=== block 1 ===
File: src/rtl/pes_adder_pkg.sv
// Shared encodings and sizing helpers for the digit-serial adder.
// Both helpers are evaluated at elaboration time.
package pes_adder_pkg;

    localparam logic [1:0] IDLE = 2'd0;
    localparam logic [1:0] BUSY = 2'd1;
    localparam logic [1:0] DONE = 2'd2;

    // Number of digits per operand; zero flags an illegal digit width.
    function automatic int calc_ndig(input int width, input int digit_w);
        return (digit_w > 0) ? width / digit_w : 0;
    endfunction

    // Digit counter width, never narrower than one bit.
    function automatic int calc_cnt_w(input int ndig);
        return (ndig < 2) ? 1 : $clog2(ndig);
    endfunction

endpackage

File: src/rtl/pes_digit_adder.sv
// Combinational DIGIT_W-bit adder with carry in and carry out.
module pes_digit_adder #(
    parameter int DIGIT_W = 2
) (
    input  logic [DIGIT_W-1:0] i_a,
    input  logic [DIGIT_W-1:0] i_b,
    input  logic               i_cin,
    output logic [DIGIT_W-1:0] o_sum,
    output logic               o_carry
);

    assign {o_carry, o_sum} = {1'b0, i_a} + {1'b0, i_b} + {{DIGIT_W{1'b0}}, i_cin};

endmodule

File: src/rtl/pes_serial_adder.sv
// Digit-serial adder: adds two WIDTH-bit operands DIGIT_W bits per clock,
// LSB digit first, with a valid/ready handshake on both sides.
module pes_serial_adder
    import pes_adder_pkg::*;
#(
    parameter int WIDTH   = 8,
    parameter int DIGIT_W = 2
) (
    input  logic             i_clk,
    input  logic             i_rst,
    input  logic             i_valid,
    output logic             o_ready,
    input  logic [WIDTH-1:0] i_a,
    input  logic [WIDTH-1:0] i_b,
    input  logic             i_cin,
    output logic             o_valid,
    input  logic             i_ready,
    output logic [WIDTH-1:0] o_sum,
    output logic             o_carry,
    output logic             o_busy
);

    localparam int NDIG  = calc_ndig(WIDTH, DIGIT_W);
    localparam int CNT_W = calc_cnt_w(NDIG);
    localparam logic [CNT_W-1:0] LAST_DIG = CNT_W'(NDIG - 1);

    if (WIDTH < 1 || DIGIT_W < 1 || (WIDTH % DIGIT_W) != 0) begin : g_bad_param
        $error("pes_serial_adder: WIDTH must be a positive multiple of DIGIT_W");
    end

    logic [1:0]         state;
    logic [CNT_W-1:0]   dig_cnt;
    logic               run_carry;
    logic [WIDTH-1:0]   a_q;
    logic [WIDTH-1:0]   b_q;
    logic [WIDTH-1:0]   sum_q;
    logic               carry_q;
    logic [DIGIT_W-1:0] dig_sum;
    logic               dig_carry;
    logic [WIDTH-1:0]   sum_next;

    // Operands shift right each cycle, so the current digit is always the low slice.
    pes_digit_adder #(
        .DIGIT_W(DIGIT_W)
    ) u_digit_adder (
        .i_a    (a_q[DIGIT_W-1:0]),
        .i_b    (b_q[DIGIT_W-1:0]),
        .i_cin  (run_carry),
        .o_sum  (dig_sum),
        .o_carry(dig_carry)
    );

    // Result digits enter at the top and walk down; after NDIG shifts they sit in place.
    if (DIGIT_W == WIDTH) begin : g_single_digit
        assign sum_next = dig_sum;
    end else begin : g_multi_digit
        assign sum_next = {dig_sum, sum_q[WIDTH-1:DIGIT_W]};
    end

    always_ff @(posedge i_clk) begin
        if (i_rst) begin
            state     <= IDLE;
            dig_cnt   <= '0;
            run_carry <= 1'b0;
            sum_q     <= '0;
            carry_q   <= 1'b0;
        end else begin
            case (state)
                IDLE: begin
                    if (i_valid) begin
                        a_q       <= i_a;
                        b_q       <= i_b;
                        run_carry <= i_cin;
                        dig_cnt   <= '0;
                        state     <= BUSY;
                    end
                end
                BUSY: begin
                    a_q       <= a_q >> DIGIT_W;
                    b_q       <= b_q >> DIGIT_W;
                    sum_q     <= sum_next;
                    run_carry <= dig_carry;
                    dig_cnt   <= dig_cnt + 1'b1;
                    if (dig_cnt == LAST_DIG) begin
                        carry_q <= dig_carry;
                        state   <= DONE;
                    end
                end
                DONE: begin
                    if (i_ready) begin
                        state <= IDLE;
                    end
                end
                default: state <= IDLE;
            endcase
        end
    end

    assign o_ready = (state == IDLE);
    assign o_busy  = (state == BUSY);
    assign o_valid = (state == DONE);
    assign o_sum   = sum_q;
    assign o_carry = carry_q;

endmodule

File: config.mk
export PLATFORM = sky130hd
export DESIGN_NAME = pes_serial_adder
export DESIGN_NICKNAME = d
export VERILOG_FILES = /design/src/rtl/pes_adder_pkg.sv /design/src/rtl/pes_digit_adder.sv /design/src/rtl/pes_serial_adder.sv
export SDC_FILE = /design/constraint.sdc
export NUM_CORES = 1
export LEC_CHECK = 0
export ABC_AREA = 1
export ABC_CLOCK_PERIOD_IN_PS = 1700
export CELL_PAD_IN_SITES_DETAIL_PLACEMENT = 1
export CELL_PAD_IN_SITES_GLOBAL_PLACEMENT = 2
export CORE_ASPECT_RATIO = 2
export CORE_UTILIZATION = 28
export CTS_CLUSTER_DIAMETER = 200
export DETAILED_ROUTE_END_ITERATION = 6
export HOLD_SLACK_MARGIN = 0.12
export PLACE_DENSITY = 0.76
export SYNTH_ARGS = -nofsm -noshare
export SYNTH_HDL_FRONTEND = slang
export SYNTH_SLANG_ARGS = --single-unit
File: constraint.sdc
create_clock -name i_clk -period 1.7 [get_ports i_clk]
set_input_delay 0.51 -clock i_clk [delete_from_list [all_inputs] [get_ports i_clk]]
set_output_delay 0.51 -clock i_clk [all_outputs]
set_load 0.05 [all_outputs]
=== block 2 ===
## config.mk

```make
export PLATFORM = sky130hd
export DESIGN_NAME = apb_modport_flat
export DESIGN_NICKNAME = d
export VERILOG_FILES = /design/src/rtl/apb_modport_if.sv /design/src/rtl/apb_modport.sv /design/src/flat_wrapper.sv
export SDC_FILE = /design/constraint.sdc
export NUM_CORES = 2
export LEC_CHECK = 0
export ABC_AREA = 1
export CORE_UTILIZATION = 40
export DETAILED_ROUTE_END_ITERATION = 10
export DONT_BUFFER_PORTS = 1
export PLACE_DENSITY = 0.58
export RECOVER_POWER = 50
export SLEW_MARGIN = 20
export SYNTH_ARGS = -nofsm -noshare
export SYNTH_HDL_FRONTEND = slang
export SYNTH_SLANG_ARGS = --single-unit
```

## constraint.sdc

```tcl
create_clock -name pclk_i -period 3.31 [get_ports pclk_i]
set_input_delay 0.993 -clock pclk_i [delete_from_list [all_inputs] [get_ports pclk_i]]
set_output_delay 0.993 -clock pclk_i [all_outputs]
set_load 0.005 [all_outputs]
```

## src/rtl/apb_modport_if.sv

```systemverilog
// apb_modport_if: APB3 bus bundle between a requester (master) and the apb_modport completer (slave).
// The _i/_o suffixes name directions as seen from the completer.
interface apb_modport_if #(
    parameter int ADDR_WIDTH = 8,
    parameter int WIDTH      = 32
);
    logic                  psel_i;
    logic                  penable_i;
    logic                  pwrite_i;
    logic [ADDR_WIDTH-1:0] paddr_i;
    logic [WIDTH-1:0]      pwdata_i;
    logic [WIDTH-1:0]      prdata_o;
    logic                  pready_o;
    logic                  pslverr_o;

    modport master (
        output psel_i, penable_i, pwrite_i, paddr_i, pwdata_i,
        input  prdata_o, pready_o, pslverr_o
    );

    modport slave (
        input  psel_i, penable_i, pwrite_i, paddr_i, pwdata_i,
        output prdata_o, pready_o, pslverr_o
    );
endinterface

```

## src/rtl/apb_modport.sv

```systemverilog
// apb_modport: APB3 completer backed by a DEPTH-word register file that clears on reset.
// Define APB_WAIT_STATE_EN to add WAIT_CYCLES wait states to every access phase.
module apb_modport #(
`ifdef APB_WAIT_STATE_EN
    parameter int WAIT_CYCLES = 2,
`endif
    parameter int ADDR_WIDTH = 8,
    parameter int WIDTH      = 32,
    parameter int DEPTH      = 64
) (
    input  logic         pclk_i,
    input  logic         presetn_i,
    apb_modport_if.slave apb
);
    localparam int IDX_W = (DEPTH > 1) ? $clog2(DEPTH) : 1;

    typedef enum logic [1:0] {IDLE, SETUP, ACCESS} state_t;

    state_t            state_q, state_d, cur_state;
    logic [IDX_W-1:0]  idx_q, idx_d;
    logic              write_q, write_d;
    logic              err_q, err_d;
    logic [WIDTH-1:0]  wdata_q, wdata_d;
    logic              pready_q, pready_d;
    logic              pslverr_q, pslverr_d;
    logic [WIDTH-1:0]  prdata_q, prdata_d;
    logic [WIDTH-1:0]  mem_q [DEPTH];
    logic [WIDTH-1:0]  mem_d [DEPTH];
    logic              wr_en;
    logic              setup_err;
    logic [IDX_W-1:0]  sel_idx;
    logic              sel_write;
    logic              sel_err;
    logic [WIDTH-1:0]  rd_word;
`ifdef APB_WAIT_STATE_EN
    logic [3:0]        cnt_q, cnt_d;
`endif

    assign apb.pready_o  = pready_q;
    assign apb.pslverr_o = pslverr_q;
    assign apb.prdata_o  = prdata_q;

    assign setup_err = (64'(apb.paddr_i) >= 64'(DEPTH));

    // The setup phase is recognised from the live bus so the access cycle can already carry pready_o.
    always_comb begin
        cur_state = state_q;
        if (state_q == IDLE && apb.psel_i && !apb.penable_i) begin
            cur_state = SETUP;
        end
    end

    always_comb begin
        if (cur_state == SETUP) begin
            sel_idx   = apb.paddr_i[IDX_W-1:0];
            sel_write = apb.pwrite_i;
            sel_err   = setup_err;
        end else begin
            sel_idx   = idx_q;
            sel_write = write_q;
            sel_err   = err_q;
        end
        rd_word = '0;
        if (!sel_err && !sel_write) begin
            rd_word = mem_q[sel_idx];
        end
    end

    always_comb begin
        state_d   = state_q;
        idx_d     = idx_q;
        write_d   = write_q;
        err_d     = err_q;
        wdata_d   = wdata_q;
        pready_d  = pready_q;
        pslverr_d = pslverr_q;
        prdata_d  = prdata_q;
        wr_en     = 1'b0;
`ifdef APB_WAIT_STATE_EN
        cnt_d     = cnt_q;
`endif
        case (cur_state)
            SETUP: begin
                state_d = ACCESS;
                idx_d   = apb.paddr_i[IDX_W-1:0];
                write_d = apb.pwrite_i;
                err_d   = setup_err;
                wdata_d = apb.pwdata_i;
`ifdef APB_WAIT_STATE_EN
                cnt_d     = 4'(WAIT_CYCLES);
                pready_d  = (WAIT_CYCLES == 0);
                pslverr_d = (WAIT_CYCLES == 0) && setup_err;
                prdata_d  = (WAIT_CYCLES == 0) ? rd_word : '0;
`else
                pready_d  = 1'b1;
                pslverr_d = setup_err;
                prdata_d  = rd_word;
`endif
            end
            ACCESS: begin
                if (!apb.psel_i) begin
                    state_d   = IDLE;
                    pready_d  = 1'b0;
                    pslverr_d = 1'b0;
                    prdata_d  = '0;
                end else if (pready_q) begin
                    if (apb.penable_i) begin
                        wr_en     = write_q && !err_q;
                        state_d   = IDLE;
                        pready_d  = 1'b0;
                        pslverr_d = 1'b0;
                        prdata_d  = '0;
                    end
                end
`ifdef APB_WAIT_STATE_EN
                else if (apb.penable_i) begin
                    if (cnt_q <= 4'd1) begin
                        cnt_d     = 4'd0;
                        pready_d  = 1'b1;
                        pslverr_d = err_q;
                        prdata_d  = rd_word;
                    end else begin
                        cnt_d = cnt_q - 4'd1;
                    end
                end
`endif
            end
            default: begin
                state_d   = IDLE;
                pready_d  = 1'b0;
                pslverr_d = 1'b0;
                prdata_d  = '0;
            end
        endcase
    end

    always_ff @(posedge pclk_i or negedge presetn_i) begin
        if (!presetn_i) begin
            state_q   <= IDLE;
            idx_q     <= '0;
            write_q   <= 1'b0;
            err_q     <= 1'b0;
            wdata_q   <= '0;
            pready_q  <= 1'b0;
            pslverr_q <= 1'b0;
            prdata_q  <= '0;
`ifdef APB_WAIT_STATE_EN
            cnt_q     <= 4'd0;
`endif
        end else begin
            state_q   <= state_d;
            idx_q     <= idx_d;
            write_q   <= write_d;
            err_q     <= err_d;
            wdata_q   <= wdata_d;
            pready_q  <= pready_d;
            pslverr_q <= pslverr_d;
            prdata_q  <= prdata_d;
`ifdef APB_WAIT_STATE_EN
            cnt_q     <= cnt_d;
`endif
        end
    end

    // Flop-based storage: every word must clear on reset, which block RAM cannot do.
    for (genvar gi = 0; gi < DEPTH; gi++) begin : g_mem
        assign mem_d[gi] = (wr_en && idx_q == IDX_W'(gi)) ? wdata_q : mem_q[gi];

        always_ff @(posedge pclk_i or negedge presetn_i) begin
            if (!presetn_i) begin
                mem_q[gi] <= '0;
            end else begin
                mem_q[gi] <= mem_d[gi];
            end
        end
    end
endmodule

```

## src/flat_wrapper.sv

```systemverilog
// flat-port wrapper written by rule: the top's interface ports become plain ports
module apb_modport_flat 
#(

    parameter int ADDR_WIDTH = 8,
    parameter int WIDTH      = 32,
    parameter int DEPTH      = 64
)
  (pclk_i, presetn_i, apb_psel_i, apb_penable_i, apb_pwrite_i, apb_paddr_i, apb_pwdata_i, apb_prdata_o, apb_pready_o, apb_pslverr_o);
  apb_modport_if #(.ADDR_WIDTH(ADDR_WIDTH), .WIDTH(WIDTH)) apb_i ();
  input  logic pclk_i;
  input  logic presetn_i;
  input wire logic [$bits(apb_i.psel_i)-1:0] apb_psel_i;
  input wire logic [$bits(apb_i.penable_i)-1:0] apb_penable_i;
  input wire logic [$bits(apb_i.pwrite_i)-1:0] apb_pwrite_i;
  input wire logic [$bits(apb_i.paddr_i)-1:0] apb_paddr_i;
  input wire logic [$bits(apb_i.pwdata_i)-1:0] apb_pwdata_i;
  output wire logic [$bits(apb_i.prdata_o)-1:0] apb_prdata_o;
  output wire logic [$bits(apb_i.pready_o)-1:0] apb_pready_o;
  output wire logic [$bits(apb_i.pslverr_o)-1:0] apb_pslverr_o;
  assign apb_i.psel_i = apb_psel_i;
  assign apb_i.penable_i = apb_penable_i;
  assign apb_i.pwrite_i = apb_pwrite_i;
  assign apb_i.paddr_i = apb_paddr_i;
  assign apb_i.pwdata_i = apb_pwdata_i;
  assign apb_prdata_o = apb_i.prdata_o;
  assign apb_pready_o = apb_i.pready_o;
  assign apb_pslverr_o = apb_i.pslverr_o;
  apb_modport #(.ADDR_WIDTH(ADDR_WIDTH), .WIDTH(WIDTH), .DEPTH(DEPTH)) u_core (.pclk_i(pclk_i), .presetn_i(presetn_i), .apb(apb_i));
endmodule
```

Block 2, signal wires on met3:
The bar under the picture is 200 um long.
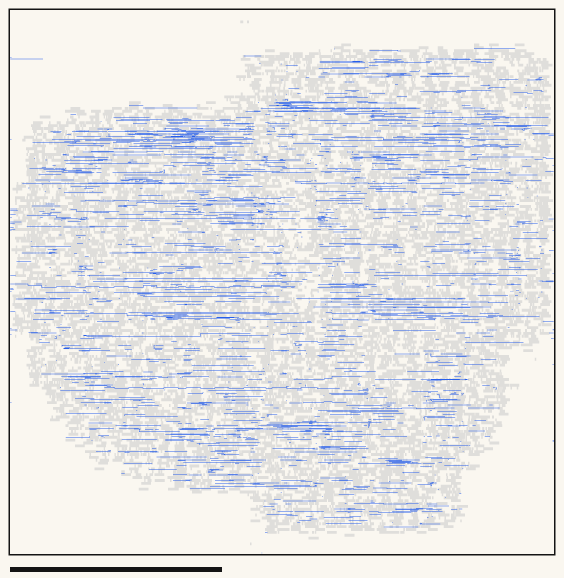
share of all routed wire = 7.6%
nets with wire on the layer = 732
DRT Wirelength: 351000 um
via count: 80800
met3 GRT Util: 4.64%

==> impl_metrics.yaml, block 2 <==
# synthesis and place-and-route metrics
run_status:
  status: "complete, but fails checks"
  violations: "capacitance limit, slew limit"
power_and_ir_drop:
  total_power_uw: 66700
  power_density_mw_per_mm2: 553
  power.switching_uw: 20500
  ir_worst_vdd_uv: 577
  p_comb_uw: 12800
  p_int_uw: 46200
synthesis:
  flop_cell: "dfrtp_1"
  floorplan.nets: 11600
  synthXorXnorAreaFrac_pct: 0
final_timing:
  slew_violations: 539
  period_needed_ps: 3080
  hold_violations: 0
  setup_ws_ps: 230
  finalSetupTns_ps: 0
  setup_viol: 0
placement:
  io_buffers: 0
  dp_hpwl_um: 216000
finish:
  comb-cell-share_pct: 33.1
  syn_to_final_growth_pct: 15.4
  buf_share_pct: 6.48
  fin_nets: 11400
  final_cell_area_sq_mm: 0.120
  num-multi-input-gates: 6503
  clkCellAreaFrac_pct: 6.63
  lay_top_cells: "nand3_1, nand2_1, dfrtp_1"
  seq_cells: 2123
drt:
  post_drt_wl_per_cell_um: 23.4
  dr.pass1.iters: 9
die:
  rows: 187
  tapCellCount: 3402
critical_path:
  reg2reg_depth: 14
  critical_path_class: "reg2reg"
  end_kind: "flop"
  required_ps: 4080
min_path:
  min_path_type: "in2async"
cts:
  worstSkewPairLatency_ps: 900
global_routing:
  grt_pass1_vias: 79800
  grt_pass1_wl_um: 526000
flow_run:
  drv_cap: 6
==> block 2: worst max-delay path: stages (launching register included) <==
cell	delay [ps]
dfrtp_1	420
nand2_1	70
inv_1	120
nand3_1	120
nor2_1	110
buf_4	160
nand2_1	90
nor2_1	110
buf_4	150
nand2_1	50
buf_4	170
nor2_4	110
clkbuf_2	850
mux2i_1	280
inv_1	70
==> block 2: path summary, 6_finish.rpt <==
| check | from | to | slack, ps |
|---|---|---|---|
| worst max-delay path | u_core.apb.pready_o | u_core.mem_q[987] | 230 |
| worst min-delay path | presetn_i | u_core.mem_q[538] | 90 |
| worst max register to register | u_core.apb.pready_o | u_core.mem_q[987] | 230 |
| worst min register to register | u_core.mem_q[899] | u_core.mem_q[899] | 480 |
| max in group asynchronous | presetn_i | u_core.mem_q[1954] | 530 |
| min in group pclk_i | apb_pwrite_i | u_core.write_q | 210 |
==> block 2: per-layer routing <==
layer  up-vias  wire length, um  GRT usage [%]  share of wire (%)
li1      36300                -              -                  -
met1     40600           149000           36.0                 42
met2      3208           160000           41.9                 46
met3       698            26700           4.64                7.6
met4         0            15300           10.4                4.4
met5         -                0              0                  0
Block 1, signal wires on met3:
The bar under the picture is 20 um long.
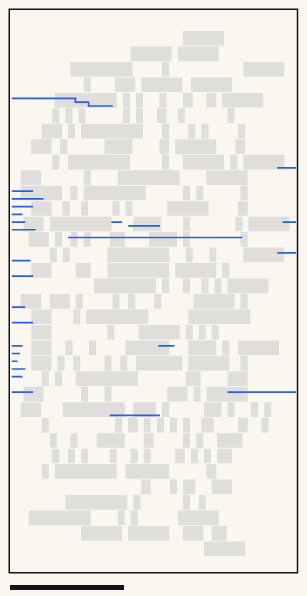
share of all routed wire = 4.4%
wire length on this layer = 129 um
main direction = horizontal
via count: 1075
met3 GRT Util: 2.93%

==> impl_metrics.yaml, block 1 <==
# synthesis and place-and-route metrics
run_status:
  status: "finished, final reports clean"
power_and_ir_drop:
  p_comb_uw: 359
  power.switching_uw: 482
  powerSeq_uw: 857
  p_leak_uw: 0.000867
  ir_worst_vdd_uv: 452
  p_int_uw: 1430
  combPwrFrac_pct: 18.7
critical_path:
  setup.worst_path.start: "run_carry"
  ff2ff_setup_slack_ps: 70
  critPathMaxStageDelay_ps: 540
  path_buffers: 1
  reg2reg_depth: 6
  crit_top_cell: "nand2_1"
  crit_chain: "inv_1 > fa_1 > fa_2 > nand2_1 > nand2_1 > nor2_1"
  critical_path_class: "reg2reg"
  r2r_end: "o_sum[7]"
placement:
  dpl_cell_area_sq_mm: 0.00183
  gp_congestion: 0.809
  dp_hpwl_um: 2270
final_timing:
  skew_ps: 9.07
  hold_violations: 0
  period_needed_ps: 1630
  hold_slack_ps: 471
  max_freq_mhz: 614
  rsz0062_at_grt: "no"
min_path:
  min_from: "dig_cnt[1]"
cts:
  cts_tree: "done"
  cts.htree.levels: 2
finish:
  clkCellAreaFrac_pct: 5.46
  drive_gt1_share_pct: 17.2
  seq_cells: 30
  n_clock_buffer: 7
  buf_share_pct: 25.6
  seqAreaFraction_pct: 39.2
  buffers: 38
  largest_cell_class: "registers"
synthesis:
  postSynthSeqShare_pct: 58.0
  fa_ha_area_share_pct: 4.00
  syn_avg_cell_area_sq_um: 8.69
  ys_cells: 151
drt:
  ant_nets: 0
die:
  fp_util_pct: 29.7
global_routing:
  grt_max_degree: 24
flow_run:
  warning_count: 26
==> block 1: placed cells by master, fill, tap and decap left out, types with 2 or more instances in the layout <==
cell and n:
a21oi_1 2, buf_12 13, buf_4 5, clkbuf_1 2, clkbuf_8 5, clkdlybuf4s50_1 20
dfxtp_1 12, dfxtp_2 2, edfxtp_1 16, inv_1 17, inv_2 2, nand2_1 49
nand3_1 2, nor2_1 29, o21ai_0 8
==> block 1: layer usage <==
layer,routed length (um),vias to the layer above,global-route usage [%]
met5,0,-,0
met4,53,0,7.05
met3,129,5,2.93
met2,1680,28,25.1
met1,1060,503,13.3
li1,-,539,-
==> block 1: stage by stage <==
step                      util, %  worst slack [ps]  cells
after floorplan                 -              49.6    151
after global placement       41.4              -101    238
after detailed placement     41.4              -111    238
after CTS                    43.9              4.68    246
after global routing         44.0              20.2    246
final                        44.0              70.6    246
==> block 1: worst min path at each step <==
stage | endpoint | depth (start not counted)
floorplan | dig_cnt[1] | 2
finish | dig_cnt[1] | 2
global route | dig_cnt[1] | 2
CTS | dig_cnt[1] | 2
global placement | dig_cnt[1] | 2
detailed placement | dig_cnt[1] | 2

=== block 3 ===
Block 3, M1 wires:
The bar under the picture is 50 um long. Supply wires on this layer in gray.
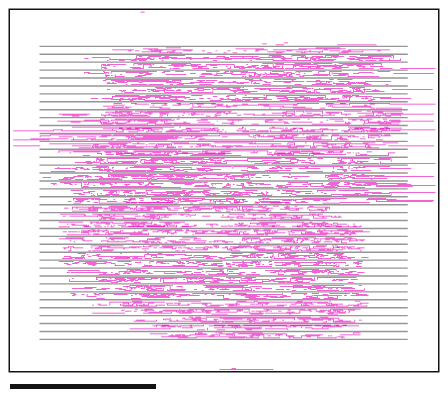

## src/rtl/dispatch_arbiter_pkg.sv

```systemverilog
// Shared issue-stage types: reservation-station payload fields and the held issue slot.
package dispatch_arbiter_pkg;

  localparam int RSV_CAPACITY = 8;

  // FU encoding: INT = 0, FP = 1
  typedef logic [0:0] FuncUnitType_t;
  typedef logic [3:0] FuncCode_t;
  typedef logic [5:0] VRegIdx_t;
  typedef logic [$clog2(RSV_CAPACITY)-1:0] RsvIdx_t;

  typedef struct packed {
    RsvIdx_t   tag;
    FuncCode_t funcCode;
    VRegIdx_t  vrdIdx;
    logic      hasRd;
  } IssueSlot_t;

endpackage

```

## src/rtl/dispatch_arbiter_rr.sv

```systemverilog
// Combinational round-robin picker: first request at or after ptr, wrapping modulo N.
module rr_arbiter #(
  parameter int N = 8,
  localparam int W = (N > 1) ? $clog2(N) : 1
) (
  input  logic [N-1:0] req,
  input  logic [W-1:0] ptr,
  output logic [N-1:0] grant,
  output logic [W-1:0] grantIdx,
  output logic         anyGrant
);

  always_comb begin
    int idx;
    idx      = 0;
    grant    = '0;
    grantIdx = '0;
    anyGrant = 1'b0;
    for (int k = 0; k < N; k++) begin
      idx = (int'(ptr) + k) % N;
      if (!anyGrant && req[W'(idx)]) begin
        anyGrant          = 1'b1;
        grant[W'(idx)]    = 1'b1;
        grantIdx          = W'(idx);
      end
    end
  end

endmodule

```

## src/rtl/dispatch_arbiter.sv

```systemverilog
// Issue stage: per-FU round-robin selection of Ready stations into valid/ready output slots.
module dispatch_arbiter
  import dispatch_arbiter_pkg::*;
#(
  parameter int NUM_RS = RSV_CAPACITY,
  parameter int NUM_FU = 2
) (
  input  logic                      clk,
  input  logic                      rstn,
  input  logic [NUM_RS-1:0]         rsReady,
  input  FuncUnitType_t             rsFuncUnit    [NUM_RS],
  input  FuncCode_t                 rsFuncCode    [NUM_RS],
  input  VRegIdx_t                  rsVrdIdx      [NUM_RS],
  input  logic [NUM_RS-1:0]         rsHasRd,
  output logic [NUM_RS-1:0]         dispatchAck,
  input  logic                      flush,
  output logic [NUM_FU-1:0]         issueValid,
  input  logic [NUM_FU-1:0]         issueReady,
  output logic [$clog2(NUM_RS)-1:0] issueTag      [NUM_FU],
  output FuncCode_t                 issueFuncCode [NUM_FU],
  output VRegIdx_t                  issueVrdIdx   [NUM_FU],
  output logic [NUM_FU-1:0]         issueHasRd
);

  localparam int TAG_W = $clog2(NUM_RS);

  logic [NUM_RS-1:0] ackVec [NUM_FU];

  genvar gi;
  for (gi = 0; gi < NUM_FU; gi++) begin : g_fu
    logic [NUM_RS-1:0] cand;
    logic [NUM_RS-1:0] grant;
    logic [TAG_W-1:0]  grantIdx;
    logic [TAG_W-1:0]  rrPtr;
    logic              anyGrant;
    logic              canLoad;
    logic              slotValid;
    IssueSlot_t        slot;

    always_comb begin
      cand = '0;
      for (int i = 0; i < NUM_RS; i++) begin
        cand[i] = rsReady[i] && (rsFuncUnit[i] == FuncUnitType_t'(gi));
      end
    end

    rr_arbiter #(.N(NUM_RS)) u_arb (
      .req      (cand),
      .ptr      (rrPtr),
      .grant    (grant),
      .grantIdx (grantIdx),
      .anyGrant (anyGrant)
    );

    // Gating the ack with canLoad also suppresses it under flush and reset.
    assign canLoad    = rstn && !flush && (!slotValid || issueReady[gi]);
    assign ackVec[gi] = (canLoad && anyGrant) ? grant : '0;

    always_ff @(posedge clk) begin
      if (!rstn) begin
        slotValid <= 1'b0;
        slot      <= '0;
        rrPtr     <= '0;
      end else if (flush) begin
        slotValid <= 1'b0;
      end else if (canLoad) begin
        slotValid <= anyGrant;
        if (anyGrant) begin
          slot <= '{tag:      RsvIdx_t'(grantIdx),
                    funcCode: rsFuncCode[grantIdx],
                    vrdIdx:   rsVrdIdx[grantIdx],
                    hasRd:    rsHasRd[grantIdx]};
          rrPtr <= (grantIdx == TAG_W'(NUM_RS - 1)) ? '0 : grantIdx + TAG_W'(1);
        end
      end
    end

    assign issueValid[gi]    = slotValid;
    assign issueTag[gi]      = TAG_W'(slot.tag);
    assign issueFuncCode[gi] = slot.funcCode;
    assign issueVrdIdx[gi]   = slot.vrdIdx;
    assign issueHasRd[gi]    = slot.hasRd;
  end

  always_comb begin
    dispatchAck = '0;
    for (int f = 0; f < NUM_FU; f++) begin
      dispatchAck = dispatchAck | ackVec[f];
    end
  end

endmodule

```

## config.mk

```make
export PLATFORM = sky130hd
export DESIGN_NAME = dispatch_arbiter
export DESIGN_NICKNAME = d
export VERILOG_FILES = /design/src/rtl/dispatch_arbiter_pkg.sv /design/src/rtl/dispatch_arbiter_rr.sv /design/src/rtl/dispatch_arbiter.sv
export SDC_FILE = /design/constraint.sdc
export NUM_CORES = 1
export LEC_CHECK = 0
export CORE_AREA = 10 10 137 114
export CTS_CLUSTER_DIAMETER = 40
export DETAILED_ROUTE_END_ITERATION = 8
export DIE_AREA = 0 0 147 124
export PLACE_DENSITY = 0.84
export SLEW_MARGIN = 20
export SYNTH_ARGS = -nofsm -noshare
export SYNTH_HDL_FRONTEND = slang
export SYNTH_SLANG_ARGS = --single-unit
```

## constraint.sdc

```tcl
create_clock -name clk -period 6.45 [get_ports clk]
set_clock_uncertainty 0.15 [all_clocks]
set_input_delay 1.935 -clock clk [delete_from_list [all_inputs] [get_ports clk]]
set_output_delay 1.935 -clock clk [all_outputs]
set_load 0.01 [all_outputs]
```

=== block 4 ===
==> src/rtl/binary_to_bcd_pkg.sv <==
`default_nettype none
// ============================================================================
// Module   : binary_to_bcd_pkg
// Purpose  : Shared constants for the double-dabble binary-to-BCD converter:
//            FSM state encodings and the per-digit adjust threshold/increment.
// Revision : 1.0 - initial release
// ============================================================================
package binary_to_bcd_pkg;

  // Converter control states; one bit is enough for IDLE/SHIFT.
  typedef enum logic [0:0] {
    ST_IDLE  = 1'b0,
    ST_SHIFT = 1'b1
  } bcd_state_t;

  // A digit at or above this value would reach 10 or more when doubled,
  // so it is pre-corrected before the shift.
  localparam logic [3:0] BCD_ADJ_THRESHOLD = 4'd5;

  // Adding 3 before doubling equals adding 6 after doubling, which is the
  // decimal-carry correction for a 4-bit digit.
  localparam logic [3:0] BCD_ADJ_ADD = 4'd3;

endpackage : binary_to_bcd_pkg
`default_nettype wire

==> src/rtl/binary_to_bcd_digit_adjust.sv <==
`default_nettype none
// ============================================================================
// Module   : bcd_digit_adjust
// Purpose  : Combinational double-dabble cell: a 4-bit BCD digit of 5..9 is
//            incremented by 3, anything below 5 passes through unchanged.
//            The result (at most 12) always fits in 4 bits, so no carry is
//            ever propagated to the neighbouring digit.
// Revision : 1.0 - initial release
// ============================================================================
module bcd_digit_adjust
  import binary_to_bcd_pkg::*;
(
  input  logic [3:0] digit_i,
  output logic [3:0] digit_o
);

  assign digit_o = (digit_i >= BCD_ADJ_THRESHOLD) ? (digit_i + BCD_ADJ_ADD)
                                                  : digit_i;

endmodule : bcd_digit_adjust
`default_nettype wire

==> src/rtl/binary_to_bcd.sv <==
`default_nettype none
// ============================================================================
// Module   : binary_to_bcd
// Purpose  : Sequential double-dabble converter. One input bit is consumed
//            per clock; after INPUT_WIDTH shift cycles the packed BCD result
//            ([3:0]=ones, [7:4]=tens, ...) is published together with an
//            overflow flag and a one-cycle done pulse. Values that do not fit
//            in DIGITS digits are reported modulo 10**DIGITS with overflow set.
// Revision : 1.0 - initial release
// ============================================================================
module binary_to_bcd
  import binary_to_bcd_pkg::*;
#(
  parameter int INPUT_WIDTH = 8,
  parameter int DIGITS      = 3
) (
  input  logic                    clock,
  input  logic                    reset,
  input  logic                    i_start,
  input  logic [INPUT_WIDTH-1:0]  i_binary,
  output logic                    o_busy,
  output logic                    o_done,
  output logic [DIGITS*4-1:0]     o_bcd,
  output logic                    o_overflow
);

  localparam int BCD_W = DIGITS * 4;
  localparam int CNT_W = $clog2(INPUT_WIDTH + 1);
  // Count value seen on the final shift edge of a conversion.
  localparam logic [CNT_W-1:0] LAST_CNT = CNT_W'(INPUT_WIDTH - 1);

  // --------------------------------------------------------------------------
  // State
  // --------------------------------------------------------------------------
  bcd_state_t                state_q;
  logic [INPUT_WIDTH-1:0]    bin_q;      // remaining binary bits, MSB first
  logic [BCD_W-1:0]          work_q;     // BCD accumulator during conversion
  logic                      ovf_q;      // sticky: a bit fell off the top digit
  logic [CNT_W-1:0]          cnt_q;      // shifts completed so far
  logic                      busy_q;
  logic                      done_q;
  logic [BCD_W-1:0]          bcd_q;      // published result, held between runs
  logic                      ovf_out_q;  // published overflow flag

  // --------------------------------------------------------------------------
  // Next-step datapath: adjust every digit in parallel, then shift the
  // {work, bin} pair left by one. The bit leaving the top digit is the
  // carry into the (non-existent) next decimal digit.
  // --------------------------------------------------------------------------
  logic [BCD_W-1:0]             adj_d;
  logic [BCD_W+INPUT_WIDTH-1:0] cat_d;
  logic [BCD_W-1:0]             work_d;
  logic [INPUT_WIDTH-1:0]       bin_d;
  logic                         ovf_d;

  for (genvar g = 0; g < DIGITS; g++) begin : g_digit
    bcd_digit_adjust u_adj (
      .digit_i (work_q[g*4 +: 4]),
      .digit_o (adj_d[g*4 +: 4])
    );
  end

  assign cat_d  = {adj_d, bin_q} << 1;
  assign work_d = cat_d[BCD_W+INPUT_WIDTH-1:INPUT_WIDTH];
  assign bin_d  = cat_d[INPUT_WIDTH-1:0];
  assign ovf_d  = ovf_q | adj_d[BCD_W-1];

  // Control FSM, shift registers and registered outputs.
  always_ff @(posedge clock) begin
    if (reset) begin
      state_q   <= ST_IDLE;
      bin_q     <= '0;
      work_q    <= '0;
      ovf_q     <= 1'b0;
      cnt_q     <= '0;
      busy_q    <= 1'b0;
      done_q    <= 1'b0;
      bcd_q     <= '0;
      ovf_out_q <= 1'b0;
    end else begin
      // Done is a pulse: dropped on every edge unless re-asserted below.
      done_q <= 1'b0;
      case (state_q)
        ST_IDLE: begin
          if (i_start) begin
            bin_q   <= i_binary;
            work_q  <= '0;
            ovf_q   <= 1'b0;
            cnt_q   <= '0;
            busy_q  <= 1'b1;
            state_q <= ST_SHIFT;
          end
        end
        ST_SHIFT: begin
          // i_start is deliberately not looked at here: no queueing.
          work_q <= work_d;
          bin_q  <= bin_d;
          ovf_q  <= ovf_d;
          cnt_q  <= cnt_q + CNT_W'(1);
          if (cnt_q == LAST_CNT) begin
            bcd_q     <= work_d;
            ovf_out_q <= ovf_d;
            done_q    <= 1'b1;
            busy_q    <= 1'b0;
            cnt_q     <= '0;
            state_q   <= ST_IDLE;
          end
        end
        default: begin
          state_q <= ST_IDLE;
          busy_q  <= 1'b0;
        end
      endcase
    end
  end

  assign o_busy     = busy_q;
  assign o_done     = done_q;
  assign o_bcd      = bcd_q;
  assign o_overflow = ovf_out_q;

endmodule : binary_to_bcd
`default_nettype wire
==> config.mk <==
export PLATFORM = sky130hd
export DESIGN_NAME = binary_to_bcd
export DESIGN_NICKNAME = d
export VERILOG_FILES = /design/src/rtl/binary_to_bcd_pkg.sv /design/src/rtl/binary_to_bcd_digit_adjust.sv /design/src/rtl/binary_to_bcd.sv
export SDC_FILE = /design/constraint.sdc
export NUM_CORES = 1
export LEC_CHECK = 0
export CAP_MARGIN = 5
export CORE_MARGIN = 10
export CORE_UTILIZATION = 40
export DETAILED_ROUTE_END_ITERATION = 12
export GPL_TIMING_DRIVEN = 0
export PLACE_DENSITY = 0.64
export SYNTH_ARGS = -nofsm -noshare
export SYNTH_HDL_FRONTEND = slang
export SYNTH_HIERARCHICAL = 1
export SYNTH_SLANG_ARGS = --single-unit
==> constraint.sdc <==
create_clock -name clock -period 1.6 [get_ports clock]
set_input_delay 0.16 -clock clock [delete_from_list [all_inputs] [get_ports clock]]
set_output_delay 0.16 -clock clock [all_outputs]
set_load 0.03 [all_outputs]
=== block 5 ===
`src/rtl/edge_update_queue.sv`:
```
// Edge update queue: assembles two-word Avalon edge updates and buffers
// them in a FWFT FIFO feeding the arbitrage Container.
module edge_update_queue #(
  parameter int NODE_BITS   = 5,
  parameter int WEIGHT_BITS = 32,
  parameter int DEPTH       = 16,
  parameter int CNT_BITS    = 5
) (
  input  logic                   clk,
  input  logic                   reset,
  input  logic                   chipselect,
  input  logic                   write,
  input  logic                   read,
  input  logic [2:0]             address,
  input  logic [WEIGHT_BITS-1:0] writedata,
  output logic [31:0]            readdata,
  output logic                   upd_valid,
  input  logic                   upd_ready,
  output logic [NODE_BITS-1:0]   upd_src,
  output logic [NODE_BITS-1:0]   upd_dst,
  output logic [WEIGHT_BITS-1:0] upd_e,
  output logic [CNT_BITS-1:0]    count,
  output logic                   overflow,
  output logic                   seq_err
);

  localparam int PTR_BITS = $clog2(DEPTH);
  localparam int ENT_BITS = 2*NODE_BITS + WEIGHT_BITS;

  logic [ENT_BITS-1:0]  mem [DEPTH];
  logic [PTR_BITS-1:0]  wr_ptr;
  logic [PTR_BITS-1:0]  rd_ptr;
  logic                 pending;
  logic [NODE_BITS-1:0] pend_src;
  logic [NODE_BITS-1:0] pend_dst;

  logic        wr_en;
  logic        flush;
  logic        wr_w;
  logic        full;
  logic        push;
  logic        pop;
  logic        drop_full;
  logic        drop_seq;
  logic [31:0] status;

  always_comb begin
    wr_en     = chipselect && write;
    flush     = wr_en && (address == 3'd3);
    wr_w      = wr_en && (address == 3'd1);
    full      = (count == CNT_BITS'(DEPTH));
    push      = wr_w && pending && !full;
    drop_full = wr_w && pending && full;
    drop_seq  = wr_w && !pending;
    pop       = upd_valid && upd_ready && !flush;
    status    = {24'b0, pending, seq_err, overflow, 5'(count)};
  end

  assign upd_valid = (count != '0);
  assign {upd_src, upd_dst, upd_e} = mem[rd_ptr];

  always_ff @(posedge clk) begin
    if (push)
      mem[wr_ptr] <= {pend_src, pend_dst, writedata};
  end

  always_ff @(posedge clk) begin
    if (reset) begin
      count   <= '0;
      wr_ptr  <= '0;
      rd_ptr  <= '0;
      pending <= 1'b0;
    end else if (flush) begin
      count   <= '0;
      wr_ptr  <= '0;
      rd_ptr  <= '0;
      pending <= 1'b0;
    end else begin
      if (push)
        wr_ptr <= wr_ptr + 1'b1;
      if (pop)
        rd_ptr <= rd_ptr + 1'b1;
      if (push && !pop)
        count <= count + 1'b1;
      else if (pop && !push)
        count <= count - 1'b1;
      if (wr_en && address == 3'd0)
        pending <= 1'b1;
      else if (wr_w)
        pending <= 1'b0;
    end
  end

  always_ff @(posedge clk) begin
    if (wr_en && address == 3'd0) begin
      pend_src <= writedata[2*NODE_BITS-1:NODE_BITS];
      pend_dst <= writedata[NODE_BITS-1:0];
    end
  end

  always_ff @(posedge clk) begin
    if (reset) begin
      overflow <= 1'b0;
      seq_err  <= 1'b0;
    end else begin
      if (drop_full)
        overflow <= 1'b1;
      else if (wr_en && address == 3'd2 && writedata[0])
        overflow <= 1'b0;
      if (drop_seq)
        seq_err <= 1'b1;
      else if (wr_en && address == 3'd2 && writedata[1])
        seq_err <= 1'b0;
    end
  end

  always_ff @(posedge clk) begin
    if (reset)
      readdata <= '0;
    else if (chipselect && read)
      readdata <= (address == 3'd2) ? status : 32'd0;
  end

endmodule

```
`config.mk`:
```
export PLATFORM = sky130hd
export DESIGN_NAME = edge_update_queue
export DESIGN_NICKNAME = d
export VERILOG_FILES = /design/src/rtl/edge_update_queue.sv
export SDC_FILE = /design/constraint.sdc
export NUM_CORES = 1
export LEC_CHECK = 0
export ABC_AREA = 1
export CAP_MARGIN = 20
export CORE_UTILIZATION = 30
export CTS_CLUSTER_SIZE = 40
export DETAILED_ROUTE_END_ITERATION = 12
export GPL_ROUTABILITY_DRIVEN = 1
export GPL_TIMING_DRIVEN = 0
export PLACE_DENSITY = 0.47
export SLEW_MARGIN = 15
export SYNTH_ARGS = -nofsm -noshare
export SYNTH_HDL_FRONTEND = slang
export SYNTH_SLANG_ARGS = --single-unit
```
`constraint.sdc`:
```
create_clock -name clk -period 9.6 [get_ports clk]
set_input_delay 2.4 -clock clk [delete_from_list [all_inputs] [get_ports clk]]
set_output_delay 2.4 -clock clk [all_outputs]
set_load 0.03 [all_outputs]
```
=== block 6 ===
$ cat config.mk
export PLATFORM = sky130hd
export DESIGN_NAME = pb_debounce_multi
export DESIGN_NICKNAME = d
export VERILOG_FILES = /design/src/rtl/pb_pkg.sv /design/src/rtl/pb_channel.sv /design/src/rtl/pb_debounce_multi.sv
export SDC_FILE = /design/constraint.sdc
export NUM_CORES = 1
export LEC_CHECK = 0
export CAP_MARGIN = 5
export CORE_MARGIN = 2
export CORE_UTILIZATION = 54
export CTS_BUF_LIST = sky130_fd_sc_hd__clkbuf_8
export CTS_CLUSTER_SIZE = 20
export DETAILED_ROUTE_END_ITERATION = 7
export PLACE_DENSITY = 0.88
export SYNTH_ARGS = -nofsm -noshare
export SYNTH_HDL_FRONTEND = slang
export SYNTH_SLANG_ARGS = --single-unit
$ cat constraint.sdc
create_clock -name clk -period 1.4 [get_ports clk]
set_clock_uncertainty 0.15 [all_clocks]
set_input_delay 0.42 -clock clk [delete_from_list [all_inputs] [get_ports clk]]
set_output_delay 0.42 -clock clk [all_outputs]
set_load 0.02 [all_outputs]
$ cat src/rtl/pb_pkg.sv
// Shared constants and helpers for the multi-channel pushbutton conditioner.
// Buttons are active-low: PB_PRESSED is the electrical level of a held button.
package pb_pkg;

  localparam logic PB_PRESSED = 1'b0;
  localparam logic PB_IDLE    = 1'b1;

  localparam int DEF_N_CH        = 4;
  localparam int DEF_SYNC_STAGES = 2;
  localparam int DEF_DB_CYCLES   = 4;
  localparam int DEF_LONG_CYCLES = 1000000;

  // Bits needed to hold values 0..max_val inclusive.
  function automatic int cnt_width(input int max_val);
    return (max_val < 1) ? 1 : $clog2(max_val + 1);
  endfunction

endpackage

$ cat src/rtl/pb_channel.sv
// One button channel: synchroniser, counter debounce, press/release strobes.
// Define PB_LONG_PRESS_EN to add the per-channel long-press hold counter.
module pb_channel
  import pb_pkg::*;
#(
  parameter int SYNC_STAGES = DEF_SYNC_STAGES,
  parameter int DB_CYCLES   = DEF_DB_CYCLES,
  parameter int LONG_CYCLES = DEF_LONG_CYCLES
) (
  input  logic clk,
  input  logic rst,
  input  logic PB,
  output logic level,
  output logic pressed,
  output logic released,
  output logic long_press
);

  localparam int            CW      = cnt_width(DB_CYCLES);
  localparam logic [CW-1:0] DB_LAST = CW'(DB_CYCLES - 1);

  logic [SYNC_STAGES-1:0] r_sync;
  logic [CW-1:0]          r_cnt;
  logic                   r_level;
  logic                   r_pressed;
  logic                   r_released;
  logic                   w_sync_out;

  assign w_sync_out = r_sync[SYNC_STAGES-1];

  // Synchroniser resets to idle so an idle button never looks like a press.
  // NOTE: sequential state uses non-blocking assignments so every flop samples
  // the pre-edge value of its neighbour; blocking here would collapse the chain.
  always_ff @(posedge clk or posedge rst) begin
    if (rst) begin
      r_sync <= '1;
    end else begin
      r_sync <= {r_sync[SYNC_STAGES-2:0], PB};
    end
  end

  always_ff @(posedge clk or posedge rst) begin
    if (rst) begin
      r_cnt      <= '0;
      r_level    <= PB_IDLE;
      r_pressed  <= 1'b0;
      r_released <= 1'b0;
    end else begin
      r_pressed  <= 1'b0;
      r_released <= 1'b0;
      if (w_sync_out == r_level) begin
        r_cnt <= '0;
      end else if (r_cnt == DB_LAST) begin
        r_cnt      <= '0;
        r_level    <= w_sync_out;
        r_pressed  <= (w_sync_out == PB_PRESSED);
        r_released <= (w_sync_out == PB_IDLE);
      end else begin
        r_cnt <= r_cnt + CW'(1);
      end
    end
  end

  assign level    = r_level;
  assign pressed  = r_pressed;
  assign released = r_released;

`ifdef PB_LONG_PRESS_EN
  localparam int            LW       = cnt_width(LONG_CYCLES);
  localparam logic [LW-1:0] LONG_MAX = LW'(LONG_CYCLES);
  localparam logic [LW-1:0] LONG_PRE = LW'(LONG_CYCLES - 1);

  logic [LW-1:0] r_hold;
  logic          r_long;

  // Saturation at LONG_MAX is what limits the strobe to once per press.
  always_ff @(posedge clk or posedge rst) begin
    if (rst) begin
      r_hold <= '0;
      r_long <= 1'b0;
    end else begin
      r_long <= 1'b0;
      if (r_level == PB_IDLE) begin
        r_hold <= '0;
      end else if (r_hold != LONG_MAX) begin
        r_hold <= r_hold + LW'(1);
        r_long <= (r_hold == LONG_PRE);
      end
    end
  end

  assign long_press = r_long;
`else
  assign long_press = 1'b0;
`endif

endmodule

$ cat src/rtl/pb_debounce_multi.sv
// Multi-channel pushbutton conditioner: N_CH independent pb_channel instances.
// Long-press strobes exist only when PB_LONG_PRESS_EN is defined.
module pb_debounce_multi
  import pb_pkg::*;
#(
  parameter int N_CH        = DEF_N_CH,
  parameter int SYNC_STAGES = DEF_SYNC_STAGES,
  parameter int DB_CYCLES   = DEF_DB_CYCLES,
  parameter int LONG_CYCLES = DEF_LONG_CYCLES
) (
  input  logic            clk,
  input  logic            rst,
  input  logic [N_CH-1:0] PB,
  output logic [N_CH-1:0] level,
  output logic [N_CH-1:0] pressed,
  output logic [N_CH-1:0] released,
  output logic [N_CH-1:0] long_press
);

  for (genvar g = 0; g < N_CH; g++) begin : g_ch
    pb_channel #(
      .SYNC_STAGES(SYNC_STAGES),
      .DB_CYCLES  (DB_CYCLES),
      .LONG_CYCLES(LONG_CYCLES)
    ) u_ch (
      .clk       (clk),
      .rst       (rst),
      .PB        (PB[g]),
      .level     (level[g]),
      .pressed   (pressed[g]),
      .released  (released[g]),
      .long_press(long_press[g])
    );
  end

endmodule

=== block 7 ===
$ cat src/rtl/uart_rx_deserializer_if.sv
// uart_rx_deserializer_if: serial line, frame configuration and receive status bundle.
interface uart_rx_deserializer_if #(parameter int DATA_W = 8, parameter int PRESC_W = 6);
    logic RX_IN;
    logic PAR_EN;
    logic PAR_TYP;
    logic [PRESC_W-1:0] Prescale;
    logic [DATA_W-1:0] P_DATA;
    logic data_valid;
    logic par_err;
    logic stp_err;
    logic busy;
    modport master (output RX_IN, PAR_EN, PAR_TYP, Prescale, input P_DATA, data_valid, par_err, stp_err, busy);
    modport slave (input RX_IN, PAR_EN, PAR_TYP, Prescale, output P_DATA, data_valid, par_err, stp_err, busy);
endinterface

$ cat src/rtl/uart_rx_deserializer.sv
// uart_rx_deserializer: oversampling UART receiver with 2-of-3 mid-bit voting,
// optional parity check and stop-bit check.
module uart_rx_deserializer #(
    parameter int DATA_W = 8,
    parameter int PRESC_W = 6
) (
    input logic clk,
    input logic rst,
    uart_rx_deserializer_if.slave bus
);
    localparam int BC_W = (DATA_W > 1) ? $clog2(DATA_W) : 1;
    typedef enum logic [2:0] {IDLE, START, DATA, PARITY, STOP} state_t;
    state_t state, state_n;
    logic rx_m, rx_s;
    logic [PRESC_W-1:0] presc, edge_cnt, half;
    logic par_en, par_typ;
    logic [BC_W-1:0] bit_cnt;
    logic [2:0] smp;
    logic bit_val, par_bad, last_edge, last_bit;
    logic [DATA_W-1:0] shreg, p_data;
    logic dv, pe, se;
    assign half = presc >> 1;
    assign last_edge = edge_cnt == presc - PRESC_W'(1);
    assign last_bit = bit_cnt == BC_W'(DATA_W - 1);
    assign bus.P_DATA = p_data;
    assign bus.data_valid = dv;
    assign bus.par_err = pe;
    assign bus.stp_err = se;
    assign bus.busy = state != IDLE;
    always_comb begin
        state_n = state;
        case (state)
            IDLE: state_n = rx_s ? IDLE : START;
            START: state_n = last_edge ? (bit_val ? IDLE : DATA) : START;
            DATA: state_n = (last_edge && last_bit) ? (par_en ? PARITY : STOP) : DATA;
            PARITY: state_n = last_edge ? STOP : PARITY;
            STOP: state_n = last_edge ? IDLE : STOP;
            default: state_n = IDLE;
        endcase
    end
    always_ff @(posedge clk or posedge rst) begin
        if (rst) begin
            rx_m <= 1'b1;
            rx_s <= 1'b1;
            state <= IDLE;
            edge_cnt <= '0;
            bit_cnt <= '0;
            presc <= '0;
            par_en <= 1'b0;
            par_typ <= 1'b0;
            smp <= '0;
            bit_val <= 1'b0;
            par_bad <= 1'b0;
            shreg <= '0;
            p_data <= '0;
            dv <= 1'b0;
            pe <= 1'b0;
            se <= 1'b0;
        end else begin
            rx_m <= bus.RX_IN;
            rx_s <= rx_m;
            state <= state_n;
            dv <= 1'b0;
            pe <= 1'b0;
            se <= 1'b0;
            edge_cnt <= (state == IDLE || last_edge) ? '0 : edge_cnt + PRESC_W'(1);
            // frame configuration is frozen at start-bit detection
            if (state == IDLE && !rx_s) begin
                presc <= bus.Prescale;
                par_en <= bus.PAR_EN;
                par_typ <= bus.PAR_TYP;
                par_bad <= 1'b0;
                bit_cnt <= '0;
            end
            if (edge_cnt == half - PRESC_W'(1)) smp[0] <= rx_s;
            if (edge_cnt == half) smp[1] <= rx_s;
            if (edge_cnt == half + PRESC_W'(1)) smp[2] <= rx_s;
            if (edge_cnt == half + PRESC_W'(2)) bit_val <= (smp[0] & smp[1]) | (smp[0] & smp[2]) | (smp[1] & smp[2]);
            if (last_edge && state == DATA) begin
                shreg <= {bit_val, shreg[DATA_W-1:1]};
                bit_cnt <= last_bit ? '0 : bit_cnt + BC_W'(1);
            end
            if (last_edge && state == PARITY) par_bad <= bit_val != (^shreg ^ par_typ);
            // stop error outranks parity error; only clean frames update P_DATA
            if (last_edge && state == STOP) begin
                se <= !bit_val;
                pe <= bit_val & par_bad;
                dv <= bit_val & !par_bad;
                if (bit_val && !par_bad) p_data <= shreg;
            end
        end
    end
endmodule
$ cat src/flat_wrapper.sv
// flat-port wrapper written by rule: the top's interface ports become plain ports
module uart_rx_deserializer_flat 
#(
    parameter int DATA_W = 8,
    parameter int PRESC_W = 6
)
  (clk, rst, bus_RX_IN, bus_PAR_EN, bus_PAR_TYP, bus_Prescale, bus_P_DATA, bus_data_valid, bus_par_err, bus_stp_err, bus_busy);
  uart_rx_deserializer_if #(.DATA_W(DATA_W), .PRESC_W(PRESC_W)) bus_i ();
  input logic clk;
  input logic rst;
  input wire logic [$bits(bus_i.RX_IN)-1:0] bus_RX_IN;
  input wire logic [$bits(bus_i.PAR_EN)-1:0] bus_PAR_EN;
  input wire logic [$bits(bus_i.PAR_TYP)-1:0] bus_PAR_TYP;
  input wire logic [$bits(bus_i.Prescale)-1:0] bus_Prescale;
  output wire logic [$bits(bus_i.P_DATA)-1:0] bus_P_DATA;
  output wire logic [$bits(bus_i.data_valid)-1:0] bus_data_valid;
  output wire logic [$bits(bus_i.par_err)-1:0] bus_par_err;
  output wire logic [$bits(bus_i.stp_err)-1:0] bus_stp_err;
  output wire logic [$bits(bus_i.busy)-1:0] bus_busy;
  assign bus_i.RX_IN = bus_RX_IN;
  assign bus_i.PAR_EN = bus_PAR_EN;
  assign bus_i.PAR_TYP = bus_PAR_TYP;
  assign bus_i.Prescale = bus_Prescale;
  assign bus_P_DATA = bus_i.P_DATA;
  assign bus_data_valid = bus_i.data_valid;
  assign bus_par_err = bus_i.par_err;
  assign bus_stp_err = bus_i.stp_err;
  assign bus_busy = bus_i.busy;
  uart_rx_deserializer #(.DATA_W(DATA_W), .PRESC_W(PRESC_W)) u_core (.clk(clk), .rst(rst), .bus(bus_i));
endmodule
$ cat config.mk
export PLATFORM = sky130hd
export DESIGN_NAME = uart_rx_deserializer_flat
export DESIGN_NICKNAME = d
export VERILOG_FILES = /design/src/rtl/uart_rx_deserializer_if.sv /design/src/rtl/uart_rx_deserializer.sv /design/src/flat_wrapper.sv
export SDC_FILE = /design/constraint.sdc
export NUM_CORES = 1
export LEC_CHECK = 0
export ABC_AREA = 1
export CAP_MARGIN = 30
export CORE_UTILIZATION = 38
export DETAILED_ROUTE_END_ITERATION = 7
export GPL_TIMING_DRIVEN = 0
export SETUP_SLACK_MARGIN = 0.1
export SLEW_MARGIN = 20
export SYNTH_ARGS = -nofsm -noshare
export SYNTH_HDL_FRONTEND = slang
export SYNTH_SLANG_ARGS = --single-unit
$ cat constraint.sdc
create_clock -name clk -period 5.6 [get_ports clk]
set_input_delay 1.68 -clock clk [delete_from_list [all_inputs] [get_ports clk]]
set_output_delay 1.68 -clock clk [all_outputs]
set_load 0.01 [all_outputs]
Block 5, layout detail:
The bar under the picture is 10 um long. Region (215, 58) to (255, 98) um. Cells in gray, sequential cells in the stronger gray; small squares are vias.
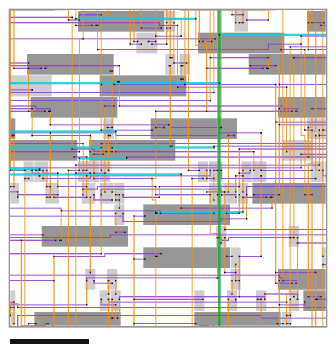
M1 -> purple
M3 -> cyan
M4 -> green
M2 -> orange
most frequent = edfxtp_1 (17), nand2_1 (16), nand3_1 (6)
sequential cells in the window = 17
cells with their middle in the window = 57
netlist names of flops here include = mem (17)

==> impl_metrics.yaml, block 5 <==
# synthesis and place-and-route metrics
run_status:
  status: "finished, final reports clean"
power_and_ir_drop:
  power_frac_clock_pct: 33.3
  top_power_group: "registers"
  p_int_uw: 5760
finish:
  instances_no_fill: 4011
  clkCellAreaFrac_pct: 6.96
  seq_cells: 710
  final_util_pct: 36.7
final_timing:
  worstMarginPinSlew_ps: 1190
critical_path:
  ff2ff_setup_slack_ps: 6830
  crit_chain: "clkbuf_1 > clkinv_1 > clkbuf_2 > nand3_1 > nand2_1 > clkdlybuf4s50_1"
cts:
  cts_buffer_depth: 3
  worstSkewPairLatency_ps: 630
placement:
  place_inst: 3868
die:
  fp_util_pct: 30.4
  dieArea_sq_mm: 0.0979
drt:
  drc: 0
block 5: synthesized netlist by cell type:
master | n | share of area, %
or2_2 | 1 | 0.022
nand3_1 | 269 | 4.6
fa_1 | 1 | 0.069
buf_4 | 30 | 0.78
inv_1 | 134 | 1.7
o211ai_1 | 106 | 2.7
nand4_1 | 2 | 0.043
a211oi_1 | 1 | 0.026
conb_1 | 1 | 0.013
buf_1 | 13 | 0.17
dfxtp_1 | 28 | 1.9
clkbuf_1 | 35 | 0.45
clkinv_1 | 1 | 0.013
nand2_1 | 536 | 6.9
inv_2 | 2 | 0.026
edfxtp_1 | 682 | 71
a21oi_1 | 21 | 0.36
nor2_1 | 327 | 4.2
nor2_2 | 1 | 0.022
ha_1 | 9 | 0.39
buf_2 | 66 | 1.1
o21ai_1 | 92 | 1.6
nor2_4 | 1 | 0.039
buf_6 | 19 | 0.74
o21ai_0 | 66 | 1.1
xor2_1 | 3 | 0.091
block 5: sequential cells by signal, summed over array words and instances, names as in the netlist, 4 cells and up, named ones only:
signal,count
mem,672
readdata,8
count,5
pend_dst,5
pend_src,5
rd_ptr,4
wr_ptr,4
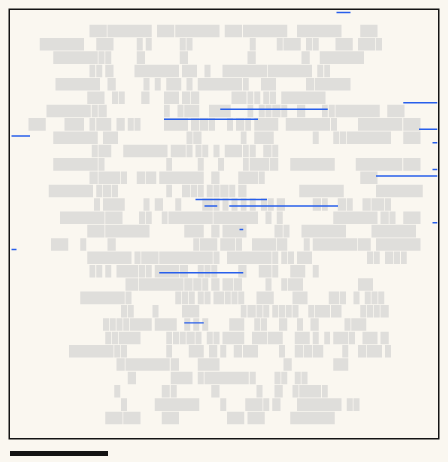
Block 7: signal wires on met3
The bar under the picture is 20 um long.
wire length on this layer = 131 um
main direction = horizontal
longest straight run = 21.9 um

==> impl_metrics.yaml, block 7 <==
# synthesis and place-and-route metrics
run_status:
  status: "finished, final reports clean"
finish:
  layout_top_cell: "nand2_1"
  final_cell_area_sq_mm: 0.00323
  diodes: 0
  flop_area_sq_mm: 0.00115
  n_fill_cell: 708
  comb-cell-share_pct: 42.6
  buf_share_pct: 9.26
  fin_nets: 410
  largest_cell_class: "multi-input combinational cells"
critical_path:
  r2r_end: "u_core.bit_cnt[1]"
  r2r-start: "u_core.presc[1]"
  worst-path-max-fanout: 3
power_and_ir_drop:
  power.switching_uw: 613
  p_comb_uw: 679
  p_int_uw: 782
  combPwrFrac_pct: 48.7
  power_frac_clock_pct: 17.7
cts:
  cts_buffer_depth: 2
  cts.htree.levels: 2
drt:
  met1_length_um: 3140
  vias_per_cell: 4.56
  wl_um: 5820
min_path:
  min_path_type: "reg2reg"
  hold_end: "u_core.rx_s"
global_routing:
  grt_use_met1_pct: 25.1
  antenna_found_initial: 0
  track_usage_pct: 17.1
placement:
  gp_congestion: 0.947
final_timing:
  period_needed_ps: 3220
synthesis:
  syn-cell-area_sq_mm: 0.00276
  yosysTopAreaCell: "dfrtp_1"
  synth_cell_types: 32
die:
  tapCellCount: 96
  pin_count: 23
  die_w_um: 87.2
block 7: cells by family (layout without fill, tap and decap cells):
| kind of cell | count (synthesis) | in the layout | share of synthesized area (%) |
|---|---|---|---|
| AND-OR/OR-AND | 21 | 21 | 4.17 |
| XOR/XNOR | 24 | 24 | 7.62 |
| adder cells (fa/ha/maj) | 10 | 10 | 4.53 |
| buffers and inverters | 53 | 84 | 8.30 |
| flip-flops | 46 | 46 | 41.8 |
| multiplexers | 1 | 1 | 0.408 |
| AND/OR/NAND/NOR | 204 | 204 | 33.2 |
block 7: flip-flops by register name, summed over array words and instances, names as in the netlist:
name / cells
u_core.rx_m: 1
u_core.bit_cnt: 3
u_core.smp: 3
u_core.bit_val: 1
u_core.shreg: 8
u_core.rx_s: 1
u_core.par_bad: 1
u_core.state: 3
u_core.presc: 6
u_core.bus.stp_err: 1
u_core.bus.P_DATA: 8
u_core.bus.par_err: 1
u_core.bus.data_valid: 1
u_core.par_en: 1
u_core.par_typ: 1
u_core.edge_cnt: 6
block 7: worst max-delay path, cell delays in order (launching register included):
cell	delay, ps
dfrtp_1	400
nor2_1	190
nand2_1	150
clkdlybuf4s50_1	510
Block 4, congestion heat map:
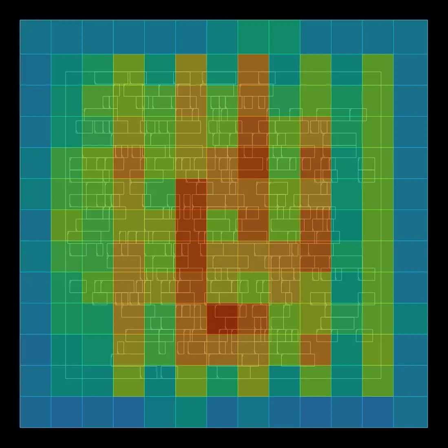
M2 GR Usage: 19.0%
GR peak layer: met2

==> impl_metrics.yaml, block 4 <==
# synthesis and place-and-route metrics
global_routing:
  overflow: 0
  grt_use_met3_pct: 3.49
  grt_use_met1_pct: 12.3
drt:
  post_drt_wl_per_cell_um: 12.9
  drc: 0
synthesis:
  compound_area_share_pct: 15.0
  synth_chip_area_sq_mm: 0.00198
  synth_cell_types: 31
  syn_avg_cell_area_sq_um: 8.36
  syn-cell-area_sq_mm: 0.00198
  netlist_logic_family_top: "simple AND/OR/NAND/NOR gates"
final_timing:
  hold_violations: 0
  hold_slack_ps: 156
  slew_headroom_pct: 55.0
critical_path:
  critPathTopFamily: "buffers and inverters"
  slowest_stage: "clkdlybuf4s50_1"
  r2r-start: "cnt_q[0]"
  end_kind: "output port"
  critPathMaxStageDelay_ps: 680
run_status:
  status: "finished, final reports clean"
cts:
  cts_buffers: 5
  clk_pin_slew_ps: 70
  cts_setup_buffers: 0
  cts_root_buffer: "clkbuf_8"
  cts.htree.levels: 2
  worstSkewPairLatency_ps: 290
power_and_ir_drop:
  p_leak_uw: 0.000848
  power.switching_uw: 446
  total_power_uw: 1850
  swShare_pct: 24.2
  ir_worst_vdd_uv: 553
finish:
  layout_top_cell: "nand2_1"
  syn_to_final_growth_pct: 21.2
flow_run:
  warning_count: 30
die:
  die.size.y_um: 90.4
placement:
  pre_cts_slack_ps: 94.9
## block 4: cell type report
class	instances	area [sq um]
fillers	487	2350
multi-input cells	171	1040
flip-flops and latches	41	825
repair buffers	23	230
plain buffers	16	110
well taps	67	83.8
clock buffers	5	68.8
inverters	9	33.8
clock inverters	1	5.00
## block 4: logic make-up after synthesis
kind of cell,count (synthesis)
compound gates,49
xor+xnor,3
fa+ha+maj,7
buf+inv,25
flops,41
mux,11
simple gates,101
## block 4: power groups by stage
stage	Combinational [uW]	Clock, uW	Sequential, uW
4_1_cts	169	648	1050
5_1_grt	184	688	1050
3_5_place_dp	169	0	1070
2_1_floorplan	110	0	1080
6_report	166	630	1050
3_3_place_gp	168	0	1070
## block 4: Yosys cell counts (all sizes together)
cell    instances  area, sq um
nand2          51          191
dfxtp          41          821
a21oi          40          241
nor2           20         82.6
buf            13         98.8
nor3b          13         97.6
inv             9         33.8
ha              7         87.6
mux2            7         78.8
nand2b          7         43.8
o21ai           6         30.0
nor3            5         35.0
mux2i           4         40.0
clkbuf          3         11.3
xnor2           3         26.3
a211oi          1         7.51
a22oi           1         7.51
a311o           1         10.0
and4b           1         10.0
nand3           1         5.00
nand4           1         6.26
nand4b          1         8.76
or3             1         6.26
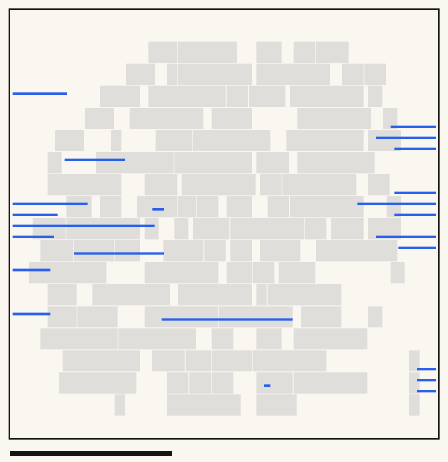
Block 6: signal wires on met3
The bar under the picture is 20 um long.
main direction = horizontal
longest straight run = 17.2 um
nets with wire on the layer = 19

==> impl_metrics.yaml, block 6 <==
# synthesis and place-and-route metrics
global_routing:
  antenna_found_initial: 0
  grt_max_degree: 33
  met2_usage_pct: 28.5
final_timing:
  setup_viol: 4
  setup_ws_ps: -107
run_status:
  status: "complete, but fails checks"
  violations: "setup timing"
power_and_ir_drop:
  p_int_uw: 2030
  combPwrFrac_pct: 32.0
  power.switching_uw: 824
placement:
  io_buffers: 17
  dpl_cell_area_sq_mm: 0.00143
synthesis:
  synth_cell_types: 17
  synth_chip_area_sq_mm: 0.00129
drt:
  ant_nets: 0
block 6: per-stage QoR:
stage	power [uW]	utilization [%]	hold slack, ps	std cells	setup slack, ps
after floorplan	1850	-	195	89	157
after global placement	2010	63.9	195	122	-309
after detailed placement	2090	63.9	197	122	-322
after CTS	2840	67.3	203	132	-103
after global routing	3040	68.1	209	132	-142
final	2850	68.1	199	132	-107
block 6: cells by family (layout without fill, tap and decap cells):
| logic type | Yosys count | after routing |
|---|---|---|
| mux | 4 | 4 |
| other cells | 1 | 4 |
| xor+xnor | 4 | 4 |
| flops | 32 | 32 |
| fa+ha+maj | 4 | 4 |
| simple gates | 24 | 24 |
| buf+inv | 17 | 32 |
block 6: final cells by class:
type / count / area share (%)
clock buffer: 6 / 5.43
clock inverter: 2 / 0.493
inverter: 1 / 0.247
multi-input combinational: 40 / 24.8
sequential: 32 / 53.6
tap: 28 / 2.30
timing repair buffer: 23 / 13.1
block 6: timing repair:
item | CTS | global route
endpoints found under the setup margin | 12 | 6
resized | 57 | 3
setup buffers | 2 | 0
gates cloned | 0 | 0
hold buffers | 0 | 0
Block 3, layout detail:
The bar under the picture is 10 um long. Region (90, 11) to (130, 51) um. Cells in gray, sequential cells in the stronger gray; small squares are vias.
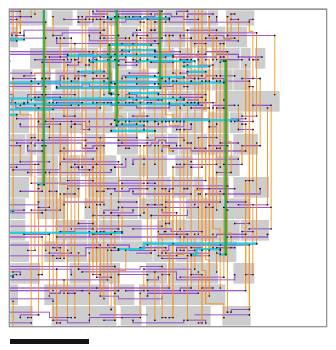
M1 -> purple
M2 -> orange
M4 -> green
M3 -> cyan
most frequent = buf_4 (35), mux2i_1 (12), mux4_2 (8)
sequential cells in the window = 0
cells with their middle in the window = 122

## Picture notes: 'M1 wires' of block 3
longest straight run = 40.5 um
main direction = horizontal
share of all routed wire = 41%
nets with wire on the layer = 1006
DRT Wirelength: 24800 um
GR Util met1: 32.1%

==> impl_metrics.yaml, block 3 <==
# synthesis and place-and-route metrics
flow_run:
  warning_count: 41
  drv_cap: 0
critical_path:
  setup.worst_path.start: "rsReady[5]"
  end_kind: "output port"
  reg2reg_depth: 17
  critical_path_arrival_ps: 4690
  critPathTopFamily: "multiplexers"
  worst-path-stages: 11
  slowest_stage: "mux4_2"
  ff2ff_setup_slack_ps: 1560
  required_ps: 4370
synthesis:
  ys_cells: 672
  syn-cell-area_sq_mm: 0.00590
  flop_cell: "dfxtp_1"
  floorplan.nets: 799
  postSynthSeqShare_pct: 12.2
  most_common_cell: "nand2_1"
  top_cells_by_area: "mux4_2, dfxtp_1, mux2i_1"
  synth_cell_types: 75
  syn_avg_cell_area_sq_um: 8.78
final_timing:
  hold_slack_ps: 327
  worstMarginPinSlew_ps: 732
  setup_viol: 8
  setup_ws_ps: -321
run_status:
  status: "complete, but fails checks"
  violations: "setup timing"
power_and_ir_drop:
  p_leak_uw: 0.00365
  power_density_mw_per_mm2: 623
drt:
  highest_layer: "met4"
  dr_wl_met2_um: 11700
  post_drt_wl_per_cell_um: 22.0
  drc: 0
finish:
  diodes: 0
  lay_top_cells: "buf_4, clkdlybuf4s50_1, nand2_1"
  syn_to_final_growth_pct: 52.3
die:
  die_w_um: 147
  rows: 37
min_path:
  min_from: "issueVrdIdx[6]"
  holdPathStages: 2
global_routing:
  grt_pass1_wl_um: 37400
  overflow: 0
  grt_use_met3_pct: 4.31
  busiest_layer: "met2"
cts:
  worstSkewPairLatency_ps: 290
  cts_root_buffer: "clkbuf_16"
placement:
  dp_hpwl_um: 19200
## block 3: cell type report
cell class | count | area, sq um | share of cell area (%)
clock buffers | 6 | 129 | 1.43
clock inverters | 2 | 35.0 | 0.390
inverters | 21 | 91.3 | 1.02
multi-input cells | 572 | 5100 | 56.7
flip-flops and latches | 36 | 721 | 8.02
well taps | 175 | 219 | 2.44
repair buffers | 314 | 2700 | 30.0
## block 3: power breakdown
group,switching (uW),leakage (uW),internal [uW]
combinational,2590,0.00327,2380
sequential,49.8,0.000296,300
clock,103,0.0000808,182
## block 3: logic make-up (layout without fill, tap and decap cells)
family,count (synthesis),in the layout,share of synthesized area (%)
AOI/OAI and AO/OA,187,187,24.5
xor gates and xnor gates,6,6,0.891
muxes,152,152,34.8
buffers and inverters,64,343,6.34
adders and majority gates,18,18,3.82
and+or+nand+nor,209,209,17.5
DFF,36,36,12.2
## block 3: sequential cells by signal, summed over array words and instances (netlist names)
name,cells
g_fu.rrPtr,6
g_fu.slotValid,2
issueFuncCode,8
issueHasRd,2
issueTag,6
issueVrdIdx,12
## block 3: repair_timing
item                                    in CTS  in global routing
resized                                    146                 18
endpoints found under the setup margin       8                  8
buffers inserted                             9                  6
pin swaps                                   16                  7

==> screenshots <==
Logic cells by family.
image #1
The bar under the picture is 50 um long.
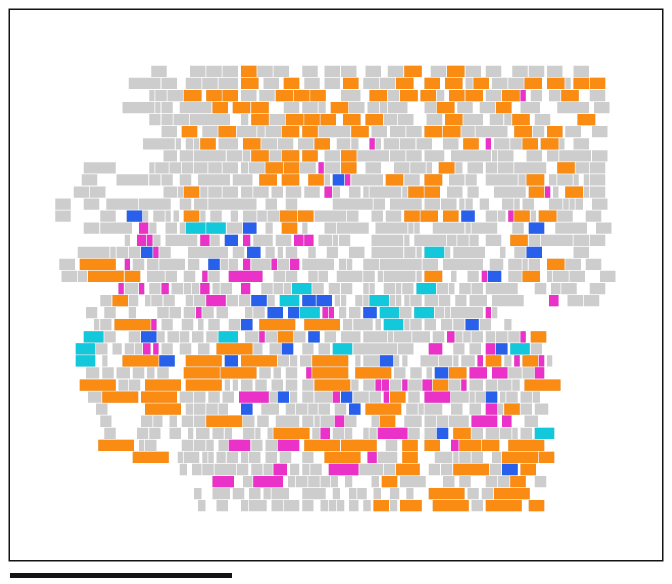
image #2
The bar under the picture is 20 um long.
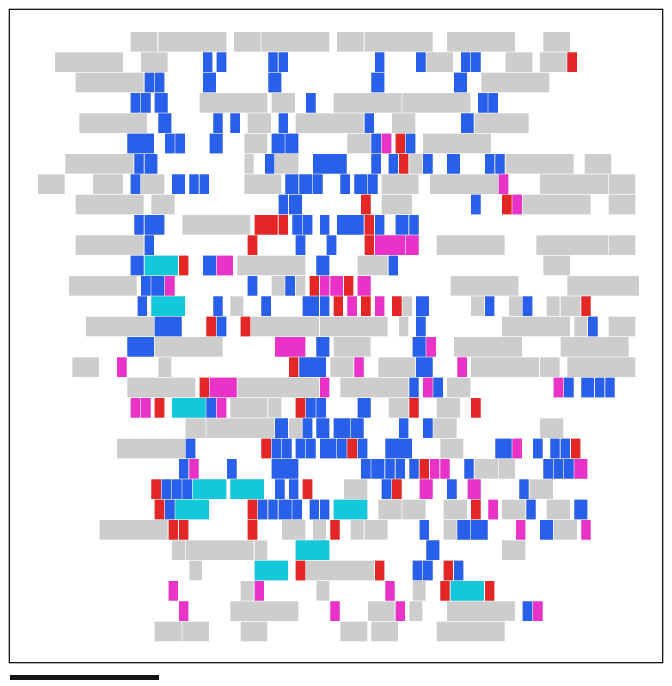
image #3
The bar under the picture is 100 um long.
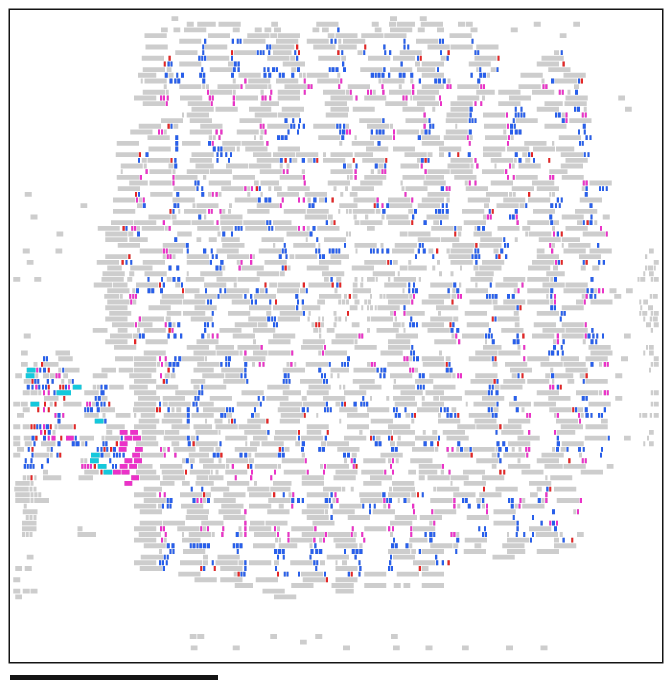
image #4
The bar under the picture is 20 um long.
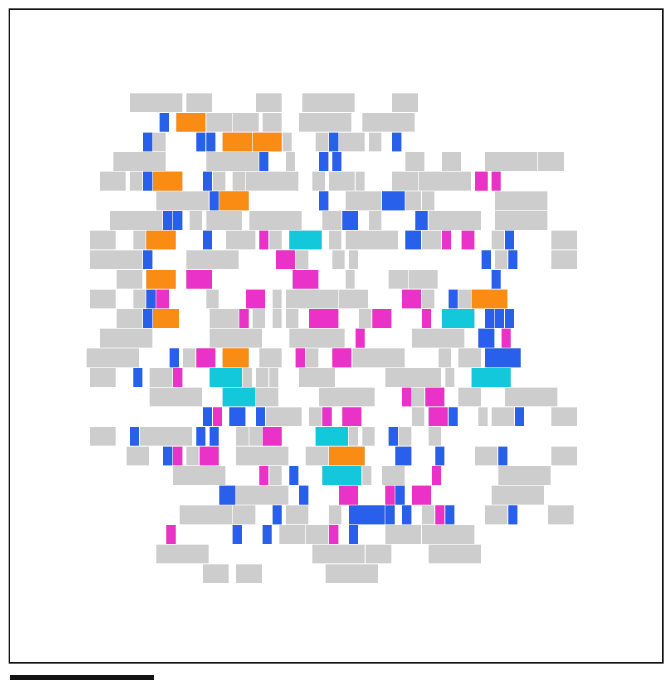
image #5
The bar under the picture is 20 um long.
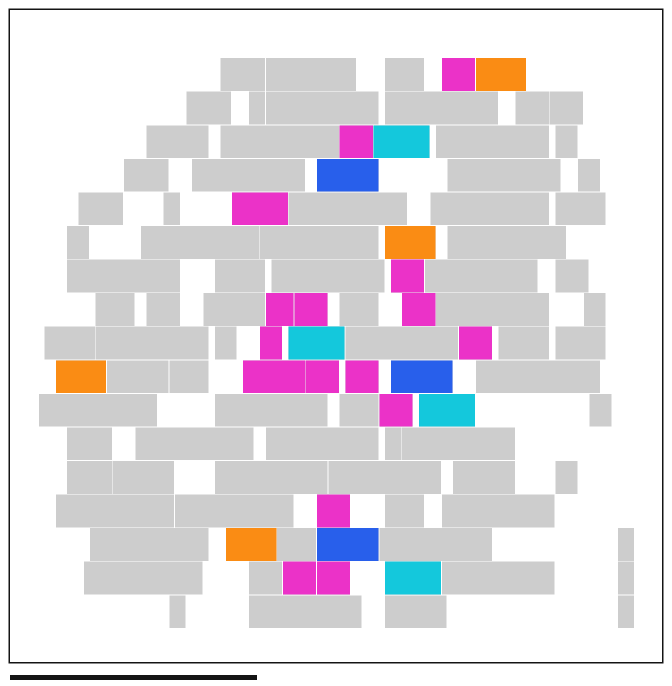
For block 4, see image #4.
For block 5, see image #3.
For block 7, see image #2.
For block 3, see image #1.
For block 6, see image #5.

Key to image #1:
mux cells -> orange  # cells 152, most used mux2i_1
non-inverting ao/oa cells -> blue  # cells 34, most used a21o_1
nor cells -> magenta  # cells 72, most used nor2_1
fa/ha/maj cells -> cyan  # cells 18, most used ha_1


=== block 8 ===
Block 8, signal wires on met3:
The bar under the picture is 20 um long.
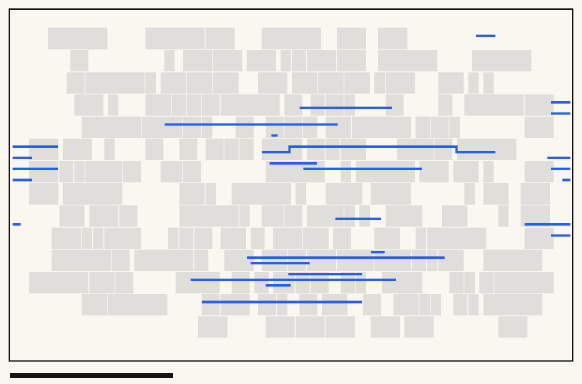

File: config.mk
export PLATFORM = sky130hd
export DESIGN_NAME = cpu_sequencer
export DESIGN_NICKNAME = d
export VERILOG_FILES = /design/src/rtl/cpu_sequencer.sv
export SDC_FILE = /design/constraint.sdc
export NUM_CORES = 1
export LEC_CHECK = 0
export CORE_ASPECT_RATIO = 0.6
export CORE_MARGIN = 2
export CORE_UTILIZATION = 52
export CTS_CLUSTER_SIZE = 28
export DETAILED_ROUTE_END_ITERATION = 8
export PLACE_DENSITY = 0.82
export SYNTH_ARGS = -nofsm -noshare
export SYNTH_HDL_FRONTEND = slang
export SYNTH_SLANG_ARGS = --single-unit
File: constraint.sdc
create_clock -name clk -period 4.35 [get_ports clk]
set_input_delay 0.87 -clock clk [delete_from_list [all_inputs] [get_ports clk]]
set_output_delay 0.87 -clock clk [all_outputs]
set_load 0.02 [all_outputs]
File: src/rtl/cpu_sequencer.sv
// Multi-cycle FETCH/EXEC/MEM sequencer around the combinational decoder.
// It shares one memory port between fetch and load/store, flags errors and counts retired instructions.
module cpu_sequencer #(
  parameter int TIMEOUT = 16,
  parameter int CNT_W   = 16
) (
  input  logic             clk,
  input  logic             rst,
  input  logic [2:0]       op_class,
  input  logic             ctl_regwrite,
  input  logic             mem_ready,
  output logic             mem_req,
  output logic             mem_we,
  output logic             addr_sel,
  output logic             ir_load,
  output logic             pc_en,
  output logic             rf_we,
  output logic [CNT_W-1:0] retired,
  output logic [1:0]       err_code,
  output logic             halted
);

  localparam int WAIT_W = (TIMEOUT > 2) ? $clog2(TIMEOUT) : 1;

  typedef enum logic [1:0] {
    ST_FETCH = 2'd0,
    ST_EXEC  = 2'd1,
    ST_MEM   = 2'd2,
    ST_HALT  = 2'd3
  } state_t;

  state_t            state_r;
  state_t            state_nxt_s;
  logic [WAIT_W-1:0] wait_r;
  logic              timeout_s;
  logic              retire_s;
  logic              err_set_s;
  logic [1:0]        err_val_s;

  // wait_r holds the count of earlier not-ready request cycles.
  // Reaching TIMEOUT-1 means the current cycle is the last one allowed.
  assign timeout_s = (wait_r == WAIT_W'(TIMEOUT - 1));

  // Next-state and strobe decode; reset forces every output low
  always_comb begin
    state_nxt_s = state_r;
    mem_req     = 1'b0;
    mem_we      = 1'b0;
    addr_sel    = 1'b0;
    ir_load     = 1'b0;
    pc_en       = 1'b0;
    rf_we       = 1'b0;
    halted      = 1'b0;
    retire_s    = 1'b0;
    err_set_s   = 1'b0;
    err_val_s   = 2'b00;
    if (rst) begin
      state_nxt_s = ST_FETCH;
    end else begin
      case (state_r)
        ST_FETCH: begin
          mem_req = 1'b1;
          if (mem_ready) begin
            ir_load     = 1'b1;
            state_nxt_s = ST_EXEC;
          end else if (timeout_s) begin
            err_set_s   = 1'b1;
            err_val_s   = 2'b01;
            state_nxt_s = ST_HALT;
          end else begin
            state_nxt_s = ST_FETCH;
          end
        end
        ST_EXEC: begin
          case (op_class)
            3'b011, 3'b101: begin
              err_set_s   = 1'b1;
              err_val_s   = 2'b10;
              state_nxt_s = ST_HALT;
            end
            3'b001, 3'b010: begin
              state_nxt_s = ST_MEM;
            end
            default: begin
              pc_en       = 1'b1;
              rf_we       = ctl_regwrite;
              retire_s    = 1'b1;
              state_nxt_s = ST_FETCH;
            end
          endcase
        end
        ST_MEM: begin
          mem_req  = 1'b1;
          addr_sel = 1'b1;
          mem_we   = (op_class == 3'b010);
          if (mem_ready) begin
            pc_en       = 1'b1;
            rf_we       = (op_class == 3'b001);
            retire_s    = 1'b1;
            state_nxt_s = ST_FETCH;
          end else if (timeout_s) begin
            err_set_s   = 1'b1;
            err_val_s   = 2'b01;
            state_nxt_s = ST_HALT;
          end else begin
            state_nxt_s = ST_MEM;
          end
        end
        ST_HALT: begin
          halted      = 1'b1;
          state_nxt_s = ST_HALT;
        end
        default: begin
          state_nxt_s = ST_FETCH;
        end
      endcase
    end
  end

  // State, wait counter, retired counter and sticky error register
  always_ff @(posedge clk) begin
    if (rst) begin
      state_r  <= ST_FETCH;
      wait_r   <= {WAIT_W{1'b0}};
      retired  <= {CNT_W{1'b0}};
      err_code <= 2'b00;
    end else begin
      state_r <= state_nxt_s;
      // Any state change starts a fresh wait window for FETCH or MEM
      if (state_nxt_s != state_r) begin
        wait_r <= {WAIT_W{1'b0}};
      end else if (mem_req && !mem_ready) begin
        wait_r <= wait_r + WAIT_W'(1);
      end else begin
        wait_r <= wait_r;
      end
      if (retire_s) begin
        retired <= retired + CNT_W'(1);
      end else begin
        retired <= retired;
      end
      if (err_set_s) begin
        err_code <= err_val_s;
      end else begin
        err_code <= err_code;
      end
    end
  end

endmodule

=== block 9 ===
<file path="src/rtl/gpo_seq_pkg.sv">
// Shared constants and types for the GPO pattern sequencer slot.
package gpo_seq_pkg;

    // Word addresses within the slot
    localparam logic [4:0] ADDR_CTRL     = 5'd0;
    localparam logic [4:0] ADDR_STATUS   = 5'd1;
    localparam logic [4:0] ADDR_LAST     = 5'd2;
    localparam logic [4:0] ADDR_DWELL    = 5'd3;
    localparam logic [4:0] ADDR_MANUAL   = 5'd4;
    localparam logic [4:0] ADDR_PAT_BASE = 5'd16;

    // CTRL bit positions
    localparam int CTRL_START = 0;
    localparam int CTRL_STOP  = 1;
    localparam int CTRL_LOOP  = 2;

    // STATUS bit positions
    localparam int STAT_BUSY    = 0;
    localparam int STAT_DONE    = 1;
    localparam int STAT_IDX_LSB = 4;

    typedef enum logic {
        ST_IDLE = 1'b0,
        ST_RUN  = 1'b1
    } state_e;

    // Last count value of a step; a dwell of zero behaves like one.
    function automatic logic [31:0] dwell_last(input logic [31:0] dwell);
        return (dwell == 32'd0) ? 32'd0 : (dwell - 32'd1);
    endfunction

endpackage

</file>
<file path="src/rtl/gpo_seq_if.sv">
// Slot bus shared with the other I/O cores.
interface gpo_seq_if;
    logic        cs;
    logic        read;
    logic        write;
    logic [4:0]  addr;
    logic [31:0] wr_data;
    logic [31:0] rd_data;

    modport master (
        output cs, read, write, addr, wr_data,
        input  rd_data
    );

    modport slave (
        input  cs, read, write, addr, wr_data,
        output rd_data
    );
endinterface

</file>
<file path="src/rtl/gpo_seq_timer.sv">
// Dwell counter: counts cycles within a step and flags the last one.
module gpo_seq_timer
    import gpo_seq_pkg::*;
(
    input  logic        clk,
    input  logic        reset,
    input  logic        clr,
    input  logic        en,
    input  logic [31:0] dwell,
    output logic        tick
);

    logic [31:0] cnt_q;
    logic [31:0] cnt_d;

    // Live compare against the current dwell so a shortened dwell acts at once
    assign tick = en && (cnt_q >= dwell_last(dwell));

    // Next count: clear wins, wrap to zero on the boundary, otherwise count up
    always_comb begin
        cnt_d = cnt_q;
        if (clr) begin
            cnt_d = 32'd0;
        end else if (en) begin
            if (tick) begin
                cnt_d = 32'd0;
            end else begin
                cnt_d = cnt_q + 32'd1;
            end
        end else begin
            cnt_d = cnt_q;
        end
    end

    // Counter register
    always_ff @(posedge clk or posedge reset) begin
        if (reset) begin
            cnt_q <= 32'd0;
        end else begin
            cnt_q <= cnt_d;
        end
    end

endmodule

</file>
<file path="src/rtl/gpo_seq_ctrl.sv">
// GPO pattern sequencer: register file, two-state run FSM and registered output.
module gpo_seq_ctrl
    import gpo_seq_pkg::*;
#(
    parameter int W       = 16,
    parameter int N_STEPS = 8
) (
    input  logic          clk,
    input  logic          reset,
    gpo_seq_if.slave      bus,
    output logic [W-1:0]  dout
);

    localparam int         IW      = $clog2(N_STEPS);
    localparam logic [5:0] PAT_END = 6'(16 + N_STEPS);

    state_e          state_q, state_d;
    logic [IW-1:0]   idx_q, idx_d;
    logic            loop_q, loop_d;
    logic            done_q, done_d;
    logic [IW-1:0]   last_q, last_d;
    logic [31:0]     dwell_q, dwell_d;
    logic [W-1:0]    manual_q, manual_d;
    logic [W-1:0]    pat_q [N_STEPS];
    logic [W-1:0]    pat_d [N_STEPS];
    logic [W-1:0]    dout_q, dout_d;

    logic            wr_en_s;
    logic            pat_hit_s;
    logic            start_s;
    logic            stop_s;
    logic            tick_s;
    logic            tmr_clr_s;
    logic            tmr_en_s;
    logic            unused_s;

    assign wr_en_s   = bus.cs && bus.write;
    assign pat_hit_s = bus.addr[4] && ({1'b0, bus.addr} < PAT_END);
    assign start_s   = wr_en_s && (bus.addr == ADDR_CTRL) && bus.wr_data[CTRL_START];
    assign stop_s    = wr_en_s && (bus.addr == ADDR_CTRL) && bus.wr_data[CTRL_STOP];

    // Reads have no side effects; the strobe is part of the slot bus only
    assign unused_s  = ^{bus.read, bus.wr_data};

    assign tmr_en_s  = (state_q == ST_RUN);
    assign tmr_clr_s = start_s || (state_q != ST_RUN);

    gpo_seq_timer u_timer (
        .clk   (clk),
        .reset (reset),
        .clr   (tmr_clr_s),
        .en    (tmr_en_s),
        .dwell (dwell_q),
        .tick  (tick_s)
    );

    // Software-visible configuration registers and pattern table writes
    always_comb begin
        loop_d   = loop_q;
        last_d   = last_q;
        dwell_d  = dwell_q;
        manual_d = manual_q;
        pat_d    = pat_q;
        if (wr_en_s) begin
            case (bus.addr)
                ADDR_CTRL:   loop_d   = bus.wr_data[CTRL_LOOP];
                ADDR_LAST:   last_d   = bus.wr_data[IW-1:0];
                ADDR_DWELL:  dwell_d  = bus.wr_data;
                ADDR_MANUAL: manual_d = bus.wr_data[W-1:0];
                default: begin
                    if (pat_hit_s) begin
                        pat_d[bus.addr[IW-1:0]] = bus.wr_data[W-1:0];
                    end else begin
                        pat_d = pat_q;
                    end
                end
            endcase
        end else begin
            loop_d = loop_q;
        end
    end

    // Run FSM: stop beats start, start (re)launches at step 0
    always_comb begin
        state_d = state_q;
        idx_d   = idx_q;
        done_d  = done_q;
        if (stop_s) begin
            state_d = ST_IDLE;
        end else if (start_s) begin
            state_d = ST_RUN;
            idx_d   = '0;
            done_d  = 1'b0;
        end else begin
            case (state_q)
                ST_IDLE: state_d = ST_IDLE;
                ST_RUN: begin
                    if (tick_s) begin
                        // >= so a LAST lowered below idx still ends or wraps
                        if (idx_q >= last_q) begin
                            if (loop_q) begin
                                idx_d = '0;
                            end else begin
                                state_d = ST_IDLE;
                                done_d  = 1'b1;
                            end
                        end else begin
                            idx_d = idx_q + IW'(1);
                        end
                    end else begin
                        idx_d = idx_q;
                    end
                end
                default: state_d = ST_IDLE;
            endcase
        end
    end

    // Output from next-state values so it changes on the same edge as the state
    always_comb begin
        if (state_d == ST_RUN) begin
            dout_d = pat_d[idx_d];
        end else begin
            dout_d = manual_d;
        end
    end

    // Readback mux on address
    always_comb begin
        bus.rd_data = 32'd0;
        case (bus.addr)
            ADDR_STATUS: begin
                bus.rd_data[STAT_BUSY]                     = (state_q == ST_RUN);
                bus.rd_data[STAT_DONE]                     = done_q;
                bus.rd_data[STAT_IDX_LSB+3:STAT_IDX_LSB]  = 4'(idx_q);
            end
            ADDR_LAST:   bus.rd_data = 32'(last_q);
            ADDR_DWELL:  bus.rd_data = dwell_q;
            ADDR_MANUAL: bus.rd_data = 32'(manual_q);
            default: begin
                if (pat_hit_s) begin
                    bus.rd_data = 32'(pat_q[bus.addr[IW-1:0]]);
                end else begin
                    bus.rd_data = 32'd0;
                end
            end
        endcase
    end

    // State, configuration and output registers
    always_ff @(posedge clk or posedge reset) begin
        if (reset) begin
            state_q  <= ST_IDLE;
            idx_q    <= '0;
            loop_q   <= 1'b0;
            done_q   <= 1'b0;
            last_q   <= '0;
            dwell_q  <= 32'd0;
            manual_q <= '0;
            pat_q    <= '{default: '0};
            dout_q   <= '0;
        end else begin
            state_q  <= state_d;
            idx_q    <= idx_d;
            loop_q   <= loop_d;
            done_q   <= done_d;
            last_q   <= last_d;
            dwell_q  <= dwell_d;
            manual_q <= manual_d;
            pat_q    <= pat_d;
            dout_q   <= dout_d;
        end
    end

    assign dout = dout_q;

endmodule

</file>
<file path="src/flat_wrapper.sv">
// flat-port wrapper written by rule: the top's interface ports become plain ports
module gpo_seq_ctrl_flat import gpo_seq_pkg::*;
#(
    parameter int W       = 16,
    parameter int N_STEPS = 8
)
  (clk, reset, dout, bus_cs, bus_read, bus_write, bus_addr, bus_wr_data, bus_rd_data);
  gpo_seq_if bus_i ();
  input  logic clk;
  input  logic reset;
  output logic [W-1:0] dout;
  input wire logic [$bits(bus_i.cs)-1:0] bus_cs;
  input wire logic [$bits(bus_i.read)-1:0] bus_read;
  input wire logic [$bits(bus_i.write)-1:0] bus_write;
  input wire logic [$bits(bus_i.addr)-1:0] bus_addr;
  input wire logic [$bits(bus_i.wr_data)-1:0] bus_wr_data;
  output wire logic [$bits(bus_i.rd_data)-1:0] bus_rd_data;
  assign bus_i.cs = bus_cs;
  assign bus_i.read = bus_read;
  assign bus_i.write = bus_write;
  assign bus_i.addr = bus_addr;
  assign bus_i.wr_data = bus_wr_data;
  assign bus_rd_data = bus_i.rd_data;
  gpo_seq_ctrl #(.W(W), .N_STEPS(N_STEPS)) u_core (.clk(clk), .reset(reset), .bus(bus_i), .dout(dout));
endmodule
</file>
<file path="config.mk">
export PLATFORM = sky130hd
export DESIGN_NAME = gpo_seq_ctrl_flat
export DESIGN_NICKNAME = d
export VERILOG_FILES = /design/src/rtl/gpo_seq_pkg.sv /design/src/rtl/gpo_seq_if.sv /design/src/rtl/gpo_seq_timer.sv /design/src/rtl/gpo_seq_ctrl.sv /design/src/flat_wrapper.sv
export SDC_FILE = /design/constraint.sdc
export NUM_CORES = 1
export LEC_CHECK = 0
export CAP_MARGIN = 5
export CORE_MARGIN = 3
export CORE_UTILIZATION = 55
export DETAILED_ROUTE_END_ITERATION = 10
export PLACE_DENSITY = 0.86
export SYNTH_ARGS = -nofsm -noshare
export SYNTH_HDL_FRONTEND = slang
export SYNTH_SLANG_ARGS = --single-unit
</file>
<file path="constraint.sdc">
create_clock -name clk -period 9.8 [get_ports clk]
set_input_delay 0.98 -clock clk [delete_from_list [all_inputs] [get_ports clk]]
set_output_delay 0.98 -clock clk [all_outputs]
set_load 0.005 [all_outputs]
</file>

==> layout pictures side by side <==
Logic cells by family.
shot_01.png
The bar under the picture is 50 um long.
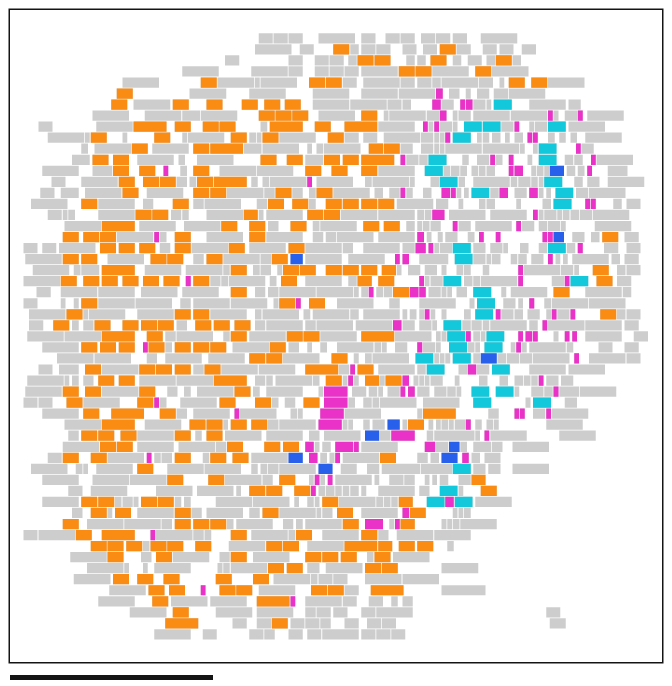
shot_02.png
The bar under the picture is 20 um long.
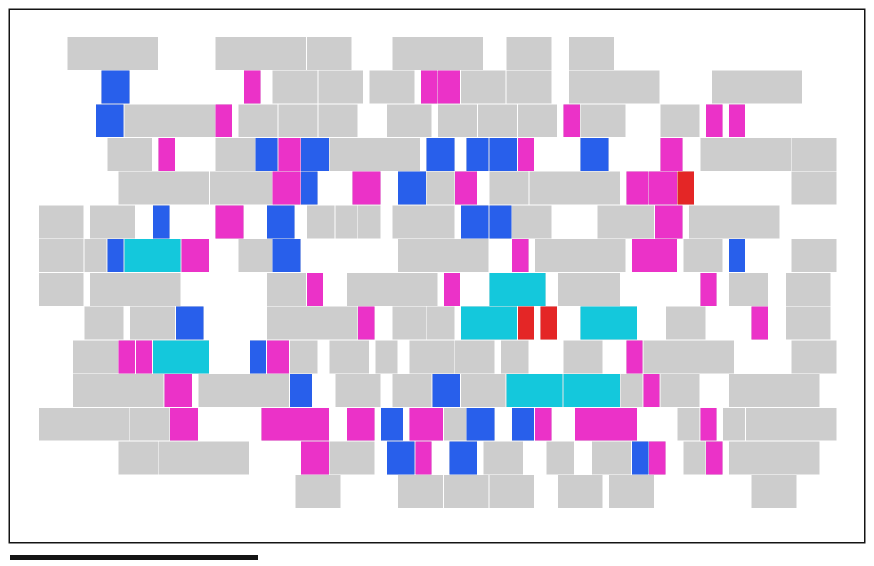
The one with the most cells is shot_01.png.
The one with the largest die is shot_01.png.
shot_02.png: block 8
shot_01.png: block 9

Block 8, PDN straps and rails:
Pins as bars on the die edge.
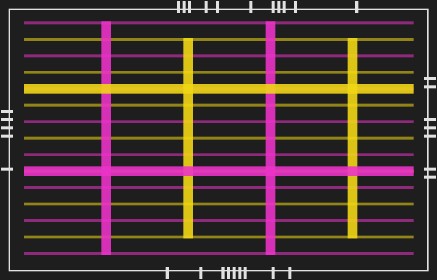
VDD -> yellow
VSS -> magenta
met5 straps = 2
met4 straps = 4
rows = 14

Block 8, M1 wires:
The bar under the picture is 20 um long. Supply wires on this layer in gray.
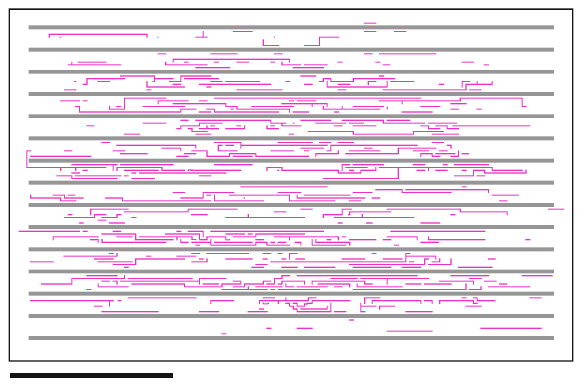
wire length on this layer = 1470 um
main direction = horizontal
longest straight run = 25.3 um
nets with wire on the layer = 175
DRT Wirelength: 3040 um
GR Util met1: 33.0%
via count: 1233

About 'signal wires on met3' of block 8:
longest straight run = 24.8 um
main direction = horizontal
wire length on this layer = 209 um
met3 GRT Util: 6.37%

==> impl_metrics.yaml, block 8 <==
# synthesis and place-and-route metrics
run_status:
  status: "finished, final reports clean"
final_timing:
  slew_headroom_pct: 62.0
  rsz0062_at_grt: "no"
  period_needed_ps: 3610
  fin_crit_sh_pct: 83.0
  finalSetupTns_ps: 0
  hold_violations: 0
  worstMarginPinSlew_ps: 566
synthesis:
  floorplan.nets: 166
  synth_chip_area_sq_mm: 0.00131
  synth_flops: 24
  edf_count: 0
  syn-cell-area_sq_mm: 0.00131
  yosysTopAreaCellShare_pct: 36.6
  synthCells: 152
  ys_top_cells_by_count: "dfxtp_1, nor2_1, xnor2_1"
finish:
  instances_no_fill: 215
  layout_top_cell: "clkdlybuf4s50_1"
  n_fill_cell: 205
min_path:
  min_from: "err_code[0]"
  hold_end: "err_code[0]"
drt:
  vias_per_cell: 5.73
  dr.pass1.iters: 4
  post_drt_wl_per_cell_um: 14.1
  highest_layer: "met4"
  dr_wl_met3_um: 209
critical_path:
  path_buffers: 2
  setup.worst_path.start: "op_class[1]"
  crit_chain: "clkdlybuf4s50_1 > nand2b_1 > a32oi_1 > nor2_1 > clkdlybuf4s50_1"
  critical_path_arrival_ps: 2740
  reg2reg_depth: 7
  slowest_stage: "clkdlybuf4s50_1"
  worst-path-max-fanout: 5
  critPathCapture: "pc_en"
cts:
  cts_setup_buffers: 0
  cts_root_buffer: "clkbuf_8"
  worstSkewPairLatency_ps: 270
  clkSinkCount: 24
power_and_ir_drop:
  p_leak_uw: 0.000572
  ir_worst_vdd_uv: 194
  power_density_mw_per_mm2: 259
global_routing:
  track_usage_pct: 23.0
  antenna_found_initial: 0
  busiest_layer: "met2"
  grt_pass1_wl_um: 5020
flow_run:
  drv_cap: 0
placement:
  dp_hpwl_um: 2280
## block 8: logic make-up (layout without fill, tap and decap cells)
kind of cell	after synthesis	after routing	share of synthesized area, %
AND-OR/OR-AND	15	15	7.14
XOR/XNOR	19	19	12.7
adder cells (fa/ha/maj)	7	7	6.67
buffers and inverters	8	39	2.95
flip-flops	24	24	36.6
multiplexers	2	2	1.52
AND/OR/NAND/NOR	77	77	32.5
## block 8: final cells by class
cell class	count	area [sq um]	share of cell area, %
clock buffers	3	41.3	2.44
inverters	3	11.3	0.665
multi-input cells	120	795	46.9
flip-flops and latches	24	480	28.4
well taps	32	40.0	2.37
repair buffers	33	325	19.2
## block 8: sequential cells by signal, indices dropped and copies added (netlist names)
name	count
state_r	2
err_code	2
retired	16
wait_r	4
## block 8: report_power, final
group          switching (uW)  leakage [uW]  total [uW]  internal, uW
Clock                    68.4     0.0000216         130          62.0
Combinational            46.8      0.000356        79.6          32.8
Sequential               4.87      0.000194         228           223
## block 8: tightest hold or removal path, stage by stage, from the launching register on
cell and delay, ps:
dfxtp_1 320, o21ai_0 70, a21oi_1 70
Block 9, signal wires on met3:
The bar under the picture is 50 um long.
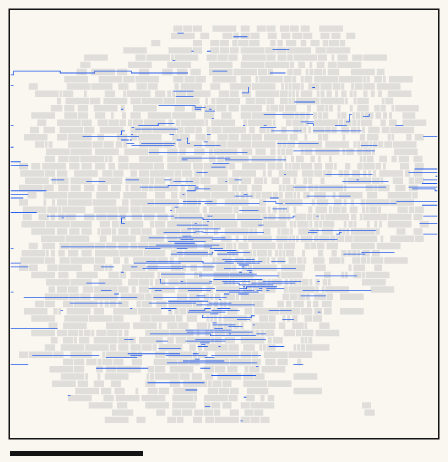
main direction = horizontal
nets with wire on the layer = 143
wire length on this layer = 2500 um
share of all routed wire = 7.3%

==> impl_metrics.yaml, block 9 <==
# synthesis and place-and-route metrics
drt:
  wl_um: 34400
synthesis:
  postSynthSeqShare_pct: 44.3
  ys_top_cells_by_count: "mux2_2, dfrtp_1, nand2_1"
  compound_area_share_pct: 8.30
  yosysTopAreaCell: "dfrtp_1"
  synth_chip_area_sq_mm: 0.0132
  synth_flops: 233
  yosysTopAreaCellShare_pct: 44.3
  top_cells_by_area: "dfrtp_1, mux2_2, ha_1"
  simple_gate_area_share_pct: 11.5
  edf_count: 0
  ys_async_sr_fraction_pct: 100
  floorplan.nets: 1247
  ys_cells: 1166
critical_path:
  critical_path_arrival_ps: 6870
  end_kind: "flop"
  worst-path-max-fanout: 65
  r2r_end: "u_core.dout[0]"
  setup.worst_path.start: "u_core.dwell_q[6]"
cts:
  worstSkewPairLatency_ps: 540
  cts_buffers: 25
  postCtsHoldBufs: 0
  cts_buffer_depth: 3
  cts_resized: 0
final_timing:
  setup_viol: 0
  slew_headroom_pct: 22.2
  period_needed_ps: 6510
  hold_violations: 0
  hold_slack_ps: 518
  rsz0062_at_grt: "no"
power_and_ir_drop:
  total_power_uw: 2760
  p_leak_uw: 0.00696
global_routing:
  grt_pass1_vias: 10200
finish:
  layout_top_cell: "mux2_2"
  diodes: 0
  instances_no_fill: 1553
  inv_count: 17
  logic_area_sq_mm: 0.00695
  buf_share_pct: 6.63
  final_util_pct: 65.2
  seqAreaFraction_pct: 38.8
placement:
  dp_hpwl_um: 21900
  gp_congestion: 0.910
min_path:
  min_path_type: "reg2reg"
run_status:
  status: "finished, final reports clean"
die:
  tapCellCount: 313
  rows: 55
## block 9: report_power, final
part / internal, uW / total [uW] / switching, uW
combinational: 326 / 659 / 333
clock: 530 / 916 / 386
sequential: 1090 / 1190 / 99.0
## block 9: flip-flops by register name (all words and copies together), names as in the netlist, 3 cells and up
signal and cells:
u_core.dout 16, u_core.dwell_q 32, u_core.idx_q 3, u_core.last_q 3, u_core.manual_q 16, u_core.pat_q 128, u_core.u_timer.cnt_q 32
## block 9: routing by layer
metal  vias up  track usage, %  share of wire, %
li1       4330               -                 -
met1      4907            34.0                40
met2       427            43.9                49
met3       129            4.41               7.3
met4         2            12.2               4.4
met5         -               0             0.026
## block 9: worst max-delay path: stages, from the launching register on
cell,delay [ps]
dfrtp_1,470
nor4_1,600
nand3_1,230
nor4_1,600
nand3_1,310
nor3_1,280
xor2_1,170
nand2_1,80
ha_1,300
nand4_1,140
nor4_1,430
nand4_1,280
a21oi_1,390
o21ai_0,220
o2bb2ai_4,190
buf_4,720
mux2_1,400
a22oi_1,220
nand3_1,220

=== block 10 ===
Block 10, congestion heat map:
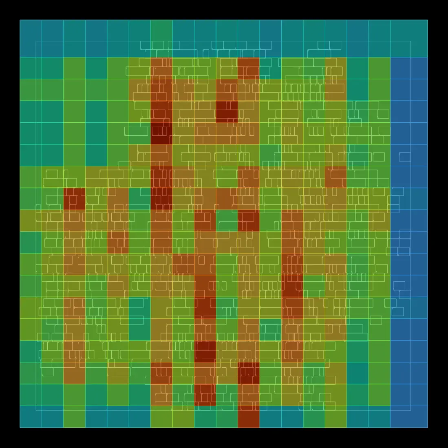

<file path="src/rtl/timestamp_pkg.sv">
// Shared constants, word layout and assembly FSM state for the timestamp word path.
package timestamp_pkg;
   localparam int ID_W      = 4;
   localparam int TYPE_W    = 4;
   localparam int PAYLOAD_W = 24;
   localparam int TS_W      = 64;

   localparam logic [TYPE_W-1:0] TS_TYPE_LO  = 4'h1;
   localparam logic [TYPE_W-1:0] TS_TYPE_MID = 4'h2;
   localparam logic [TYPE_W-1:0] TS_TYPE_HI  = 4'h3;

   typedef enum logic [1:0] {
      ST_W1,
      ST_W2,
      ST_W3,
      ST_OUT
   } asm_state_e;

   typedef struct packed {
      logic [ID_W-1:0]      id;
      logic [TYPE_W-1:0]    typ;
      logic [PAYLOAD_W-1:0] payload;
   } fifo_word_t;
endpackage

</file>
<file path="src/rtl/timestamp_word_assembler_if.sv">
// FIFO pop port plus the outgoing 64-bit timestamp stream.
interface timestamp_word_assembler_if;
   logic                         FIFO_EMPTY;
   logic                         FIFO_READ;
   logic [31:0]                  FIFO_DATA;
   logic [timestamp_pkg::TS_W-1:0] TS_DATA;
   logic                         TS_VALID;
   logic                         TS_READY;
`ifdef TS_MONOTONIC_CHECK_EN
   logic                         TS_NONMONO;

   modport master (
      input  FIFO_EMPTY, FIFO_DATA, TS_READY,
      output FIFO_READ, TS_DATA, TS_VALID, TS_NONMONO
   );
   modport slave (
      output FIFO_EMPTY, FIFO_DATA, TS_READY,
      input  FIFO_READ, TS_DATA, TS_VALID, TS_NONMONO
   );
`else
   modport master (
      input  FIFO_EMPTY, FIFO_DATA, TS_READY,
      output FIFO_READ, TS_DATA, TS_VALID
   );
   modport slave (
      output FIFO_EMPTY, FIFO_DATA, TS_READY,
      input  FIFO_READ, TS_DATA, TS_VALID
   );
`endif
endinterface

</file>
<file path="src/rtl/sat_counter.sv">
// Saturating up-counter; clear wins over a same-cycle increment.
module sat_counter #(
   parameter int CNT_WIDTH = 8
) (
   input  logic                 clk,
   input  logic                 rst,
   input  logic                 clr,
   input  logic                 inc,
   output logic [CNT_WIDTH-1:0] cnt
);
   logic [CNT_WIDTH-1:0] cnt_q, cnt_d;

   always_comb begin
      cnt_d = cnt_q;
      if (clr)
         cnt_d = '0;
      else if (inc && !(&cnt_q))
         cnt_d = cnt_q + 1'b1;
   end

   always_ff @(posedge clk) begin
      if (rst) cnt_q <= '0;
      else     cnt_q <= cnt_d;
   end

   assign cnt = cnt_q;
endmodule

</file>
<file path="src/rtl/timestamp_word_assembler.sv">
// Pops id/type-tagged words and rebuilds 64-bit timestamps from type 1/2/3 triples.
// Optional macro TS_MONOTONIC_CHECK_EN adds TS_NONMONO (new timestamp <= last emitted).
module timestamp_word_assembler
   import timestamp_pkg::*;
#(
   parameter logic [ID_W-1:0] IDENTIFIER = 4'b0001,
   parameter int              CNT_WIDTH  = 8
) (
   input  logic                       BUS_CLK,
   input  logic                       BUS_RST,
   timestamp_word_assembler_if.master bus,
   input  logic                       CLR_CNT,
   output logic [CNT_WIDTH-1:0]       ID_ERR_CNT,
   output logic [CNT_WIDTH-1:0]       SEQ_ERR_CNT,
   output logic                       BUSY
);
   asm_state_e             state_q, state_d;
   logic                   rd_pend_q, rd_pend_d;
   logic [2*PAYLOAD_W-1:0] part_q, part_d;
   logic [TS_W-1:0]        ts_q, ts_d;
   fifo_word_t             word;
   logic                   fifo_read, handshake, id_err, seq_err;

   assign word      = bus.FIFO_DATA;
   assign handshake = (state_q == ST_OUT) && bus.TS_READY;
   // Combinational pop so the word lands exactly one cycle after the strobe.
   assign fifo_read = !BUS_RST && !bus.FIFO_EMPTY && !rd_pend_q && (state_q != ST_OUT);

   always_comb begin
      state_d   = state_q;
      part_d    = part_q;
      ts_d      = ts_q;
      rd_pend_d = fifo_read;
      id_err    = 1'b0;
      seq_err   = 1'b0;
      if (handshake) begin
         state_d = ST_W1;
      end else if (rd_pend_q) begin
         if (word.id != IDENTIFIER) begin
            id_err = 1'b1;
         end else begin
            case (state_q)
               ST_W1: begin
                  if (word.typ == TS_TYPE_LO) begin
                     part_d[PAYLOAD_W-1:0] = word.payload;
                     state_d = ST_W2;
                  end else begin
                     seq_err = 1'b1;
                  end
               end
               ST_W2: begin
                  if (word.typ == TS_TYPE_MID) begin
                     part_d[2*PAYLOAD_W-1:PAYLOAD_W] = word.payload;
                     state_d = ST_W3;
                  end else if (word.typ == TS_TYPE_LO) begin
                     seq_err = 1'b1;
                     part_d[PAYLOAD_W-1:0] = word.payload;
                  end else begin
                     seq_err = 1'b1;
                     state_d = ST_W1;
                  end
               end
               ST_W3: begin
                  if (word.typ == TS_TYPE_HI && word.payload[PAYLOAD_W-1:16] == '0) begin
                     ts_d    = {word.payload[15:0], part_q};
                     state_d = ST_OUT;
                  end else if (word.typ == TS_TYPE_LO) begin
                     seq_err = 1'b1;
                     part_d[PAYLOAD_W-1:0] = word.payload;
                     state_d = ST_W2;
                  end else begin
                     seq_err = 1'b1;
                     state_d = ST_W1;
                  end
               end
               default: ;
            endcase
         end
      end
   end

   always_ff @(posedge BUS_CLK) begin
      if (BUS_RST) begin
         state_q   <= ST_W1;
         rd_pend_q <= 1'b0;
         part_q    <= '0;
         ts_q      <= '0;
      end else begin
         state_q   <= state_d;
         rd_pend_q <= rd_pend_d;
         part_q    <= part_d;
         ts_q      <= ts_d;
      end
   end

`ifdef TS_MONOTONIC_CHECK_EN
   logic [TS_W-1:0] last_q, last_d;
   logic            nonmono_q, nonmono_d;

   always_comb begin
      last_d    = last_q;
      nonmono_d = nonmono_q;
      if (handshake)
         last_d = ts_q;
      if (state_q != ST_OUT && state_d == ST_OUT)
         nonmono_d = (ts_d <= last_q);
   end

   always_ff @(posedge BUS_CLK) begin
      if (BUS_RST) begin
         last_q    <= '0;
         nonmono_q <= 1'b0;
      end else begin
         last_q    <= last_d;
         nonmono_q <= nonmono_d;
      end
   end

   assign bus.TS_NONMONO = nonmono_q;
`endif

   sat_counter #(.CNT_WIDTH(CNT_WIDTH)) u_id_cnt (
      .clk (BUS_CLK),
      .rst (BUS_RST),
      .clr (CLR_CNT),
      .inc (id_err),
      .cnt (ID_ERR_CNT)
   );

   sat_counter #(.CNT_WIDTH(CNT_WIDTH)) u_seq_cnt (
      .clk (BUS_CLK),
      .rst (BUS_RST),
      .clr (CLR_CNT),
      .inc (seq_err),
      .cnt (SEQ_ERR_CNT)
   );

   assign bus.FIFO_READ = fifo_read;
   assign bus.TS_VALID  = (state_q == ST_OUT);
   assign bus.TS_DATA   = ts_q;
   assign BUSY          = (state_q == ST_W2) || (state_q == ST_W3);
endmodule

</file>
<file path="src/flat_wrapper.sv">
// flat-port wrapper written by rule: the top's interface ports become plain ports
module timestamp_word_assembler_flat import timestamp_pkg::*;
#(
   parameter logic [ID_W-1:0] IDENTIFIER = 4'b0001,
   parameter int              CNT_WIDTH  = 8
)
  (BUS_CLK, BUS_RST, CLR_CNT, ID_ERR_CNT, SEQ_ERR_CNT, BUSY, bus_FIFO_EMPTY, bus_FIFO_DATA, bus_TS_READY, bus_FIFO_READ, bus_TS_DATA, bus_TS_VALID);
  timestamp_word_assembler_if bus_i ();
  input  logic BUS_CLK;
  input  logic BUS_RST;
  input  logic CLR_CNT;
  output logic [CNT_WIDTH-1:0] ID_ERR_CNT;
  output logic [CNT_WIDTH-1:0] SEQ_ERR_CNT;
  output logic BUSY;
  input wire logic [$bits(bus_i.FIFO_EMPTY)-1:0] bus_FIFO_EMPTY;
  input wire logic [$bits(bus_i.FIFO_DATA)-1:0] bus_FIFO_DATA;
  input wire logic [$bits(bus_i.TS_READY)-1:0] bus_TS_READY;
  output wire logic [$bits(bus_i.FIFO_READ)-1:0] bus_FIFO_READ;
  output wire logic [$bits(bus_i.TS_DATA)-1:0] bus_TS_DATA;
  output wire logic [$bits(bus_i.TS_VALID)-1:0] bus_TS_VALID;
  assign bus_i.FIFO_EMPTY = bus_FIFO_EMPTY;
  assign bus_i.FIFO_DATA = bus_FIFO_DATA;
  assign bus_i.TS_READY = bus_TS_READY;
  assign bus_FIFO_READ = bus_i.FIFO_READ;
  assign bus_TS_DATA = bus_i.TS_DATA;
  assign bus_TS_VALID = bus_i.TS_VALID;
  timestamp_word_assembler #(.IDENTIFIER(IDENTIFIER), .CNT_WIDTH(CNT_WIDTH)) u_core (.BUS_CLK(BUS_CLK), .BUS_RST(BUS_RST), .bus(bus_i), .CLR_CNT(CLR_CNT), .ID_ERR_CNT(ID_ERR_CNT), .SEQ_ERR_CNT(SEQ_ERR_CNT), .BUSY(BUSY));
endmodule
</file>
<file path="config.mk">
export PLATFORM = sky130hd
export DESIGN_NAME = timestamp_word_assembler_flat
export DESIGN_NICKNAME = d
export VERILOG_FILES = /design/src/rtl/timestamp_pkg.sv /design/src/rtl/timestamp_word_assembler_if.sv /design/src/rtl/sat_counter.sv /design/src/rtl/timestamp_word_assembler.sv /design/src/flat_wrapper.sv
export SDC_FILE = /design/constraint.sdc
export NUM_CORES = 1
export LEC_CHECK = 0
export CAP_MARGIN = 20
export CORE_MARGIN = 5
export CORE_UTILIZATION = 35
export CTS_BUF_LIST = sky130_fd_sc_hd__clkbuf_16
export DETAILED_ROUTE_END_ITERATION = 12
export GPL_TIMING_DRIVEN = 0
export PLACE_DENSITY = 0.65
export SLEW_MARGIN = 20
export SYNTH_ARGS = -nofsm -noshare
export SYNTH_HDL_FRONTEND = slang
export SYNTH_SLANG_ARGS = --single-unit
</file>
<file path="constraint.sdc">
create_clock -name BUS_CLK -period 4.3 [get_ports BUS_CLK]
set_clock_uncertainty 0.05 [all_clocks]
set_input_delay 0.86 -clock BUS_CLK [delete_from_list [all_inputs] [get_ports BUS_CLK]]
set_output_delay 0.86 -clock BUS_CLK [all_outputs]
set_load 0.05 [all_outputs]
</file>
=== block 11 ===
==> src/rtl/processador_multiciclo_param_if.sv <==
// Fetch/execute bus of the multicycle core: instruction/immediate input, bus and step observation.
interface processador_multiciclo_param_if #(
    parameter int DATA_W = 16
);
    logic              Run;
    logic [DATA_W-1:0] DIN;
    logic              Done;
    logic [DATA_W-1:0] BusWires;
    logic [1:0]        Tstep;

    modport master (output Run, DIN, input Done, BusWires, Tstep);
    modport slave  (input Run, DIN, output Done, BusWires, Tstep);
endinterface

==> src/rtl/processador_multiciclo_param.sv <==
// Parametrised multicycle core: mv/mvi/mvnz/nop in 2 steps, add/sub/and/xor in 4 steps over one shared bus.
module processador_multiciclo_param #(
    parameter int DATA_W   = 16,
    parameter int REG_BITS = 3
) (
    input  logic                           Clock,
    input  logic                           Reset,
    processador_multiciclo_param_if.slave  bus_if
);
    localparam int NREGS = 2**REG_BITS;
    localparam int IRW   = 3 + 2*REG_BITS;

    typedef enum logic [1:0] {T0 = 2'd0, T1 = 2'd1, T2 = 2'd2, T3 = 2'd3} step_e;
    typedef enum logic [2:0] {
        OP_MV  = 3'b000, OP_MVI = 3'b001, OP_ADD  = 3'b010, OP_SUB = 3'b011,
        OP_AND = 3'b100, OP_XOR = 3'b101, OP_MVNZ = 3'b110, OP_NOP = 3'b111
    } op_e;

    step_e                          step_q;
    logic [IRW-1:0]                 ir_q;
    logic [NREGS-1:0][DATA_W-1:0]   r_q;
    logic [DATA_W-1:0]              a_q, g_q;

    op_e                 op;
    logic [REG_BITS-1:0] rx, ry;
    logic                z;
    logic [DATA_W-1:0]   bus, alu;
    logic                done;

    assign op = op_e'(ir_q[IRW-1 -: 3]);
    assign rx = ir_q[IRW-4 -: REG_BITS];
    assign ry = ir_q[REG_BITS-1:0];
    assign z  = (g_q == '0);

    always_comb begin
        bus  = '0;
        done = 1'b0;
        unique case (step_q)
            T0: bus = bus_if.DIN;
            T1: begin
                unique case (op)
                    OP_MV, OP_MVNZ: begin bus = r_q[ry];     done = 1'b1; end
                    OP_MVI:         begin bus = bus_if.DIN; done = 1'b1; end
                    OP_NOP:         begin bus = '0;         done = 1'b1; end
                    default:        bus = r_q[rx];
                endcase
            end
            T2: bus = r_q[ry];
            T3: begin bus = g_q; done = 1'b1; end
        endcase
    end

    // sub is two's-complement add so the result wraps exactly like add
    always_comb begin
        alu = '0;
        unique case (op)
            OP_ADD:  alu = a_q + bus;
            OP_SUB:  alu = a_q + ~bus + {{(DATA_W-1){1'b0}}, 1'b1};
            OP_AND:  alu = a_q & bus;
            OP_XOR:  alu = a_q ^ bus;
            default: alu = '0;
        endcase
    end

    always_ff @(posedge Clock) begin
        if (Reset) begin
            step_q <= T0;
            ir_q   <= '0;
            r_q    <= '0;
            a_q    <= '0;
            g_q    <= '0;
        end else begin
            unique case (step_q)
                T0: if (bus_if.Run) begin
                    ir_q   <= bus_if.DIN[IRW-1:0];
                    step_q <= T1;
                end
                T1: begin
                    unique case (op)
                        OP_MV, OP_MVI: begin r_q[rx] <= bus; step_q <= T0; end
                        OP_MVNZ: begin
                            if (!z) r_q[rx] <= bus;
                            step_q <= T0;
                        end
                        OP_NOP:  step_q <= T0;
                        default: begin a_q <= bus; step_q <= T2; end
                    endcase
                end
                T2: begin g_q <= alu; step_q <= T3; end
                T3: begin r_q[rx] <= g_q; step_q <= T0; end
            endcase
        end
    end

    assign bus_if.Done     = done;
    assign bus_if.BusWires = bus;
    assign bus_if.Tstep    = step_q;
endmodule
==> src/flat_wrapper.sv <==
// flat-port wrapper written by rule: the top's interface ports become plain ports
module processador_multiciclo_param_flat 
#(
    parameter int DATA_W   = 16,
    parameter int REG_BITS = 3
)
  (Clock, Reset, bus_if_Run, bus_if_DIN, bus_if_Done, bus_if_BusWires, bus_if_Tstep);
  processador_multiciclo_param_if #(.DATA_W(DATA_W)) bus_if_i ();
  input  logic Clock;
  input  logic Reset;
  input wire logic [$bits(bus_if_i.Run)-1:0] bus_if_Run;
  input wire logic [$bits(bus_if_i.DIN)-1:0] bus_if_DIN;
  output wire logic [$bits(bus_if_i.Done)-1:0] bus_if_Done;
  output wire logic [$bits(bus_if_i.BusWires)-1:0] bus_if_BusWires;
  output wire logic [$bits(bus_if_i.Tstep)-1:0] bus_if_Tstep;
  assign bus_if_i.Run = bus_if_Run;
  assign bus_if_i.DIN = bus_if_DIN;
  assign bus_if_Done = bus_if_i.Done;
  assign bus_if_BusWires = bus_if_i.BusWires;
  assign bus_if_Tstep = bus_if_i.Tstep;
  processador_multiciclo_param #(.DATA_W(DATA_W), .REG_BITS(REG_BITS)) u_core (.Clock(Clock), .Reset(Reset), .bus_if(bus_if_i));
endmodule
==> config.mk <==
export PLATFORM = sky130hd
export DESIGN_NAME = processador_multiciclo_param_flat
export DESIGN_NICKNAME = d
export VERILOG_FILES = /design/src/rtl/processador_multiciclo_param_if.sv /design/src/rtl/processador_multiciclo_param.sv /design/src/flat_wrapper.sv
export SDC_FILE = /design/constraint.sdc
export NUM_CORES = 1
export LEC_CHECK = 0
export CAP_MARGIN = 15
export CORE_MARGIN = 2
export CORE_UTILIZATION = 33
export CTS_CLUSTER_DIAMETER = 40
export DETAILED_ROUTE_END_ITERATION = 8
export GPL_TIMING_DRIVEN = 0
export PLACE_DENSITY = 0.59
export SETUP_SLACK_MARGIN = 0.02
export SLEW_MARGIN = 20
export SYNTH_ARGS = -nofsm -noshare
export SYNTH_HDL_FRONTEND = slang
export SYNTH_SLANG_ARGS = --single-unit
==> constraint.sdc <==
create_clock -name Clock -period 5.08 [get_ports Clock]
set_clock_uncertainty 0.1 [all_clocks]
set_input_delay 1.524 -clock Clock [delete_from_list [all_inputs] [get_ports Clock]]
set_output_delay 1.524 -clock Clock [all_outputs]
set_load 0.03 [all_outputs]
=== block 12 ===
==> src/rtl/web_resource_ctrl_if.sv <==
// Command/fire handshake and resource status bundle between the web command
// source (master) and web_resource_ctrl (slave).
interface web_resource_ctrl_if;
   logic       cmd_valid;
   logic       cmd_ready;
   logic [2:0] func_sel;
   logic [3:0] target_sel;
   logic       fire_valid;
   logic [2:0] fire_func;
   logic [3:0] fire_target;
   logic       cmd_reject;
   logic [5:0] tracer_count;
   logic [7:0] fluid_level;
   logic [7:0] energy_level;
   logic       fluid_empty;
   logic       energy_empty;
   logic       busy;

   modport slave (
      input  cmd_valid, func_sel, target_sel,
      output cmd_ready, fire_valid, fire_func, fire_target, cmd_reject,
             tracer_count, fluid_level, energy_level, fluid_empty, energy_empty, busy
   );

   modport master (
      output cmd_valid, func_sel, target_sel,
      input  cmd_ready, fire_valid, fire_func, fire_target, cmd_reject,
             tracer_count, fluid_level, energy_level, fluid_empty, energy_empty, busy
   );
endinterface

==> src/rtl/web_resource_ctrl.sv <==
// Web command front-end: budgets fluid/tracer/energy, strobes the WebShooter
// core on fire commands and sequences reloads.
//
// state    | meaning
// IDLE     | ready to accept a command
// COOLDOWN | post-fire hold-off, cmd_ready low
// RELOAD   | reload in progress, level restored on final cycle
// DEAD     | energy exhausted, locked until reset
module web_resource_ctrl #(
   parameter int FLUID_MAX       = 64,
   parameter int TRACER_MAX      = 8,
   parameter int ENERGY_MAX      = 32,
   parameter int COOLDOWN_CYCLES = 2,
   parameter int RELOAD_CYCLES   = 4
) (
   input logic          clk,
   input logic          reset,
   web_resource_ctrl_if.slave cmd
);

   localparam logic [1:0] ST_IDLE     = 2'd0;
   localparam logic [1:0] ST_COOLDOWN = 2'd1;
   localparam logic [1:0] ST_RELOAD   = 2'd2;
   localparam logic [1:0] ST_DEAD     = 2'd3;

   localparam int TMR_MAX = (COOLDOWN_CYCLES > RELOAD_CYCLES) ? COOLDOWN_CYCLES : RELOAD_CYCLES;
   localparam int TW      = (TMR_MAX > 1) ? $clog2(TMR_MAX) : 1;

   localparam logic [7:0]    FLUID_FULL  = 8'(FLUID_MAX);
   localparam logic [5:0]    TRACER_FULL = 6'(TRACER_MAX);
   localparam logic [7:0]    ENERGY_FULL = 8'(ENERGY_MAX);
   localparam logic [TW-1:0] TMR_COOL    = TW'(COOLDOWN_CYCLES - 1);
   localparam logic [TW-1:0] TMR_RELOAD  = TW'(RELOAD_CYCLES - 1);

   logic [1:0]    state;
   logic [TW-1:0] tmr;
   logic          reload_tracer;
   logic [7:0]    fluid;
   logic [5:0]    tracer;
   logic [7:0]    energy;
   logic          fire_valid;
   logic [2:0]    fire_func;
   logic [3:0]    fire_target;
   logic          cmd_reject;

   logic [7:0] cost_fluid;
   logic [5:0] cost_tracer;
   logic [7:0] cost_energy;
   logic       is_reload;
   logic       is_fire;
   logic       refuse;
   logic       accept;

   always_comb begin
      cost_fluid  = 8'd0;
      cost_tracer = 6'd0;
      cost_energy = 8'd0;
      case (cmd.func_sel)
         3'b001: begin cost_fluid = 8'd4;  cost_energy = 8'd1; end
         3'b010: begin cost_fluid = 8'd8;  cost_energy = 8'd2; end
         3'b011: begin cost_tracer = 6'd1; cost_energy = 8'd3; end
         3'b100: begin cost_fluid = 8'd16; cost_energy = 8'd4; end
         3'b101,
         3'b110: cost_energy = 8'd2;
         3'b111: cost_energy = 8'd1;
         default: ;
      endcase
   end

   assign is_reload = (cmd.func_sel == 3'b101) || (cmd.func_sel == 3'b110);
   assign is_fire   = (cmd.func_sel != 3'b000) && !is_reload;
   // A reload into an already-full store is treated as an unaffordable command
   assign refuse    = (fluid < cost_fluid) || (tracer < cost_tracer) || (energy < cost_energy)
                    || ((cmd.func_sel == 3'b101) && (fluid == FLUID_FULL))
                    || ((cmd.func_sel == 3'b110) && (tracer == TRACER_FULL));
   assign accept    = cmd.cmd_valid && cmd.cmd_ready;

   always_ff @(posedge clk or posedge reset) begin
      if (reset) begin
         state         <= ST_IDLE;
         tmr           <= '0;
         reload_tracer <= 1'b0;
         fluid         <= FLUID_FULL;
         tracer        <= TRACER_FULL;
         energy        <= ENERGY_FULL;
         fire_valid    <= 1'b0;
         fire_func     <= 3'd0;
         fire_target   <= 4'd0;
         cmd_reject    <= 1'b0;
      end else begin
         fire_valid <= 1'b0;
         cmd_reject <= 1'b0;
         case (state)
            ST_IDLE: begin
               if (accept) begin
                  if (refuse) begin
                     cmd_reject <= 1'b1;
                  end else if (is_fire) begin
                     fluid       <= fluid - cost_fluid;
                     tracer      <= tracer - cost_tracer;
                     energy      <= energy - cost_energy;
                     fire_valid  <= 1'b1;
                     fire_func   <= cmd.func_sel;
                     fire_target <= cmd.target_sel;
                     tmr         <= TMR_COOL;
                     state       <= ST_COOLDOWN;
                  end else if (is_reload) begin
                     energy        <= energy - cost_energy;
                     reload_tracer <= (cmd.func_sel == 3'b110);
                     tmr           <= TMR_RELOAD;
                     state         <= ST_RELOAD;
                  end
               end
            end
            ST_COOLDOWN: begin
               if (tmr == '0) state <= (energy == 8'd0) ? ST_DEAD : ST_IDLE;
               else           tmr   <= tmr - 1'b1;
            end
            ST_RELOAD: begin
               if (tmr == '0) begin
                  if (reload_tracer) tracer <= TRACER_FULL;
                  else               fluid  <= FLUID_FULL;
                  state <= (energy == 8'd0) ? ST_DEAD : ST_IDLE;
               end else begin
                  tmr <= tmr - 1'b1;
               end
            end
            default: ;
         endcase
      end
   end

   assign cmd.cmd_ready    = (state == ST_IDLE);
   assign cmd.busy         = (state == ST_COOLDOWN) || (state == ST_RELOAD);
   assign cmd.fire_valid   = fire_valid;
   assign cmd.fire_func    = fire_func;
   assign cmd.fire_target  = fire_target;
   assign cmd.cmd_reject   = cmd_reject;
   assign cmd.tracer_count = tracer;
   assign cmd.fluid_level  = fluid;
   assign cmd.energy_level = energy;
   assign cmd.fluid_empty  = (fluid == 8'd0);
   assign cmd.energy_empty = (energy == 8'd0);

endmodule

==> src/flat_wrapper.sv <==
// flat-port wrapper written by rule: the top's interface ports become plain ports
module web_resource_ctrl_flat 
#(
   parameter int FLUID_MAX       = 64,
   parameter int TRACER_MAX      = 8,
   parameter int ENERGY_MAX      = 32,
   parameter int COOLDOWN_CYCLES = 2,
   parameter int RELOAD_CYCLES   = 4
)
  (clk, reset, cmd_cmd_valid, cmd_func_sel, cmd_target_sel, cmd_cmd_ready, cmd_fire_valid, cmd_fire_func, cmd_fire_target, cmd_cmd_reject, cmd_tracer_count, cmd_fluid_level, cmd_energy_level, cmd_fluid_empty, cmd_energy_empty, cmd_busy);
  web_resource_ctrl_if cmd_i ();
  input logic clk;
  input logic reset;
  input wire logic [$bits(cmd_i.cmd_valid)-1:0] cmd_cmd_valid;
  input wire logic [$bits(cmd_i.func_sel)-1:0] cmd_func_sel;
  input wire logic [$bits(cmd_i.target_sel)-1:0] cmd_target_sel;
  output wire logic [$bits(cmd_i.cmd_ready)-1:0] cmd_cmd_ready;
  output wire logic [$bits(cmd_i.fire_valid)-1:0] cmd_fire_valid;
  output wire logic [$bits(cmd_i.fire_func)-1:0] cmd_fire_func;
  output wire logic [$bits(cmd_i.fire_target)-1:0] cmd_fire_target;
  output wire logic [$bits(cmd_i.cmd_reject)-1:0] cmd_cmd_reject;
  output wire logic [$bits(cmd_i.tracer_count)-1:0] cmd_tracer_count;
  output wire logic [$bits(cmd_i.fluid_level)-1:0] cmd_fluid_level;
  output wire logic [$bits(cmd_i.energy_level)-1:0] cmd_energy_level;
  output wire logic [$bits(cmd_i.fluid_empty)-1:0] cmd_fluid_empty;
  output wire logic [$bits(cmd_i.energy_empty)-1:0] cmd_energy_empty;
  output wire logic [$bits(cmd_i.busy)-1:0] cmd_busy;
  assign cmd_i.cmd_valid = cmd_cmd_valid;
  assign cmd_i.func_sel = cmd_func_sel;
  assign cmd_i.target_sel = cmd_target_sel;
  assign cmd_cmd_ready = cmd_i.cmd_ready;
  assign cmd_fire_valid = cmd_i.fire_valid;
  assign cmd_fire_func = cmd_i.fire_func;
  assign cmd_fire_target = cmd_i.fire_target;
  assign cmd_cmd_reject = cmd_i.cmd_reject;
  assign cmd_tracer_count = cmd_i.tracer_count;
  assign cmd_fluid_level = cmd_i.fluid_level;
  assign cmd_energy_level = cmd_i.energy_level;
  assign cmd_fluid_empty = cmd_i.fluid_empty;
  assign cmd_energy_empty = cmd_i.energy_empty;
  assign cmd_busy = cmd_i.busy;
  web_resource_ctrl #(.FLUID_MAX(FLUID_MAX), .TRACER_MAX(TRACER_MAX), .ENERGY_MAX(ENERGY_MAX), .COOLDOWN_CYCLES(COOLDOWN_CYCLES), .RELOAD_CYCLES(RELOAD_CYCLES)) u_core (.clk(clk), .reset(reset), .cmd(cmd_i));
endmodule
==> config.mk <==
export PLATFORM = sky130hd
export DESIGN_NAME = web_resource_ctrl_flat
export DESIGN_NICKNAME = d
export VERILOG_FILES = /design/src/rtl/web_resource_ctrl_if.sv /design/src/rtl/web_resource_ctrl.sv /design/src/flat_wrapper.sv
export SDC_FILE = /design/constraint.sdc
export NUM_CORES = 1
export LEC_CHECK = 0
export ABC_CLOCK_PERIOD_IN_PS = 2800
export CELL_PAD_IN_SITES_DETAIL_PLACEMENT = 0
export CELL_PAD_IN_SITES_GLOBAL_PLACEMENT = 1
export CORE_ASPECT_RATIO = 0.7
export CORE_UTILIZATION = 40
export CTS_BUF_LIST = sky130_fd_sc_hd__clkbuf_4
export DETAILED_ROUTE_END_ITERATION = 8
export PLACE_DENSITY = 0.84
export SYNTH_ARGS = -nofsm -noshare
export SYNTH_HDL_FRONTEND = slang
export SYNTH_SLANG_ARGS = --single-unit
==> constraint.sdc <==
create_clock -name clk -period 2.8 [get_ports clk]
set_input_delay 0.56 -clock clk [delete_from_list [all_inputs] [get_ports clk]]
set_output_delay 0.56 -clock clk [all_outputs]
set_load 0.01 [all_outputs]
Block 10, M1 wires:
The bar under the picture is 50 um long. Supply wires on this layer in gray.
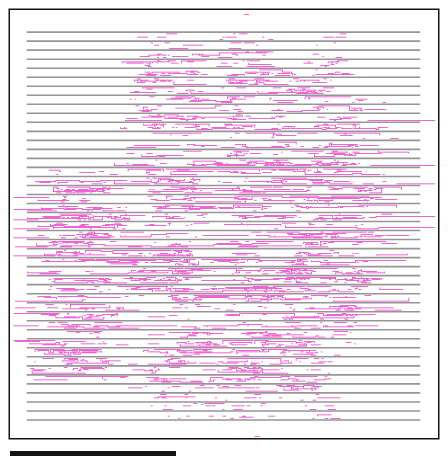
longest straight run = 28.1 um
nets with wire on the layer = 701
share of all routed wire = 44%

About 'congestion heat map' of block 10:
Wirelength per Cell: 14.8 um
GR Util met1: 20.5%

==> impl_metrics.yaml, block 10 <==
# synthesis and place-and-route metrics
final_timing:
  period_needed_ps: 3500
  setup_viol: 0
  rsz0062_at_grt: "no"
  slew_violations: 0
cts:
  clkSinkCount: 131
  cts_tree: "done"
  cts_root_buffer: "clkbuf_16"
  cts_resized: 0
placement:
  dpl_cell_area_sq_mm: 0.00637
  gp_congestion: 0.815
critical_path:
  setup.worst_path.start: "BUS_RST"
  worst-path-max-fanout: 10
  crit_top_cell: "clkbuf_1"
  r2r_end: "u_core.bus.TS_DATA[52]"
  ff2ff_setup_slack_ps: 1940
  reg2reg_depth: 7
drt:
  dr_wl_met3_um: 1050
  drtIter0Drc: 278
  wl_um: 13700
synthesis:
  ys_top_cells_by_count: "nand2_1, dfxtp_1, a21oi_1"
  synth_cell_types: 47
  yosysTopAreaCell: "dfxtp_1"
  synth_flops: 131
  synthCells: 594
  top_cells_by_area: "dfxtp_1, nand2_1, a21oi_1"
  synth_chip_area_sq_mm: 0.00496
  yosysTopAreaCellShare_pct: 52.8
  syn-cell-area_sq_mm: 0.00496
finish:
  flop_area_sq_mm: 0.00262
  fin_nets: 774
  n_fill_cell: 1325
  drive_gt1_share_pct: 5.24
  diodes: 0
run_status:
  status: "finished, final reports clean"
die:
  rows: 43
  die.size.y_um: 129
  fp_util_pct: 35.7
  dieArea_sq_mm: 0.0167
global_routing:
  met2_usage_pct: 26.6
  grt_pass1_wl_um: 22400
  overflow: 0
flow_run:
  warning_count: 29
min_path:
  min_from: "u_core.part_q[12]"
## block 10: kinds of logic (layout without fill, tap and decap cells)
| logic type | count (synthesis) | count (layout) | synth area share [%] |
|---|---|---|---|
| mux | 25 | 25 | 5.04 |
| buf+inv | 39 | 189 | 3.20 |
| flops | 131 | 131 | 52.8 |
| fa+ha+maj | 6 | 6 | 1.51 |
| xor+xnor | 5 | 5 | 0.882 |
| compound gates | 118 | 118 | 12.9 |
| simple gates | 270 | 270 | 23.7 |
## block 10: area by class of cell
class | count | area share, %
clock inverters | 15 | 1.81
flip-flops and latches | 131 | 37.9
repair buffers | 118 | 17.1
clock buffers | 17 | 6.15
plain buffers | 36 | 2.13
inverters | 3 | 0.163
well taps | 180 | 3.25
multi-input cells | 424 | 31.5
## block 10: power by group
group	switching, uW	internal [uW]	leakage [uW]	total [uW]
clock	512	834	0.000279	1350
combinational	50.4	39.6	0.00113	90.0
sequential	1.28	1220	0.00105	1220
total	564	2090	0.00247	2650
## block 10: stage by stage
step	worst slack, ps	hold slack, ps	power, uW	util [%]
detailed placement	822	397	1330	45.9
CTS	797	404	2680	49.8
floorplan	659	382	1270	-
finish	797	400	2650	49.8
global placement	822	394	1330	45.9
global route	716	417	2750	49.8
Block 12, logic cells by family:
The bar under the picture is 20 um long.
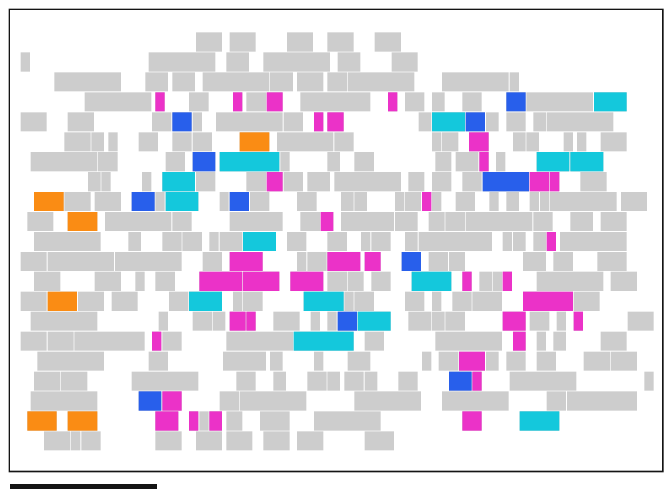
fa/ha/maj cells -> cyan  # cells 14, most used ha_1
non-inverting ao/oa cells -> blue  # cells 11, most used a21o_1
nor cells -> magenta  # cells 36, most used nor2_1
mux cells -> orange  # cells 6, most used mux2_2

==> impl_metrics.yaml, block 12 <==
# synthesis and place-and-route metrics
run_status:
  status: "finished, final reports clean"
critical_path:
  critPathTopFamily: "simple AND/OR/NAND/NOR gates"
  worst-path-stages: 13
  required_ps: 3080
  critPathMaxStageDelay_ps: 470
  worst-path-max-fanout: 5
  slowest_stage: "or4_1"
  r2r-start: "u_core.cmd.fluid_level[2]"
  worstSetupStartpointType: "input port"
finish:
  n_clock_buffer: 5
  seqAreaFraction_pct: 28.6
  flop_area_sq_um: 855
  drive_gt1_share_pct: 26.3
  fin_nets: 316
  instances_no_fill: 362
  largest_cell_class: "multi-input combinational cells"
cts:
  clk_pin_slew_ps: 110
  cts_tree: "done"
  cts_root_buffer: "clkbuf_4"
  cts_resized: 17
  cts_buffer_depth: 2
synthesis:
  fa_ha_area_share_pct: 8.99
  ys_async_sr_fraction_pct: 100
  synthCells: 214
  yosysTopAreaCellShare_pct: 36.7
  synth_cell_types: 50
  edf_count: 0
  muxShareOfSynthArea_pct: 3.19
  postSynthSeqShare_pct: 40.4
  synth_chip_area_sq_mm: 0.00212
  synth_flops: 34
final_timing:
  slew_headroom_pct: 65.8
  finalSetupTns_ps: 0
  hold_slack_ps: 493
  rsz0062_at_grt: "no"
power_and_ir_drop:
  ir_worst_vdd_uv: 473
  p_comb_uw: 1590
  top_power_group: "combinational logic"
  p_leak_uw: 0.00130
  seqPwrFrac_pct: 33.6
  pg_clk_uw: 262
  combPwrFrac_pct: 57.0
global_routing:
  grt_pass1_wl_um: 8690
  overflow: 0
die:
  dieArea_sq_mm: 0.00559
  die.size.y_um: 62.9
  die_w_um: 88.9
placement:
  place_inst: 352
  dp_hpwl_um: 3800
  pre_cts_slack_ps: -662
  gp_congestion: 0.785
drt:
  post_drt_wl_per_cell_um: 14.2
## block 12: synthesized netlist by cell type, types with 3 or more instances
cell type   n
dfrtp_1    31
inv_1      21
nor2_1     16
o21ai_0    15
ha_1       12
nand2_1    11
o31ai_1    10
a21oi_1     7
nor3b_1     7
mux2_2      6
xor2_1      6
a21o_1      5
buf_2       4
nor3_1      4
or4_1       4
a211o_1     3
a31oi_1     3
dfstp_2     3
nand2b_1    3
nand3_1     3
nor2b_1     3
## block 12: sequential cells by signal (all words and copies together) (netlist names)
| name | count |
|---|---|
| u_core.cmd.energy_level | 8 |
| u_core.cmd.fluid_level | 6 |
| u_core.cmd.tracer_count | 6 |
| u_core.cmd.fire_target | 4 |
| u_core.cmd.fire_func | 3 |
| u_core.state | 2 |
| u_core.tmr | 2 |
| u_core.cmd.cmd_reject | 1 |
| u_core.cmd.fire_valid | 1 |
| u_core.reload_tracer | 1 |
## block 12: layer usage
layer  global-route usage, %  vias to the layer above  routed length, um  share of wire (%)
met2                    29.5                       53               2210                 43
met3                    6.21                        4                315                6.1
met5                       0                        -                  0                  0
li1                        -                      917                  -                  -
met4                    5.24                        0                 25               0.49
met1                    29.4                      887               2580                 50
Block 11, congestion heat map:
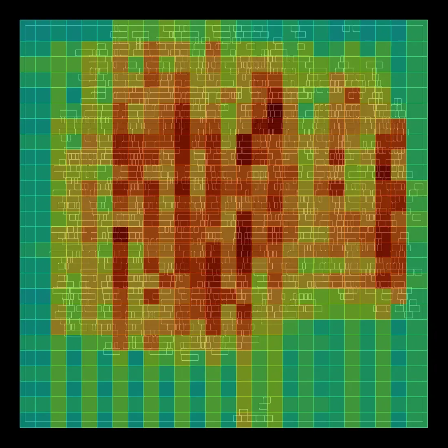
met3 GRT Util: 3.21%
M2 GR Usage: 38.3%
GR Util met1: 32.8%
GR peak layer: met2

==> impl_metrics.yaml, block 11 <==
# synthesis and place-and-route metrics
finish:
  lay_top_cells: "nor2_1, dfxtp_1, a211oi_1"
  n_fill_cell: 3201
  n_clock_buffer: 17
  final_cell_area_sq_mm: 0.0121
  layout_top_cell: "nor2_1"
  fin_nets: 1311
  flop_area_sq_mm: 0.00343
  largest_cell_class: "multi-input combinational cells"
drt:
  dr_wl_met2_um: 17900
  wl_um: 39600
  dr.pass1.iters: 5
final_timing:
  finalSetupTns_ps: 0
  period_needed_ps: 4990
  slew_headroom_pct: 43.5
  max_freq_mhz: 200
  worstMarginPinSlew_ps: 847
  slew_violations: 0
cts:
  worstSkewPairLatency_ps: 440
  cts_root_buffer: "clkbuf_16"
  clk_pin_slew_ps: 70
  cts_buffer_depth: 2
synthesis:
  syn-cell-area_sq_mm: 0.0104
  flop_cell: "dfxtp_1"
  yosysTopAreaCellShare_pct: 32.8
  postSynthSeqShare_pct: 32.8
  floorplan.nets: 1244
placement:
  dp_hpwl_um: 30400
  io_buffers: 37
global_routing:
  grt_pass1_wl_um: 60300
min_path:
  min_path_type: "reg2reg"
  hold_end: "u_core.a_q[15]"
critical_path:
  r2r_end: "u_core.g_q[15]"
  r2r-start: "u_core.ir_q[4]"
  worst-path-max-fanout: 10
die:
  die.size.y_um: 182
run_status:
  status: "finished, final reports clean"
power_and_ir_drop:
  p_leak_uw: 0.00415
  power_density_mw_per_mm2: 290
block 11: through the flow:
step,cells,hold WS (ps),worst slack [ps],utilization [%]
finish,1670,374,88.4,38.7
CTS,1668,375,-75.1,38.5
global placement,1627,369,-687,36.1
global route,1670,393,38.5,38.7
detailed placement,1627,364,-633,36.1
floorplan,1188,341,514,-
block 11: power breakdown:
part | internal (uW) | switching [uW] | total, uW
registers | 1370 | 40.1 | 1410
logic | 268 | 482 | 750
clock network | 675 | 680 | 1360
block 11: cells by family (layout without fill, tap and decap cells):
logic type                 count (synthesis)  count (layout)  share of synthesized area, %
adders and majority gates                 37              37                          4.57
muxes                                    113             113                          15.1
and+or+nand+nor                          378             378                          16.0
buffers and inverters                    131             211                          5.39
xor gates and xnor gates                  13              13                          1.16
AOI/OAI and AO/OA                        345             345                          25.0
DFF                                      171             171                          32.8
block 11: flip-flops by register name, summed over array words and instances, names as in the netlist, named ones only:
register,count
u_core.a_q,16
u_core.g_q,16
u_core.ir_q,9
u_core.bus_if.Tstep,1
u_core.r_q,128
block 11: repair_timing:
action                     in CTS  in global routing
buffers inserted                9                  2
pin swaps                       0                  0
hold buffers                    0                  0
setup endpoints to repair      23                 15
gates resized                  24                 17

## Gallery

Signal wires on met3.
Plate I
The bar under the picture is 20 um long.
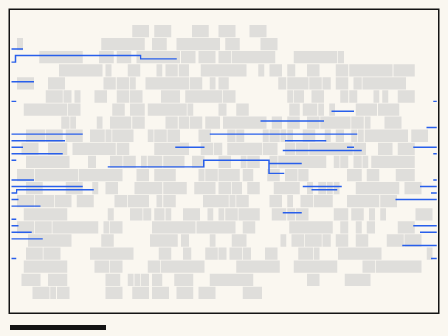
Plate II
The bar under the picture is 50 um long.
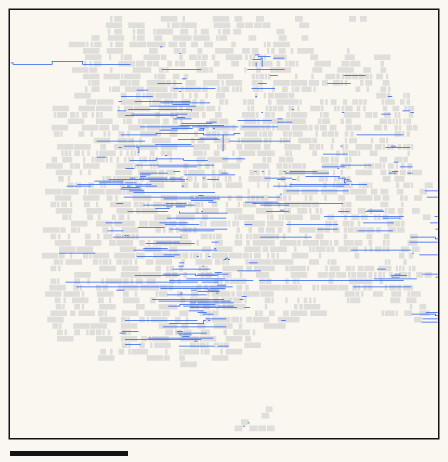
Plate III
The bar under the picture is 50 um long.
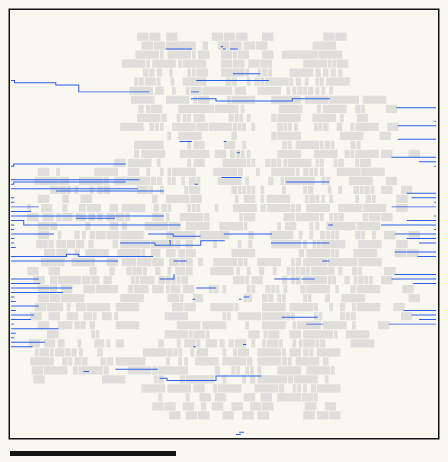
Plate I is block 12.
Plate II is block 11.
Plate III is block 10.
The one with the largest die is Plate II.
The one with the smallest die is Plate I.


=== block 13 ===
Block 13, layout detail:
The bar under the picture is 10 um long. Region (153, 52) to (193, 92) um. Cells in gray, sequential cells in the stronger gray; small squares are vias.
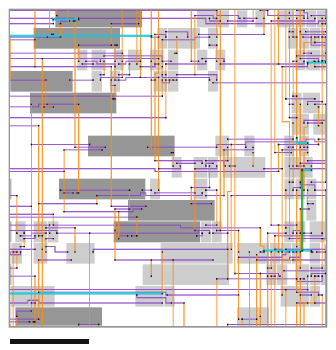

**src/rtl/fetch_pkg.sv**
```systemverilog
// fetch_pkg: shared constants and types for the instruction-fetch front end.
// Latency: n/a (types and constants only).
// Backpressure: n/a.
// Contents: NOP_INSTR, FETCH_DEPTH_DEFAULT, fetch_state_e {BOOT, RUN},
//           fetch_entry_t {pc, instr}.
package fetch_pkg;

  localparam logic [31:0] NOP_INSTR           = 32'h0000_0013;
  localparam int          FETCH_DEPTH_DEFAULT = 4;

  typedef enum logic {
    BOOT = 1'b0,
    RUN  = 1'b1
  } fetch_state_e;

  typedef struct packed {
    logic [31:0] pc;
    logic [31:0] instr;
  } fetch_entry_t;

endpackage

```
**src/rtl/fetch_fifo.sv**
```systemverilog
// fetch_fifo: synchronous FIFO of fetch_entry_t with flush; head is read straight from storage.
// Latency: a pushed entry becomes visible at the head on the cycle after the push.
// Backpressure: push is ignored when full unless a pop happens in the same cycle.
// Ports: clk/rst_n (async active-low), push/push_data, pop, flush, head, count, full, empty.
module fetch_fifo
  import fetch_pkg::*;
#(
  parameter  int DEPTH = FETCH_DEPTH_DEFAULT,
  localparam int AW    = $clog2(DEPTH),
  localparam int CW    = AW + 1
) (
  input  logic         clk,
  input  logic         rst_n,
  input  logic         push,
  input  fetch_entry_t push_data,
  input  logic         pop,
  input  logic         flush,
  output fetch_entry_t head,
  output logic [CW-1:0] count,
  output logic         full,
  output logic         empty
);

  fetch_entry_t  mem [DEPTH];
  logic [AW-1:0] wr_ptr;
  logic [AW-1:0] rd_ptr;
  logic          do_push;
  logic          do_pop;

  assign empty   = (count == '0);
  assign full    = (count == CW'(DEPTH));
  assign do_pop  = pop && !empty;
  assign do_push = push && (!full || do_pop);
  assign head    = mem[rd_ptr];

  // DEPTH is a power of two, so the pointers wrap on their own.
  always_ff @(posedge clk or negedge rst_n) begin
    if (!rst_n) begin
      wr_ptr <= '0;
      rd_ptr <= '0;
      count  <= '0;
    end else if (flush) begin
      wr_ptr <= '0;
      rd_ptr <= '0;
      count  <= '0;
    end else begin
      if (do_push) wr_ptr <= wr_ptr + AW'(1);
      if (do_pop)  rd_ptr <= rd_ptr + AW'(1);
      case ({do_push, do_pop})
        2'b10:   count <= count + CW'(1);
        2'b01:   count <= count - CW'(1);
        default: count <= count;
      endcase
    end
  end

  always_ff @(posedge clk) begin
    if (do_push && !flush) mem[wr_ptr] <= push_data;
  end

endmodule

```
**src/rtl/fetch_unit.sv**
```systemverilog
// fetch_unit: owns the PC, issues word fetches over req/gnt/rvalid and buffers instructions for decode.
// Latency: rvalid -> if_valid_o is 1 cycle (0 cycles via the bypass when FETCH_BYPASS_EN is defined).
// Backpressure: issue stalls while outstanding + buffered fetches reach FIFO_DEPTH; a redirect flushes.
// Ports: clk_i, rst_n_i (async active-low), redirect_i/redirect_pc_i from execute,
//        imem_req_o/imem_addr_o/imem_gnt_i/imem_rvalid_i/imem_rdata_i to instruction memory,
//        if_valid_o/if_ready_i/if_pc_o/if_pc_next_o/if_instr_o to the IF/DE register.
// Optional macro: FETCH_BYPASS_EN forwards a response combinationally when the buffer is empty.
module fetch_unit
  import fetch_pkg::*;
#(
  parameter int          FIFO_DEPTH = FETCH_DEPTH_DEFAULT,
  parameter logic [31:0] RESET_PC   = 32'h0000_0000
) (
  input  logic        clk_i,
  input  logic        rst_n_i,
  input  logic        redirect_i,
  input  logic [31:0] redirect_pc_i,
  output logic        imem_req_o,
  output logic [31:0] imem_addr_o,
  input  logic        imem_gnt_i,
  input  logic        imem_rvalid_i,
  input  logic [31:0] imem_rdata_i,
  output logic        if_valid_o,
  input  logic        if_ready_i,
  output logic [31:0] if_pc_o,
  output logic [31:0] if_pc_next_o,
  output logic [31:0] if_instr_o
);

  localparam int CW = $clog2(FIFO_DEPTH) + 1;

  fetch_state_e  state;
  logic [31:0]   fetch_pc;
  logic [CW-1:0] out_cnt;
  logic [CW-1:0] discard_cnt;
  logic [CW-1:0] fifo_cnt;
  logic [CW-1:0] pcq_cnt;
  logic [CW:0]   in_flight;
  logic          fifo_full, fifo_empty, pcq_full, pcq_empty;
  fetch_entry_t  fifo_head, fifo_wdata, pcq_head, pcq_wdata, present;
  logic          accept, resp, drop, fifo_push, fifo_pop, pcq_pop;

  // Credit check uses the registered counts only, so a pop this cycle does not free a slot yet.
  assign in_flight  = {1'b0, out_cnt} + {1'b0, fifo_cnt};
  assign imem_req_o = (state == RUN) && !redirect_i && (in_flight < (CW+1)'(FIFO_DEPTH));
  assign imem_addr_o = fetch_pc;
  assign accept     = imem_req_o && imem_gnt_i;

  // Responses with nothing outstanding (e.g. in flight across a reset) are ignored.
  assign resp     = imem_rvalid_i && (out_cnt != '0);
  assign drop     = (discard_cnt != '0) || redirect_i;
  // Stale responses were never re-queued after the flush, so only kept ones pop the PC queue.
  assign pcq_pop  = resp && !drop;
  assign fifo_pop = if_valid_o && if_ready_i && !redirect_i;

  assign pcq_wdata  = {fetch_pc, 32'h0000_0000};
  assign fifo_wdata = {pcq_head.pc, imem_rdata_i};

`ifdef FETCH_BYPASS_EN
  logic bypass;
  assign bypass     = resp && !drop && fifo_empty;
  assign fifo_push  = resp && !drop && !(bypass && if_ready_i);
  assign present    = bypass ? fifo_wdata : fifo_head;
  assign if_valid_o = !fifo_empty || bypass;
`else
  assign fifo_push  = resp && !drop;
  assign present    = fifo_head;
  assign if_valid_o = !fifo_empty;
`endif

  assign if_pc_o      = if_valid_o ? present.pc : 32'h0000_0000;
  assign if_pc_next_o = if_pc_o + 32'd4;
  assign if_instr_o   = if_valid_o ? present.instr : NOP_INSTR;

  always_ff @(posedge clk_i or negedge rst_n_i) begin
    if (!rst_n_i) begin
      state       <= BOOT;
      fetch_pc    <= RESET_PC;
      out_cnt     <= '0;
      discard_cnt <= '0;
    end else begin
      if (state == BOOT) state <= RUN;

      if (redirect_i)  fetch_pc <= redirect_pc_i;
      else if (accept) fetch_pc <= fetch_pc + 32'd4;

      out_cnt <= out_cnt + CW'(accept) - CW'(resp);

      // Everything still outstanding once this cycle's response retires is stale.
      if (redirect_i)                         discard_cnt <= out_cnt - CW'(resp);
      else if (resp && (discard_cnt != '0))   discard_cnt <= discard_cnt - CW'(1);
    end
  end

  fetch_fifo #(.DEPTH(FIFO_DEPTH)) u_instr_fifo (
    .clk       (clk_i),
    .rst_n     (rst_n_i),
    .push      (fifo_push),
    .push_data (fifo_wdata),
    .pop       (fifo_pop),
    .flush     (redirect_i),
    .head      (fifo_head),
    .count     (fifo_cnt),
    .full      (fifo_full),
    .empty     (fifo_empty)
  );

  // Pairs each outstanding request with its address; the instr field is unused here.
  fetch_fifo #(.DEPTH(FIFO_DEPTH)) u_pc_queue (
    .clk       (clk_i),
    .rst_n     (rst_n_i),
    .push      (accept),
    .push_data (pcq_wdata),
    .pop       (pcq_pop),
    .flush     (redirect_i),
    .head      (pcq_head),
    .count     (pcq_cnt),
    .full      (pcq_full),
    .empty     (pcq_empty)
  );

  logic unused_status;
  assign unused_status = ^{pcq_cnt, pcq_full, pcq_empty, pcq_head.instr, fifo_full};

endmodule

```
**config.mk**
```make
export PLATFORM = sky130hd
export DESIGN_NAME = fetch_unit
export DESIGN_NICKNAME = d
export VERILOG_FILES = /design/src/rtl/fetch_pkg.sv /design/src/rtl/fetch_fifo.sv /design/src/rtl/fetch_unit.sv
export SDC_FILE = /design/constraint.sdc
export NUM_CORES = 1
export LEC_CHECK = 0
export ABC_AREA = 1
export CORE_ASPECT_RATIO = 1.25
export CORE_UTILIZATION = 30
export CTS_BUF_LIST = sky130_fd_sc_hd__clkbuf_4 sky130_fd_sc_hd__clkbuf_8 sky130_fd_sc_hd__clkbuf_16
export DETAILED_ROUTE_END_ITERATION = 8
export PLACE_DENSITY_LB_ADDON = 0.1
export SYNTH_ARGS = -nofsm -noshare
export SYNTH_HDL_FRONTEND = slang
export SYNTH_SLANG_ARGS = --single-unit
```
**constraint.sdc**
```tcl
create_clock -name clk_i -period 5.37 [get_ports clk_i]
set_clock_uncertainty 0.05 [all_clocks]
set_input_delay 0.537 -clock clk_i [delete_from_list [all_inputs] [get_ports clk_i]]
set_output_delay 0.537 -clock clk_i [all_outputs]
set_load 0.05 [all_outputs]
```
=== block 14 ===
$ cat src/rtl/vending_pkg.sv
// Shared definitions for the vending datapath: coin codes, coin values in
// nickels and the change dispenser state encoding.
package vending_pkg;

   localparam logic [1:0] COIN_NICKEL  = 2'd0;
   localparam logic [1:0] COIN_DIME    = 2'd1;
   localparam logic [1:0] COIN_QUARTER = 2'd2;
   localparam logic [1:0] COIN_DOLLAR  = 2'd3;

   localparam logic [7:0] VAL_NICKEL  = 8'd1;
   localparam logic [7:0] VAL_DIME    = 8'd2;
   localparam logic [7:0] VAL_QUARTER = 8'd5;
   localparam logic [7:0] VAL_DOLLAR  = 8'd20;

   typedef enum logic [2:0] {
      ST_IDLE,
      ST_SELECT,
      ST_REQ,
      ST_GAP,
      ST_DONE,
      ST_FAULT
   } state_e;

   function automatic logic [7:0] coin_value(input logic [1:0] coin);
      case (coin)
         COIN_DOLLAR:  coin_value = VAL_DOLLAR;
         COIN_QUARTER: coin_value = VAL_QUARTER;
         COIN_DIME:    coin_value = VAL_DIME;
         default:      coin_value = VAL_NICKEL;
      endcase
   endfunction

endpackage

$ cat src/rtl/change_dispenser_coin_select.sv
// Greedy coin picker: the largest coin that fits in the unpaid amount and
// whose hopper still has stock.
module coin_select
   import vending_pkg::*;
(
   input  logic [7:0] remaining_i,
   input  logic [3:0] hopper_empty_i,
   output logic       valid_o,
   output logic [1:0] coin_o,
   output logic [7:0] value_o
);

   always_comb begin
      // NOTE: every output gets a default first so no path leaves it unassigned (no latch).
      valid_o = 1'b1;
      coin_o  = COIN_NICKEL;
      if (!hopper_empty_i[3] && remaining_i >= VAL_DOLLAR) begin
         coin_o = COIN_DOLLAR;
      end else if (!hopper_empty_i[2] && remaining_i >= VAL_QUARTER) begin
         coin_o = COIN_QUARTER;
      end else if (!hopper_empty_i[1] && remaining_i >= VAL_DIME) begin
         coin_o = COIN_DIME;
      end else if (!hopper_empty_i[0] && remaining_i >= VAL_NICKEL) begin
         coin_o = COIN_NICKEL;
      end else begin
         valid_o = 1'b0;
      end
      value_o = coin_value(coin_o);
   end

endmodule

$ cat src/rtl/change_dispenser.sv
// Pays out change one coin-eject request at a time, largest coin first,
// with hopper ack timeout, shortfall detection and abort.
module change_dispenser
   import vending_pkg::*;
#(
   parameter int GAP_CYCLES  = 2,
   parameter int ACK_TIMEOUT = 1000
) (
   input  logic       clk,
   input  logic       resetN,
   input  logic       start,
   input  logic [7:0] changeNickels,
   input  logic       abort,
   input  logic [3:0] hopperEmpty,
   input  logic       ejectAck,
   output logic       ejectReq,
   output logic [1:0] ejectCoin,
   output logic       busy,
   output logic       done,
   output logic       fault,
   output logic [7:0] remaining,
   output logic [7:0] coinsOut
);

   localparam int CNT_MAX = (ACK_TIMEOUT > GAP_CYCLES) ? ACK_TIMEOUT : GAP_CYCLES;
   localparam int CW      = $clog2(CNT_MAX + 1);

   state_e          state_q, state_d;
   logic [7:0]      rem_q, rem_d;
   logic [7:0]      coins_q, coins_d;
   logic [7:0]      val_q, val_d;
   logic [1:0]      coin_q, coin_d;
   logic            fault_q, fault_d;
   logic [CW-1:0]   cnt_q, cnt_d;

   logic            sel_valid;
   logic [1:0]      sel_coin;
   logic [7:0]      sel_value;

   coin_select u_coin_select (
      .remaining_i    (rem_q),
      .hopper_empty_i (hopperEmpty),
      .valid_o        (sel_valid),
      .coin_o         (sel_coin),
      .value_o        (sel_value)
   );

   always_comb begin
      state_d = state_q;
      rem_d   = rem_q;
      coins_d = coins_q;
      val_d   = val_q;
      coin_d  = coin_q;
      fault_d = fault_q;

      case (state_q)
         ST_IDLE: begin
            if (start) begin
               rem_d   = changeNickels;
               coins_d = '0;
               fault_d = 1'b0;
               state_d = ST_SELECT;
            end
         end
         ST_SELECT: begin
            if (abort || rem_q == '0) begin
               state_d = ST_DONE;
            end else if (sel_valid) begin
               coin_d  = sel_coin;
               val_d   = sel_value;
               state_d = ST_REQ;
            end else begin
               fault_d = 1'b1;
               state_d = ST_FAULT;
            end
         end
         ST_REQ: begin
            // An ack on the same edge as abort still pays for the coin.
            if (ejectAck) begin
               rem_d   = rem_q - val_q;
               coins_d = (coins_q == 8'hFF) ? coins_q : coins_q + 8'd1;
               state_d = abort ? ST_DONE : ST_GAP;
            end else if (abort) begin
               state_d = ST_DONE;
            end else if (cnt_q == CW'(ACK_TIMEOUT - 1)) begin
               fault_d = 1'b1;
               state_d = ST_FAULT;
            end
         end
         ST_GAP: begin
            if (abort) begin
               state_d = ST_DONE;
            end else if (cnt_q == CW'(GAP_CYCLES - 1)) begin
               state_d = ST_SELECT;
            end
         end
         ST_DONE:  state_d = ST_IDLE;
         ST_FAULT: state_d = ST_IDLE;
         default:  state_d = ST_IDLE;
      endcase

      // Counter runs only while waiting in REQ or GAP and restarts on every state change.
      if ((state_q == ST_REQ || state_q == ST_GAP) && state_d == state_q) begin
         cnt_d = cnt_q + 1'b1;
      end else begin
         cnt_d = '0;
      end
   end

   // NOTE: state is updated with non-blocking assignments; async reset clears everything at once.
   always_ff @(posedge clk or negedge resetN) begin
      if (!resetN) begin
         state_q <= ST_IDLE;
         rem_q   <= '0;
         coins_q <= '0;
         val_q   <= '0;
         coin_q  <= COIN_NICKEL;
         fault_q <= 1'b0;
         cnt_q   <= '0;
      end else begin
         state_q <= state_d;
         rem_q   <= rem_d;
         coins_q <= coins_d;
         val_q   <= val_d;
         coin_q  <= coin_d;
         fault_q <= fault_d;
         cnt_q   <= cnt_d;
      end
   end

   assign ejectReq  = (state_q == ST_REQ);
   assign ejectCoin = coin_q;
   assign busy      = (state_q != ST_IDLE);
   assign done      = (state_q == ST_DONE) || (state_q == ST_FAULT);
   assign fault     = fault_q;
   assign remaining = rem_q;
   assign coinsOut  = coins_q;

endmodule

$ cat config.mk
export PLATFORM = sky130hd
export DESIGN_NAME = change_dispenser
export DESIGN_NICKNAME = d
export VERILOG_FILES = /design/src/rtl/vending_pkg.sv /design/src/rtl/change_dispenser_coin_select.sv /design/src/rtl/change_dispenser.sv
export SDC_FILE = /design/constraint.sdc
export NUM_CORES = 1
export LEC_CHECK = 0
export ABC_CLOCK_PERIOD_IN_PS = 1600
export CORE_MARGIN = 3
export CORE_UTILIZATION = 35
export DETAILED_ROUTE_END_ITERATION = 12
export PLACE_DENSITY_LB_ADDON = 0.1
export SLEW_MARGIN = 20
export SYNTH_ARGS = -nofsm -noshare
export SYNTH_HDL_FRONTEND = slang
export SYNTH_SLANG_ARGS = --single-unit
$ cat constraint.sdc
create_clock -name clk -period 1.6 [get_ports clk]
set_input_delay 0.32 -clock clk [delete_from_list [all_inputs] [get_ports clk]]
set_output_delay 0.32 -clock clk [all_outputs]
set_load 0.01 [all_outputs]
=== block 15 ===
$ cat config.mk
export PLATFORM = sky130hd
export DESIGN_NAME = mem_port_master
export DESIGN_NICKNAME = d
export VERILOG_FILES = /design/src/rtl/mem_port_master_pkg.sv /design/src/rtl/mem_rsp_fifo.sv /design/src/rtl/mem_port_master.sv
export SDC_FILE = /design/constraint.sdc
export NUM_CORES = 1
export LEC_CHECK = 0
export CAP_MARGIN = 15
export CORE_MARGIN = 2
export CORE_UTILIZATION = 35
export DETAILED_ROUTE_END_ITERATION = 7
export HOLD_SLACK_MARGIN = 0.06
export PLACE_DENSITY = 0.66
export REMOVE_ABC_BUFFERS = 1
export SLEW_MARGIN = 10
export SYNTH_ARGS = -nofsm -noshare
export SYNTH_HDL_FRONTEND = slang
export SYNTH_SLANG_ARGS = --single-unit
$ cat constraint.sdc
create_clock -name clk -period 2.2 [get_ports clk]
set_input_delay 0.22 -clock clk [delete_from_list [all_inputs] [get_ports clk]]
set_output_delay 0.22 -clock clk [all_outputs]
set_load 0.05 [all_outputs]
$ cat src/rtl/mem_port_master_pkg.sv
// Shared constants for the single-port synchronous memory and its initiators.
// Both sides import these so data/address widths stay in lockstep.
package mem_port_master_pkg;

    localparam int MEM_DW = 16;
    localparam int MEM_AW = 25;
    localparam int RSP_DEPTH_DEF = 4;

    function automatic int level_width(input int depth);
        return $clog2(depth) + 1;
    endfunction

endpackage

$ cat src/rtl/mem_rsp_fifo.sv
// Synchronous response FIFO for mem_port_master.
// Head entry is presented combinationally from storage at the read pointer.
module mem_rsp_fifo
    import mem_port_master_pkg::*;
#(
    parameter  int DW    = MEM_DW,
    parameter  int DEPTH = RSP_DEPTH_DEF,
    localparam int PW    = $clog2(DEPTH),
    localparam int CW    = level_width(DEPTH)
) (
    input  logic          clk,
    input  logic          rst_n,
    input  logic          push,
    input  logic [DW-1:0] wdata,
    input  logic          pop,
    output logic [DW-1:0] head,
    output logic [CW-1:0] count
);

    logic [DW-1:0] store [DEPTH];
    logic [PW-1:0] wr_ptr;
    logic [PW-1:0] rd_ptr;
    logic          do_pop;

    // A pop against an empty FIFO is ignored rather than corrupting pointers.
    assign do_pop = pop & (count != '0);
    assign head   = store[rd_ptr];

    always_ff @(posedge clk) begin
        if (!rst_n) begin
            wr_ptr <= '0;
            rd_ptr <= '0;
            count  <= '0;
            for (int i = 0; i < DEPTH; i++) begin
                store[i] <= '0;
            end
        end else begin
            if (push) begin
                store[wr_ptr] <= wdata;
                wr_ptr        <= wr_ptr + PW'(1);
            end
            if (do_pop) begin
                rd_ptr <= rd_ptr + PW'(1);
            end
            unique case ({push, do_pop})
                2'b10:   count <= count + CW'(1);
                2'b01:   count <= count - CW'(1);
                default: count <= count;
            endcase
        end
    end

endmodule

$ cat src/rtl/mem_port_master.sv
// Initiator that turns a valid/ready request channel into memory port cycles
// and returns registered read data through a valid/ready response FIFO.
module mem_port_master
    import mem_port_master_pkg::*;
#(
    parameter  int DW        = MEM_DW,
    parameter  int AW        = MEM_AW,
    parameter  int RSP_DEPTH = RSP_DEPTH_DEF,
    localparam int LW        = level_width(RSP_DEPTH)
) (
    input  logic          clk,
    input  logic          rst_n,
    input  logic          req_valid,
    output logic          req_ready,
    input  logic          req_wen,
    input  logic [AW-1:0] req_addr,
    input  logic [DW-1:0] req_wdata,
    output logic          rsp_valid,
    input  logic          rsp_ready,
    output logic [DW-1:0] rsp_rdata,
    output logic [LW-1:0] rsp_level,
    output logic          mem_cs,
    output logic          mem_wen,
    output logic [AW-1:0] mem_addr,
    output logic [DW-1:0] mem_wdata,
    input  logic [DW-1:0] mem_rdata
);

    logic          rd_pend;
    logic          acc;
    logic          pop;
    logic [LW-1:0] count;
    logic [LW-1:0] level;
    logic [DW-1:0] head;

    // Reserve a FIFO slot for the read in flight so a push never overflows.
    assign level     = count + LW'(rd_pend);
    assign req_ready = rst_n & (level < LW'(RSP_DEPTH));
    assign acc       = req_valid & req_ready;

    assign mem_cs    = acc;
    assign mem_wen   = req_wen;
    assign mem_addr  = req_addr;
    assign mem_wdata = req_wdata;

    assign rsp_valid = rst_n & (count != '0);
    assign rsp_rdata = rsp_valid ? head : '0;
    assign rsp_level = rst_n ? level : '0;
    assign pop       = rsp_valid & rsp_ready;

    always_ff @(posedge clk) begin
        if (!rst_n) begin
            rd_pend <= 1'b0;
        end else begin
            rd_pend <= acc & ~req_wen;
        end
    end

    mem_rsp_fifo #(
        .DW    (DW),
        .DEPTH (RSP_DEPTH)
    ) u_fifo (
        .clk   (clk),
        .rst_n (rst_n),
        .push  (rd_pend),
        .wdata (mem_rdata),
        .pop   (pop),
        .head  (head),
        .count (count)
    );

endmodule

=== block 16 ===
--- src/rtl/img_absdiff_if.sv ---
// Pixel-in / result-out stream bundle for img_absdiff; slave is the block's view, master the driver's.
// out_sum (and the N_PIX parameter sizing it) exists only when IMG_ABSDIFF_SUM_EN is defined.
interface img_absdiff_if #(
  parameter int PIX_W = 4
`ifdef IMG_ABSDIFF_SUM_EN
  , parameter int N_PIX = 9
`endif
);
`ifdef IMG_ABSDIFF_SUM_EN
  localparam int SUM_W = PIX_W + $clog2(N_PIX + 1);
  logic [SUM_W-1:0] out_sum;
`endif
  logic             in_valid;
  logic [PIX_W-1:0] in_image;
  logic             in_ready;
  logic             out_valid;
  logic             out_ready;
  logic [PIX_W-1:0] out_diff;
  logic             out_last;

`ifdef IMG_ABSDIFF_SUM_EN
  modport slave  (input  in_valid, in_image, out_ready,
                  output in_ready, out_valid, out_diff, out_last, out_sum);
  modport master (output in_valid, in_image, out_ready,
                  input  in_ready, out_valid, out_diff, out_last, out_sum);
`else
  modport slave  (input  in_valid, in_image, out_ready,
                  output in_ready, out_valid, out_diff, out_last);
  modport master (output in_valid, in_image, out_ready,
                  input  in_ready, out_valid, out_diff, out_last);
`endif
endinterface

--- src/rtl/img_absdiff.sv ---
// Loads image A then image B, computes R[i]=f(A[i],B[i]) per MODE while B streams in, then replays R.
// Optional IMG_ABSDIFF_SUM_EN adds out_sum, the frame total of R presented alongside out_last.
module img_absdiff #(
  parameter int PIX_W = 4,
  parameter int N_PIX = 9,
  parameter int MODE  = 0
) (
  input logic         clk,
  input logic         rst,
  img_absdiff_if.slave bus
);
  localparam int IDX_W = $clog2(N_PIX);
  localparam logic [IDX_W-1:0] LAST_IDX = IDX_W'(N_PIX - 1);
  localparam logic [1:0] IDLE = 2'd0, LOAD_A = 2'd1, LOAD_B = 2'd2, OUTPUT = 2'd3;

  logic [1:0]       state_q, state_d;
  logic [IDX_W-1:0] idx_q, idx_d, idx_nxt;
  logic             out_valid_q, out_valid_d;
  logic [PIX_W-1:0] out_diff_q, out_diff_d;
  logic             out_last_q, out_last_d;
  logic [PIX_W-1:0] a_mem [N_PIX];
  logic [PIX_W-1:0] r_mem [N_PIX];
  logic             in_fire, out_fire;
  logic [PIX_W-1:0] r_new;

  function automatic logic [PIX_W-1:0] calc(input logic [PIX_W-1:0] a, input logic [PIX_W-1:0] b);
    logic [PIX_W-1:0] res;
    if (MODE == 1)      res = (a >= b) ? a - b : b - a;
    else if (MODE == 2) res = (a >= b) ? a - b : '0;
    else                res = a - b;
    return res;
  endfunction

  assign in_fire  = bus.in_valid && (state_q != OUTPUT);
  assign out_fire = out_valid_q && bus.out_ready;
  assign idx_nxt  = idx_q + 1'b1;
  assign r_new    = calc(a_mem[idx_q], bus.in_image);

  always_comb begin
    state_d     = state_q;
    idx_d       = idx_q;
    out_valid_d = out_valid_q;
    out_diff_d  = out_diff_q;
    out_last_d  = out_last_q;
    case (state_q)
      IDLE: if (in_fire) begin
        state_d = LOAD_A;
        idx_d   = IDX_W'(1);
      end
      LOAD_A: if (in_fire) begin
        if (idx_q == LAST_IDX) begin
          state_d = LOAD_B;
          idx_d   = '0;
        end else begin
          idx_d = idx_nxt;
        end
      end
      LOAD_B: if (in_fire) begin
        if (idx_q == LAST_IDX) begin
          // R[0] was stored long ago, so the first result is ready the very next cycle
          state_d     = OUTPUT;
          idx_d       = '0;
          out_valid_d = 1'b1;
          out_diff_d  = r_mem[0];
          out_last_d  = 1'b0;
        end else begin
          idx_d = idx_nxt;
        end
      end
      default: if (out_fire) begin
        if (out_last_q) begin
          state_d     = IDLE;
          idx_d       = '0;
          out_valid_d = 1'b0;
          out_diff_d  = '0;
          out_last_d  = 1'b0;
        end else begin
          idx_d      = idx_nxt;
          out_diff_d = r_mem[idx_nxt];
          out_last_d = (idx_nxt == LAST_IDX);
        end
      end
    endcase
  end

  always_ff @(posedge clk) begin
    if (rst) begin
      state_q     <= IDLE;
      idx_q       <= '0;
      out_valid_q <= 1'b0;
      out_diff_q  <= '0;
      out_last_q  <= 1'b0;
    end else begin
      state_q     <= state_d;
      idx_q       <= idx_d;
      out_valid_q <= out_valid_d;
      out_diff_q  <= out_diff_d;
      out_last_q  <= out_last_d;
    end
  end

  // Pixel/result storage carries no reset; a new frame overwrites every entry before it is read
  always_ff @(posedge clk) begin
    if (!rst && in_fire) begin
      if (state_q == LOAD_B) r_mem[idx_q] <= r_new;
      else                   a_mem[idx_q] <= bus.in_image;
    end
  end

  assign bus.in_ready  = (state_q != OUTPUT);
  assign bus.out_valid = out_valid_q;
  assign bus.out_diff  = out_diff_q;
  assign bus.out_last  = out_last_q;

`ifdef IMG_ABSDIFF_SUM_EN
  localparam int SUM_W = PIX_W + $clog2(N_PIX + 1);
  logic [SUM_W-1:0] acc_q, acc_d;

  always_comb begin
    acc_d = acc_q;
    if (state_q == LOAD_B && in_fire)            acc_d = acc_q + SUM_W'(r_new);
    else if (out_fire && out_last_q)             acc_d = '0;
  end

  always_ff @(posedge clk) begin
    if (rst) acc_q <= '0;
    else     acc_q <= acc_d;
  end

  assign bus.out_sum = out_last_q ? acc_q : '0;
`endif
endmodule

--- src/flat_wrapper.sv ---
// flat-port wrapper written by rule: the top's interface ports become plain ports
module img_absdiff_flat 
#(
  parameter int PIX_W = 4,
  parameter int N_PIX = 9,
  parameter int MODE  = 0
)
  (clk, rst, bus_in_valid, bus_in_image, bus_out_ready, bus_in_ready, bus_out_valid, bus_out_diff, bus_out_last);
  img_absdiff_if #(.PIX_W(PIX_W)) bus_i ();
  input logic clk;
  input logic rst;
  input wire logic [$bits(bus_i.in_valid)-1:0] bus_in_valid;
  input wire logic [$bits(bus_i.in_image)-1:0] bus_in_image;
  input wire logic [$bits(bus_i.out_ready)-1:0] bus_out_ready;
  output wire logic [$bits(bus_i.in_ready)-1:0] bus_in_ready;
  output wire logic [$bits(bus_i.out_valid)-1:0] bus_out_valid;
  output wire logic [$bits(bus_i.out_diff)-1:0] bus_out_diff;
  output wire logic [$bits(bus_i.out_last)-1:0] bus_out_last;
  assign bus_i.in_valid = bus_in_valid;
  assign bus_i.in_image = bus_in_image;
  assign bus_i.out_ready = bus_out_ready;
  assign bus_in_ready = bus_i.in_ready;
  assign bus_out_valid = bus_i.out_valid;
  assign bus_out_diff = bus_i.out_diff;
  assign bus_out_last = bus_i.out_last;
  img_absdiff #(.PIX_W(PIX_W), .N_PIX(N_PIX), .MODE(MODE)) u_core (.clk(clk), .rst(rst), .bus(bus_i));
endmodule
--- config.mk ---
export PLATFORM = sky130hd
export DESIGN_NAME = img_absdiff_flat
export DESIGN_NICKNAME = d
export VERILOG_FILES = /design/src/rtl/img_absdiff_if.sv /design/src/rtl/img_absdiff.sv /design/src/flat_wrapper.sv
export SDC_FILE = /design/constraint.sdc
export NUM_CORES = 1
export LEC_CHECK = 0
export CORE_AREA = 2 2 82 84
export DETAILED_ROUTE_END_ITERATION = 8
export DIE_AREA = 0 0 84 86
export PLACE_DENSITY_LB_ADDON = 0.08
export SLEW_MARGIN = 20
export SYNTH_ARGS = -nofsm -noshare
export SYNTH_HDL_FRONTEND = slang
export SYNTH_SLANG_ARGS = --single-unit
--- constraint.sdc ---
create_clock -name clk -period 5.16 [get_ports clk]
set_clock_uncertainty 0.1 [all_clocks]
set_input_delay 1.032 -clock clk [delete_from_list [all_inputs] [get_ports clk]]
set_output_delay 1.032 -clock clk [all_outputs]
set_load 0.005 [all_outputs]
Block 14, M1 wires:
The bar under the picture is 20 um long. Supply wires on this layer in gray.
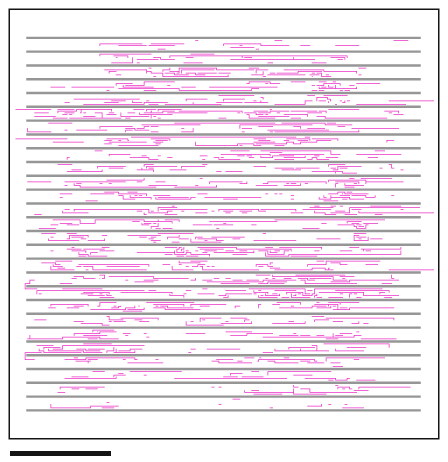
nets with wire on the layer = 373
share of all routed wire = 45%
GR Util met1: 26.1%
DRT Wirelength: 6860 um
via count: 2355

==> impl_metrics.yaml, block 14 <==
# synthesis and place-and-route metrics
run_status:
  status: "complete, but fails checks"
  violations: "setup timing"
global_routing:
  grt_max_degree: 36
  track_usage_pct: 19.6
critical_path:
  slowest_stage: "or4_4"
  worst-path-stages: 6
  end_kind: "flop"
finish:
  comb-cell-share_pct: 41.2
  drive_gt1_share_pct: 50.1
  n_fill_cell: 458
  inv_count: 13
  fin_nets: 409
power_and_ir_drop:
  p_int_uw: 3660
  combPwrFrac_pct: 66.6
  total_power_uw: 6130
min_path:
  min_path_type: "in2async"
cts:
  cts_tree: "done"
  cts_buffer_depth: 2
placement:
  dpl_cell_area_sq_mm: 0.00325
final_timing:
  setup_ws_ps: -161
  setup_viol: 30
  slew_headroom_pct: 68.9
synthesis:
  synth_cell_types: 46
  synthCells: 246
  yosysTopAreaCell: "dfrtp_1"
drt:
  post_drt_wl_per_cell_um: 15.0
die:
  tapCellCount: 72
block 14: power groups by stage:
stage | clock (uW) | combinational [uW] | sequential, uW
5_1_grt | 732 | 4440 | 1400
6_report | 676 | 4090 | 1370
2_1_floorplan | 0 | 1540 | 1430
3_5_place_dp | 0 | 3180 | 1330
3_3_place_gp | 0 | 3130 | 1320
4_1_cts | 688 | 3750 | 1330
block 14: kinds of logic after synthesis:
| family | Yosys count | synth area share [%] |
|---|---|---|
| AND/OR/NAND/NOR | 106 | 25.6 |
| AND-OR/OR-AND | 59 | 16.9 |
| flip-flops | 35 | 40.7 |
| buffers and inverters | 22 | 5.06 |
| XOR/XNOR | 14 | 5.70 |
| adder cells (fa/ha/maj) | 9 | 5.47 |
| multiplexers | 1 | 0.466 |
block 14: layer usage:
| layer | vias to the layer above | GRT usage, % |
|---|---|---|
| li1 | 1148 | - |
| met1 | 1142 | 26.1 |
| met2 | 54 | 32.1 |
| met3 | 11 | 4.61 |
| met4 | 0 | 5.18 |
| met5 | - | 0 |
block 14: worst register-to-register path, delay by kind of cell, from the launching register on:
family,cells,cell delay (ps)
compound gates,1,260
fa+ha+maj,1,200
flops,1,370
simple gates,4,810
Block 16, M1 wires:
The bar under the picture is 20 um long. Supply wires on this layer in gray.
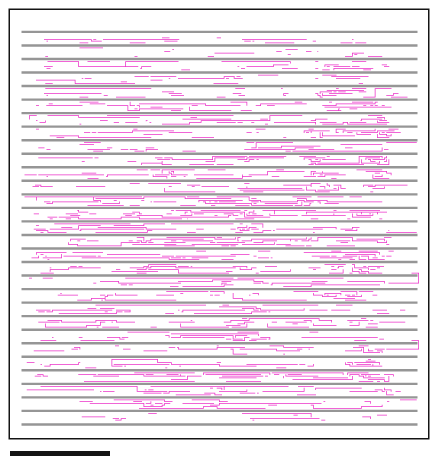
longest straight run = 27.6 um
wire length on this layer = 3460 um
main direction = horizontal

==> impl_metrics.yaml, block 16 <==
# synthesis and place-and-route metrics
run_status:
  status: "finished, final reports clean"
power_and_ir_drop:
  ir_worst_vdd_uv: 249
  swShare_pct: 30.1
  pg_clk_uw: 482
  total_power_uw: 1820
  p_leak_uw: 0.00146
  powerSeq_uw: 885
  power_frac_clock_pct: 26.5
  combPwrFrac_pct: 25.0
  p_int_uw: 1270
global_routing:
  grt_use_met3_pct: 5.10
  antenna_found_initial: 0
  grt_use_met1_pct: 30.8
  met2_usage_pct: 34.1
drt:
  dr_wl_met2_um: 3390
  met1_length_um: 3460
  post_drt_wl_per_cell_um: 19.5
  vias: 2278
critical_path:
  end_kind: "flop"
  slowest_stage: "dfxtp_1"
  crit_chain: "mux4_2 > mux2i_1 > o21ai_0 > ha_1 > a21oi_1 > o21ai_0 > xnor2_1 > xnor2_1"
  critical_path_arrival_ps: 3230
  r2r_end: "u_core.r_mem[4][3]"
  worstSetupStartpointType: "flop"
synthesis:
  yosysTopAreaCellShare_pct: 53.9
  synth_chip_area_sq_mm: 0.00401
  synthCells: 279
  ys_top_cells_by_count: "edfxtp_1, dfxtp_1, and2_1"
  edf_count: 72
  most_common_cell: "edfxtp_1"
  synth_warnings: 0
placement:
  gp_congestion: 0.799
  place_inst: 357
  dpl_cell_area_sq_mm: 0.00418
die:
  die.size.y_um: 86
  fp_util_pct: 63.9
flow_run:
  warning_count: 33
finish:
  instances_no_fill: 373
min_path:
  min_from: "u_core.bus.out_diff[1]"
  min_path_type: "reg2reg"
final_timing:
  worstMarginPinSlew_ps: 865
cts:
  clkSinkCount: 88
  cts_buffers: 9
[block 16: cells in the final DEF (no fill, tap or decap), types with 3 or more instances in the layout]
cell	netlist	layout
nand2b_1	4	4
mux4_2	11	11
nand2_1	13	13
ha_1	12	12
and2_1	15	15
dfxtp_1	16	16
nor3_1	4	4
a2111oi_0	3	3
a21oi_1	7	7
mux2_2	14	14
edfxtp_1	72	72
nand3_1	11	11
clkbuf_8	0	9
nor2b_1	3	3
o21ai_0	6	6
clkdlybuf4s50_1	0	14
nor2_1	14	14
o311a_1	3	3
clkinvlp_4	0	3
nand3b_1	3	3
inv_1	9	9
mux2i_1	6	6
xnor2_1	3	3
a211oi_1	6	6
[block 16: worst max-delay path: cells and delay by family, from the launching register on]
family,cells,cell delay (ps)
XOR/XNOR,2,780
multiplexers,2,730
flip-flops,1,620
AND-OR/OR-AND,3,390
adder cells (fa/ha/maj),1,340
[block 16: final cells by class]
type	count	area, sq um	share of cell area (%)
Clock buffer	9	124	2.83
Clock inverter	7	78.8	1.80
Inverter	10	37.5	0.856
Multi-Input combinational cell	168	1430	32.5
Sequential cell	88	2480	56.6
Tap cell	77	96.3	2.20
Timing Repair Buffer	14	140	3.20
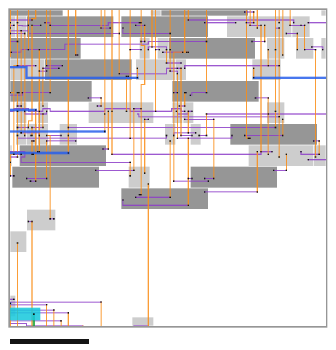
Block 15: layout detail
The bar under the picture is 10 um long. Region (60, 7) to (100, 47) um. Cells in gray, sequential cells in the stronger gray; small squares are vias.
M2 -> orange
M4 -> green
M1 -> purple
M3 -> blue
M5 -> cyan
netlist names of flops here include = u_fifo.store (12)
most frequent = edfxtp_1 (12), nor2_1 (7), nand2_1 (4)
sequential cells in the window = 12
cells with their middle in the window = 41

==> impl_metrics.yaml, block 15 <==
# synthesis and place-and-route metrics
drt:
  ant_nets: 0
  vias_per_cell: 4.66
synthesis:
  most_common_cell: "edfxtp_1"
  compound_area_share_pct: 1.53
  yosysTopAreaCellShare_pct: 52.3
  ys_async_sr_fraction_pct: 0
  synth_cell_types: 28
power_and_ir_drop:
  swShare_pct: 23.2
  ir_worst_vdd_uv: 291
  pg_clk_uw: 978
flow_run:
  warning_count: 25
global_routing:
  grt_max_degree: 19
  grt_pass1_wl_um: 12800
min_path:
  min_from: "req_wen"
placement:
  dpl_cell_area_sq_mm: 0.00403
critical_path:
  worst-path-max-fanout: 6
  r2r_end: "u_fifo.count[2]"
  critical_path_arrival_ps: 2280
  reg2reg_depth: 9
final_timing:
  hold_slack_ps: 430
  max_freq_mhz: 495
finish:
  fin_nets: 368
  final_util_pct: 41.1
run_status:
  status: "finished, final reports clean"
cts:
  clk_pin_slew_ps: 70
  cts_setup_buffers: 0
  cts_tree: "done"
  clkSinkCount: 74
die:
  die_w_um: 106
[block 15: metal layers]
layer	GRT usage, %	wire [um]	vias to the layer above
met5	5.24	79	-
met4	3.53	82	4
met3	12.0	1220	12
met2	22.7	3740	108
met1	18.9	3470	974
li1	-	-	961
[block 15: cell type report]
type                    instances  area [sq um]  area share (%)
repair buffers                 57           581            13.8
well taps                     136           170            4.03
multi-input cells             139          1080            25.7
clock buffers                   9           124            2.94
inverters                      21          78.8            1.87
flip-flops and latches         74          2120            50.4
clock inverters                 6          58.8            1.39
[block 15: worst max-delay path, cell delays in order (launching register included)]
cell and delay [ps]:
dfxtp_1 440, o31ai_2 90, inv_1 70, and2_1 120, ha_1 150, inv_1 50, fa_1 380, xor2_1 160
or3_1 310, a21boi_0 160
[block 15: registers in the layout, summed over array words and instances (netlist names), named ones only]
name           count
rd_pend            1
u_fifo.count       3
u_fifo.wr_ptr      2
u_fifo.rd_ptr      2
u_fifo.store      64
[block 15: kinds of logic (layout without fill, tap and decap cells)]
logic type,count (synthesis),after routing
adders and majority gates,4,4
DFF,74,74
and+or+nand+nor,104,104
AOI/OAI and AO/OA,8,8
muxes,16,16
xor gates and xnor gates,7,7
buffers and inverters,76,93
Block 13, congestion heat map:
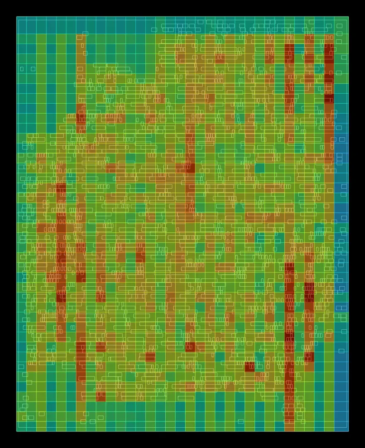
GR Util met1: 21.6%
met3 GRT Util: 2.44%

Notes on 'layout detail' of block 13 above:
M4 -> green
M1 -> purple
M2 -> orange
M3 -> cyan
netlist names of flops here include = u_instr_fifo.mem (9)
cells with their middle in the window = 88
most frequent = nand2_1 (28), nor2_1 (12), nand3_1 (11)
sequential cells in the window = 9

==> impl_metrics.yaml, block 13 <==
# synthesis and place-and-route metrics
global_routing:
  busiest_layer: "met2"
  overflow: 0
  grt_max_degree: 132
  antenna_found_initial: 0
  met2_usage_pct: 27.2
finish:
  clkCellAreaFrac_pct: 6.53
  n_clock_buffer: 57
  seqAreaFraction_pct: 53.5
  largest_cell_class: "registers"
  final_cell_area_sq_mm: 0.0240
  comb-cell-share_pct: 24.3
  layout_top_cell: "edfxtp_1"
  buf_share_pct: 9.25
  n_fill_cell: 6429
  largest_register_ffs: 256
critical_path:
  crit_chain: "buf_4 > nand2_1 > nand3_1 > nand3_2 > inv_1 > ha_1 > nand2_1 > nor2_4 > inv_2 > nor2_2 > xor2_1 > clkdlybuf4s50_1"
  r2r_end: "u_instr_fifo.mem[2][7]"
  ff2ff_setup_slack_ps: 2160
  end_kind: "output port"
  path_buffers: 4
  critical_path_class: "reg2out"
  worst-path-max-fanout: 68
final_timing:
  hold_slack_ps: 72.3
  slew_headroom_pct: 31.6
  max_freq_mhz: 218
  setup_viol: 0
synthesis:
  edf_count: 384
  synthCells: 1855
  synth_warnings: 0
  yosysTopAreaCell: "edfxtp_1"
  synth_chip_area_sq_mm: 0.0196
drt:
  met1_length_um: 24800
  vias: 13700
  vias_per_cell: 4.67
  drtIter0Drc: 937
  wl_um: 54100
die:
  rows: 104
  fp_util_pct: 30.4
  die.size.y_um: 288
  pin_count: 200
  tapCellCount: 848
  dieArea_sq_mm: 0.0665
  core_sq_mm: 0.0645
power_and_ir_drop:
  total_power_uw: 12400
run_status:
  status: "finished, final reports clean"
cts:
  cts.htree.levels: 2
  postCtsHoldBufs: 0
placement:
  pre_cts_slack_ps: 1330
  place_inst: 2843
  dp_hpwl_um: 33900
flow_run:
  warning_count: 35
  drv_cap: 0
block 13: worst register-to-register path, delay by kind of cell, from the launching register on:
family | cells | cell delay [ps]
flip-flops | 1 | 440
AND/OR/NAND/NOR | 4 | 1510
buffers and inverters | 2 | 540
AND-OR/OR-AND | 1 | 340
block 13: cell families (layout without fill, tap and decap cells):
logic type / after synthesis / count (layout) / share of synthesized area, %
AND-OR/OR-AND: 267 / 267 / 7.29
XOR/XNOR: 40 / 40 / 1.78
adder cells (fa/ha/maj): 21 / 21 / 1.45
buffers and inverters: 212 / 438 / 4.99
flip-flops: 437 / 437 / 65.5
other: 1 / 1 / 0.0191
AND/OR/NAND/NOR: 877 / 877 / 19.0
block 13: power breakdown:
| part | leakage (uW) | internal [uW] | total [uW] | switching (uW) |
|---|---|---|---|---|
| Clock | 0.000764 | 1930 | 3280 | 1350 |
| Sequential | 0.00411 | 3970 | 4150 | 187 |
| Combinational | 0.00391 | 1400 | 4970 | 3570 |
| Total | 0.00878 | 7290 | 12400 | 5110 |

=== block 17 ===
`config.mk`:
```
export PLATFORM = sky130hd
export DESIGN_NAME = keypad_scanner
export DESIGN_NICKNAME = d
export VERILOG_FILES = /design/src/rtl/keypad_pkg.sv /design/src/rtl/keypad_keymap.sv /design/src/rtl/keypad_scanner.sv
export SDC_FILE = /design/constraint.sdc
export NUM_CORES = 1
export LEC_CHECK = 0
export ABC_AREA = 0
export CAP_MARGIN = 10
export CORE_ASPECT_RATIO = 1.5
export CORE_MARGIN = 10
export CORE_UTILIZATION = 30
export DETAILED_ROUTE_END_ITERATION = 16
export PLACE_DENSITY_LB_ADDON = 0.15
export SETUP_SLACK_MARGIN = 0.02
export SLEW_MARGIN = 40
export SYNTH_ARGS = -nofsm -noshare
export SYNTH_HDL_FRONTEND = slang
export SYNTH_SLANG_ARGS = --single-unit
```
`constraint.sdc`:
```
create_clock -name clk -period 3.5 [get_ports clk]
set_input_delay 0.35 -clock clk [delete_from_list [all_inputs] [get_ports clk]]
set_output_delay 0.35 -clock clk [all_outputs]
set_load 0.02 [all_outputs]
```
`src/rtl/keypad_pkg.sv`:
```
// Shared types and constants for the 4x4 matrix keypad scanner.
package keypad_pkg;
    localparam int NUM_ROWS = 4;
    localparam int NUM_COLS = 4;

    typedef enum logic [1:0] {SCAN, DEB_PRESS, HELD, DEB_REL} state_t;

    // Indexed by {row, col}; * and # are reported as E and F.
    localparam logic [3:0] KEYMAP [NUM_ROWS*NUM_COLS] = '{
        4'h1, 4'h2, 4'h3, 4'hA,
        4'h4, 4'h5, 4'h6, 4'hB,
        4'h7, 4'h8, 4'h9, 4'hC,
        4'hE, 4'h0, 4'hF, 4'hD
    };

    function automatic logic is_onehot(input logic [NUM_COLS-1:0] v);
        return $countones(v) == 1;
    endfunction
endpackage

```
`src/rtl/keypad_keymap.sv`:
```
// Maps a row index and a one-hot column to the key code.
module keypad_keymap
    import keypad_pkg::*;
(
    input  logic [1:0]          row_idx,
    input  logic [NUM_COLS-1:0] col_hot,
    output logic [3:0]          code
);
    logic [1:0] col_idx;

    always_comb begin
        col_idx = '0;
        for (int i = 0; i < NUM_COLS; i++)
            if (col_hot[i]) col_idx = 2'(i);
    end

    assign code = KEYMAP[{row_idx, col_idx}];
endmodule

```
`src/rtl/keypad_scanner.sv`:
```
// Row scanner with press/release debounce for a 4x4 keypad; one valid pulse per press.
module keypad_scanner
    import keypad_pkg::*;
#(
    parameter int SCAN_CYCLES     = 16,
    parameter int DEBOUNCE_CYCLES = 1000
) (
    input  logic                clk,
    input  logic                reset,
    input  logic [NUM_COLS-1:0] col,
    output logic [NUM_ROWS-1:0] row,
    output logic [3:0]          key_code,
    output logic                key_valid,
    output logic                key_held
);
    localparam int DW = (SCAN_CYCLES > 1) ? $clog2(SCAN_CYCLES) : 1;
    localparam int CW = (DEBOUNCE_CYCLES > 1) ? $clog2(DEBOUNCE_CYCLES) : 1;
    localparam logic [DW-1:0] DWELL_LAST = DW'(SCAN_CYCLES - 1);
    localparam logic [CW-1:0] DEB_LAST   = CW'(DEBOUNCE_CYCLES - 1);

    state_t              state;
    logic [1:0]          row_idx;
    logic [DW-1:0]       dwell;
    logic [CW-1:0]       cnt;
    logic [NUM_COLS-1:0] cap_col;
    logic [3:0]          map_code;

    // row_idx doubles as the captured row: it is frozen outside SCAN.
    keypad_keymap u_keymap (
        .row_idx (row_idx),
        .col_hot (cap_col),
        .code    (map_code)
    );

    assign row = NUM_ROWS'(1) << row_idx;

    always_ff @(posedge clk) begin
        if (!reset) begin
            state     <= SCAN;
            row_idx   <= '0;
            dwell     <= '0;
            cnt       <= '0;
            cap_col   <= '0;
            key_code  <= '0;
            key_valid <= 1'b0;
            key_held  <= 1'b0;
        end else begin
            key_valid <= 1'b0;
            case (state)
                SCAN: begin
                    if (dwell == DWELL_LAST) begin
                        dwell <= '0;
                        if (is_onehot(col)) begin
                            cap_col <= col;
                            cnt     <= '0;
                            state   <= DEB_PRESS;
                        end else begin
                            row_idx <= row_idx + 2'd1;
                        end
                    end else begin
                        dwell <= dwell + DW'(1);
                    end
                end
                DEB_PRESS: begin
                    if (col == cap_col) begin
                        if (cnt == DEB_LAST) begin
                            key_valid <= 1'b1;
                            key_code  <= map_code;
                            key_held  <= 1'b1;
                            state     <= HELD;
                        end else begin
                            cnt <= cnt + CW'(1);
                        end
                    end else begin
                        row_idx <= row_idx + 2'd1;
                        dwell   <= '0;
                        state   <= SCAN;
                    end
                end
                HELD: begin
                    // Extra keys are tolerated; only a fully idle column starts release.
                    if (col == '0) begin
                        cnt   <= '0;
                        state <= DEB_REL;
                    end
                end
                DEB_REL: begin
                    if (col != '0) begin
                        state <= HELD;
                    end else if (cnt == DEB_LAST) begin
                        key_held <= 1'b0;
                        row_idx  <= row_idx + 2'd1;
                        dwell    <= '0;
                        state    <= SCAN;
                    end else begin
                        cnt <= cnt + CW'(1);
                    end
                end
                default: state <= SCAN;
            endcase
        end
    end
endmodule

```
=== block 18 ===
==> config.mk <==
export PLATFORM = sky130hd
export DESIGN_NAME = shift_reg_unit
export DESIGN_NICKNAME = d
export VERILOG_FILES = /design/src/rtl/shift_reg_unit_pkg.sv /design/src/rtl/shift_reg_unit_shift_step.sv /design/src/rtl/shift_reg_unit.sv
export SDC_FILE = /design/constraint.sdc
export NUM_CORES = 1
export LEC_CHECK = 0
export ABC_AREA = 1
export CAP_MARGIN = 20
export CORE_UTILIZATION = 45
export DETAILED_ROUTE_END_ITERATION = 7
export PLACE_DENSITY_LB_ADDON = 0.15
export SLEW_MARGIN = 10
export SYNTH_ARGS = -nofsm -noshare
export SYNTH_HDL_FRONTEND = slang
export SYNTH_SLANG_ARGS = --single-unit
==> constraint.sdc <==
create_clock -name clk -period 1.8 [get_ports clk]
set_input_delay 0.45 -clock clk [delete_from_list [all_inputs] [get_ports clk]]
set_output_delay 0.45 -clock clk [all_outputs]
set_load 0.02 [all_outputs]
==> src/rtl/shift_reg_unit_pkg.sv <==
// Shared encodings for the shift register unit: operation codes and FSM states.
package shift_reg_unit_pkg;

  localparam logic [2:0] OP_NOP  = 3'b000;
  localparam logic [2:0] OP_LOAD = 3'b001;
  localparam logic [2:0] OP_SLL  = 3'b010;
  localparam logic [2:0] OP_SRL  = 3'b011;
  localparam logic [2:0] OP_SRA  = 3'b100;
  localparam logic [2:0] OP_ROR  = 3'b101;
  localparam logic [2:0] OP_ROL  = 3'b110;
  localparam logic [2:0] OP_RSVD = 3'b111;

  typedef enum logic [1:0] {
    ST_IDLE  = 2'd0,
    ST_SHIFT = 2'd1,
    ST_DONE  = 2'd2
  } state_t;

  function automatic logic is_shift_op(input logic [2:0] op);
    return (op >= OP_SLL) && (op <= OP_ROL);
  endfunction

endpackage

==> src/rtl/shift_reg_unit_shift_step.sv <==
// Combinational single-bit shift/rotate of the datapath word; unknown ops pass data through.
module shift_step
  import shift_reg_unit_pkg::*;
#(
  parameter int DATA_W = 32
) (
  input  logic [DATA_W-1:0] data,
  input  logic [2:0]        op,
  output logic [DATA_W-1:0] result
);

  always_comb begin
    result = data;
    case (op)
      OP_SLL:  result = {data[DATA_W-2:0], 1'b0};
      OP_SRL:  result = {1'b0, data[DATA_W-1:1]};
      OP_SRA:  result = {data[DATA_W-1], data[DATA_W-1:1]};
      OP_ROR:  result = {data[0], data[DATA_W-1:1]};
      OP_ROL:  result = {data[DATA_W-2:0], data[DATA_W-1]};
      default: result = data;
    endcase
  end

endmodule

==> src/rtl/shift_reg_unit.sv <==
// Multi-cycle shift register: LOAD or shift one bit per cycle for shamt cycles.
// Handshake: start is sampled only in IDLE; busy is high for every SHIFT cycle,
// done pulses for one cycle when a LOAD or shift finishes; inputs are ignored otherwise.
module shift_reg_unit
  import shift_reg_unit_pkg::*;
#(
  parameter int DATA_W  = 32,
  parameter int SHAMT_W = 5
) (
  input  logic               clk,
  input  logic               reset_n,
  input  logic [DATA_W-1:0]  entry_in,
  input  logic [SHAMT_W-1:0] shamt_in,
  input  logic [2:0]         shift_op,
  input  logic               start,
  output logic               busy,
  output logic               done,
  output logic [DATA_W-1:0]  shift_out,
  output state_t             dbg_state
);

  state_t              state;
  logic [DATA_W-1:0]   sreg;
  logic [SHAMT_W-1:0]  cnt;
  logic [2:0]          op_q;
  logic [DATA_W-1:0]   step_val;

  shift_step #(.DATA_W(DATA_W)) u_step (
    .data   (sreg),
    .op     (op_q),
    .result (step_val)
  );

  always_ff @(posedge clk or negedge reset_n) begin
    if (!reset_n) begin
      state <= ST_IDLE;
      sreg  <= '0;
      cnt   <= '0;
      op_q  <= OP_NOP;
      busy  <= 1'b0;
      done  <= 1'b0;
    end else begin
      case (state)
        ST_IDLE: begin
          busy <= 1'b0;
          done <= 1'b0;
          if (start && shift_op == OP_LOAD) begin
            sreg  <= entry_in;
            state <= ST_DONE;
            done  <= 1'b1;
          end else if (start && is_shift_op(shift_op)) begin
            op_q <= shift_op;
            cnt  <= shamt_in;
            // A zero shift amount completes at once with the register untouched.
            if (shamt_in != '0) begin
              state <= ST_SHIFT;
              busy  <= 1'b1;
            end else begin
              state <= ST_DONE;
              done  <= 1'b1;
            end
          end
        end
        ST_SHIFT: begin
          sreg <= step_val;
          cnt  <= cnt - SHAMT_W'(1);
          if (cnt == SHAMT_W'(1)) begin
            state <= ST_DONE;
            busy  <= 1'b0;
            done  <= 1'b1;
          end
        end
        ST_DONE: begin
          state <= ST_IDLE;
          busy  <= 1'b0;
          done  <= 1'b0;
        end
        default: begin
          state <= ST_IDLE;
          busy  <= 1'b0;
          done  <= 1'b0;
        end
      endcase
    end
  end

  assign shift_out = sreg;
  assign dbg_state = state;

endmodule

=== block 19 ===
==> src/rtl/shoplift_monitor.sv <==
// -----------------------------------------------------------------------------
// shoplift_monitor
//
// Watches a checkout scanner stream. Each accepted item is classified by its
// code as "discounted" and/or "expensive". Discounted items raise a one-cycle
// disc_led pulse and bump disc_count. A returned expensive item without the
// secret mark is a stolen event: it bumps stolen_count and raises the alarm.
// While the alarm is up the scanner is blocked until the operator clears it;
// after the clear the scanner stays blocked for HOLD_CYCLES more cycles.
//
// Ports
//   clk           in   1      single clock, all state changes on rising edge
//   reset_n       in   1      asynchronous active-low reset
//   item_valid    in   1      scanned item present this cycle
//   item_upc      in   UPC_W  item code
//   item_mark     in   1      secret mark present on item
//   item_return   in   1      1 = return, 0 = purchase
//   item_ready    out  1      block accepts an item this cycle (combinational)
//   alarm_clr     in   1      operator acknowledge of the stolen alarm
//   count_clr     in   1      synchronous clear of both counters
//   disc_led      out  1      one-cycle pulse per accepted discounted item
//   stolen_led    out  1      high while the alarm is active
//   disc_count    out  CNT_W  accepted discounted items since last clear
//   stolen_count  out  CNT_W  stolen events since last clear
//   state_o       out  2      FSM state (IDLE=0, ALARM=1, HOLD=2)
// -----------------------------------------------------------------------------
module shoplift_monitor #(
    parameter int                       UPC_W       = 3,
    parameter logic [(1<<UPC_W)-1:0]    DISC_MASK   = 8'b1110_1100,
    parameter logic [(1<<UPC_W)-1:0]    EXP_MASK    = 8'b0011_0001,
    parameter int                       CNT_W       = 8,
    parameter int                       HOLD_CYCLES = 4
) (
    input  logic              clk,
    input  logic              reset_n,
    input  logic              item_valid,
    input  logic [UPC_W-1:0]  item_upc,
    input  logic              item_mark,
    input  logic              item_return,
    output logic              item_ready,
    input  logic              alarm_clr,
    input  logic              count_clr,
    output logic              disc_led,
    output logic              stolen_led,
    output logic [CNT_W-1:0]  disc_count,
    output logic [CNT_W-1:0]  stolen_count,
    output logic [1:0]        state_o
);

    localparam int               CODES     = 1 << UPC_W;
    localparam logic [CNT_W-1:0] CNT_MAX   = {CNT_W{1'b1}};
    localparam logic [CNT_W-1:0] CNT_ONE   = CNT_W'(1);
    localparam logic [7:0]       HOLD_LOAD = 8'(HOLD_CYCLES);

    typedef enum logic [1:0] {
        ST_IDLE  = 2'd0,
        ST_ALARM = 2'd1,
        ST_HOLD  = 2'd2
    } state_t;

    // -------------------------------------------------------------------------
    // Item classification: one-hot decode of the code, then select the mask
    // bits. Doing it as a decode keeps the mask lookup a plain AND/OR tree.
    // -------------------------------------------------------------------------
    logic [CODES-1:0] code_hit;

    for (genvar gi = 0; gi < CODES; gi++) begin : g_decode
        assign code_hit[gi] = (item_upc == UPC_W'(gi));
    end

    logic is_disc;
    logic is_exp;

    assign is_disc = |(code_hit & DISC_MASK);
    assign is_exp  = |(code_hit & EXP_MASK);

    // -------------------------------------------------------------------------
    // State
    // -------------------------------------------------------------------------
    state_t           state_reg;
    state_t           state_next;
    logic [7:0]       hold_reg;
    logic [7:0]       hold_next;
    logic             disc_led_reg;
    logic [CNT_W-1:0] disc_count_reg;
    logic [CNT_W-1:0] disc_count_next;
    logic [CNT_W-1:0] stolen_count_reg;
    logic [CNT_W-1:0] stolen_count_next;

    // Handshake and event qualification.
    logic accept;
    logic disc_hit;
    logic stolen_hit;

    // item_ready also looks at reset_n so the scanner is blocked the very
    // moment reset is asserted, without waiting for a clock edge.
    assign item_ready = (state_reg == ST_IDLE) && reset_n;
    assign accept     = item_valid && item_ready;
    assign disc_hit   = accept && is_disc;
    assign stolen_hit = accept && item_return && is_exp && !item_mark;

    // -------------------------------------------------------------------------
    // FSM process 1: state register (also holds the lockout counter)
    // -------------------------------------------------------------------------
    always_ff @(posedge clk or negedge reset_n) begin
        if (!reset_n) begin
            state_reg <= ST_IDLE;
            hold_reg  <= 8'd0;
        end else begin
            state_reg <= state_next;
            hold_reg  <= hold_next;
        end
    end

    // -------------------------------------------------------------------------
    // FSM process 2: next-state logic
    // -------------------------------------------------------------------------
    always_comb begin
        state_next = state_reg;
        hold_next  = hold_reg;
        case (state_reg)
            ST_IDLE: begin
                // alarm_clr is meaningless here; a stolen event always wins.
                if (stolen_hit) begin
                    state_next = ST_ALARM;
                end
            end
            ST_ALARM: begin
                if (alarm_clr) begin
                    state_next = ST_HOLD;
                    hold_next  = HOLD_LOAD;
                end
            end
            ST_HOLD: begin
                // The counter is loaded with HOLD_CYCLES on entry, so leaving
                // on the edge where it reaches zero gives exactly HOLD_CYCLES
                // cycles in HOLD. A zero count (only possible from a corrupted
                // register) leaves at once instead of wrapping to 255.
                if (hold_reg <= 8'd1) begin
                    state_next = ST_IDLE;
                    hold_next  = 8'd0;
                end else begin
                    hold_next  = hold_reg - 8'd1;
                end
            end
            default: begin
                // Unused encoding 3: recover to IDLE.
                state_next = ST_IDLE;
                hold_next  = 8'd0;
            end
        endcase
    end

    // -------------------------------------------------------------------------
    // FSM process 3: state-derived outputs
    // -------------------------------------------------------------------------
    always_comb begin
        stolen_led = (state_reg == ST_ALARM);
        state_o    = state_reg;
    end

    // -------------------------------------------------------------------------
    // Event counters: saturating, with count_clr taking priority over any
    // increment in the same cycle.
    // -------------------------------------------------------------------------
    always_comb begin
        disc_count_next   = disc_count_reg;
        stolen_count_next = stolen_count_reg;
        if (count_clr) begin
            disc_count_next   = '0;
            stolen_count_next = '0;
        end else begin
            if (disc_hit && (disc_count_reg != CNT_MAX)) begin
                disc_count_next = disc_count_reg + CNT_ONE;
            end
            if (stolen_hit && (stolen_count_reg != CNT_MAX)) begin
                stolen_count_next = stolen_count_reg + CNT_ONE;
            end
        end
    end

    always_ff @(posedge clk or negedge reset_n) begin
        if (!reset_n) begin
            disc_count_reg   <= '0;
            stolen_count_reg <= '0;
            disc_led_reg     <= 1'b0;
        end else begin
            disc_count_reg   <= disc_count_next;
            stolen_count_reg <= stolen_count_next;
            // Registered straight from the accept, so back-to-back discounted
            // items produce back-to-back pulses.
            disc_led_reg     <= disc_hit;
        end
    end

    assign disc_led     = disc_led_reg;
    assign disc_count   = disc_count_reg;
    assign stolen_count = stolen_count_reg;

endmodule

==> config.mk <==
export PLATFORM = sky130hd
export DESIGN_NAME = shoplift_monitor
export DESIGN_NICKNAME = d
export VERILOG_FILES = /design/src/rtl/shoplift_monitor.sv
export SDC_FILE = /design/constraint.sdc
export NUM_CORES = 1
export LEC_CHECK = 0
export CAP_MARGIN = 20
export CORE_UTILIZATION = 51
export CTS_BUF_LIST = sky130_fd_sc_hd__clkbuf_4 sky130_fd_sc_hd__clkbuf_8 sky130_fd_sc_hd__clkbuf_16
export DETAILED_ROUTE_END_ITERATION = 12
export PLACE_DENSITY = 0.86
export SLEW_MARGIN = 15
export SYNTH_ARGS = -nofsm -noshare
export SYNTH_HDL_FRONTEND = slang
export SYNTH_SLANG_ARGS = --single-unit
export TNS_END_PERCENT = 10
==> constraint.sdc <==
create_clock -name clk -period 2.8 [get_ports clk]
set_input_delay 0.84 -clock clk [delete_from_list [all_inputs] [get_ports clk]]
set_output_delay 0.84 -clock clk [all_outputs]
set_load 0.005 [all_outputs]
=== block 20 ===
===== config.mk =====
export PLATFORM = sky130hd
export DESIGN_NAME = ccl_frame_ctrl_flat
export DESIGN_NICKNAME = d
export VERILOG_FILES = /design/src/rtl/ccl_frame_ctrl_pkg.sv /design/src/rtl/ccl_frame_ctrl_if.sv /design/src/rtl/ccl_frame_ctrl_raster_counter.sv /design/src/rtl/ccl_frame_ctrl.sv /design/src/flat_wrapper.sv
export SDC_FILE = /design/constraint.sdc
export NUM_CORES = 1
export LEC_CHECK = 0
export CORE_MARGIN = 2
export CORE_UTILIZATION = 45
export DETAILED_ROUTE_END_ITERATION = 7
export PLACE_DENSITY = 0.73
export SLEW_MARGIN = 40
export SYNTH_ARGS = -nofsm -noshare
export SYNTH_HDL_FRONTEND = slang
export SYNTH_SLANG_ARGS = --single-unit

===== constraint.sdc =====
create_clock -name clk -period 4 [get_ports clk]
set_clock_uncertainty 0.2 [all_clocks]
set_input_delay 0.6 -clock clk [delete_from_list [all_inputs] [get_ports clk]]
set_output_delay 0.6 -clock clk [all_outputs]
set_load 0.05 [all_outputs]

===== src/rtl/ccl_frame_ctrl_pkg.sv =====
// rtl/ccl_frame_ctrl_pkg.sv - shared widths and FSM state encoding for the CCL frame controller
//
// Purpose: the single place that fixes label/coordinate widths and the
// controller state encoding. Every other file imports this package.
// Ports: none.
package ccl_frame_ctrl_pkg;

  localparam int WORD_SIZE = 8;   // label / object id width
  localparam int LOC_SIZE  = 10;  // raster coordinate / centroid width

  localparam logic [2:0] ST_IDLE    = 3'd0;
  localparam logic [2:0] ST_SCAN    = 3'd1;
  localparam logic [2:0] ST_DRAIN   = 3'd2;
  localparam logic [2:0] ST_READ    = 3'd3;
  localparam logic [2:0] ST_PRESENT = 3'd4;
  localparam logic [2:0] ST_FINISH  = 3'd5;

  typedef enum logic [2:0] {
    IDLE    = ST_IDLE,
    SCAN    = ST_SCAN,
    DRAIN   = ST_DRAIN,
    READ    = ST_READ,
    PRESENT = ST_PRESENT,
    FINISH  = ST_FINISH
  } state_t;

endpackage


===== src/rtl/ccl_frame_ctrl_if.sv =====
// rtl/ccl_frame_ctrl_if.sv - object record valid/ready channel
//
// Purpose: carries one object record (id plus centroid) per handshake.
// Signals: out_valid, out_id, out_x, out_y (master drives); out_ready (slave drives).
// Modports: master = record producer (the controller), slave = record consumer.
interface ccl_frame_ctrl_if;
  import ccl_frame_ctrl_pkg::*;

  logic                 out_valid;
  logic                 out_ready;
  logic [WORD_SIZE-1:0] out_id;
  logic [LOC_SIZE-1:0]  out_x;
  logic [LOC_SIZE-1:0]  out_y;

  modport master (output out_valid, output out_id, output out_x, output out_y,
                  input out_ready);
  modport slave  (input out_valid, input out_id, input out_x, input out_y,
                  output out_ready);
endinterface


===== src/rtl/ccl_frame_ctrl_raster_counter.sv =====
// rtl/ccl_frame_ctrl_raster_counter.sv - raster x/y generator for one frame
//
// Purpose: steps (x, y) through the frame in raster order, one position per
// advance, and wraps to (0, 0) after the last pixel.
// Ports: clk, reset (async, active-high); clear forces (0, 0);
//        advance steps one pixel; x, y current coordinate;
//        last is high while (x, y) is the final pixel of the frame.
module raster_counter
  import ccl_frame_ctrl_pkg::*;
#(
  parameter int IMG_W = 640,
  parameter int IMG_H = 480
) (
  input  logic                clk,
  input  logic                reset,
  input  logic                clear,
  input  logic                advance,
  output logic [LOC_SIZE-1:0] x,
  output logic [LOC_SIZE-1:0] y,
  output logic                last
);

  logic x_end;
  assign x_end = (x == LOC_SIZE'(IMG_W - 1));
  assign last  = x_end && (y == LOC_SIZE'(IMG_H - 1));

  always_ff @(posedge clk or posedge reset) begin
    if (reset) begin
      x <= '0;
      y <= '0;
    end else if (clear) begin
      x <= '0;
      y <= '0;
    end else if (advance) begin
      if (x_end) begin
        x <= '0;
        // the last pixel returns y to 0 so the coordinate rests at the origin
        y <= last ? '0 : y + LOC_SIZE'(1);
      end else begin
        x <= x + LOC_SIZE'(1);
      end
    end
  end

endmodule


===== src/rtl/ccl_frame_ctrl.sv =====
// rtl/ccl_frame_ctrl.sv - frame sequencing and object readout for connected-component labeling
//
// Purpose: scans one frame through the labeling pipeline, flushes it, then
// reads object records 1..n-1 out of the data table one per handshake.
// Ports: clk, reset (async, active-high); start frame request;
//        pix_valid upstream pixel available; num_labels next free label;
//        obj_x_in/obj_y_in table data for obj_id; en pipeline advance;
//        flush background forcing; x, y raster coordinate; obj_id table address;
//        rec record channel (master); busy not idle; done end-of-readout pulse.
module ccl_frame_ctrl
  import ccl_frame_ctrl_pkg::*;
#(
  parameter int IMG_W     = 640,
  parameter int IMG_H     = 480,
  parameter int DRAIN_CYC = 4,
  parameter int RD_LAT    = 1
) (
  input  logic                 clk,
  input  logic                 reset,
  input  logic                 start,
  input  logic                 pix_valid,
  input  logic [WORD_SIZE-1:0] num_labels,
  input  logic [LOC_SIZE-1:0]  obj_x_in,
  input  logic [LOC_SIZE-1:0]  obj_y_in,
  output logic                 en,
  output logic                 flush,
  output logic [LOC_SIZE-1:0]  x,
  output logic [LOC_SIZE-1:0]  y,
  output logic [WORD_SIZE-1:0] obj_id,
  ccl_frame_ctrl_if.master     rec,
  output logic                 busy,
  output logic                 done
);

  state_t               state, state_nxt;
  logic [15:0]          cnt;
  logic [WORD_SIZE-1:0] n_lat;
  logic                 advance, last_pix, drain_end, read_end, hs, last_obj;

  assign advance   = (state == SCAN) && pix_valid;
  assign drain_end = (state == DRAIN) && (cnt == 16'(DRAIN_CYC - 1));
  assign read_end  = (state == READ) && (cnt == 16'(RD_LAT - 1));
  assign hs        = (state == PRESENT) && rec.out_ready;
  // n > 1 whenever readout runs, so n_lat - 1 cannot underflow here
  assign last_obj  = (obj_id == n_lat - WORD_SIZE'(1));

  assign rec.out_valid = (state == PRESENT);

  raster_counter #(.IMG_W(IMG_W), .IMG_H(IMG_H)) u_raster (
    .clk     (clk),
    .reset   (reset),
    .clear   ((state == IDLE) && start),
    .advance (advance),
    .x       (x),
    .y       (y),
    .last    (last_pix)
  );

  always_ff @(posedge clk or posedge reset) begin
    if (reset) state <= IDLE;
    else       state <= state_nxt;
  end

  always_comb begin
    state_nxt = state;
    en        = 1'b0;
    flush     = 1'b0;
    busy      = 1'b1;
    done      = 1'b0;
    case (state)
      IDLE: begin
        busy = 1'b0;
        if (start) state_nxt = SCAN;
      end
      SCAN: begin
        en = pix_valid;
        if (advance && last_pix) state_nxt = DRAIN;
      end
      DRAIN: begin
        en    = 1'b1;
        flush = 1'b1;
        // label 0 is background, so fewer than two labels means no objects
        if (drain_end) state_nxt = (num_labels > WORD_SIZE'(1)) ? READ : FINISH;
      end
      READ: begin
        if (read_end) state_nxt = PRESENT;
      end
      PRESENT: begin
        if (hs) state_nxt = last_obj ? FINISH : READ;
      end
      FINISH: begin
        done      = 1'b1;
        state_nxt = IDLE;
      end
      default: state_nxt = IDLE;
    endcase
  end

  always_ff @(posedge clk or posedge reset) begin
    if (reset) begin
      cnt        <= '0;
      n_lat      <= '0;
      obj_id     <= '0;
      rec.out_id <= '0;
      rec.out_x  <= '0;
      rec.out_y  <= '0;
    end else begin
      // cnt times the DRAIN and READ dwell; it restarts on every state change
      if (state_nxt != state)                  cnt <= '0;
      else if (state == DRAIN || state == READ) cnt <= cnt + 16'd1;

      if (drain_end) begin
        n_lat  <= num_labels;
        obj_id <= WORD_SIZE'(1);
      end else if (hs && !last_obj) begin
        obj_id <= obj_id + WORD_SIZE'(1);
      end

      if (read_end) begin
        rec.out_id <= obj_id;
        rec.out_x  <= obj_x_in;
        rec.out_y  <= obj_y_in;
      end
    end
  end

endmodule


===== src/flat_wrapper.sv =====
// flat-port wrapper written by rule: the top's interface ports become plain ports
module ccl_frame_ctrl_flat import ccl_frame_ctrl_pkg::*;
#(
  parameter int IMG_W     = 640,
  parameter int IMG_H     = 480,
  parameter int DRAIN_CYC = 4,
  parameter int RD_LAT    = 1
)
  (clk, reset, start, pix_valid, num_labels, obj_x_in, obj_y_in, en, flush, x, y, obj_id, busy, done, rec_out_valid, rec_out_id, rec_out_x, rec_out_y, rec_out_ready);
  ccl_frame_ctrl_if rec_i ();
  input  logic clk;
  input  logic reset;
  input  logic start;
  input  logic pix_valid;
  input  logic [WORD_SIZE-1:0] num_labels;
  input  logic [LOC_SIZE-1:0] obj_x_in;
  input  logic [LOC_SIZE-1:0] obj_y_in;
  output logic en;
  output logic flush;
  output logic [LOC_SIZE-1:0] x;
  output logic [LOC_SIZE-1:0] y;
  output logic [WORD_SIZE-1:0] obj_id;
  output logic busy;
  output logic done;
  output wire logic [$bits(rec_i.out_valid)-1:0] rec_out_valid;
  output wire logic [$bits(rec_i.out_id)-1:0] rec_out_id;
  output wire logic [$bits(rec_i.out_x)-1:0] rec_out_x;
  output wire logic [$bits(rec_i.out_y)-1:0] rec_out_y;
  input wire logic [$bits(rec_i.out_ready)-1:0] rec_out_ready;
  assign rec_out_valid = rec_i.out_valid;
  assign rec_out_id = rec_i.out_id;
  assign rec_out_x = rec_i.out_x;
  assign rec_out_y = rec_i.out_y;
  assign rec_i.out_ready = rec_out_ready;
  ccl_frame_ctrl #(.IMG_W(IMG_W), .IMG_H(IMG_H), .DRAIN_CYC(DRAIN_CYC), .RD_LAT(RD_LAT)) u_core (.clk(clk), .reset(reset), .start(start), .pix_valid(pix_valid), .num_labels(num_labels), .obj_x_in(obj_x_in), .obj_y_in(obj_y_in), .en(en), .flush(flush), .x(x), .y(y), .obj_id(obj_id), .rec(rec_i), .busy(busy), .done(done));
endmodule

Block 18, congestion heat map:
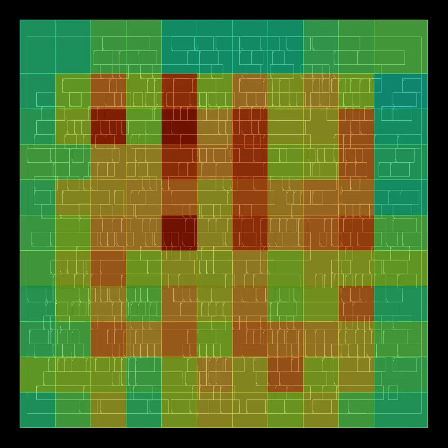
Final Util: 66.4%
GR Util met1: 30.2%
GR peak layer: met2
M2 GR Usage: 38.4%

==> impl_metrics.yaml, block 18 <==
# synthesis and place-and-route metrics
run_status:
  status: "finished, final reports clean"
die:
  pin_count: 79
  die_w_um: 79.4
  fp_util_pct: 47.8
  rows: 27
critical_path:
  required_ps: 1350
  critical_path_class: "reg2out"
  critPathMaxStageDelay_ps: 620
  path_buffers: 1
  r2r-start: "dbg_state[1]"
  r2r_end: "shift_out[26]"
placement:
  io_buffers: 78
  place_inst: 533
  gp_congestion: 0.806
synthesis:
  ys_top_cells_by_count: "nand2_1, nand3_1, dfrtp_1"
  yosysTopAreaCell: "dfrtp_1"
  simple_gate_area_share_pct: 49.3
  synthCells: 389
  ys_async_sr_fraction_pct: 100
  postSynthSeqShare_pct: 40.8
  yosysTopAreaCellShare_pct: 40.8
  top_cells_by_area: "dfrtp_1, nand3_1, nand2_1"
  compound_area_share_pct: 2.13
  ys_cells: 389
drt:
  drc: 0
  highest_layer: "met4"
  wl_um: 7020
  dr_wl_met2_um: 3420
  post_drt_wl_per_cell_um: 13.0
cts:
  clk_pin_slew_ps: 80
  cts_root_buffer: "clkbuf_8"
  cts_buffers: 5
  cts_tree: "done"
  postCtsHoldBufs: 0
finish:
  instances_no_fill: 541
  layout_top_cell: "nand2_1"
  diodes: 0
global_routing:
  grt_use_met3_pct: 5.26
  overflow: 0
  antenna_found_initial: 0
final_timing:
  hold_violations: 0
flow_run:
  warning_count: 27
power_and_ir_drop:
  power_frac_clock_pct: 10.6
## block 18: repair_timing
item,CTS,global route
endpoints found under the setup margin,6,25
setup buffers,0,0
resized,6,25
gates cloned,0,0
## block 18: metrics by stage
| step | power [uW] | worst slack (ps) | instance area (sq um) | hold slack (ps) | setup TNS (ps) |
|---|---|---|---|---|---|
| detailed placement | 6440 | -130 | 3580 | 471 | -3350 |
| CTS | 7160 | 1.87 | 3680 | 149 | 0 |
| global placement | 6340 | -108 | 3580 | 470 | -2570 |
| finish | 7060 | 31.5 | 3740 | 136 | 0 |
| floorplan | 4880 | 413 | 2700 | 154 | 0 |
| global route | 7710 | 1.01 | 3740 | 174 | 0 |
## block 18: power groups by stage
stage / logic [uW] / registers (uW) / clock network, uW
2_1_floorplan: 2470 / 2410 / 0
3_3_place_gp: 4310 / 2030 / 0
3_5_place_dp: 4400 / 2030 / 0
4_1_cts: 4380 / 2020 / 763
5_1_grt: 4820 / 2090 / 803
6_report: 4300 / 2010 / 748
## block 18: cell type report
type,instances,area (sq um)
timing repair buffer,94,951
fill,498,1900
multi-input combinational,301,1410
clock buffer,6,72.6
sequential,44,1100
clock inverter,2,35.0
inverter,22,82.6
tap,72,90.1
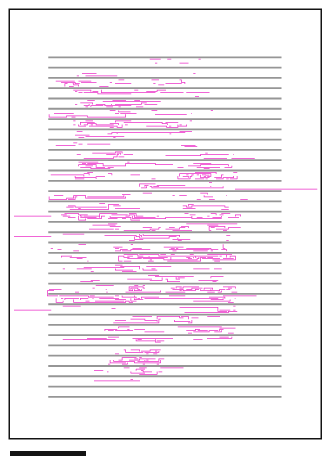
Block 17: M1 wires
The bar under the picture is 20 um long. Supply wires on this layer in gray.
longest straight run = 21.6 um
nets with wire on the layer = 217
share of all routed wire = 46%
main direction = horizontal

Block 17, layout detail:
The bar under the picture is 10 um long. Region (42, 8) to (82, 48) um. Cells in gray, sequential cells in the stronger gray; small squares are vias.
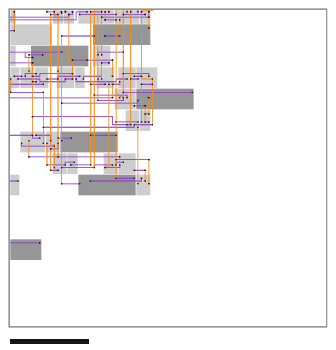
M1 -> purple
M2 -> orange
most frequent = dfxtp_1 (6), nand2_1 (5), nand3_1 (4)
cells with their middle in the window = 30
netlist names of flops here include = cnt (5), dwell (1)
sequential cells in the window = 6

==> impl_metrics.yaml, block 17 <==
# synthesis and place-and-route metrics
critical_path:
  worst-path-max-fanout: 12
  ff2ff_setup_slack_ps: 1360
min_path:
  hold_end: "key_held"
run_status:
  status: "finished, final reports clean"
synthesis:
  floorplan.nets: 222
  synthCells: 201
  fa_ha_area_share_pct: 11.2
  yosysTopAreaCell: "dfxtp_1"
  synthXorXnorAreaFrac_pct: 2.02
  yosysTopAreaCellShare_pct: 32.3
  ys_top_cells_by_count: "dfxtp_1, nor2_1, nand2_1"
drt:
  post_drt_wl_per_cell_um: 13.3
finish:
  fin_nets: 238
global_routing:
  antenna_found_initial: 0
final_timing:
  skew_ps: 2.67
  period_needed_ps: 2980
die:
  pin_count: 16
block 17: tightest hold or removal path, delay by kind of cell, from the launching register on:
family / cells / cell delay, ps
DFF: 1 / 340
AOI/OAI and AO/OA: 1 / 50
and+or+nand+nor: 1 / 60
block 17: worst max path at each step:
stage	startpoint	end	slack, ps	depth (start not counted)
5_1_grt	col[0]	cnt[6]	240	12
6_report	col[0]	cnt[5]	520	12
2_1_floorplan	col[0]	cnt[5]	790	11
3_3_place_gp	col[0]	cnt[5]	250	12
3_5_place_dp	col[0]	cnt[5]	210	12
4_1_cts	col[0]	cnt[5]	510	12
block 17: cell type report:
type	count	area (sq um)
fillers	579	3520
multi-input cells	151	1060
flip-flops and latches	28	561
repair buffers	19	180
well taps	70	87.6
inverters	14	52.6
clock buffers	3	41.3
clock inverters	1	30.0
block 17: report_power, final:
| group | total [uW] | leakage [uW] | switching, uW | internal [uW] |
|---|---|---|---|---|
| registers | 324 | 0.000226 | 3.00 | 321 |
| logic | 41.5 | 0.000550 | 21.8 | 19.6 |
| clock network | 262 | 0.0000357 | 109 | 153 |
| total | 628 | 0.000811 | 133 | 494 |
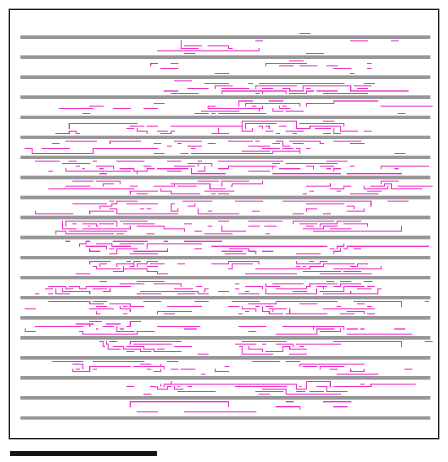
Block 19: M1 wires
The bar under the picture is 20 um long. Supply wires on this layer in gray.
share of all routed wire = 42%
wire length on this layer = 1550 um
main direction = horizontal
nets with wire on the layer = 200
GR Util met1: 26.9%
DRT Wirelength: 3710 um
via count: 1500

Block 19, PDN straps and rails:
Pins as bars on the die edge.
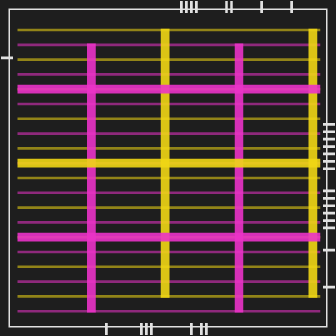
VSS -> magenta
VDD -> yellow
met4 straps = 4
met5 straps = 3
rows = 19
signal pins = 31
met1 rails = 20

==> impl_metrics.yaml, block 19 <==
# synthesis and place-and-route metrics
synthesis:
  muxShareOfSynthArea_pct: 5.46
  most_common_cell: "dfrtp_1"
  floorplan.nets: 188
  syn-cell-area_sq_mm: 0.00160
  yosysTopAreaCell: "dfrtp_1"
  yosysTopAreaCellShare_pct: 42.1
  ys_async_sr_fraction_pct: 100
  simple_gate_area_share_pct: 25.8
die:
  die.size.y_um: 58.1
  core_sq_mm: 0.00288
  pin_count: 31
  rows: 19
cts:
  cts_buffers: 3
  cts_root_buffer: "clkbuf_4"
  cts_resized: 1
  postCtsHoldBufs: 0
drt:
  dr.pass1.iters: 5
  dr_wl_met2_um: 1960
  drtIter0Drc: 59
  ant_nets: 0
  drc: 0
  met1_length_um: 1550
power_and_ir_drop:
  combPwrFrac_pct: 48.0
  power_frac_clock_pct: 13.8
  powerSeq_uw: 492
  p_comb_uw: 619
  power_density_mw_per_mm2: 630
  top_power_group: "combinational logic"
  pg_clk_uw: 178
final_timing:
  setup_viol: 0
  worstMarginPinSlew_ps: 548
  slew_violations: 0
  setup_ws_ps: 256
run_status:
  status: "finished, final reports clean"
flow_run:
  warning_count: 30
finish:
  syn_to_final_growth_pct: 27.5
global_routing:
  grt_pass1_vias: 1492
  met2_usage_pct: 43.2
  antenna_found_initial: 0
critical_path:
  required_ps: 1960
  worstSetupStartpointType: "input port"
  critical_path_class: "in2out"
  critPathMaxStageDelay_ps: 490
min_path:
  min_path_type: "reg2reg"
placement:
  io_buffers: 30
block 19: stage by stage:
step | utilization [%] | cells
finish | 71.1 | 253
global route | 71.1 | 253
CTS | 71.1 | 253
detailed placement | 70.1 | 249
global placement | 70.1 | 249
floorplan | - | 170
block 19: layout make-up:
class                           count  area [sq um]
Timing Repair Buffer               41           382
Fill cell                         210           831
Inverter                           11          41.3
Tap cell                           42          52.6
Clock buffer                        4          30.0
Sequential cell                    27           676
Multi-Input combinational cell    128           865
block 19: cell families after synthesis:
group                      Yosys count
muxes                                8
DFF                                 27
AOI/OAI and AO/OA                   40
adders and majority gates            8
and+or+nand+nor                     72
buffers and inverters               15
block 19: path summary, 6_finish.rpt:
| kind | from | end | slack, ps | cells after the start |
|---|---|---|---|---|
| setup / recovery | reset_n | item_ready | 260 | 3 |
| hold / removal | hold_reg[4] | hold_reg[4] | 520 | 1 |
| setup reg to reg | state_o[1] | stolen_count[5] | 480 | 6 |
| hold reg to reg | hold_reg[4] | hold_reg[4] | 520 | 1 |
| max in group asynchronous | reset_n | hold_reg[0] | 1630 | 2 |
| min in group asynchronous | reset_n | disc_count[6] | 890 | 3 |
Block 20, layout detail:
The bar under the picture is 10 um long. Region (55, 5) to (95, 45) um. Cells in gray, sequential cells in the stronger gray; small squares are vias.
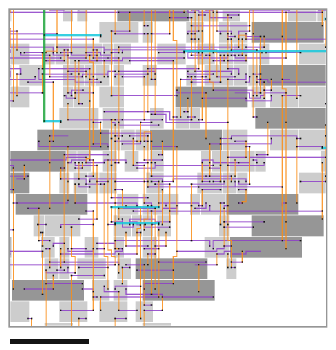
M3 -> cyan
M2 -> orange
M4 -> green
M1 -> purple
netlist names of flops here include = u_core.u_raster.x (10), u_core.u_raster.y (4)
cells with their middle in the window = 110
sequential cells in the window = 15
most frequent = nand2_1 (15), dfrtp_1 (15), o21ai_0 (14)

Block 20, M1 wires:
The bar under the picture is 20 um long. Supply wires on this layer in gray.
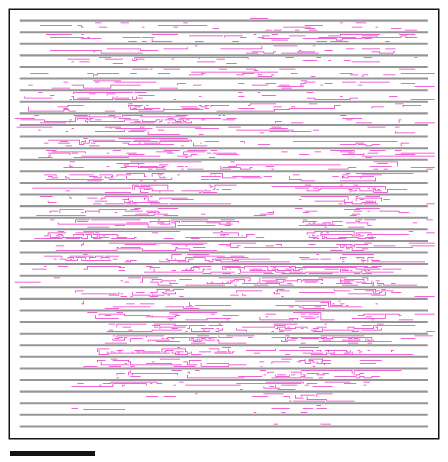
wire length on this layer = 4210 um
share of all routed wire = 47%
longest straight run = 26.7 um
main direction = horizontal
nets with wire on the layer = 495
GR Util met1: 24.8%
DRT Wirelength: 8960 um
via count: 3345

==> impl_metrics.yaml, block 20 <==
# synthesis and place-and-route metrics
critical_path:
  ff2ff_setup_slack_ps: 1330
  crit_chain: "clkdlybuf4s50_1 > and3_1 > or2_2 > clkdlybuf4s50_1"
  slowest_stage: "clkdlybuf4s50_1"
  worst-path-stages: 4
  critPathCapture: "en"
  r2r_end: "u_core.rec.out_y[1]"
  critical_path_class: "in2out"
  critical_path_arrival_ps: 2370
run_status:
  status: "finished, final reports clean"
global_routing:
  grt_pass1_wl_um: 14900
  grt_max_degree: 41
min_path:
  min_path_type: "reg2reg"
  holdPathStages: 2
cts:
  cts_resized: 0
  clk_pin_slew_ps: 90
  cts.htree.levels: 3
final_timing:
  worstMarginPinSlew_ps: 770
  hold_slack_ps: 285
  rsz0062_at_grt: "no"
  slew_violations: 0
finish:
  drive_gt1_share_pct: 11.1
  n_fill_cell: 809
  fin_nets: 548
  largest_register_ffs: 16
  lay_top_cells: "clkdlybuf4s50_1, dfrtp_1, nand2_1"
die:
  die_w_um: 100
  fp_util_pct: 45.9
  pin_count: 94
  dieArea_sq_mm: 0.0101
synthesis:
  edf_count: 0
  synth_cell_types: 52
  ys_top_cells_by_count: "dfrtp_1, nand2_1, nor2_1"
  synthXorXnorAreaFrac_pct: 5.65
  yosysTopAreaCell: "dfrtp_1"
  most_common_cell: "dfrtp_1"
  yosysTopAreaCellShare_pct: 49.7
  ys_async_sr_fraction_pct: 100
power_and_ir_drop:
  power_frac_clock_pct: 31.1
  top_power_group: "registers"
  swShare_pct: 31.7
  combPwrFrac_pct: 20.4
  p_comb_uw: 394
placement:
  io_buffers: 93
==> block 20: worst min-delay path, delay by kind of cell, from the launching register on <==
| family | cells | cell delay, ps |
|---|---|---|
| compound gates | 1 | 60 |
| flops | 1 | 350 |
| simple gates | 1 | 50 |
==> block 20: per-layer routing <==
| metal | vias up | track usage [%] | routed length (um) |
|---|---|---|---|
| met3 | 11 | 2.92 | 347 |
| met2 | 69 | 29.5 | 4260 |
| met5 | - | 0 | 0 |
| met1 | 1635 | 24.8 | 4210 |
| li1 | 1630 | - | - |
| met4 | 0 | 7.27 | 138 |
==> block 20: cell type report <==
cell class | instances | area (sq um) | area share (%)
Sequential cell | 83 | 2080 | 38.6
Multi-Input combinational cell | 306 | 1970 | 36.6
Timing Repair Buffer | 95 | 946 | 17.6
Tap cell | 111 | 139 | 2.58
Clock buffer | 11 | 131 | 2.44
Clock inverter | 5 | 62.6 | 1.16
Inverter | 14 | 53.8 | 1.00

=== block 21 ===
Block 21, M1 wires:
The bar under the picture is 20 um long. Supply wires on this layer in gray.
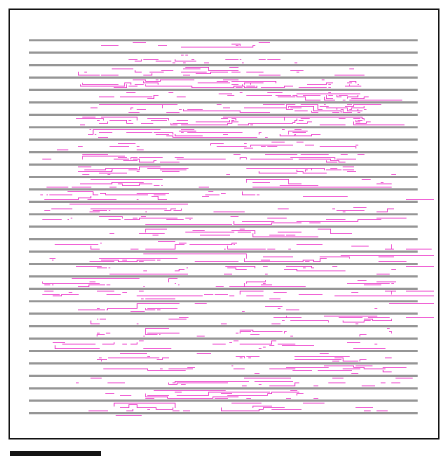

File: src/rtl/crypto_pkg.sv
// Shared definitions for the crypto transmit sequencer: FSM encoding and
// the default cipher-wait timeout.
package crypto_pkg;

    typedef enum logic [2:0] {
        IDLE    = 3'd0,
        START   = 3'd1,
        WAIT_C  = 3'd2,
        SEND    = 3'd3,
        WAIT_TX = 3'd4
    } state_t;

    localparam int TMO_DEFAULT = 1023;

endpackage

File: src/rtl/req_fifo.sv
// Plaintext request queue. A push into a full queue is still accepted
// when a pop happens in the same cycle.
module req_fifo #(
    parameter int DBITS = 8,
    parameter int DEPTH = 4
) (
    input  logic                       clk,
    input  logic                       rst,
    input  logic                       push,
    input  logic                       pop,
    input  logic [DBITS-1:0]           din,
    output logic [DBITS-1:0]           dout,
    output logic                       full,
    output logic                       empty,
    output logic [$clog2(DEPTH+1)-1:0] count
);
    localparam int AW = $clog2(DEPTH);
    localparam int CW = $clog2(DEPTH + 1);

    logic [DBITS-1:0] mem [DEPTH];
    logic [AW-1:0]    wr_ptr;
    logic [AW-1:0]    rd_ptr;
    logic             wr_en;
    logic             rd_en;

    assign full  = (count == CW'(DEPTH));
    assign empty = (count == '0);
    assign rd_en = pop & ~empty;
    assign wr_en = push & (~full | rd_en);
    assign dout  = mem[rd_ptr];

    // Storage is not reset; an empty count makes its contents irrelevant.
    always_ff @(posedge clk) begin
        if (wr_en) begin
            mem[wr_ptr] <= din;
        end
    end

    // DEPTH is a power of two, so the pointers wrap by natural overflow.
    always_ff @(posedge clk or negedge rst) begin
        if (!rst) begin
            wr_ptr <= '0;
            rd_ptr <= '0;
            count  <= '0;
        end else begin
            if (wr_en) begin
                wr_ptr <= wr_ptr + 1'b1;
            end
            if (rd_en) begin
                rd_ptr <= rd_ptr + 1'b1;
            end
            if (wr_en && !rd_en) begin
                count <= count + 1'b1;
            end else if (rd_en && !wr_en) begin
                count <= count - 1'b1;
            end
        end
    end

endmodule

File: src/rtl/crypto_tx_sequencer.sv
// Queues button-captured plaintext bytes, runs each through the cipher one at
// a time and hands the ciphertext to the UART transmitter.
module crypto_tx_sequencer
    import crypto_pkg::*;
#(
    parameter int DBITS = 8,
    parameter int DEPTH = 4,
    parameter int TMO   = TMO_DEFAULT
) (
    input  logic                       clk,
    input  logic                       rst,
    input  logic                       req_tick,
    input  logic [DBITS-1:0]           plain_text,
    output logic                       crypto_start,
    output logic [DBITS-1:0]           crypto_pt,
    input  logic                       crypto_done,
    input  logic [DBITS-1:0]           cipher_text,
    output logic                       tx_start,
    output logic [DBITS-1:0]           tx_din,
    input  logic                       tx_done_tick,
    output logic [DBITS-1:0]           last_plain,
    output logic [DBITS-1:0]           last_cipher,
    output logic                       busy,
    output logic                       ovf,
    output logic                       tmo_err,
    input  logic                       err_clr,
    output logic [2:0]                 state,
    output logic [$clog2(DEPTH+1)-1:0] level
);
    localparam int TW = $clog2(TMO + 1);
    localparam logic [TW-1:0] TMO_LAST = TW'(TMO - 1);

    state_t           cur_state;
    state_t           next_state;
    logic [TW-1:0]    tmo_cnt;
    logic [DBITS-1:0] fifo_dout;
    logic             fifo_full;
    logic             fifo_empty;
    logic             pop;
    logic             drop;
    logic             done_hit;
    logic             timeout;

    req_fifo #(
        .DBITS(DBITS),
        .DEPTH(DEPTH)
    ) u_req_fifo (
        .clk  (clk),
        .rst  (rst),
        .push (req_tick),
        .pop  (pop),
        .din  (plain_text),
        .dout (fifo_dout),
        .full (fifo_full),
        .empty(fifo_empty),
        .count(level)
    );

    assign drop  = req_tick & fifo_full & ~pop;
    assign busy  = (cur_state != IDLE);
    assign state = cur_state;

    always_ff @(posedge clk or negedge rst) begin
        if (!rst) begin
            cur_state <= IDLE;
        end else begin
            cur_state <= next_state;
        end
    end

    // Strobe protocol: crypto_start/tx_start are single-cycle pulses, and each
    // is answered by exactly one single-cycle done pulse that is only honoured
    // in the matching wait state; the data outputs hold between the two.
    always_comb begin
        next_state   = cur_state;
        pop          = 1'b0;
        crypto_start = 1'b0;
        tx_start     = 1'b0;
        done_hit     = 1'b0;
        timeout      = 1'b0;
        case (cur_state)
            IDLE: begin
                if (!fifo_empty) begin
                    pop        = 1'b1;
                    next_state = START;
                end
            end
            START: begin
                crypto_start = 1'b1;
                next_state   = WAIT_C;
            end
            WAIT_C: begin
                if (crypto_done) begin
                    done_hit   = 1'b1;
                    next_state = SEND;
                end else if (tmo_cnt == TMO_LAST) begin
                    timeout    = 1'b1;
                    next_state = IDLE;
                end
            end
            SEND: begin
                tx_start   = 1'b1;
                next_state = WAIT_TX;
            end
            WAIT_TX: begin
                if (tx_done_tick) begin
                    next_state = IDLE;
                end
            end
            default: next_state = IDLE;
        endcase
    end

    always_ff @(posedge clk or negedge rst) begin
        if (!rst) begin
            tmo_cnt     <= '0;
            crypto_pt   <= '0;
            tx_din      <= '0;
            last_plain  <= '0;
            last_cipher <= '0;
            ovf         <= 1'b0;
            tmo_err     <= 1'b0;
        end else begin
            // The counter value equals the number of WAIT_C cycles already spent.
            if (cur_state == WAIT_C) begin
                tmo_cnt <= tmo_cnt + 1'b1;
            end else begin
                tmo_cnt <= '0;
            end
            if (pop) begin
                crypto_pt <= fifo_dout;
            end
            if (done_hit) begin
                tx_din      <= cipher_text;
                last_cipher <= cipher_text;
                last_plain  <= crypto_pt;
            end
            // A set event in the same cycle wins over err_clr.
            if (drop) begin
                ovf <= 1'b1;
            end else if (err_clr) begin
                ovf <= 1'b0;
            end
            if (timeout) begin
                tmo_err <= 1'b1;
            end else if (err_clr) begin
                tmo_err <= 1'b0;
            end
        end
    end

endmodule

File: config.mk
export PLATFORM = sky130hd
export DESIGN_NAME = crypto_tx_sequencer
export DESIGN_NICKNAME = d
export VERILOG_FILES = /design/src/rtl/crypto_pkg.sv /design/src/rtl/req_fifo.sv /design/src/rtl/crypto_tx_sequencer.sv
export SDC_FILE = /design/constraint.sdc
export NUM_CORES = 1
export LEC_CHECK = 0
export CAP_MARGIN = 20
export CORE_MARGIN = 4
export CORE_UTILIZATION = 45
export DETAILED_ROUTE_END_ITERATION = 6
export PLACE_DENSITY_LB_ADDON = 0.25
export SLEW_MARGIN = 0
export SYNTH_ARGS = -nofsm -noshare
export SYNTH_HDL_FRONTEND = slang
export SYNTH_SLANG_ARGS = --single-unit
File: constraint.sdc
create_clock -name clk -period 3.65 [get_ports clk]
set_input_delay 1.095 -clock clk [delete_from_list [all_inputs] [get_ports clk]]
set_output_delay 1.095 -clock clk [all_outputs]
set_load 0.02 [all_outputs]
=== block 22 ===
--- src/rtl/sample_fetch_if.sv ---
// Single-word read port between sample_fetch (master) and the cellular RAM controller (slave).
interface sample_fetch_if #(
  parameter int unsigned ADDR_W = 26
);
  logic              rd_req;
  logic [ADDR_W-1:0] rd_addr;
  logic              rd_ack;
  logic [15:0]       rd_data;

  modport master (output rd_req, rd_addr, input rd_ack, rd_data);
  modport slave  (input rd_req, rd_addr, output rd_ack, rd_data);
endinterface

--- src/rtl/sample_fetch.sv ---
// Streams a sample buffer from cellular RAM through a small FIFO, one sample per rate tick.
// Optional 8-bit PWM audio output is enabled by defining SAMPLE_FETCH_PWM_EN.
module sample_fetch #(
  parameter int unsigned ADDR_W     = 26,
  parameter int unsigned FIFO_DEPTH = 8,
  parameter int unsigned CLK_DIV    = 2268
) (
  input  logic              clk,
  input  logic              rst,
  input  logic              start,
  input  logic              stop,
  input  logic              loop,
  input  logic [ADDR_W-1:0] base_addr,
  input  logic [ADDR_W-1:0] length,
  sample_fetch_if.master    ram,
  output logic [15:0]       sample,
  output logic              sample_valid,
  output logic              busy,
  output logic              underrun,
  output logic              pwm_out
);
  localparam int unsigned PTR_W = $clog2(FIFO_DEPTH);
  localparam int unsigned CNT_W = PTR_W + 1;
  localparam int unsigned DIV_W = $clog2(CLK_DIV);

  typedef enum logic [2:0] {IDLE, REQ, WAIT, DRAIN, ABORT} state_t;

  state_t            state;
  logic [ADDR_W-1:0] addr, remaining, base_l, len_l;
  logic              loop_l;
  logic [15:0]       mem [FIFO_DEPTH];
  logic [PTR_W-1:0]  wr_ptr, rd_ptr;
  logic [CNT_W-1:0]  count;
  logic [DIV_W-1:0]  div;
  logic              tick, push, pop, go_idle;

  assign busy = (state != IDLE);

  // Every path back to IDLE funnels through go_idle so the FIFO flush lives in one place.
  always_comb begin
    tick    = busy && (div == DIV_W'(CLK_DIV - 1));
    pop     = tick && (count != '0);
    push    = (state == WAIT) && ram.rd_ack && !stop;
    go_idle = 1'b0;
    case (state)
      REQ:     go_idle = stop;
      WAIT:    go_idle = stop && ram.rd_ack;
      DRAIN:   go_idle = stop || (count == '0) || ((count == CNT_W'(1)) && pop);
      ABORT:   go_idle = ram.rd_ack;
      default: go_idle = 1'b0;
    endcase
  end

  always_ff @(posedge clk) begin
    if (push) mem[wr_ptr] <= ram.rd_data;
  end

  always_ff @(posedge clk or negedge rst) begin
    if (!rst) begin
      state        <= IDLE;
      ram.rd_req   <= 1'b0;
      ram.rd_addr  <= '0;
      addr         <= '0;
      remaining    <= '0;
      base_l       <= '0;
      len_l        <= '0;
      loop_l       <= 1'b0;
      wr_ptr       <= '0;
      rd_ptr       <= '0;
      count        <= '0;
      div          <= '0;
      sample       <= '0;
      sample_valid <= 1'b0;
      underrun     <= 1'b0;
    end else begin
      sample_valid <= pop;
      if (pop) sample <= mem[rd_ptr];
      if (tick && (count == '0) && ((state == REQ) || (state == WAIT))) underrun <= 1'b1;
      if (push) wr_ptr <= wr_ptr + 1'b1;
      if (pop)  rd_ptr <= rd_ptr + 1'b1;
      if (push && !pop)      count <= count + 1'b1;
      else if (pop && !push) count <= count - 1'b1;
      div <= (!busy || tick) ? '0 : div + 1'b1;

      if (go_idle) begin
        state      <= IDLE;
        ram.rd_req <= 1'b0;
        wr_ptr     <= '0;
        rd_ptr     <= '0;
        count      <= '0;
        div        <= '0;
      end else begin
        case (state)
          IDLE: begin
            if (start && (length != '0)) begin
              addr      <= base_addr;
              remaining <= length;
              base_l    <= base_addr;
              len_l     <= length;
              loop_l    <= loop;
              underrun  <= 1'b0;
              wr_ptr    <= '0;
              rd_ptr    <= '0;
              count     <= '0;
              state     <= REQ;
            end
          end
          REQ: begin
            if (count < CNT_W'(FIFO_DEPTH)) begin
              ram.rd_req  <= 1'b1;
              ram.rd_addr <= addr;
              state       <= WAIT;
            end
          end
          WAIT: begin
            if (stop) begin
              state <= ABORT;
            end else if (ram.rd_ack) begin
              ram.rd_req <= 1'b0;
              if (remaining == ADDR_W'(1)) begin
                if (loop_l) begin
                  addr      <= base_l;
                  remaining <= len_l;
                  state     <= REQ;
                end else begin
                  state <= DRAIN;
                end
              end else begin
                addr      <= addr + 1'b1;
                remaining <= remaining - 1'b1;
                state     <= REQ;
              end
            end
          end
          DRAIN:   state <= DRAIN;
          ABORT:   state <= ABORT;
          default: state <= IDLE;
        endcase
      end
    end
  end

`ifdef SAMPLE_FETCH_PWM_EN
  logic [7:0] pwm_cnt;
  logic [7:0] level;

  // Offset-binary level so silence (0x0000) maps to 50% duty.
  assign level = {~sample[15], sample[14:8]};

  always_ff @(posedge clk or negedge rst) begin
    if (!rst) begin
      pwm_cnt <= '0;
      pwm_out <= 1'b0;
    end else begin
      pwm_cnt <= pwm_cnt + 1'b1;
      pwm_out <= (pwm_cnt < level);
    end
  end
`else
  assign pwm_out = 1'b0;
`endif

endmodule

--- src/flat_wrapper.sv ---
// flat-port wrapper written by rule: the top's interface ports become plain ports
module sample_fetch_flat 
#(
  parameter int unsigned ADDR_W     = 26,
  parameter int unsigned FIFO_DEPTH = 8,
  parameter int unsigned CLK_DIV    = 2268
)
  (clk, rst, start, stop, loop, base_addr, length, sample, sample_valid, busy, underrun, pwm_out, ram_rd_req, ram_rd_addr, ram_rd_ack, ram_rd_data);
  sample_fetch_if #(.ADDR_W(ADDR_W)) ram_i ();
  input  logic clk;
  input  logic rst;
  input  logic start;
  input  logic stop;
  input  logic loop;
  input  logic [ADDR_W-1:0] base_addr;
  input  logic [ADDR_W-1:0] length;
  output logic [15:0] sample;
  output logic sample_valid;
  output logic busy;
  output logic underrun;
  output logic pwm_out;
  output wire logic [$bits(ram_i.rd_req)-1:0] ram_rd_req;
  output wire logic [$bits(ram_i.rd_addr)-1:0] ram_rd_addr;
  input wire logic [$bits(ram_i.rd_ack)-1:0] ram_rd_ack;
  input wire logic [$bits(ram_i.rd_data)-1:0] ram_rd_data;
  assign ram_rd_req = ram_i.rd_req;
  assign ram_rd_addr = ram_i.rd_addr;
  assign ram_i.rd_ack = ram_rd_ack;
  assign ram_i.rd_data = ram_rd_data;
  sample_fetch #(.ADDR_W(ADDR_W), .FIFO_DEPTH(FIFO_DEPTH), .CLK_DIV(CLK_DIV)) u_core (.clk(clk), .rst(rst), .start(start), .stop(stop), .loop(loop), .base_addr(base_addr), .length(length), .ram(ram_i), .sample(sample), .sample_valid(sample_valid), .busy(busy), .underrun(underrun), .pwm_out(pwm_out));
endmodule
--- config.mk ---
export PLATFORM = sky130hd
export DESIGN_NAME = sample_fetch_flat
export DESIGN_NICKNAME = d
export VERILOG_FILES = /design/src/rtl/sample_fetch_if.sv /design/src/rtl/sample_fetch.sv /design/src/flat_wrapper.sv
export SDC_FILE = /design/constraint.sdc
export NUM_CORES = 1
export LEC_CHECK = 0
export ABC_AREA = 1
export ABC_CLOCK_PERIOD_IN_PS = 2600
export CORE_MARGIN = 2
export CORE_UTILIZATION = 53
export DETAILED_ROUTE_END_ITERATION = 12
export PLACE_DENSITY = 0.77
export SYNTH_ARGS = -nofsm -noshare
export SYNTH_HDL_FRONTEND = slang
export SYNTH_SLANG_ARGS = --single-unit
--- constraint.sdc ---
create_clock -name clk -period 2.6 [get_ports clk]
set_input_delay 0.65 -clock clk [delete_from_list [all_inputs] [get_ports clk]]
set_output_delay 0.65 -clock clk [all_outputs]
set_load 0.01 [all_outputs]
Block 22, layout detail:
The bar under the picture is 10 um long. Region (110, 23) to (150, 63) um. Cells in gray, sequential cells in the stronger gray; small squares are vias.
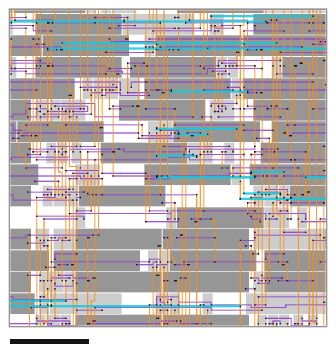
M1 -> purple
M3 -> cyan
M2 -> orange
netlist names of flops here include = u_core.mem (32)
sequential cells in the window = 32
cells with their middle in the window = 88
most frequent = edfxtp_1 (32), nor2_1 (24), nand2_1 (11)

==> impl_metrics.yaml, block 22 <==
# synthesis and place-and-route metrics
synthesis:
  syn-cell-area_sq_mm: 0.0152
  postSynthSeqShare_pct: 54.0
  yosysTopAreaCellShare_pct: 28.8
  floorplan.nets: 1957
  flop_cell: "dfrtp_1"
  yosysTopAreaCell: "dfrtp_1"
  ys_async_sr_fraction_pct: 57.8
  synth_warnings: 0
  top_cells_by_area: "dfrtp_1, edfxtp_1, nand2_1"
power_and_ir_drop:
  ir_worst_vdd_uv: 838
finish:
  final_cell_area_sq_mm: 0.0181
  layout_top_cell: "nand2_1"
  fin_nets: 2080
  buffers: 179
  largest_register_ffs: 128
  comb-cell-share_pct: 33.8
  diodes: 0
  largest_cell_class: "registers"
die:
  die.size.y_um: 174
  rows: 62
  tapCellCount: 384
  pin_count: 121
  die_w_um: 174
run_status:
  status: "finished, final reports clean"
critical_path:
  critical_path_arrival_ps: 1830
  worst-path-stages: 3
  worst-path-max-fanout: 7
  critPathCapture: "busy"
  critical_path_class: "reg2out"
  r2r_end: "u_core.addr[12]"
  path_buffers: 1
  critPathTopFamily: "buffers and inverters"
  ff2ff_setup_slack_ps: 280
  required_ps: 1950
cts:
  worstSkewPairLatency_ps: 570
  clkSinkCount: 303
  cts_setup_buffers: 0
  cts.htree.levels: 1
final_timing:
  max_freq_mhz: 403
  finalSetupTns_ps: 0
  skew_ps: 9.61
  fin_crit_sh_pct: 95.5
placement:
  io_buffers: 119
  pre_cts_slack_ps: -89.4
  dpl_cell_area_sq_mm: 0.0171
global_routing:
  overflow: 0
  grt_pass1_wl_um: 64400
  grt_max_degree: 68
drt:
  wl_um: 39100
  drtIter0Drc: 1266
[block 22: metrics by stage]
stage          util (%)  instances
4_1_cts            63.7       2406
3_3_place_gp       60.2       2348
5_1_grt            63.7       2406
6_report           63.7       2406
3_5_place_dp       60.2       2348
2_1_floorplan         -       1874
[block 22: cell families after synthesis]
group,Yosys count,share of synthesized area [%]
AOI/OAI and AO/OA,180,6.76
xor gates and xnor gates,23,1.32
adders and majority gates,9,0.739
buffers and inverters,232,6.12
DFF,303,54.0
other,1,0.0246
and+or+nand+nor,1126,31.0
[block 22: per-layer routing]
| metal | vias to the layer above | routed length, um | global-route usage (%) |
|---|---|---|---|
| met5 | - | 0 | 0 |
| met4 | 0 | 903 | 7.17 |
| met3 | 73 | 2890 | 3.73 |
| met2 | 501 | 18000 | 41.9 |
| met1 | 6272 | 17300 | 37.3 |
| li1 | 6398 | - | - |
[block 22: where the power goes]
group          total [uW]  switching [uW]  internal [uW]
Combinational        5710            3650           2050
Clock                4370            1870           2500
Sequential           7040             970           6070
[block 22: what timing repair did]
action | CTS | global route
gates resized | 1 | 1
hold buffers | 0 | 0
setup endpoints to repair | 1 | 1
Block 21, congestion heat map:
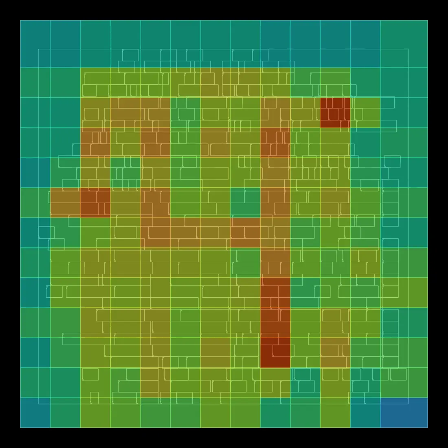
Final Util: 60.3%
M2 GR Usage: 21.6%
GRT Resource Usage Total: 14.4%
GR Util met1: 19.1%
GR peak layer: met2

Block 21, logic cells by family:
The bar under the picture is 20 um long.
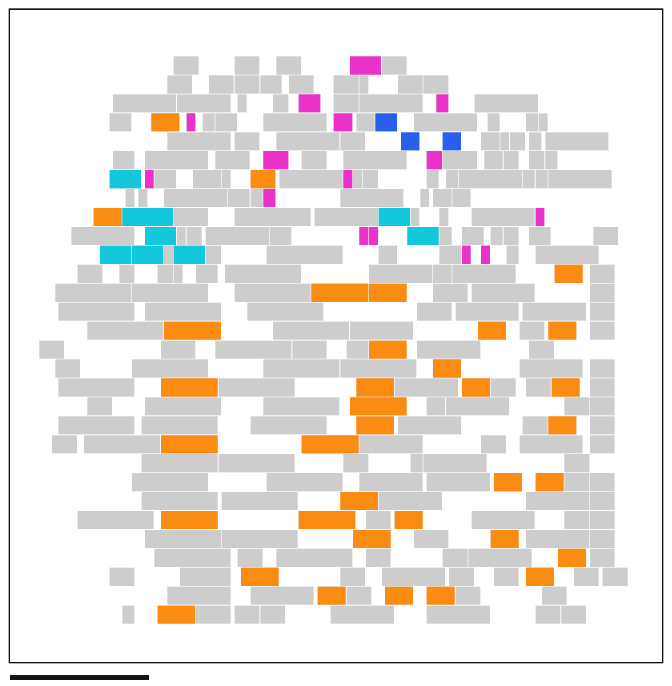
nor cells -> magenta  # cells 15, most used nor2_1
non-inverting ao/oa cells -> blue  # cells 3, most used o21a_1
mux cells -> orange  # cells 35, most used mux2_2
fa/ha/maj cells -> cyan  # cells 8, most used ha_1
Top cell excl fill/tap: clkdlybuf4s50_1
Comb area share: 24.9%
Layout Cells excl Fill: 371

Notes on 'M1 wires' of block 21 above:
wire length on this layer = 2570 um
share of all routed wire = 45%
nets with wire on the layer = 254
main direction = horizontal

==> impl_metrics.yaml, block 21 <==
# synthesis and place-and-route metrics
run_status:
  status: "finished, final reports clean"
finish:
  fin_nets: 300
  largest_register_ffs: 32
drt:
  drtIter0Drc: 49
  wl_um: 5670
  dr.pass1.iters: 4
  ant_nets: 0
  dr_wl_met2_um: 2670
  highest_layer: "met4"
  dr_wl_met3_um: 295
  drc: 0
  vias_per_cell: 4.86
synthesis:
  yosysTopAreaCell: "dfrtp_1"
  compound_area_share_pct: 3.22
  edf_count: 32
  synth_chip_area_sq_mm: 0.00330
  syn-cell-area_sq_mm: 0.00330
  synthCells: 207
  ys_top_cells_by_count: "dfrtp_1, edfxtp_1, mux2_2"
  floorplan.nets: 237
  muxShareOfSynthArea_pct: 15.5
  ys_async_sr_fraction_pct: 59.0
  flop_cell: "dfrtp_1"
  postSynthSeqShare_pct: 64.0
min_path:
  min_path_type: "reg2reg"
cts:
  cts_resized: 0
  cts_setup_buffers: 0
  cts_tree: "done"
  worstSkewPairLatency_ps: 350
  postCtsHoldBufs: 0
  cts_buffers: 9
  clk_pin_slew_ps: 70
final_timing:
  slew_violations: 0
  slew_headroom_pct: 62.1
  fin_crit_sh_pct: 79.0
  worstMarginPinSlew_ps: 568
  max_freq_mhz: 347
flow_run:
  drv_cap: 0
  warning_count: 30
power_and_ir_drop:
  swShare_pct: 34.1
  p_leak_uw: 0.00162
  ir_worst_vdd_uv: 418
  power_frac_clock_pct: 18.3
  power_density_mw_per_mm2: 899
  total_power_uw: 3760
critical_path:
  critPathTopFamily: "buffers and inverters"
  critPathMaxStageDelay_ps: 560
  required_ps: 2550
  worstSetupStartpointType: "flop"
  critical_path_arrival_ps: 1790
placement:
  dp_hpwl_um: 3940
  io_buffers: 64
global_routing:
  overflow: 0
  antenna_found_initial: 0
-- block 21: power by group through the flow --
stage / Sequential, uW / Clock, uW / Combinational [uW]
final: 1460 / 688 / 1610
after global routing: 1510 / 742 / 1730
after CTS: 1460 / 706 / 1640
after detailed placement: 1480 / 0 / 1640
after global placement: 1470 / 0 / 1600
after floorplan: 1600 / 0 / 933
-- block 21: path summary, 6_finish.rpt --
kind | start | to | slack (ps) | cells past startpoint
worst max register to register | state[0] | u_req_fifo.count[2] | 1360 | 9
worst max-delay path | state[0] | busy | 770 | 3
min in group asynchronous | rst | u_req_fifo.wr_ptr[1] | 610 | 1
worst min register to register | ovf | ovf | 490 | 1
worst min-delay path | ovf | ovf | 490 | 1
max in group asynchronous | rst | last_plain[4] | 2560 | 2
-- block 21: stage by stage --
stage,worst slack (ps),utilization (%)
floorplan,1220,-
global placement,670,56.9
detailed placement,627,56.9
CTS,737,60.0
global route,652,60.3
finish,765,60.3
-- block 21: final cells by class --
class | instances | area, sq um
Clock buffer | 9 | 124
Clock inverter | 7 | 88.8
Fill cell | 544 | 2760
Inverter | 9 | 33.8
Multi-Input combinational cell | 106 | 1040
Sequential cell | 78 | 2110
Tap cell | 96 | 120
Timing Repair Buffer | 66 | 663

=== block 23 ===
Block 23, M1 wires:
The bar under the picture is 20 um long. Supply wires on this layer in gray.
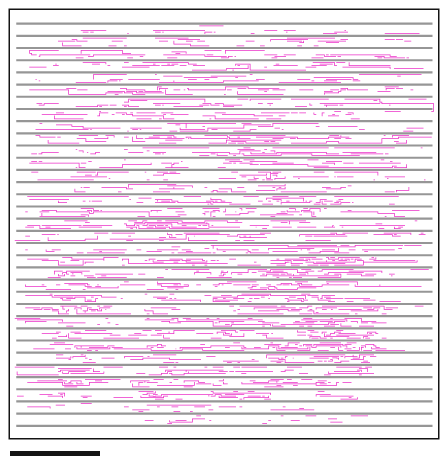
Block 23, layout detail:
The bar under the picture is 10 um long. Region (52, 4) to (92, 44) um. Cells in gray, sequential cells in the stronger gray; small squares are vias.
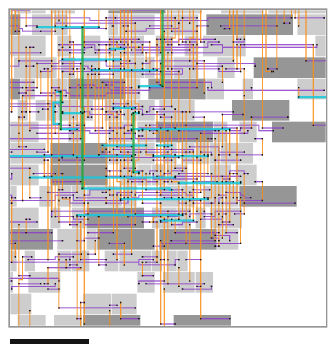
Block 23, logic cells by family:
The bar under the picture is 20 um long.
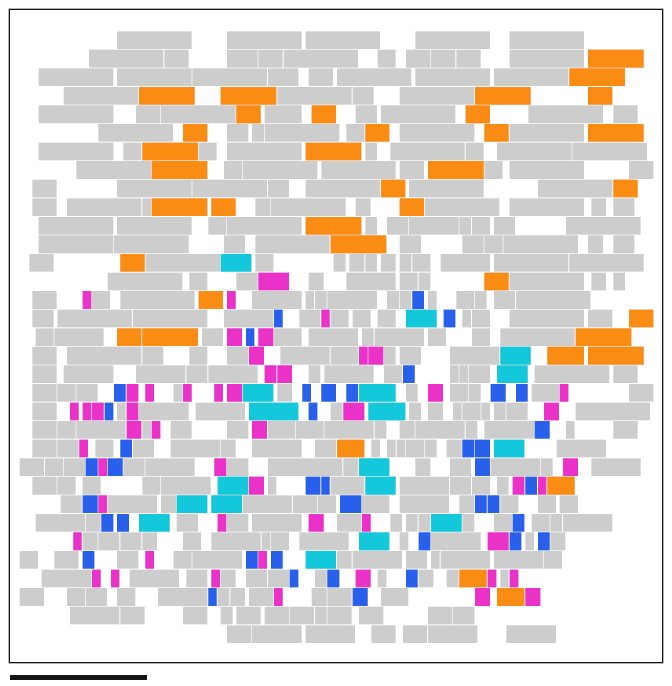
--- src/rtl/bandscope_streamer_if.sv ---
// bandscope_streamer_if: valid/ready byte stream toward the host packet sender.
interface bandscope_streamer_if;
  logic [7:0] out_data;
  logic out_valid, out_ready, out_last;
  modport master(output out_data, out_valid, out_last, input out_ready);
  modport slave(input out_data, out_valid, out_last, output out_ready);
endinterface

--- src/rtl/bandscope_streamer.sv ---
// bandscope_streamer: drains a 4096-sample bandscope frame from RAM as 16 framed byte packets.
module bandscope_streamer #(
  parameter int RD_LAT = 2,
  parameter logic [7:0] HDR_MAGIC = 8'hA5
) (
  input  logic clock,
  input  logic reset,
  input  logic bs_on,
  input  logic bs_ready,
  output logic [11:0] rd_addr,
  input  logic [15:0] mem_q,
  bandscope_streamer_if.master out,
  output logic busy,
  output logic [7:0] overrun
);
  typedef enum logic [1:0] {IDLE, HDR0, HDR1, DATA} state_t;
  state_t state_q, state_d;
  logic bs_old_q, lsb_q, lsb_d;
  logic [3:0] pkt_q, pkt_d, seq_q, seq_d;
  logic [7:0] cnt_q, cnt_d, ovr_q, ovr_d;
  logic [12:0] iss_q, iss_d;
  logic [RD_LAT-1:0] vld_q, vld_d;
  logic [15:0] fifo_q [4];
  logic [1:0] wp_q, wp_d, rp_q, rp_d;
  logic [2:0] occ_q, occ_d, infl;
  logic start, xfer, pop, ret, issue;
  logic [15:0] head;
  assign rd_addr = iss_q[11:0];
  assign overrun = ovr_q;
  if (RD_LAT == 1) begin : g_l1
    assign vld_d = issue;
  end else begin : g_ln
    assign vld_d = {vld_q[RD_LAT-2:0], issue};
  end
  always_comb begin
    start = bs_ready != bs_old_q;
    busy = state_q != IDLE;
    ret = vld_q[RD_LAT-1];
    infl = 3'($countones(vld_q));
    // an empty FIFO forwards the returning RAM word so a fresh frame has no bubble
    head = occ_q == 3'd0 ? mem_q : fifo_q[rp_q];
    out.out_valid = state_q == HDR0 || state_q == HDR1 || (state_q == DATA && (occ_q != 3'd0 || ret));
    out.out_data = state_q == HDR0 ? HDR_MAGIC : state_q == HDR1 ? {seq_q, pkt_q} :
                   state_q == DATA ? (lsb_q ? head[7:0] : head[15:8]) : 8'h00;
    out.out_last = state_q == DATA && lsb_q && cnt_q == 8'hff;
    xfer = out.out_valid && out.out_ready;
    pop = xfer && state_q == DATA && lsb_q;
    issue = busy && !iss_q[12] && occ_q + infl < 3'd4;
    state_d = state_q;
    pkt_d = pkt_q;
    seq_d = seq_q;
    cnt_d = cnt_q;
    lsb_d = lsb_q;
    ovr_d = ovr_q + 8'(start && busy && bs_on && ovr_q != 8'hff);
    iss_d = iss_q + 13'(issue);
    wp_d = wp_q + 2'(ret);
    rp_d = rp_q + 2'(pop);
    occ_d = occ_q + 3'(ret) - 3'(pop);
    if (!busy && start && bs_on) begin
      state_d = HDR0;
      pkt_d = 4'h0;
      iss_d = 13'h0;
    end else if (xfer) begin
      if (state_q == HDR0) state_d = HDR1;
      else if (state_q == HDR1) state_d = DATA;
      else begin
        lsb_d = !lsb_q;
        cnt_d = cnt_q + 8'(lsb_q);
        if (out.out_last) begin
          state_d = pkt_q == 4'hf ? IDLE : HDR0;
          pkt_d = pkt_q + 4'h1;
          seq_d = seq_q + 4'(pkt_q == 4'hf);
        end
      end
    end
  end
  always_ff @(posedge clock) begin
    bs_old_q <= bs_ready;
    if (ret) fifo_q[wp_q] <= mem_q;
    if (reset) begin
      state_q <= IDLE;
      pkt_q <= '0;
      seq_q <= '0;
      cnt_q <= '0;
      lsb_q <= 1'b0;
      ovr_q <= '0;
      iss_q <= '0;
      vld_q <= '0;
      wp_q <= '0;
      rp_q <= '0;
      occ_q <= '0;
    end else begin
      state_q <= state_d;
      pkt_q <= pkt_d;
      seq_q <= seq_d;
      cnt_q <= cnt_d;
      lsb_q <= lsb_d;
      ovr_q <= ovr_d;
      iss_q <= iss_d;
      vld_q <= vld_d;
      wp_q <= wp_d;
      rp_q <= rp_d;
      occ_q <= occ_d;
    end
  end
endmodule
--- src/flat_wrapper.sv ---
// flat-port wrapper written by rule: the top's interface ports become plain ports
module bandscope_streamer_flat 
#(
  parameter int RD_LAT = 2,
  parameter logic [7:0] HDR_MAGIC = 8'hA5
)
  (clock, reset, bs_on, bs_ready, rd_addr, mem_q, busy, overrun, out_out_data, out_out_valid, out_out_last, out_out_ready);
  bandscope_streamer_if out_i ();
  input  logic clock;
  input  logic reset;
  input  logic bs_on;
  input  logic bs_ready;
  output logic [11:0] rd_addr;
  input  logic [15:0] mem_q;
  output logic busy;
  output logic [7:0] overrun;
  output wire logic [$bits(out_i.out_data)-1:0] out_out_data;
  output wire logic [$bits(out_i.out_valid)-1:0] out_out_valid;
  output wire logic [$bits(out_i.out_last)-1:0] out_out_last;
  input wire logic [$bits(out_i.out_ready)-1:0] out_out_ready;
  assign out_out_data = out_i.out_data;
  assign out_out_valid = out_i.out_valid;
  assign out_out_last = out_i.out_last;
  assign out_i.out_ready = out_out_ready;
  bandscope_streamer #(.RD_LAT(RD_LAT), .HDR_MAGIC(HDR_MAGIC)) u_core (.clock(clock), .reset(reset), .bs_on(bs_on), .bs_ready(bs_ready), .rd_addr(rd_addr), .mem_q(mem_q), .out(out_i), .busy(busy), .overrun(overrun));
endmodule
--- config.mk ---
export PLATFORM = sky130hd
export DESIGN_NAME = bandscope_streamer_flat
export DESIGN_NICKNAME = d
export VERILOG_FILES = /design/src/rtl/bandscope_streamer_if.sv /design/src/rtl/bandscope_streamer.sv /design/src/flat_wrapper.sv
export SDC_FILE = /design/constraint.sdc
export NUM_CORES = 1
export LEC_CHECK = 0
export CAP_MARGIN = 20
export CORE_UTILIZATION = 59
export CTS_BUF_LIST = sky130_fd_sc_hd__clkbuf_4
export DETAILED_ROUTE_END_ITERATION = 10
export GPL_TIMING_DRIVEN = 0
export PLACE_DENSITY = 0.82
export SLEW_MARGIN = 20
export SYNTH_ARGS = -nofsm -noshare
export SYNTH_HDL_FRONTEND = slang
export SYNTH_SLANG_ARGS = --single-unit
--- constraint.sdc ---
create_clock -name clock -period 3.3 [get_ports clock]
set_clock_uncertainty 0.15 [all_clocks]
set_input_delay 0.495 -clock clock [delete_from_list [all_inputs] [get_ports clock]]
set_output_delay 0.495 -clock clock [all_outputs]
set_load 0.02 [all_outputs]
==> impl_metrics.yaml <==
# synthesis and place-and-route metrics
synthesis:
  syn-cell-area_sq_mm: 0.00516
  fa_ha_area_share_pct: 4.51
  syn_avg_cell_area_sq_um: 12.6
  simple_gate_area_share_pct: 12.6
  synth_chip_area_sq_mm: 0.00516
  synth_warnings: 0
  ys_cells: 410
  yosysTopAreaCellShare_pct: 37.2
global_routing:
  grt_use_met3_pct: 7.34
  met2_usage_pct: 42.6
  grt_max_degree: 17
  overflow: 0
critical_path:
  critPathCapture: "out_out_data[6]"
  ff2ff_setup_slack_ps: 290
  critical_path_arrival_ps: 2530
  end_kind: "output port"
min_path:
  holdPathStages: 1
  hold_end: "u_core.bs_old_q"
power_and_ir_drop:
  p_int_uw: 2080
  swShare_pct: 25.2
  combPwrFrac_pct: 7.5
cts:
  clk_pin_slew_ps: 110
  cts_buffer_depth: 2
run_status:
  status: "finished, final reports clean"
placement:
  dpl_cell_area_sq_mm: 0.00585
  gp_congestion: 0.850
final_timing:
  setup_viol: 0
die:
  tapCellCount: 105
  rows: 33
finish:
  buf_share_pct: 12.1
  top_regs: "u_core.fifo_q (64), u_core.iss_q (13)"
drt:
  met1_length_um: 4400
  highest_layer: "met4"
flow_run:
  drv_cap: 0
## Picture notes: 'M1 wires' of block 23
nets with wire on the layer = 475
share of all routed wire = 41%

## Picture notes: 'layout detail' of block 23
M4 -> green
M2 -> orange
M1 -> purple
M3 -> cyan
sequential cells in the window = 16
most frequent = dfxtp_1 (14), nand3_1 (11), a21oi_1 (8)
cells with their middle in the window = 115
netlist names of flops here include = u_core.cnt_q (8), u_core.fifo_q (2), u_core.seq_q (2)

## Picture notes: 'logic cells by family' of block 23
fa/ha/maj cells -> cyan  # cells 18, most used ha_1
nor cells -> magenta  # cells 51, most used nor2_1
mux cells -> orange  # cells 37
nand cells -> blue  # cells 41, most used nand3_1
Comb area share: 32.9%
Top cell excl fill/tap: edfxtp_1
Layout Cells excl Fill: 600

[power groups by stage]
stage / sequential, uW / combinational [uW] / clock [uW]
floorplan: 1560 / 112 / 0
global placement: 1560 / 202 / 0
detailed placement: 1560 / 209 / 0
CTS: 1530 / 208 / 1060
global route: 1530 / 225 / 1120
finish: 1530 / 207 / 1040
[layout by cell type, fill, tap and decap left out, types with 7 or more instances in the layout]
cell             netlist  routed
clkdlybuf4s50_1        0      43
xor2_1                 7       7
mux2i_1               16      16
dfxtp_1               50      50
edfxtp_1              64      64
clkbuf_4               0      18
nand3_1               23      23
o31ai_1                7       7
and3_1                 7       7
a21oi_1               20      20
buf_4                 13      17
inv_1                 10      10
xnor2_1               14      14
mux4_2                16      16
ha_1                  17      15
clkbuf_1              13       9
o21ai_0               10      10
nor2b_1               12      11
nor2_1                28      26
nand2_1                9       8
[worst max-delay path: cells and delay by family, from the launching register on]
family	cells	cell delay, ps
flip-flops	1	410
buffers and inverters	2	440
adder cells (fa/ha/maj)	1	270
AND-OR/OR-AND	1	110
AND/OR/NAND/NOR	3	780


==> gallery <==
Congestion heat map.
panel A
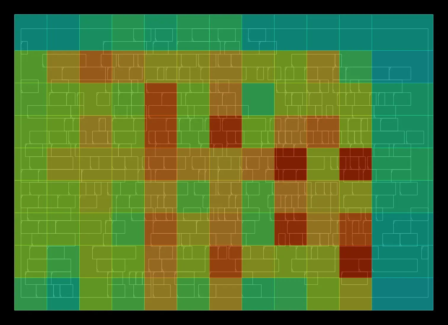
panel B
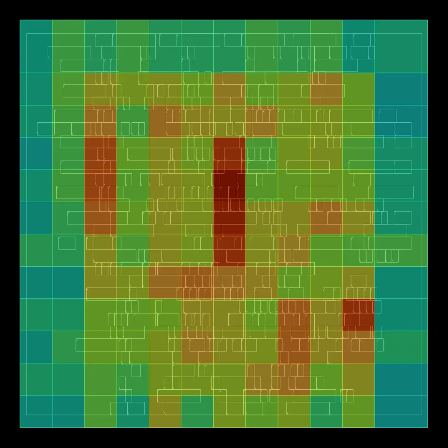
panel C
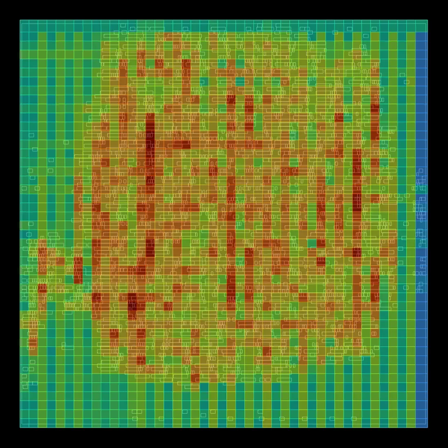
panel D
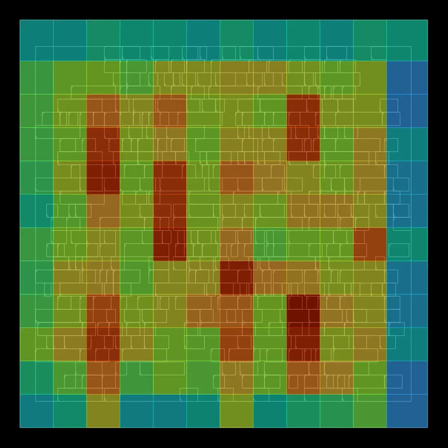
panel E
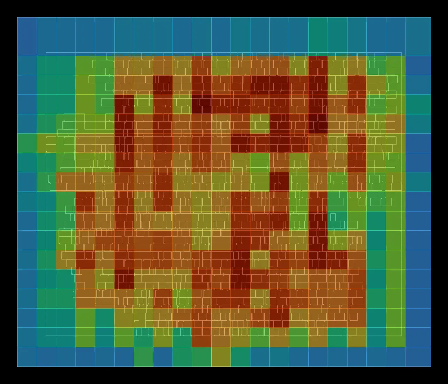
panel F
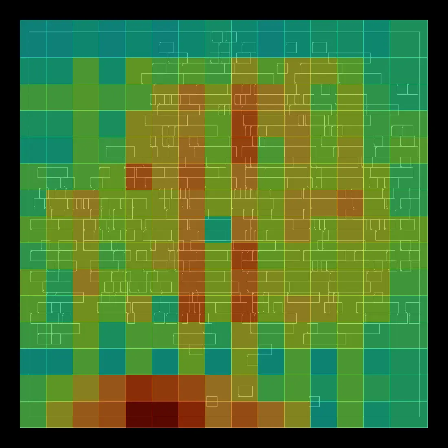
Of these, highest track usage: panel E
Of these, least wire per cell: panel B
- panel C = block 5
- panel A = block 12
- panel D = block 14
- panel B = block 7
- panel F = block 15
- panel E = block 3


==> screenshots <==
Congestion heat map.
picture 1
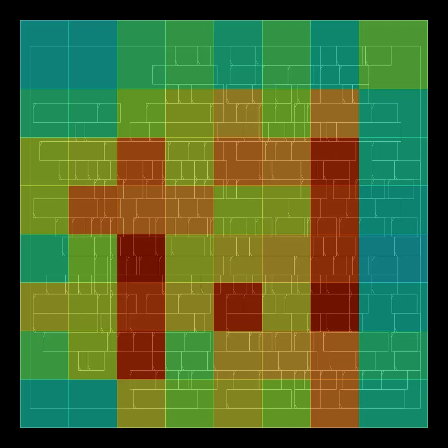
picture 2
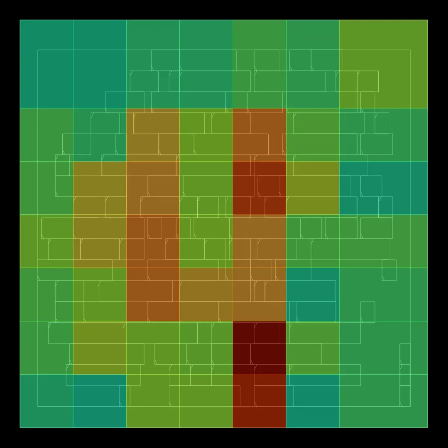
picture 3
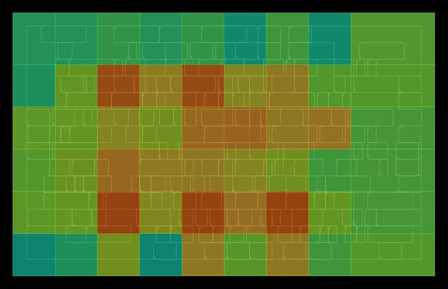
picture 4
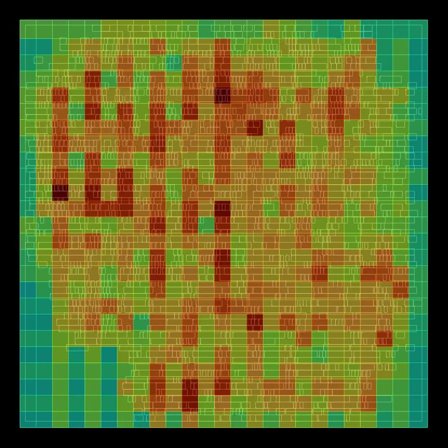
picture 5
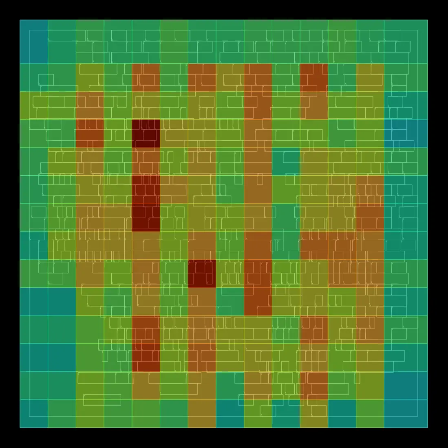
picture 6
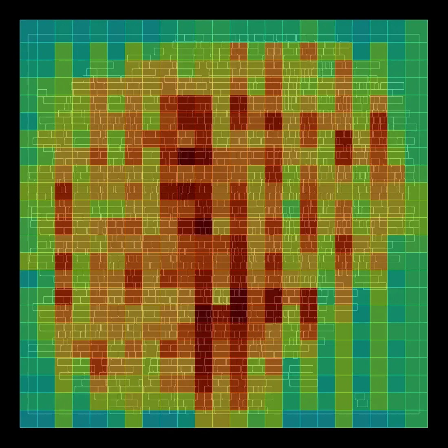
- block 22 = picture 4
- block 6 = picture 2
- block 9 = picture 6
- block 19 = picture 1
- block 20 = picture 5
- block 8 = picture 3

Power figures rest on the tool's default switching activity, not on a simulated workload.
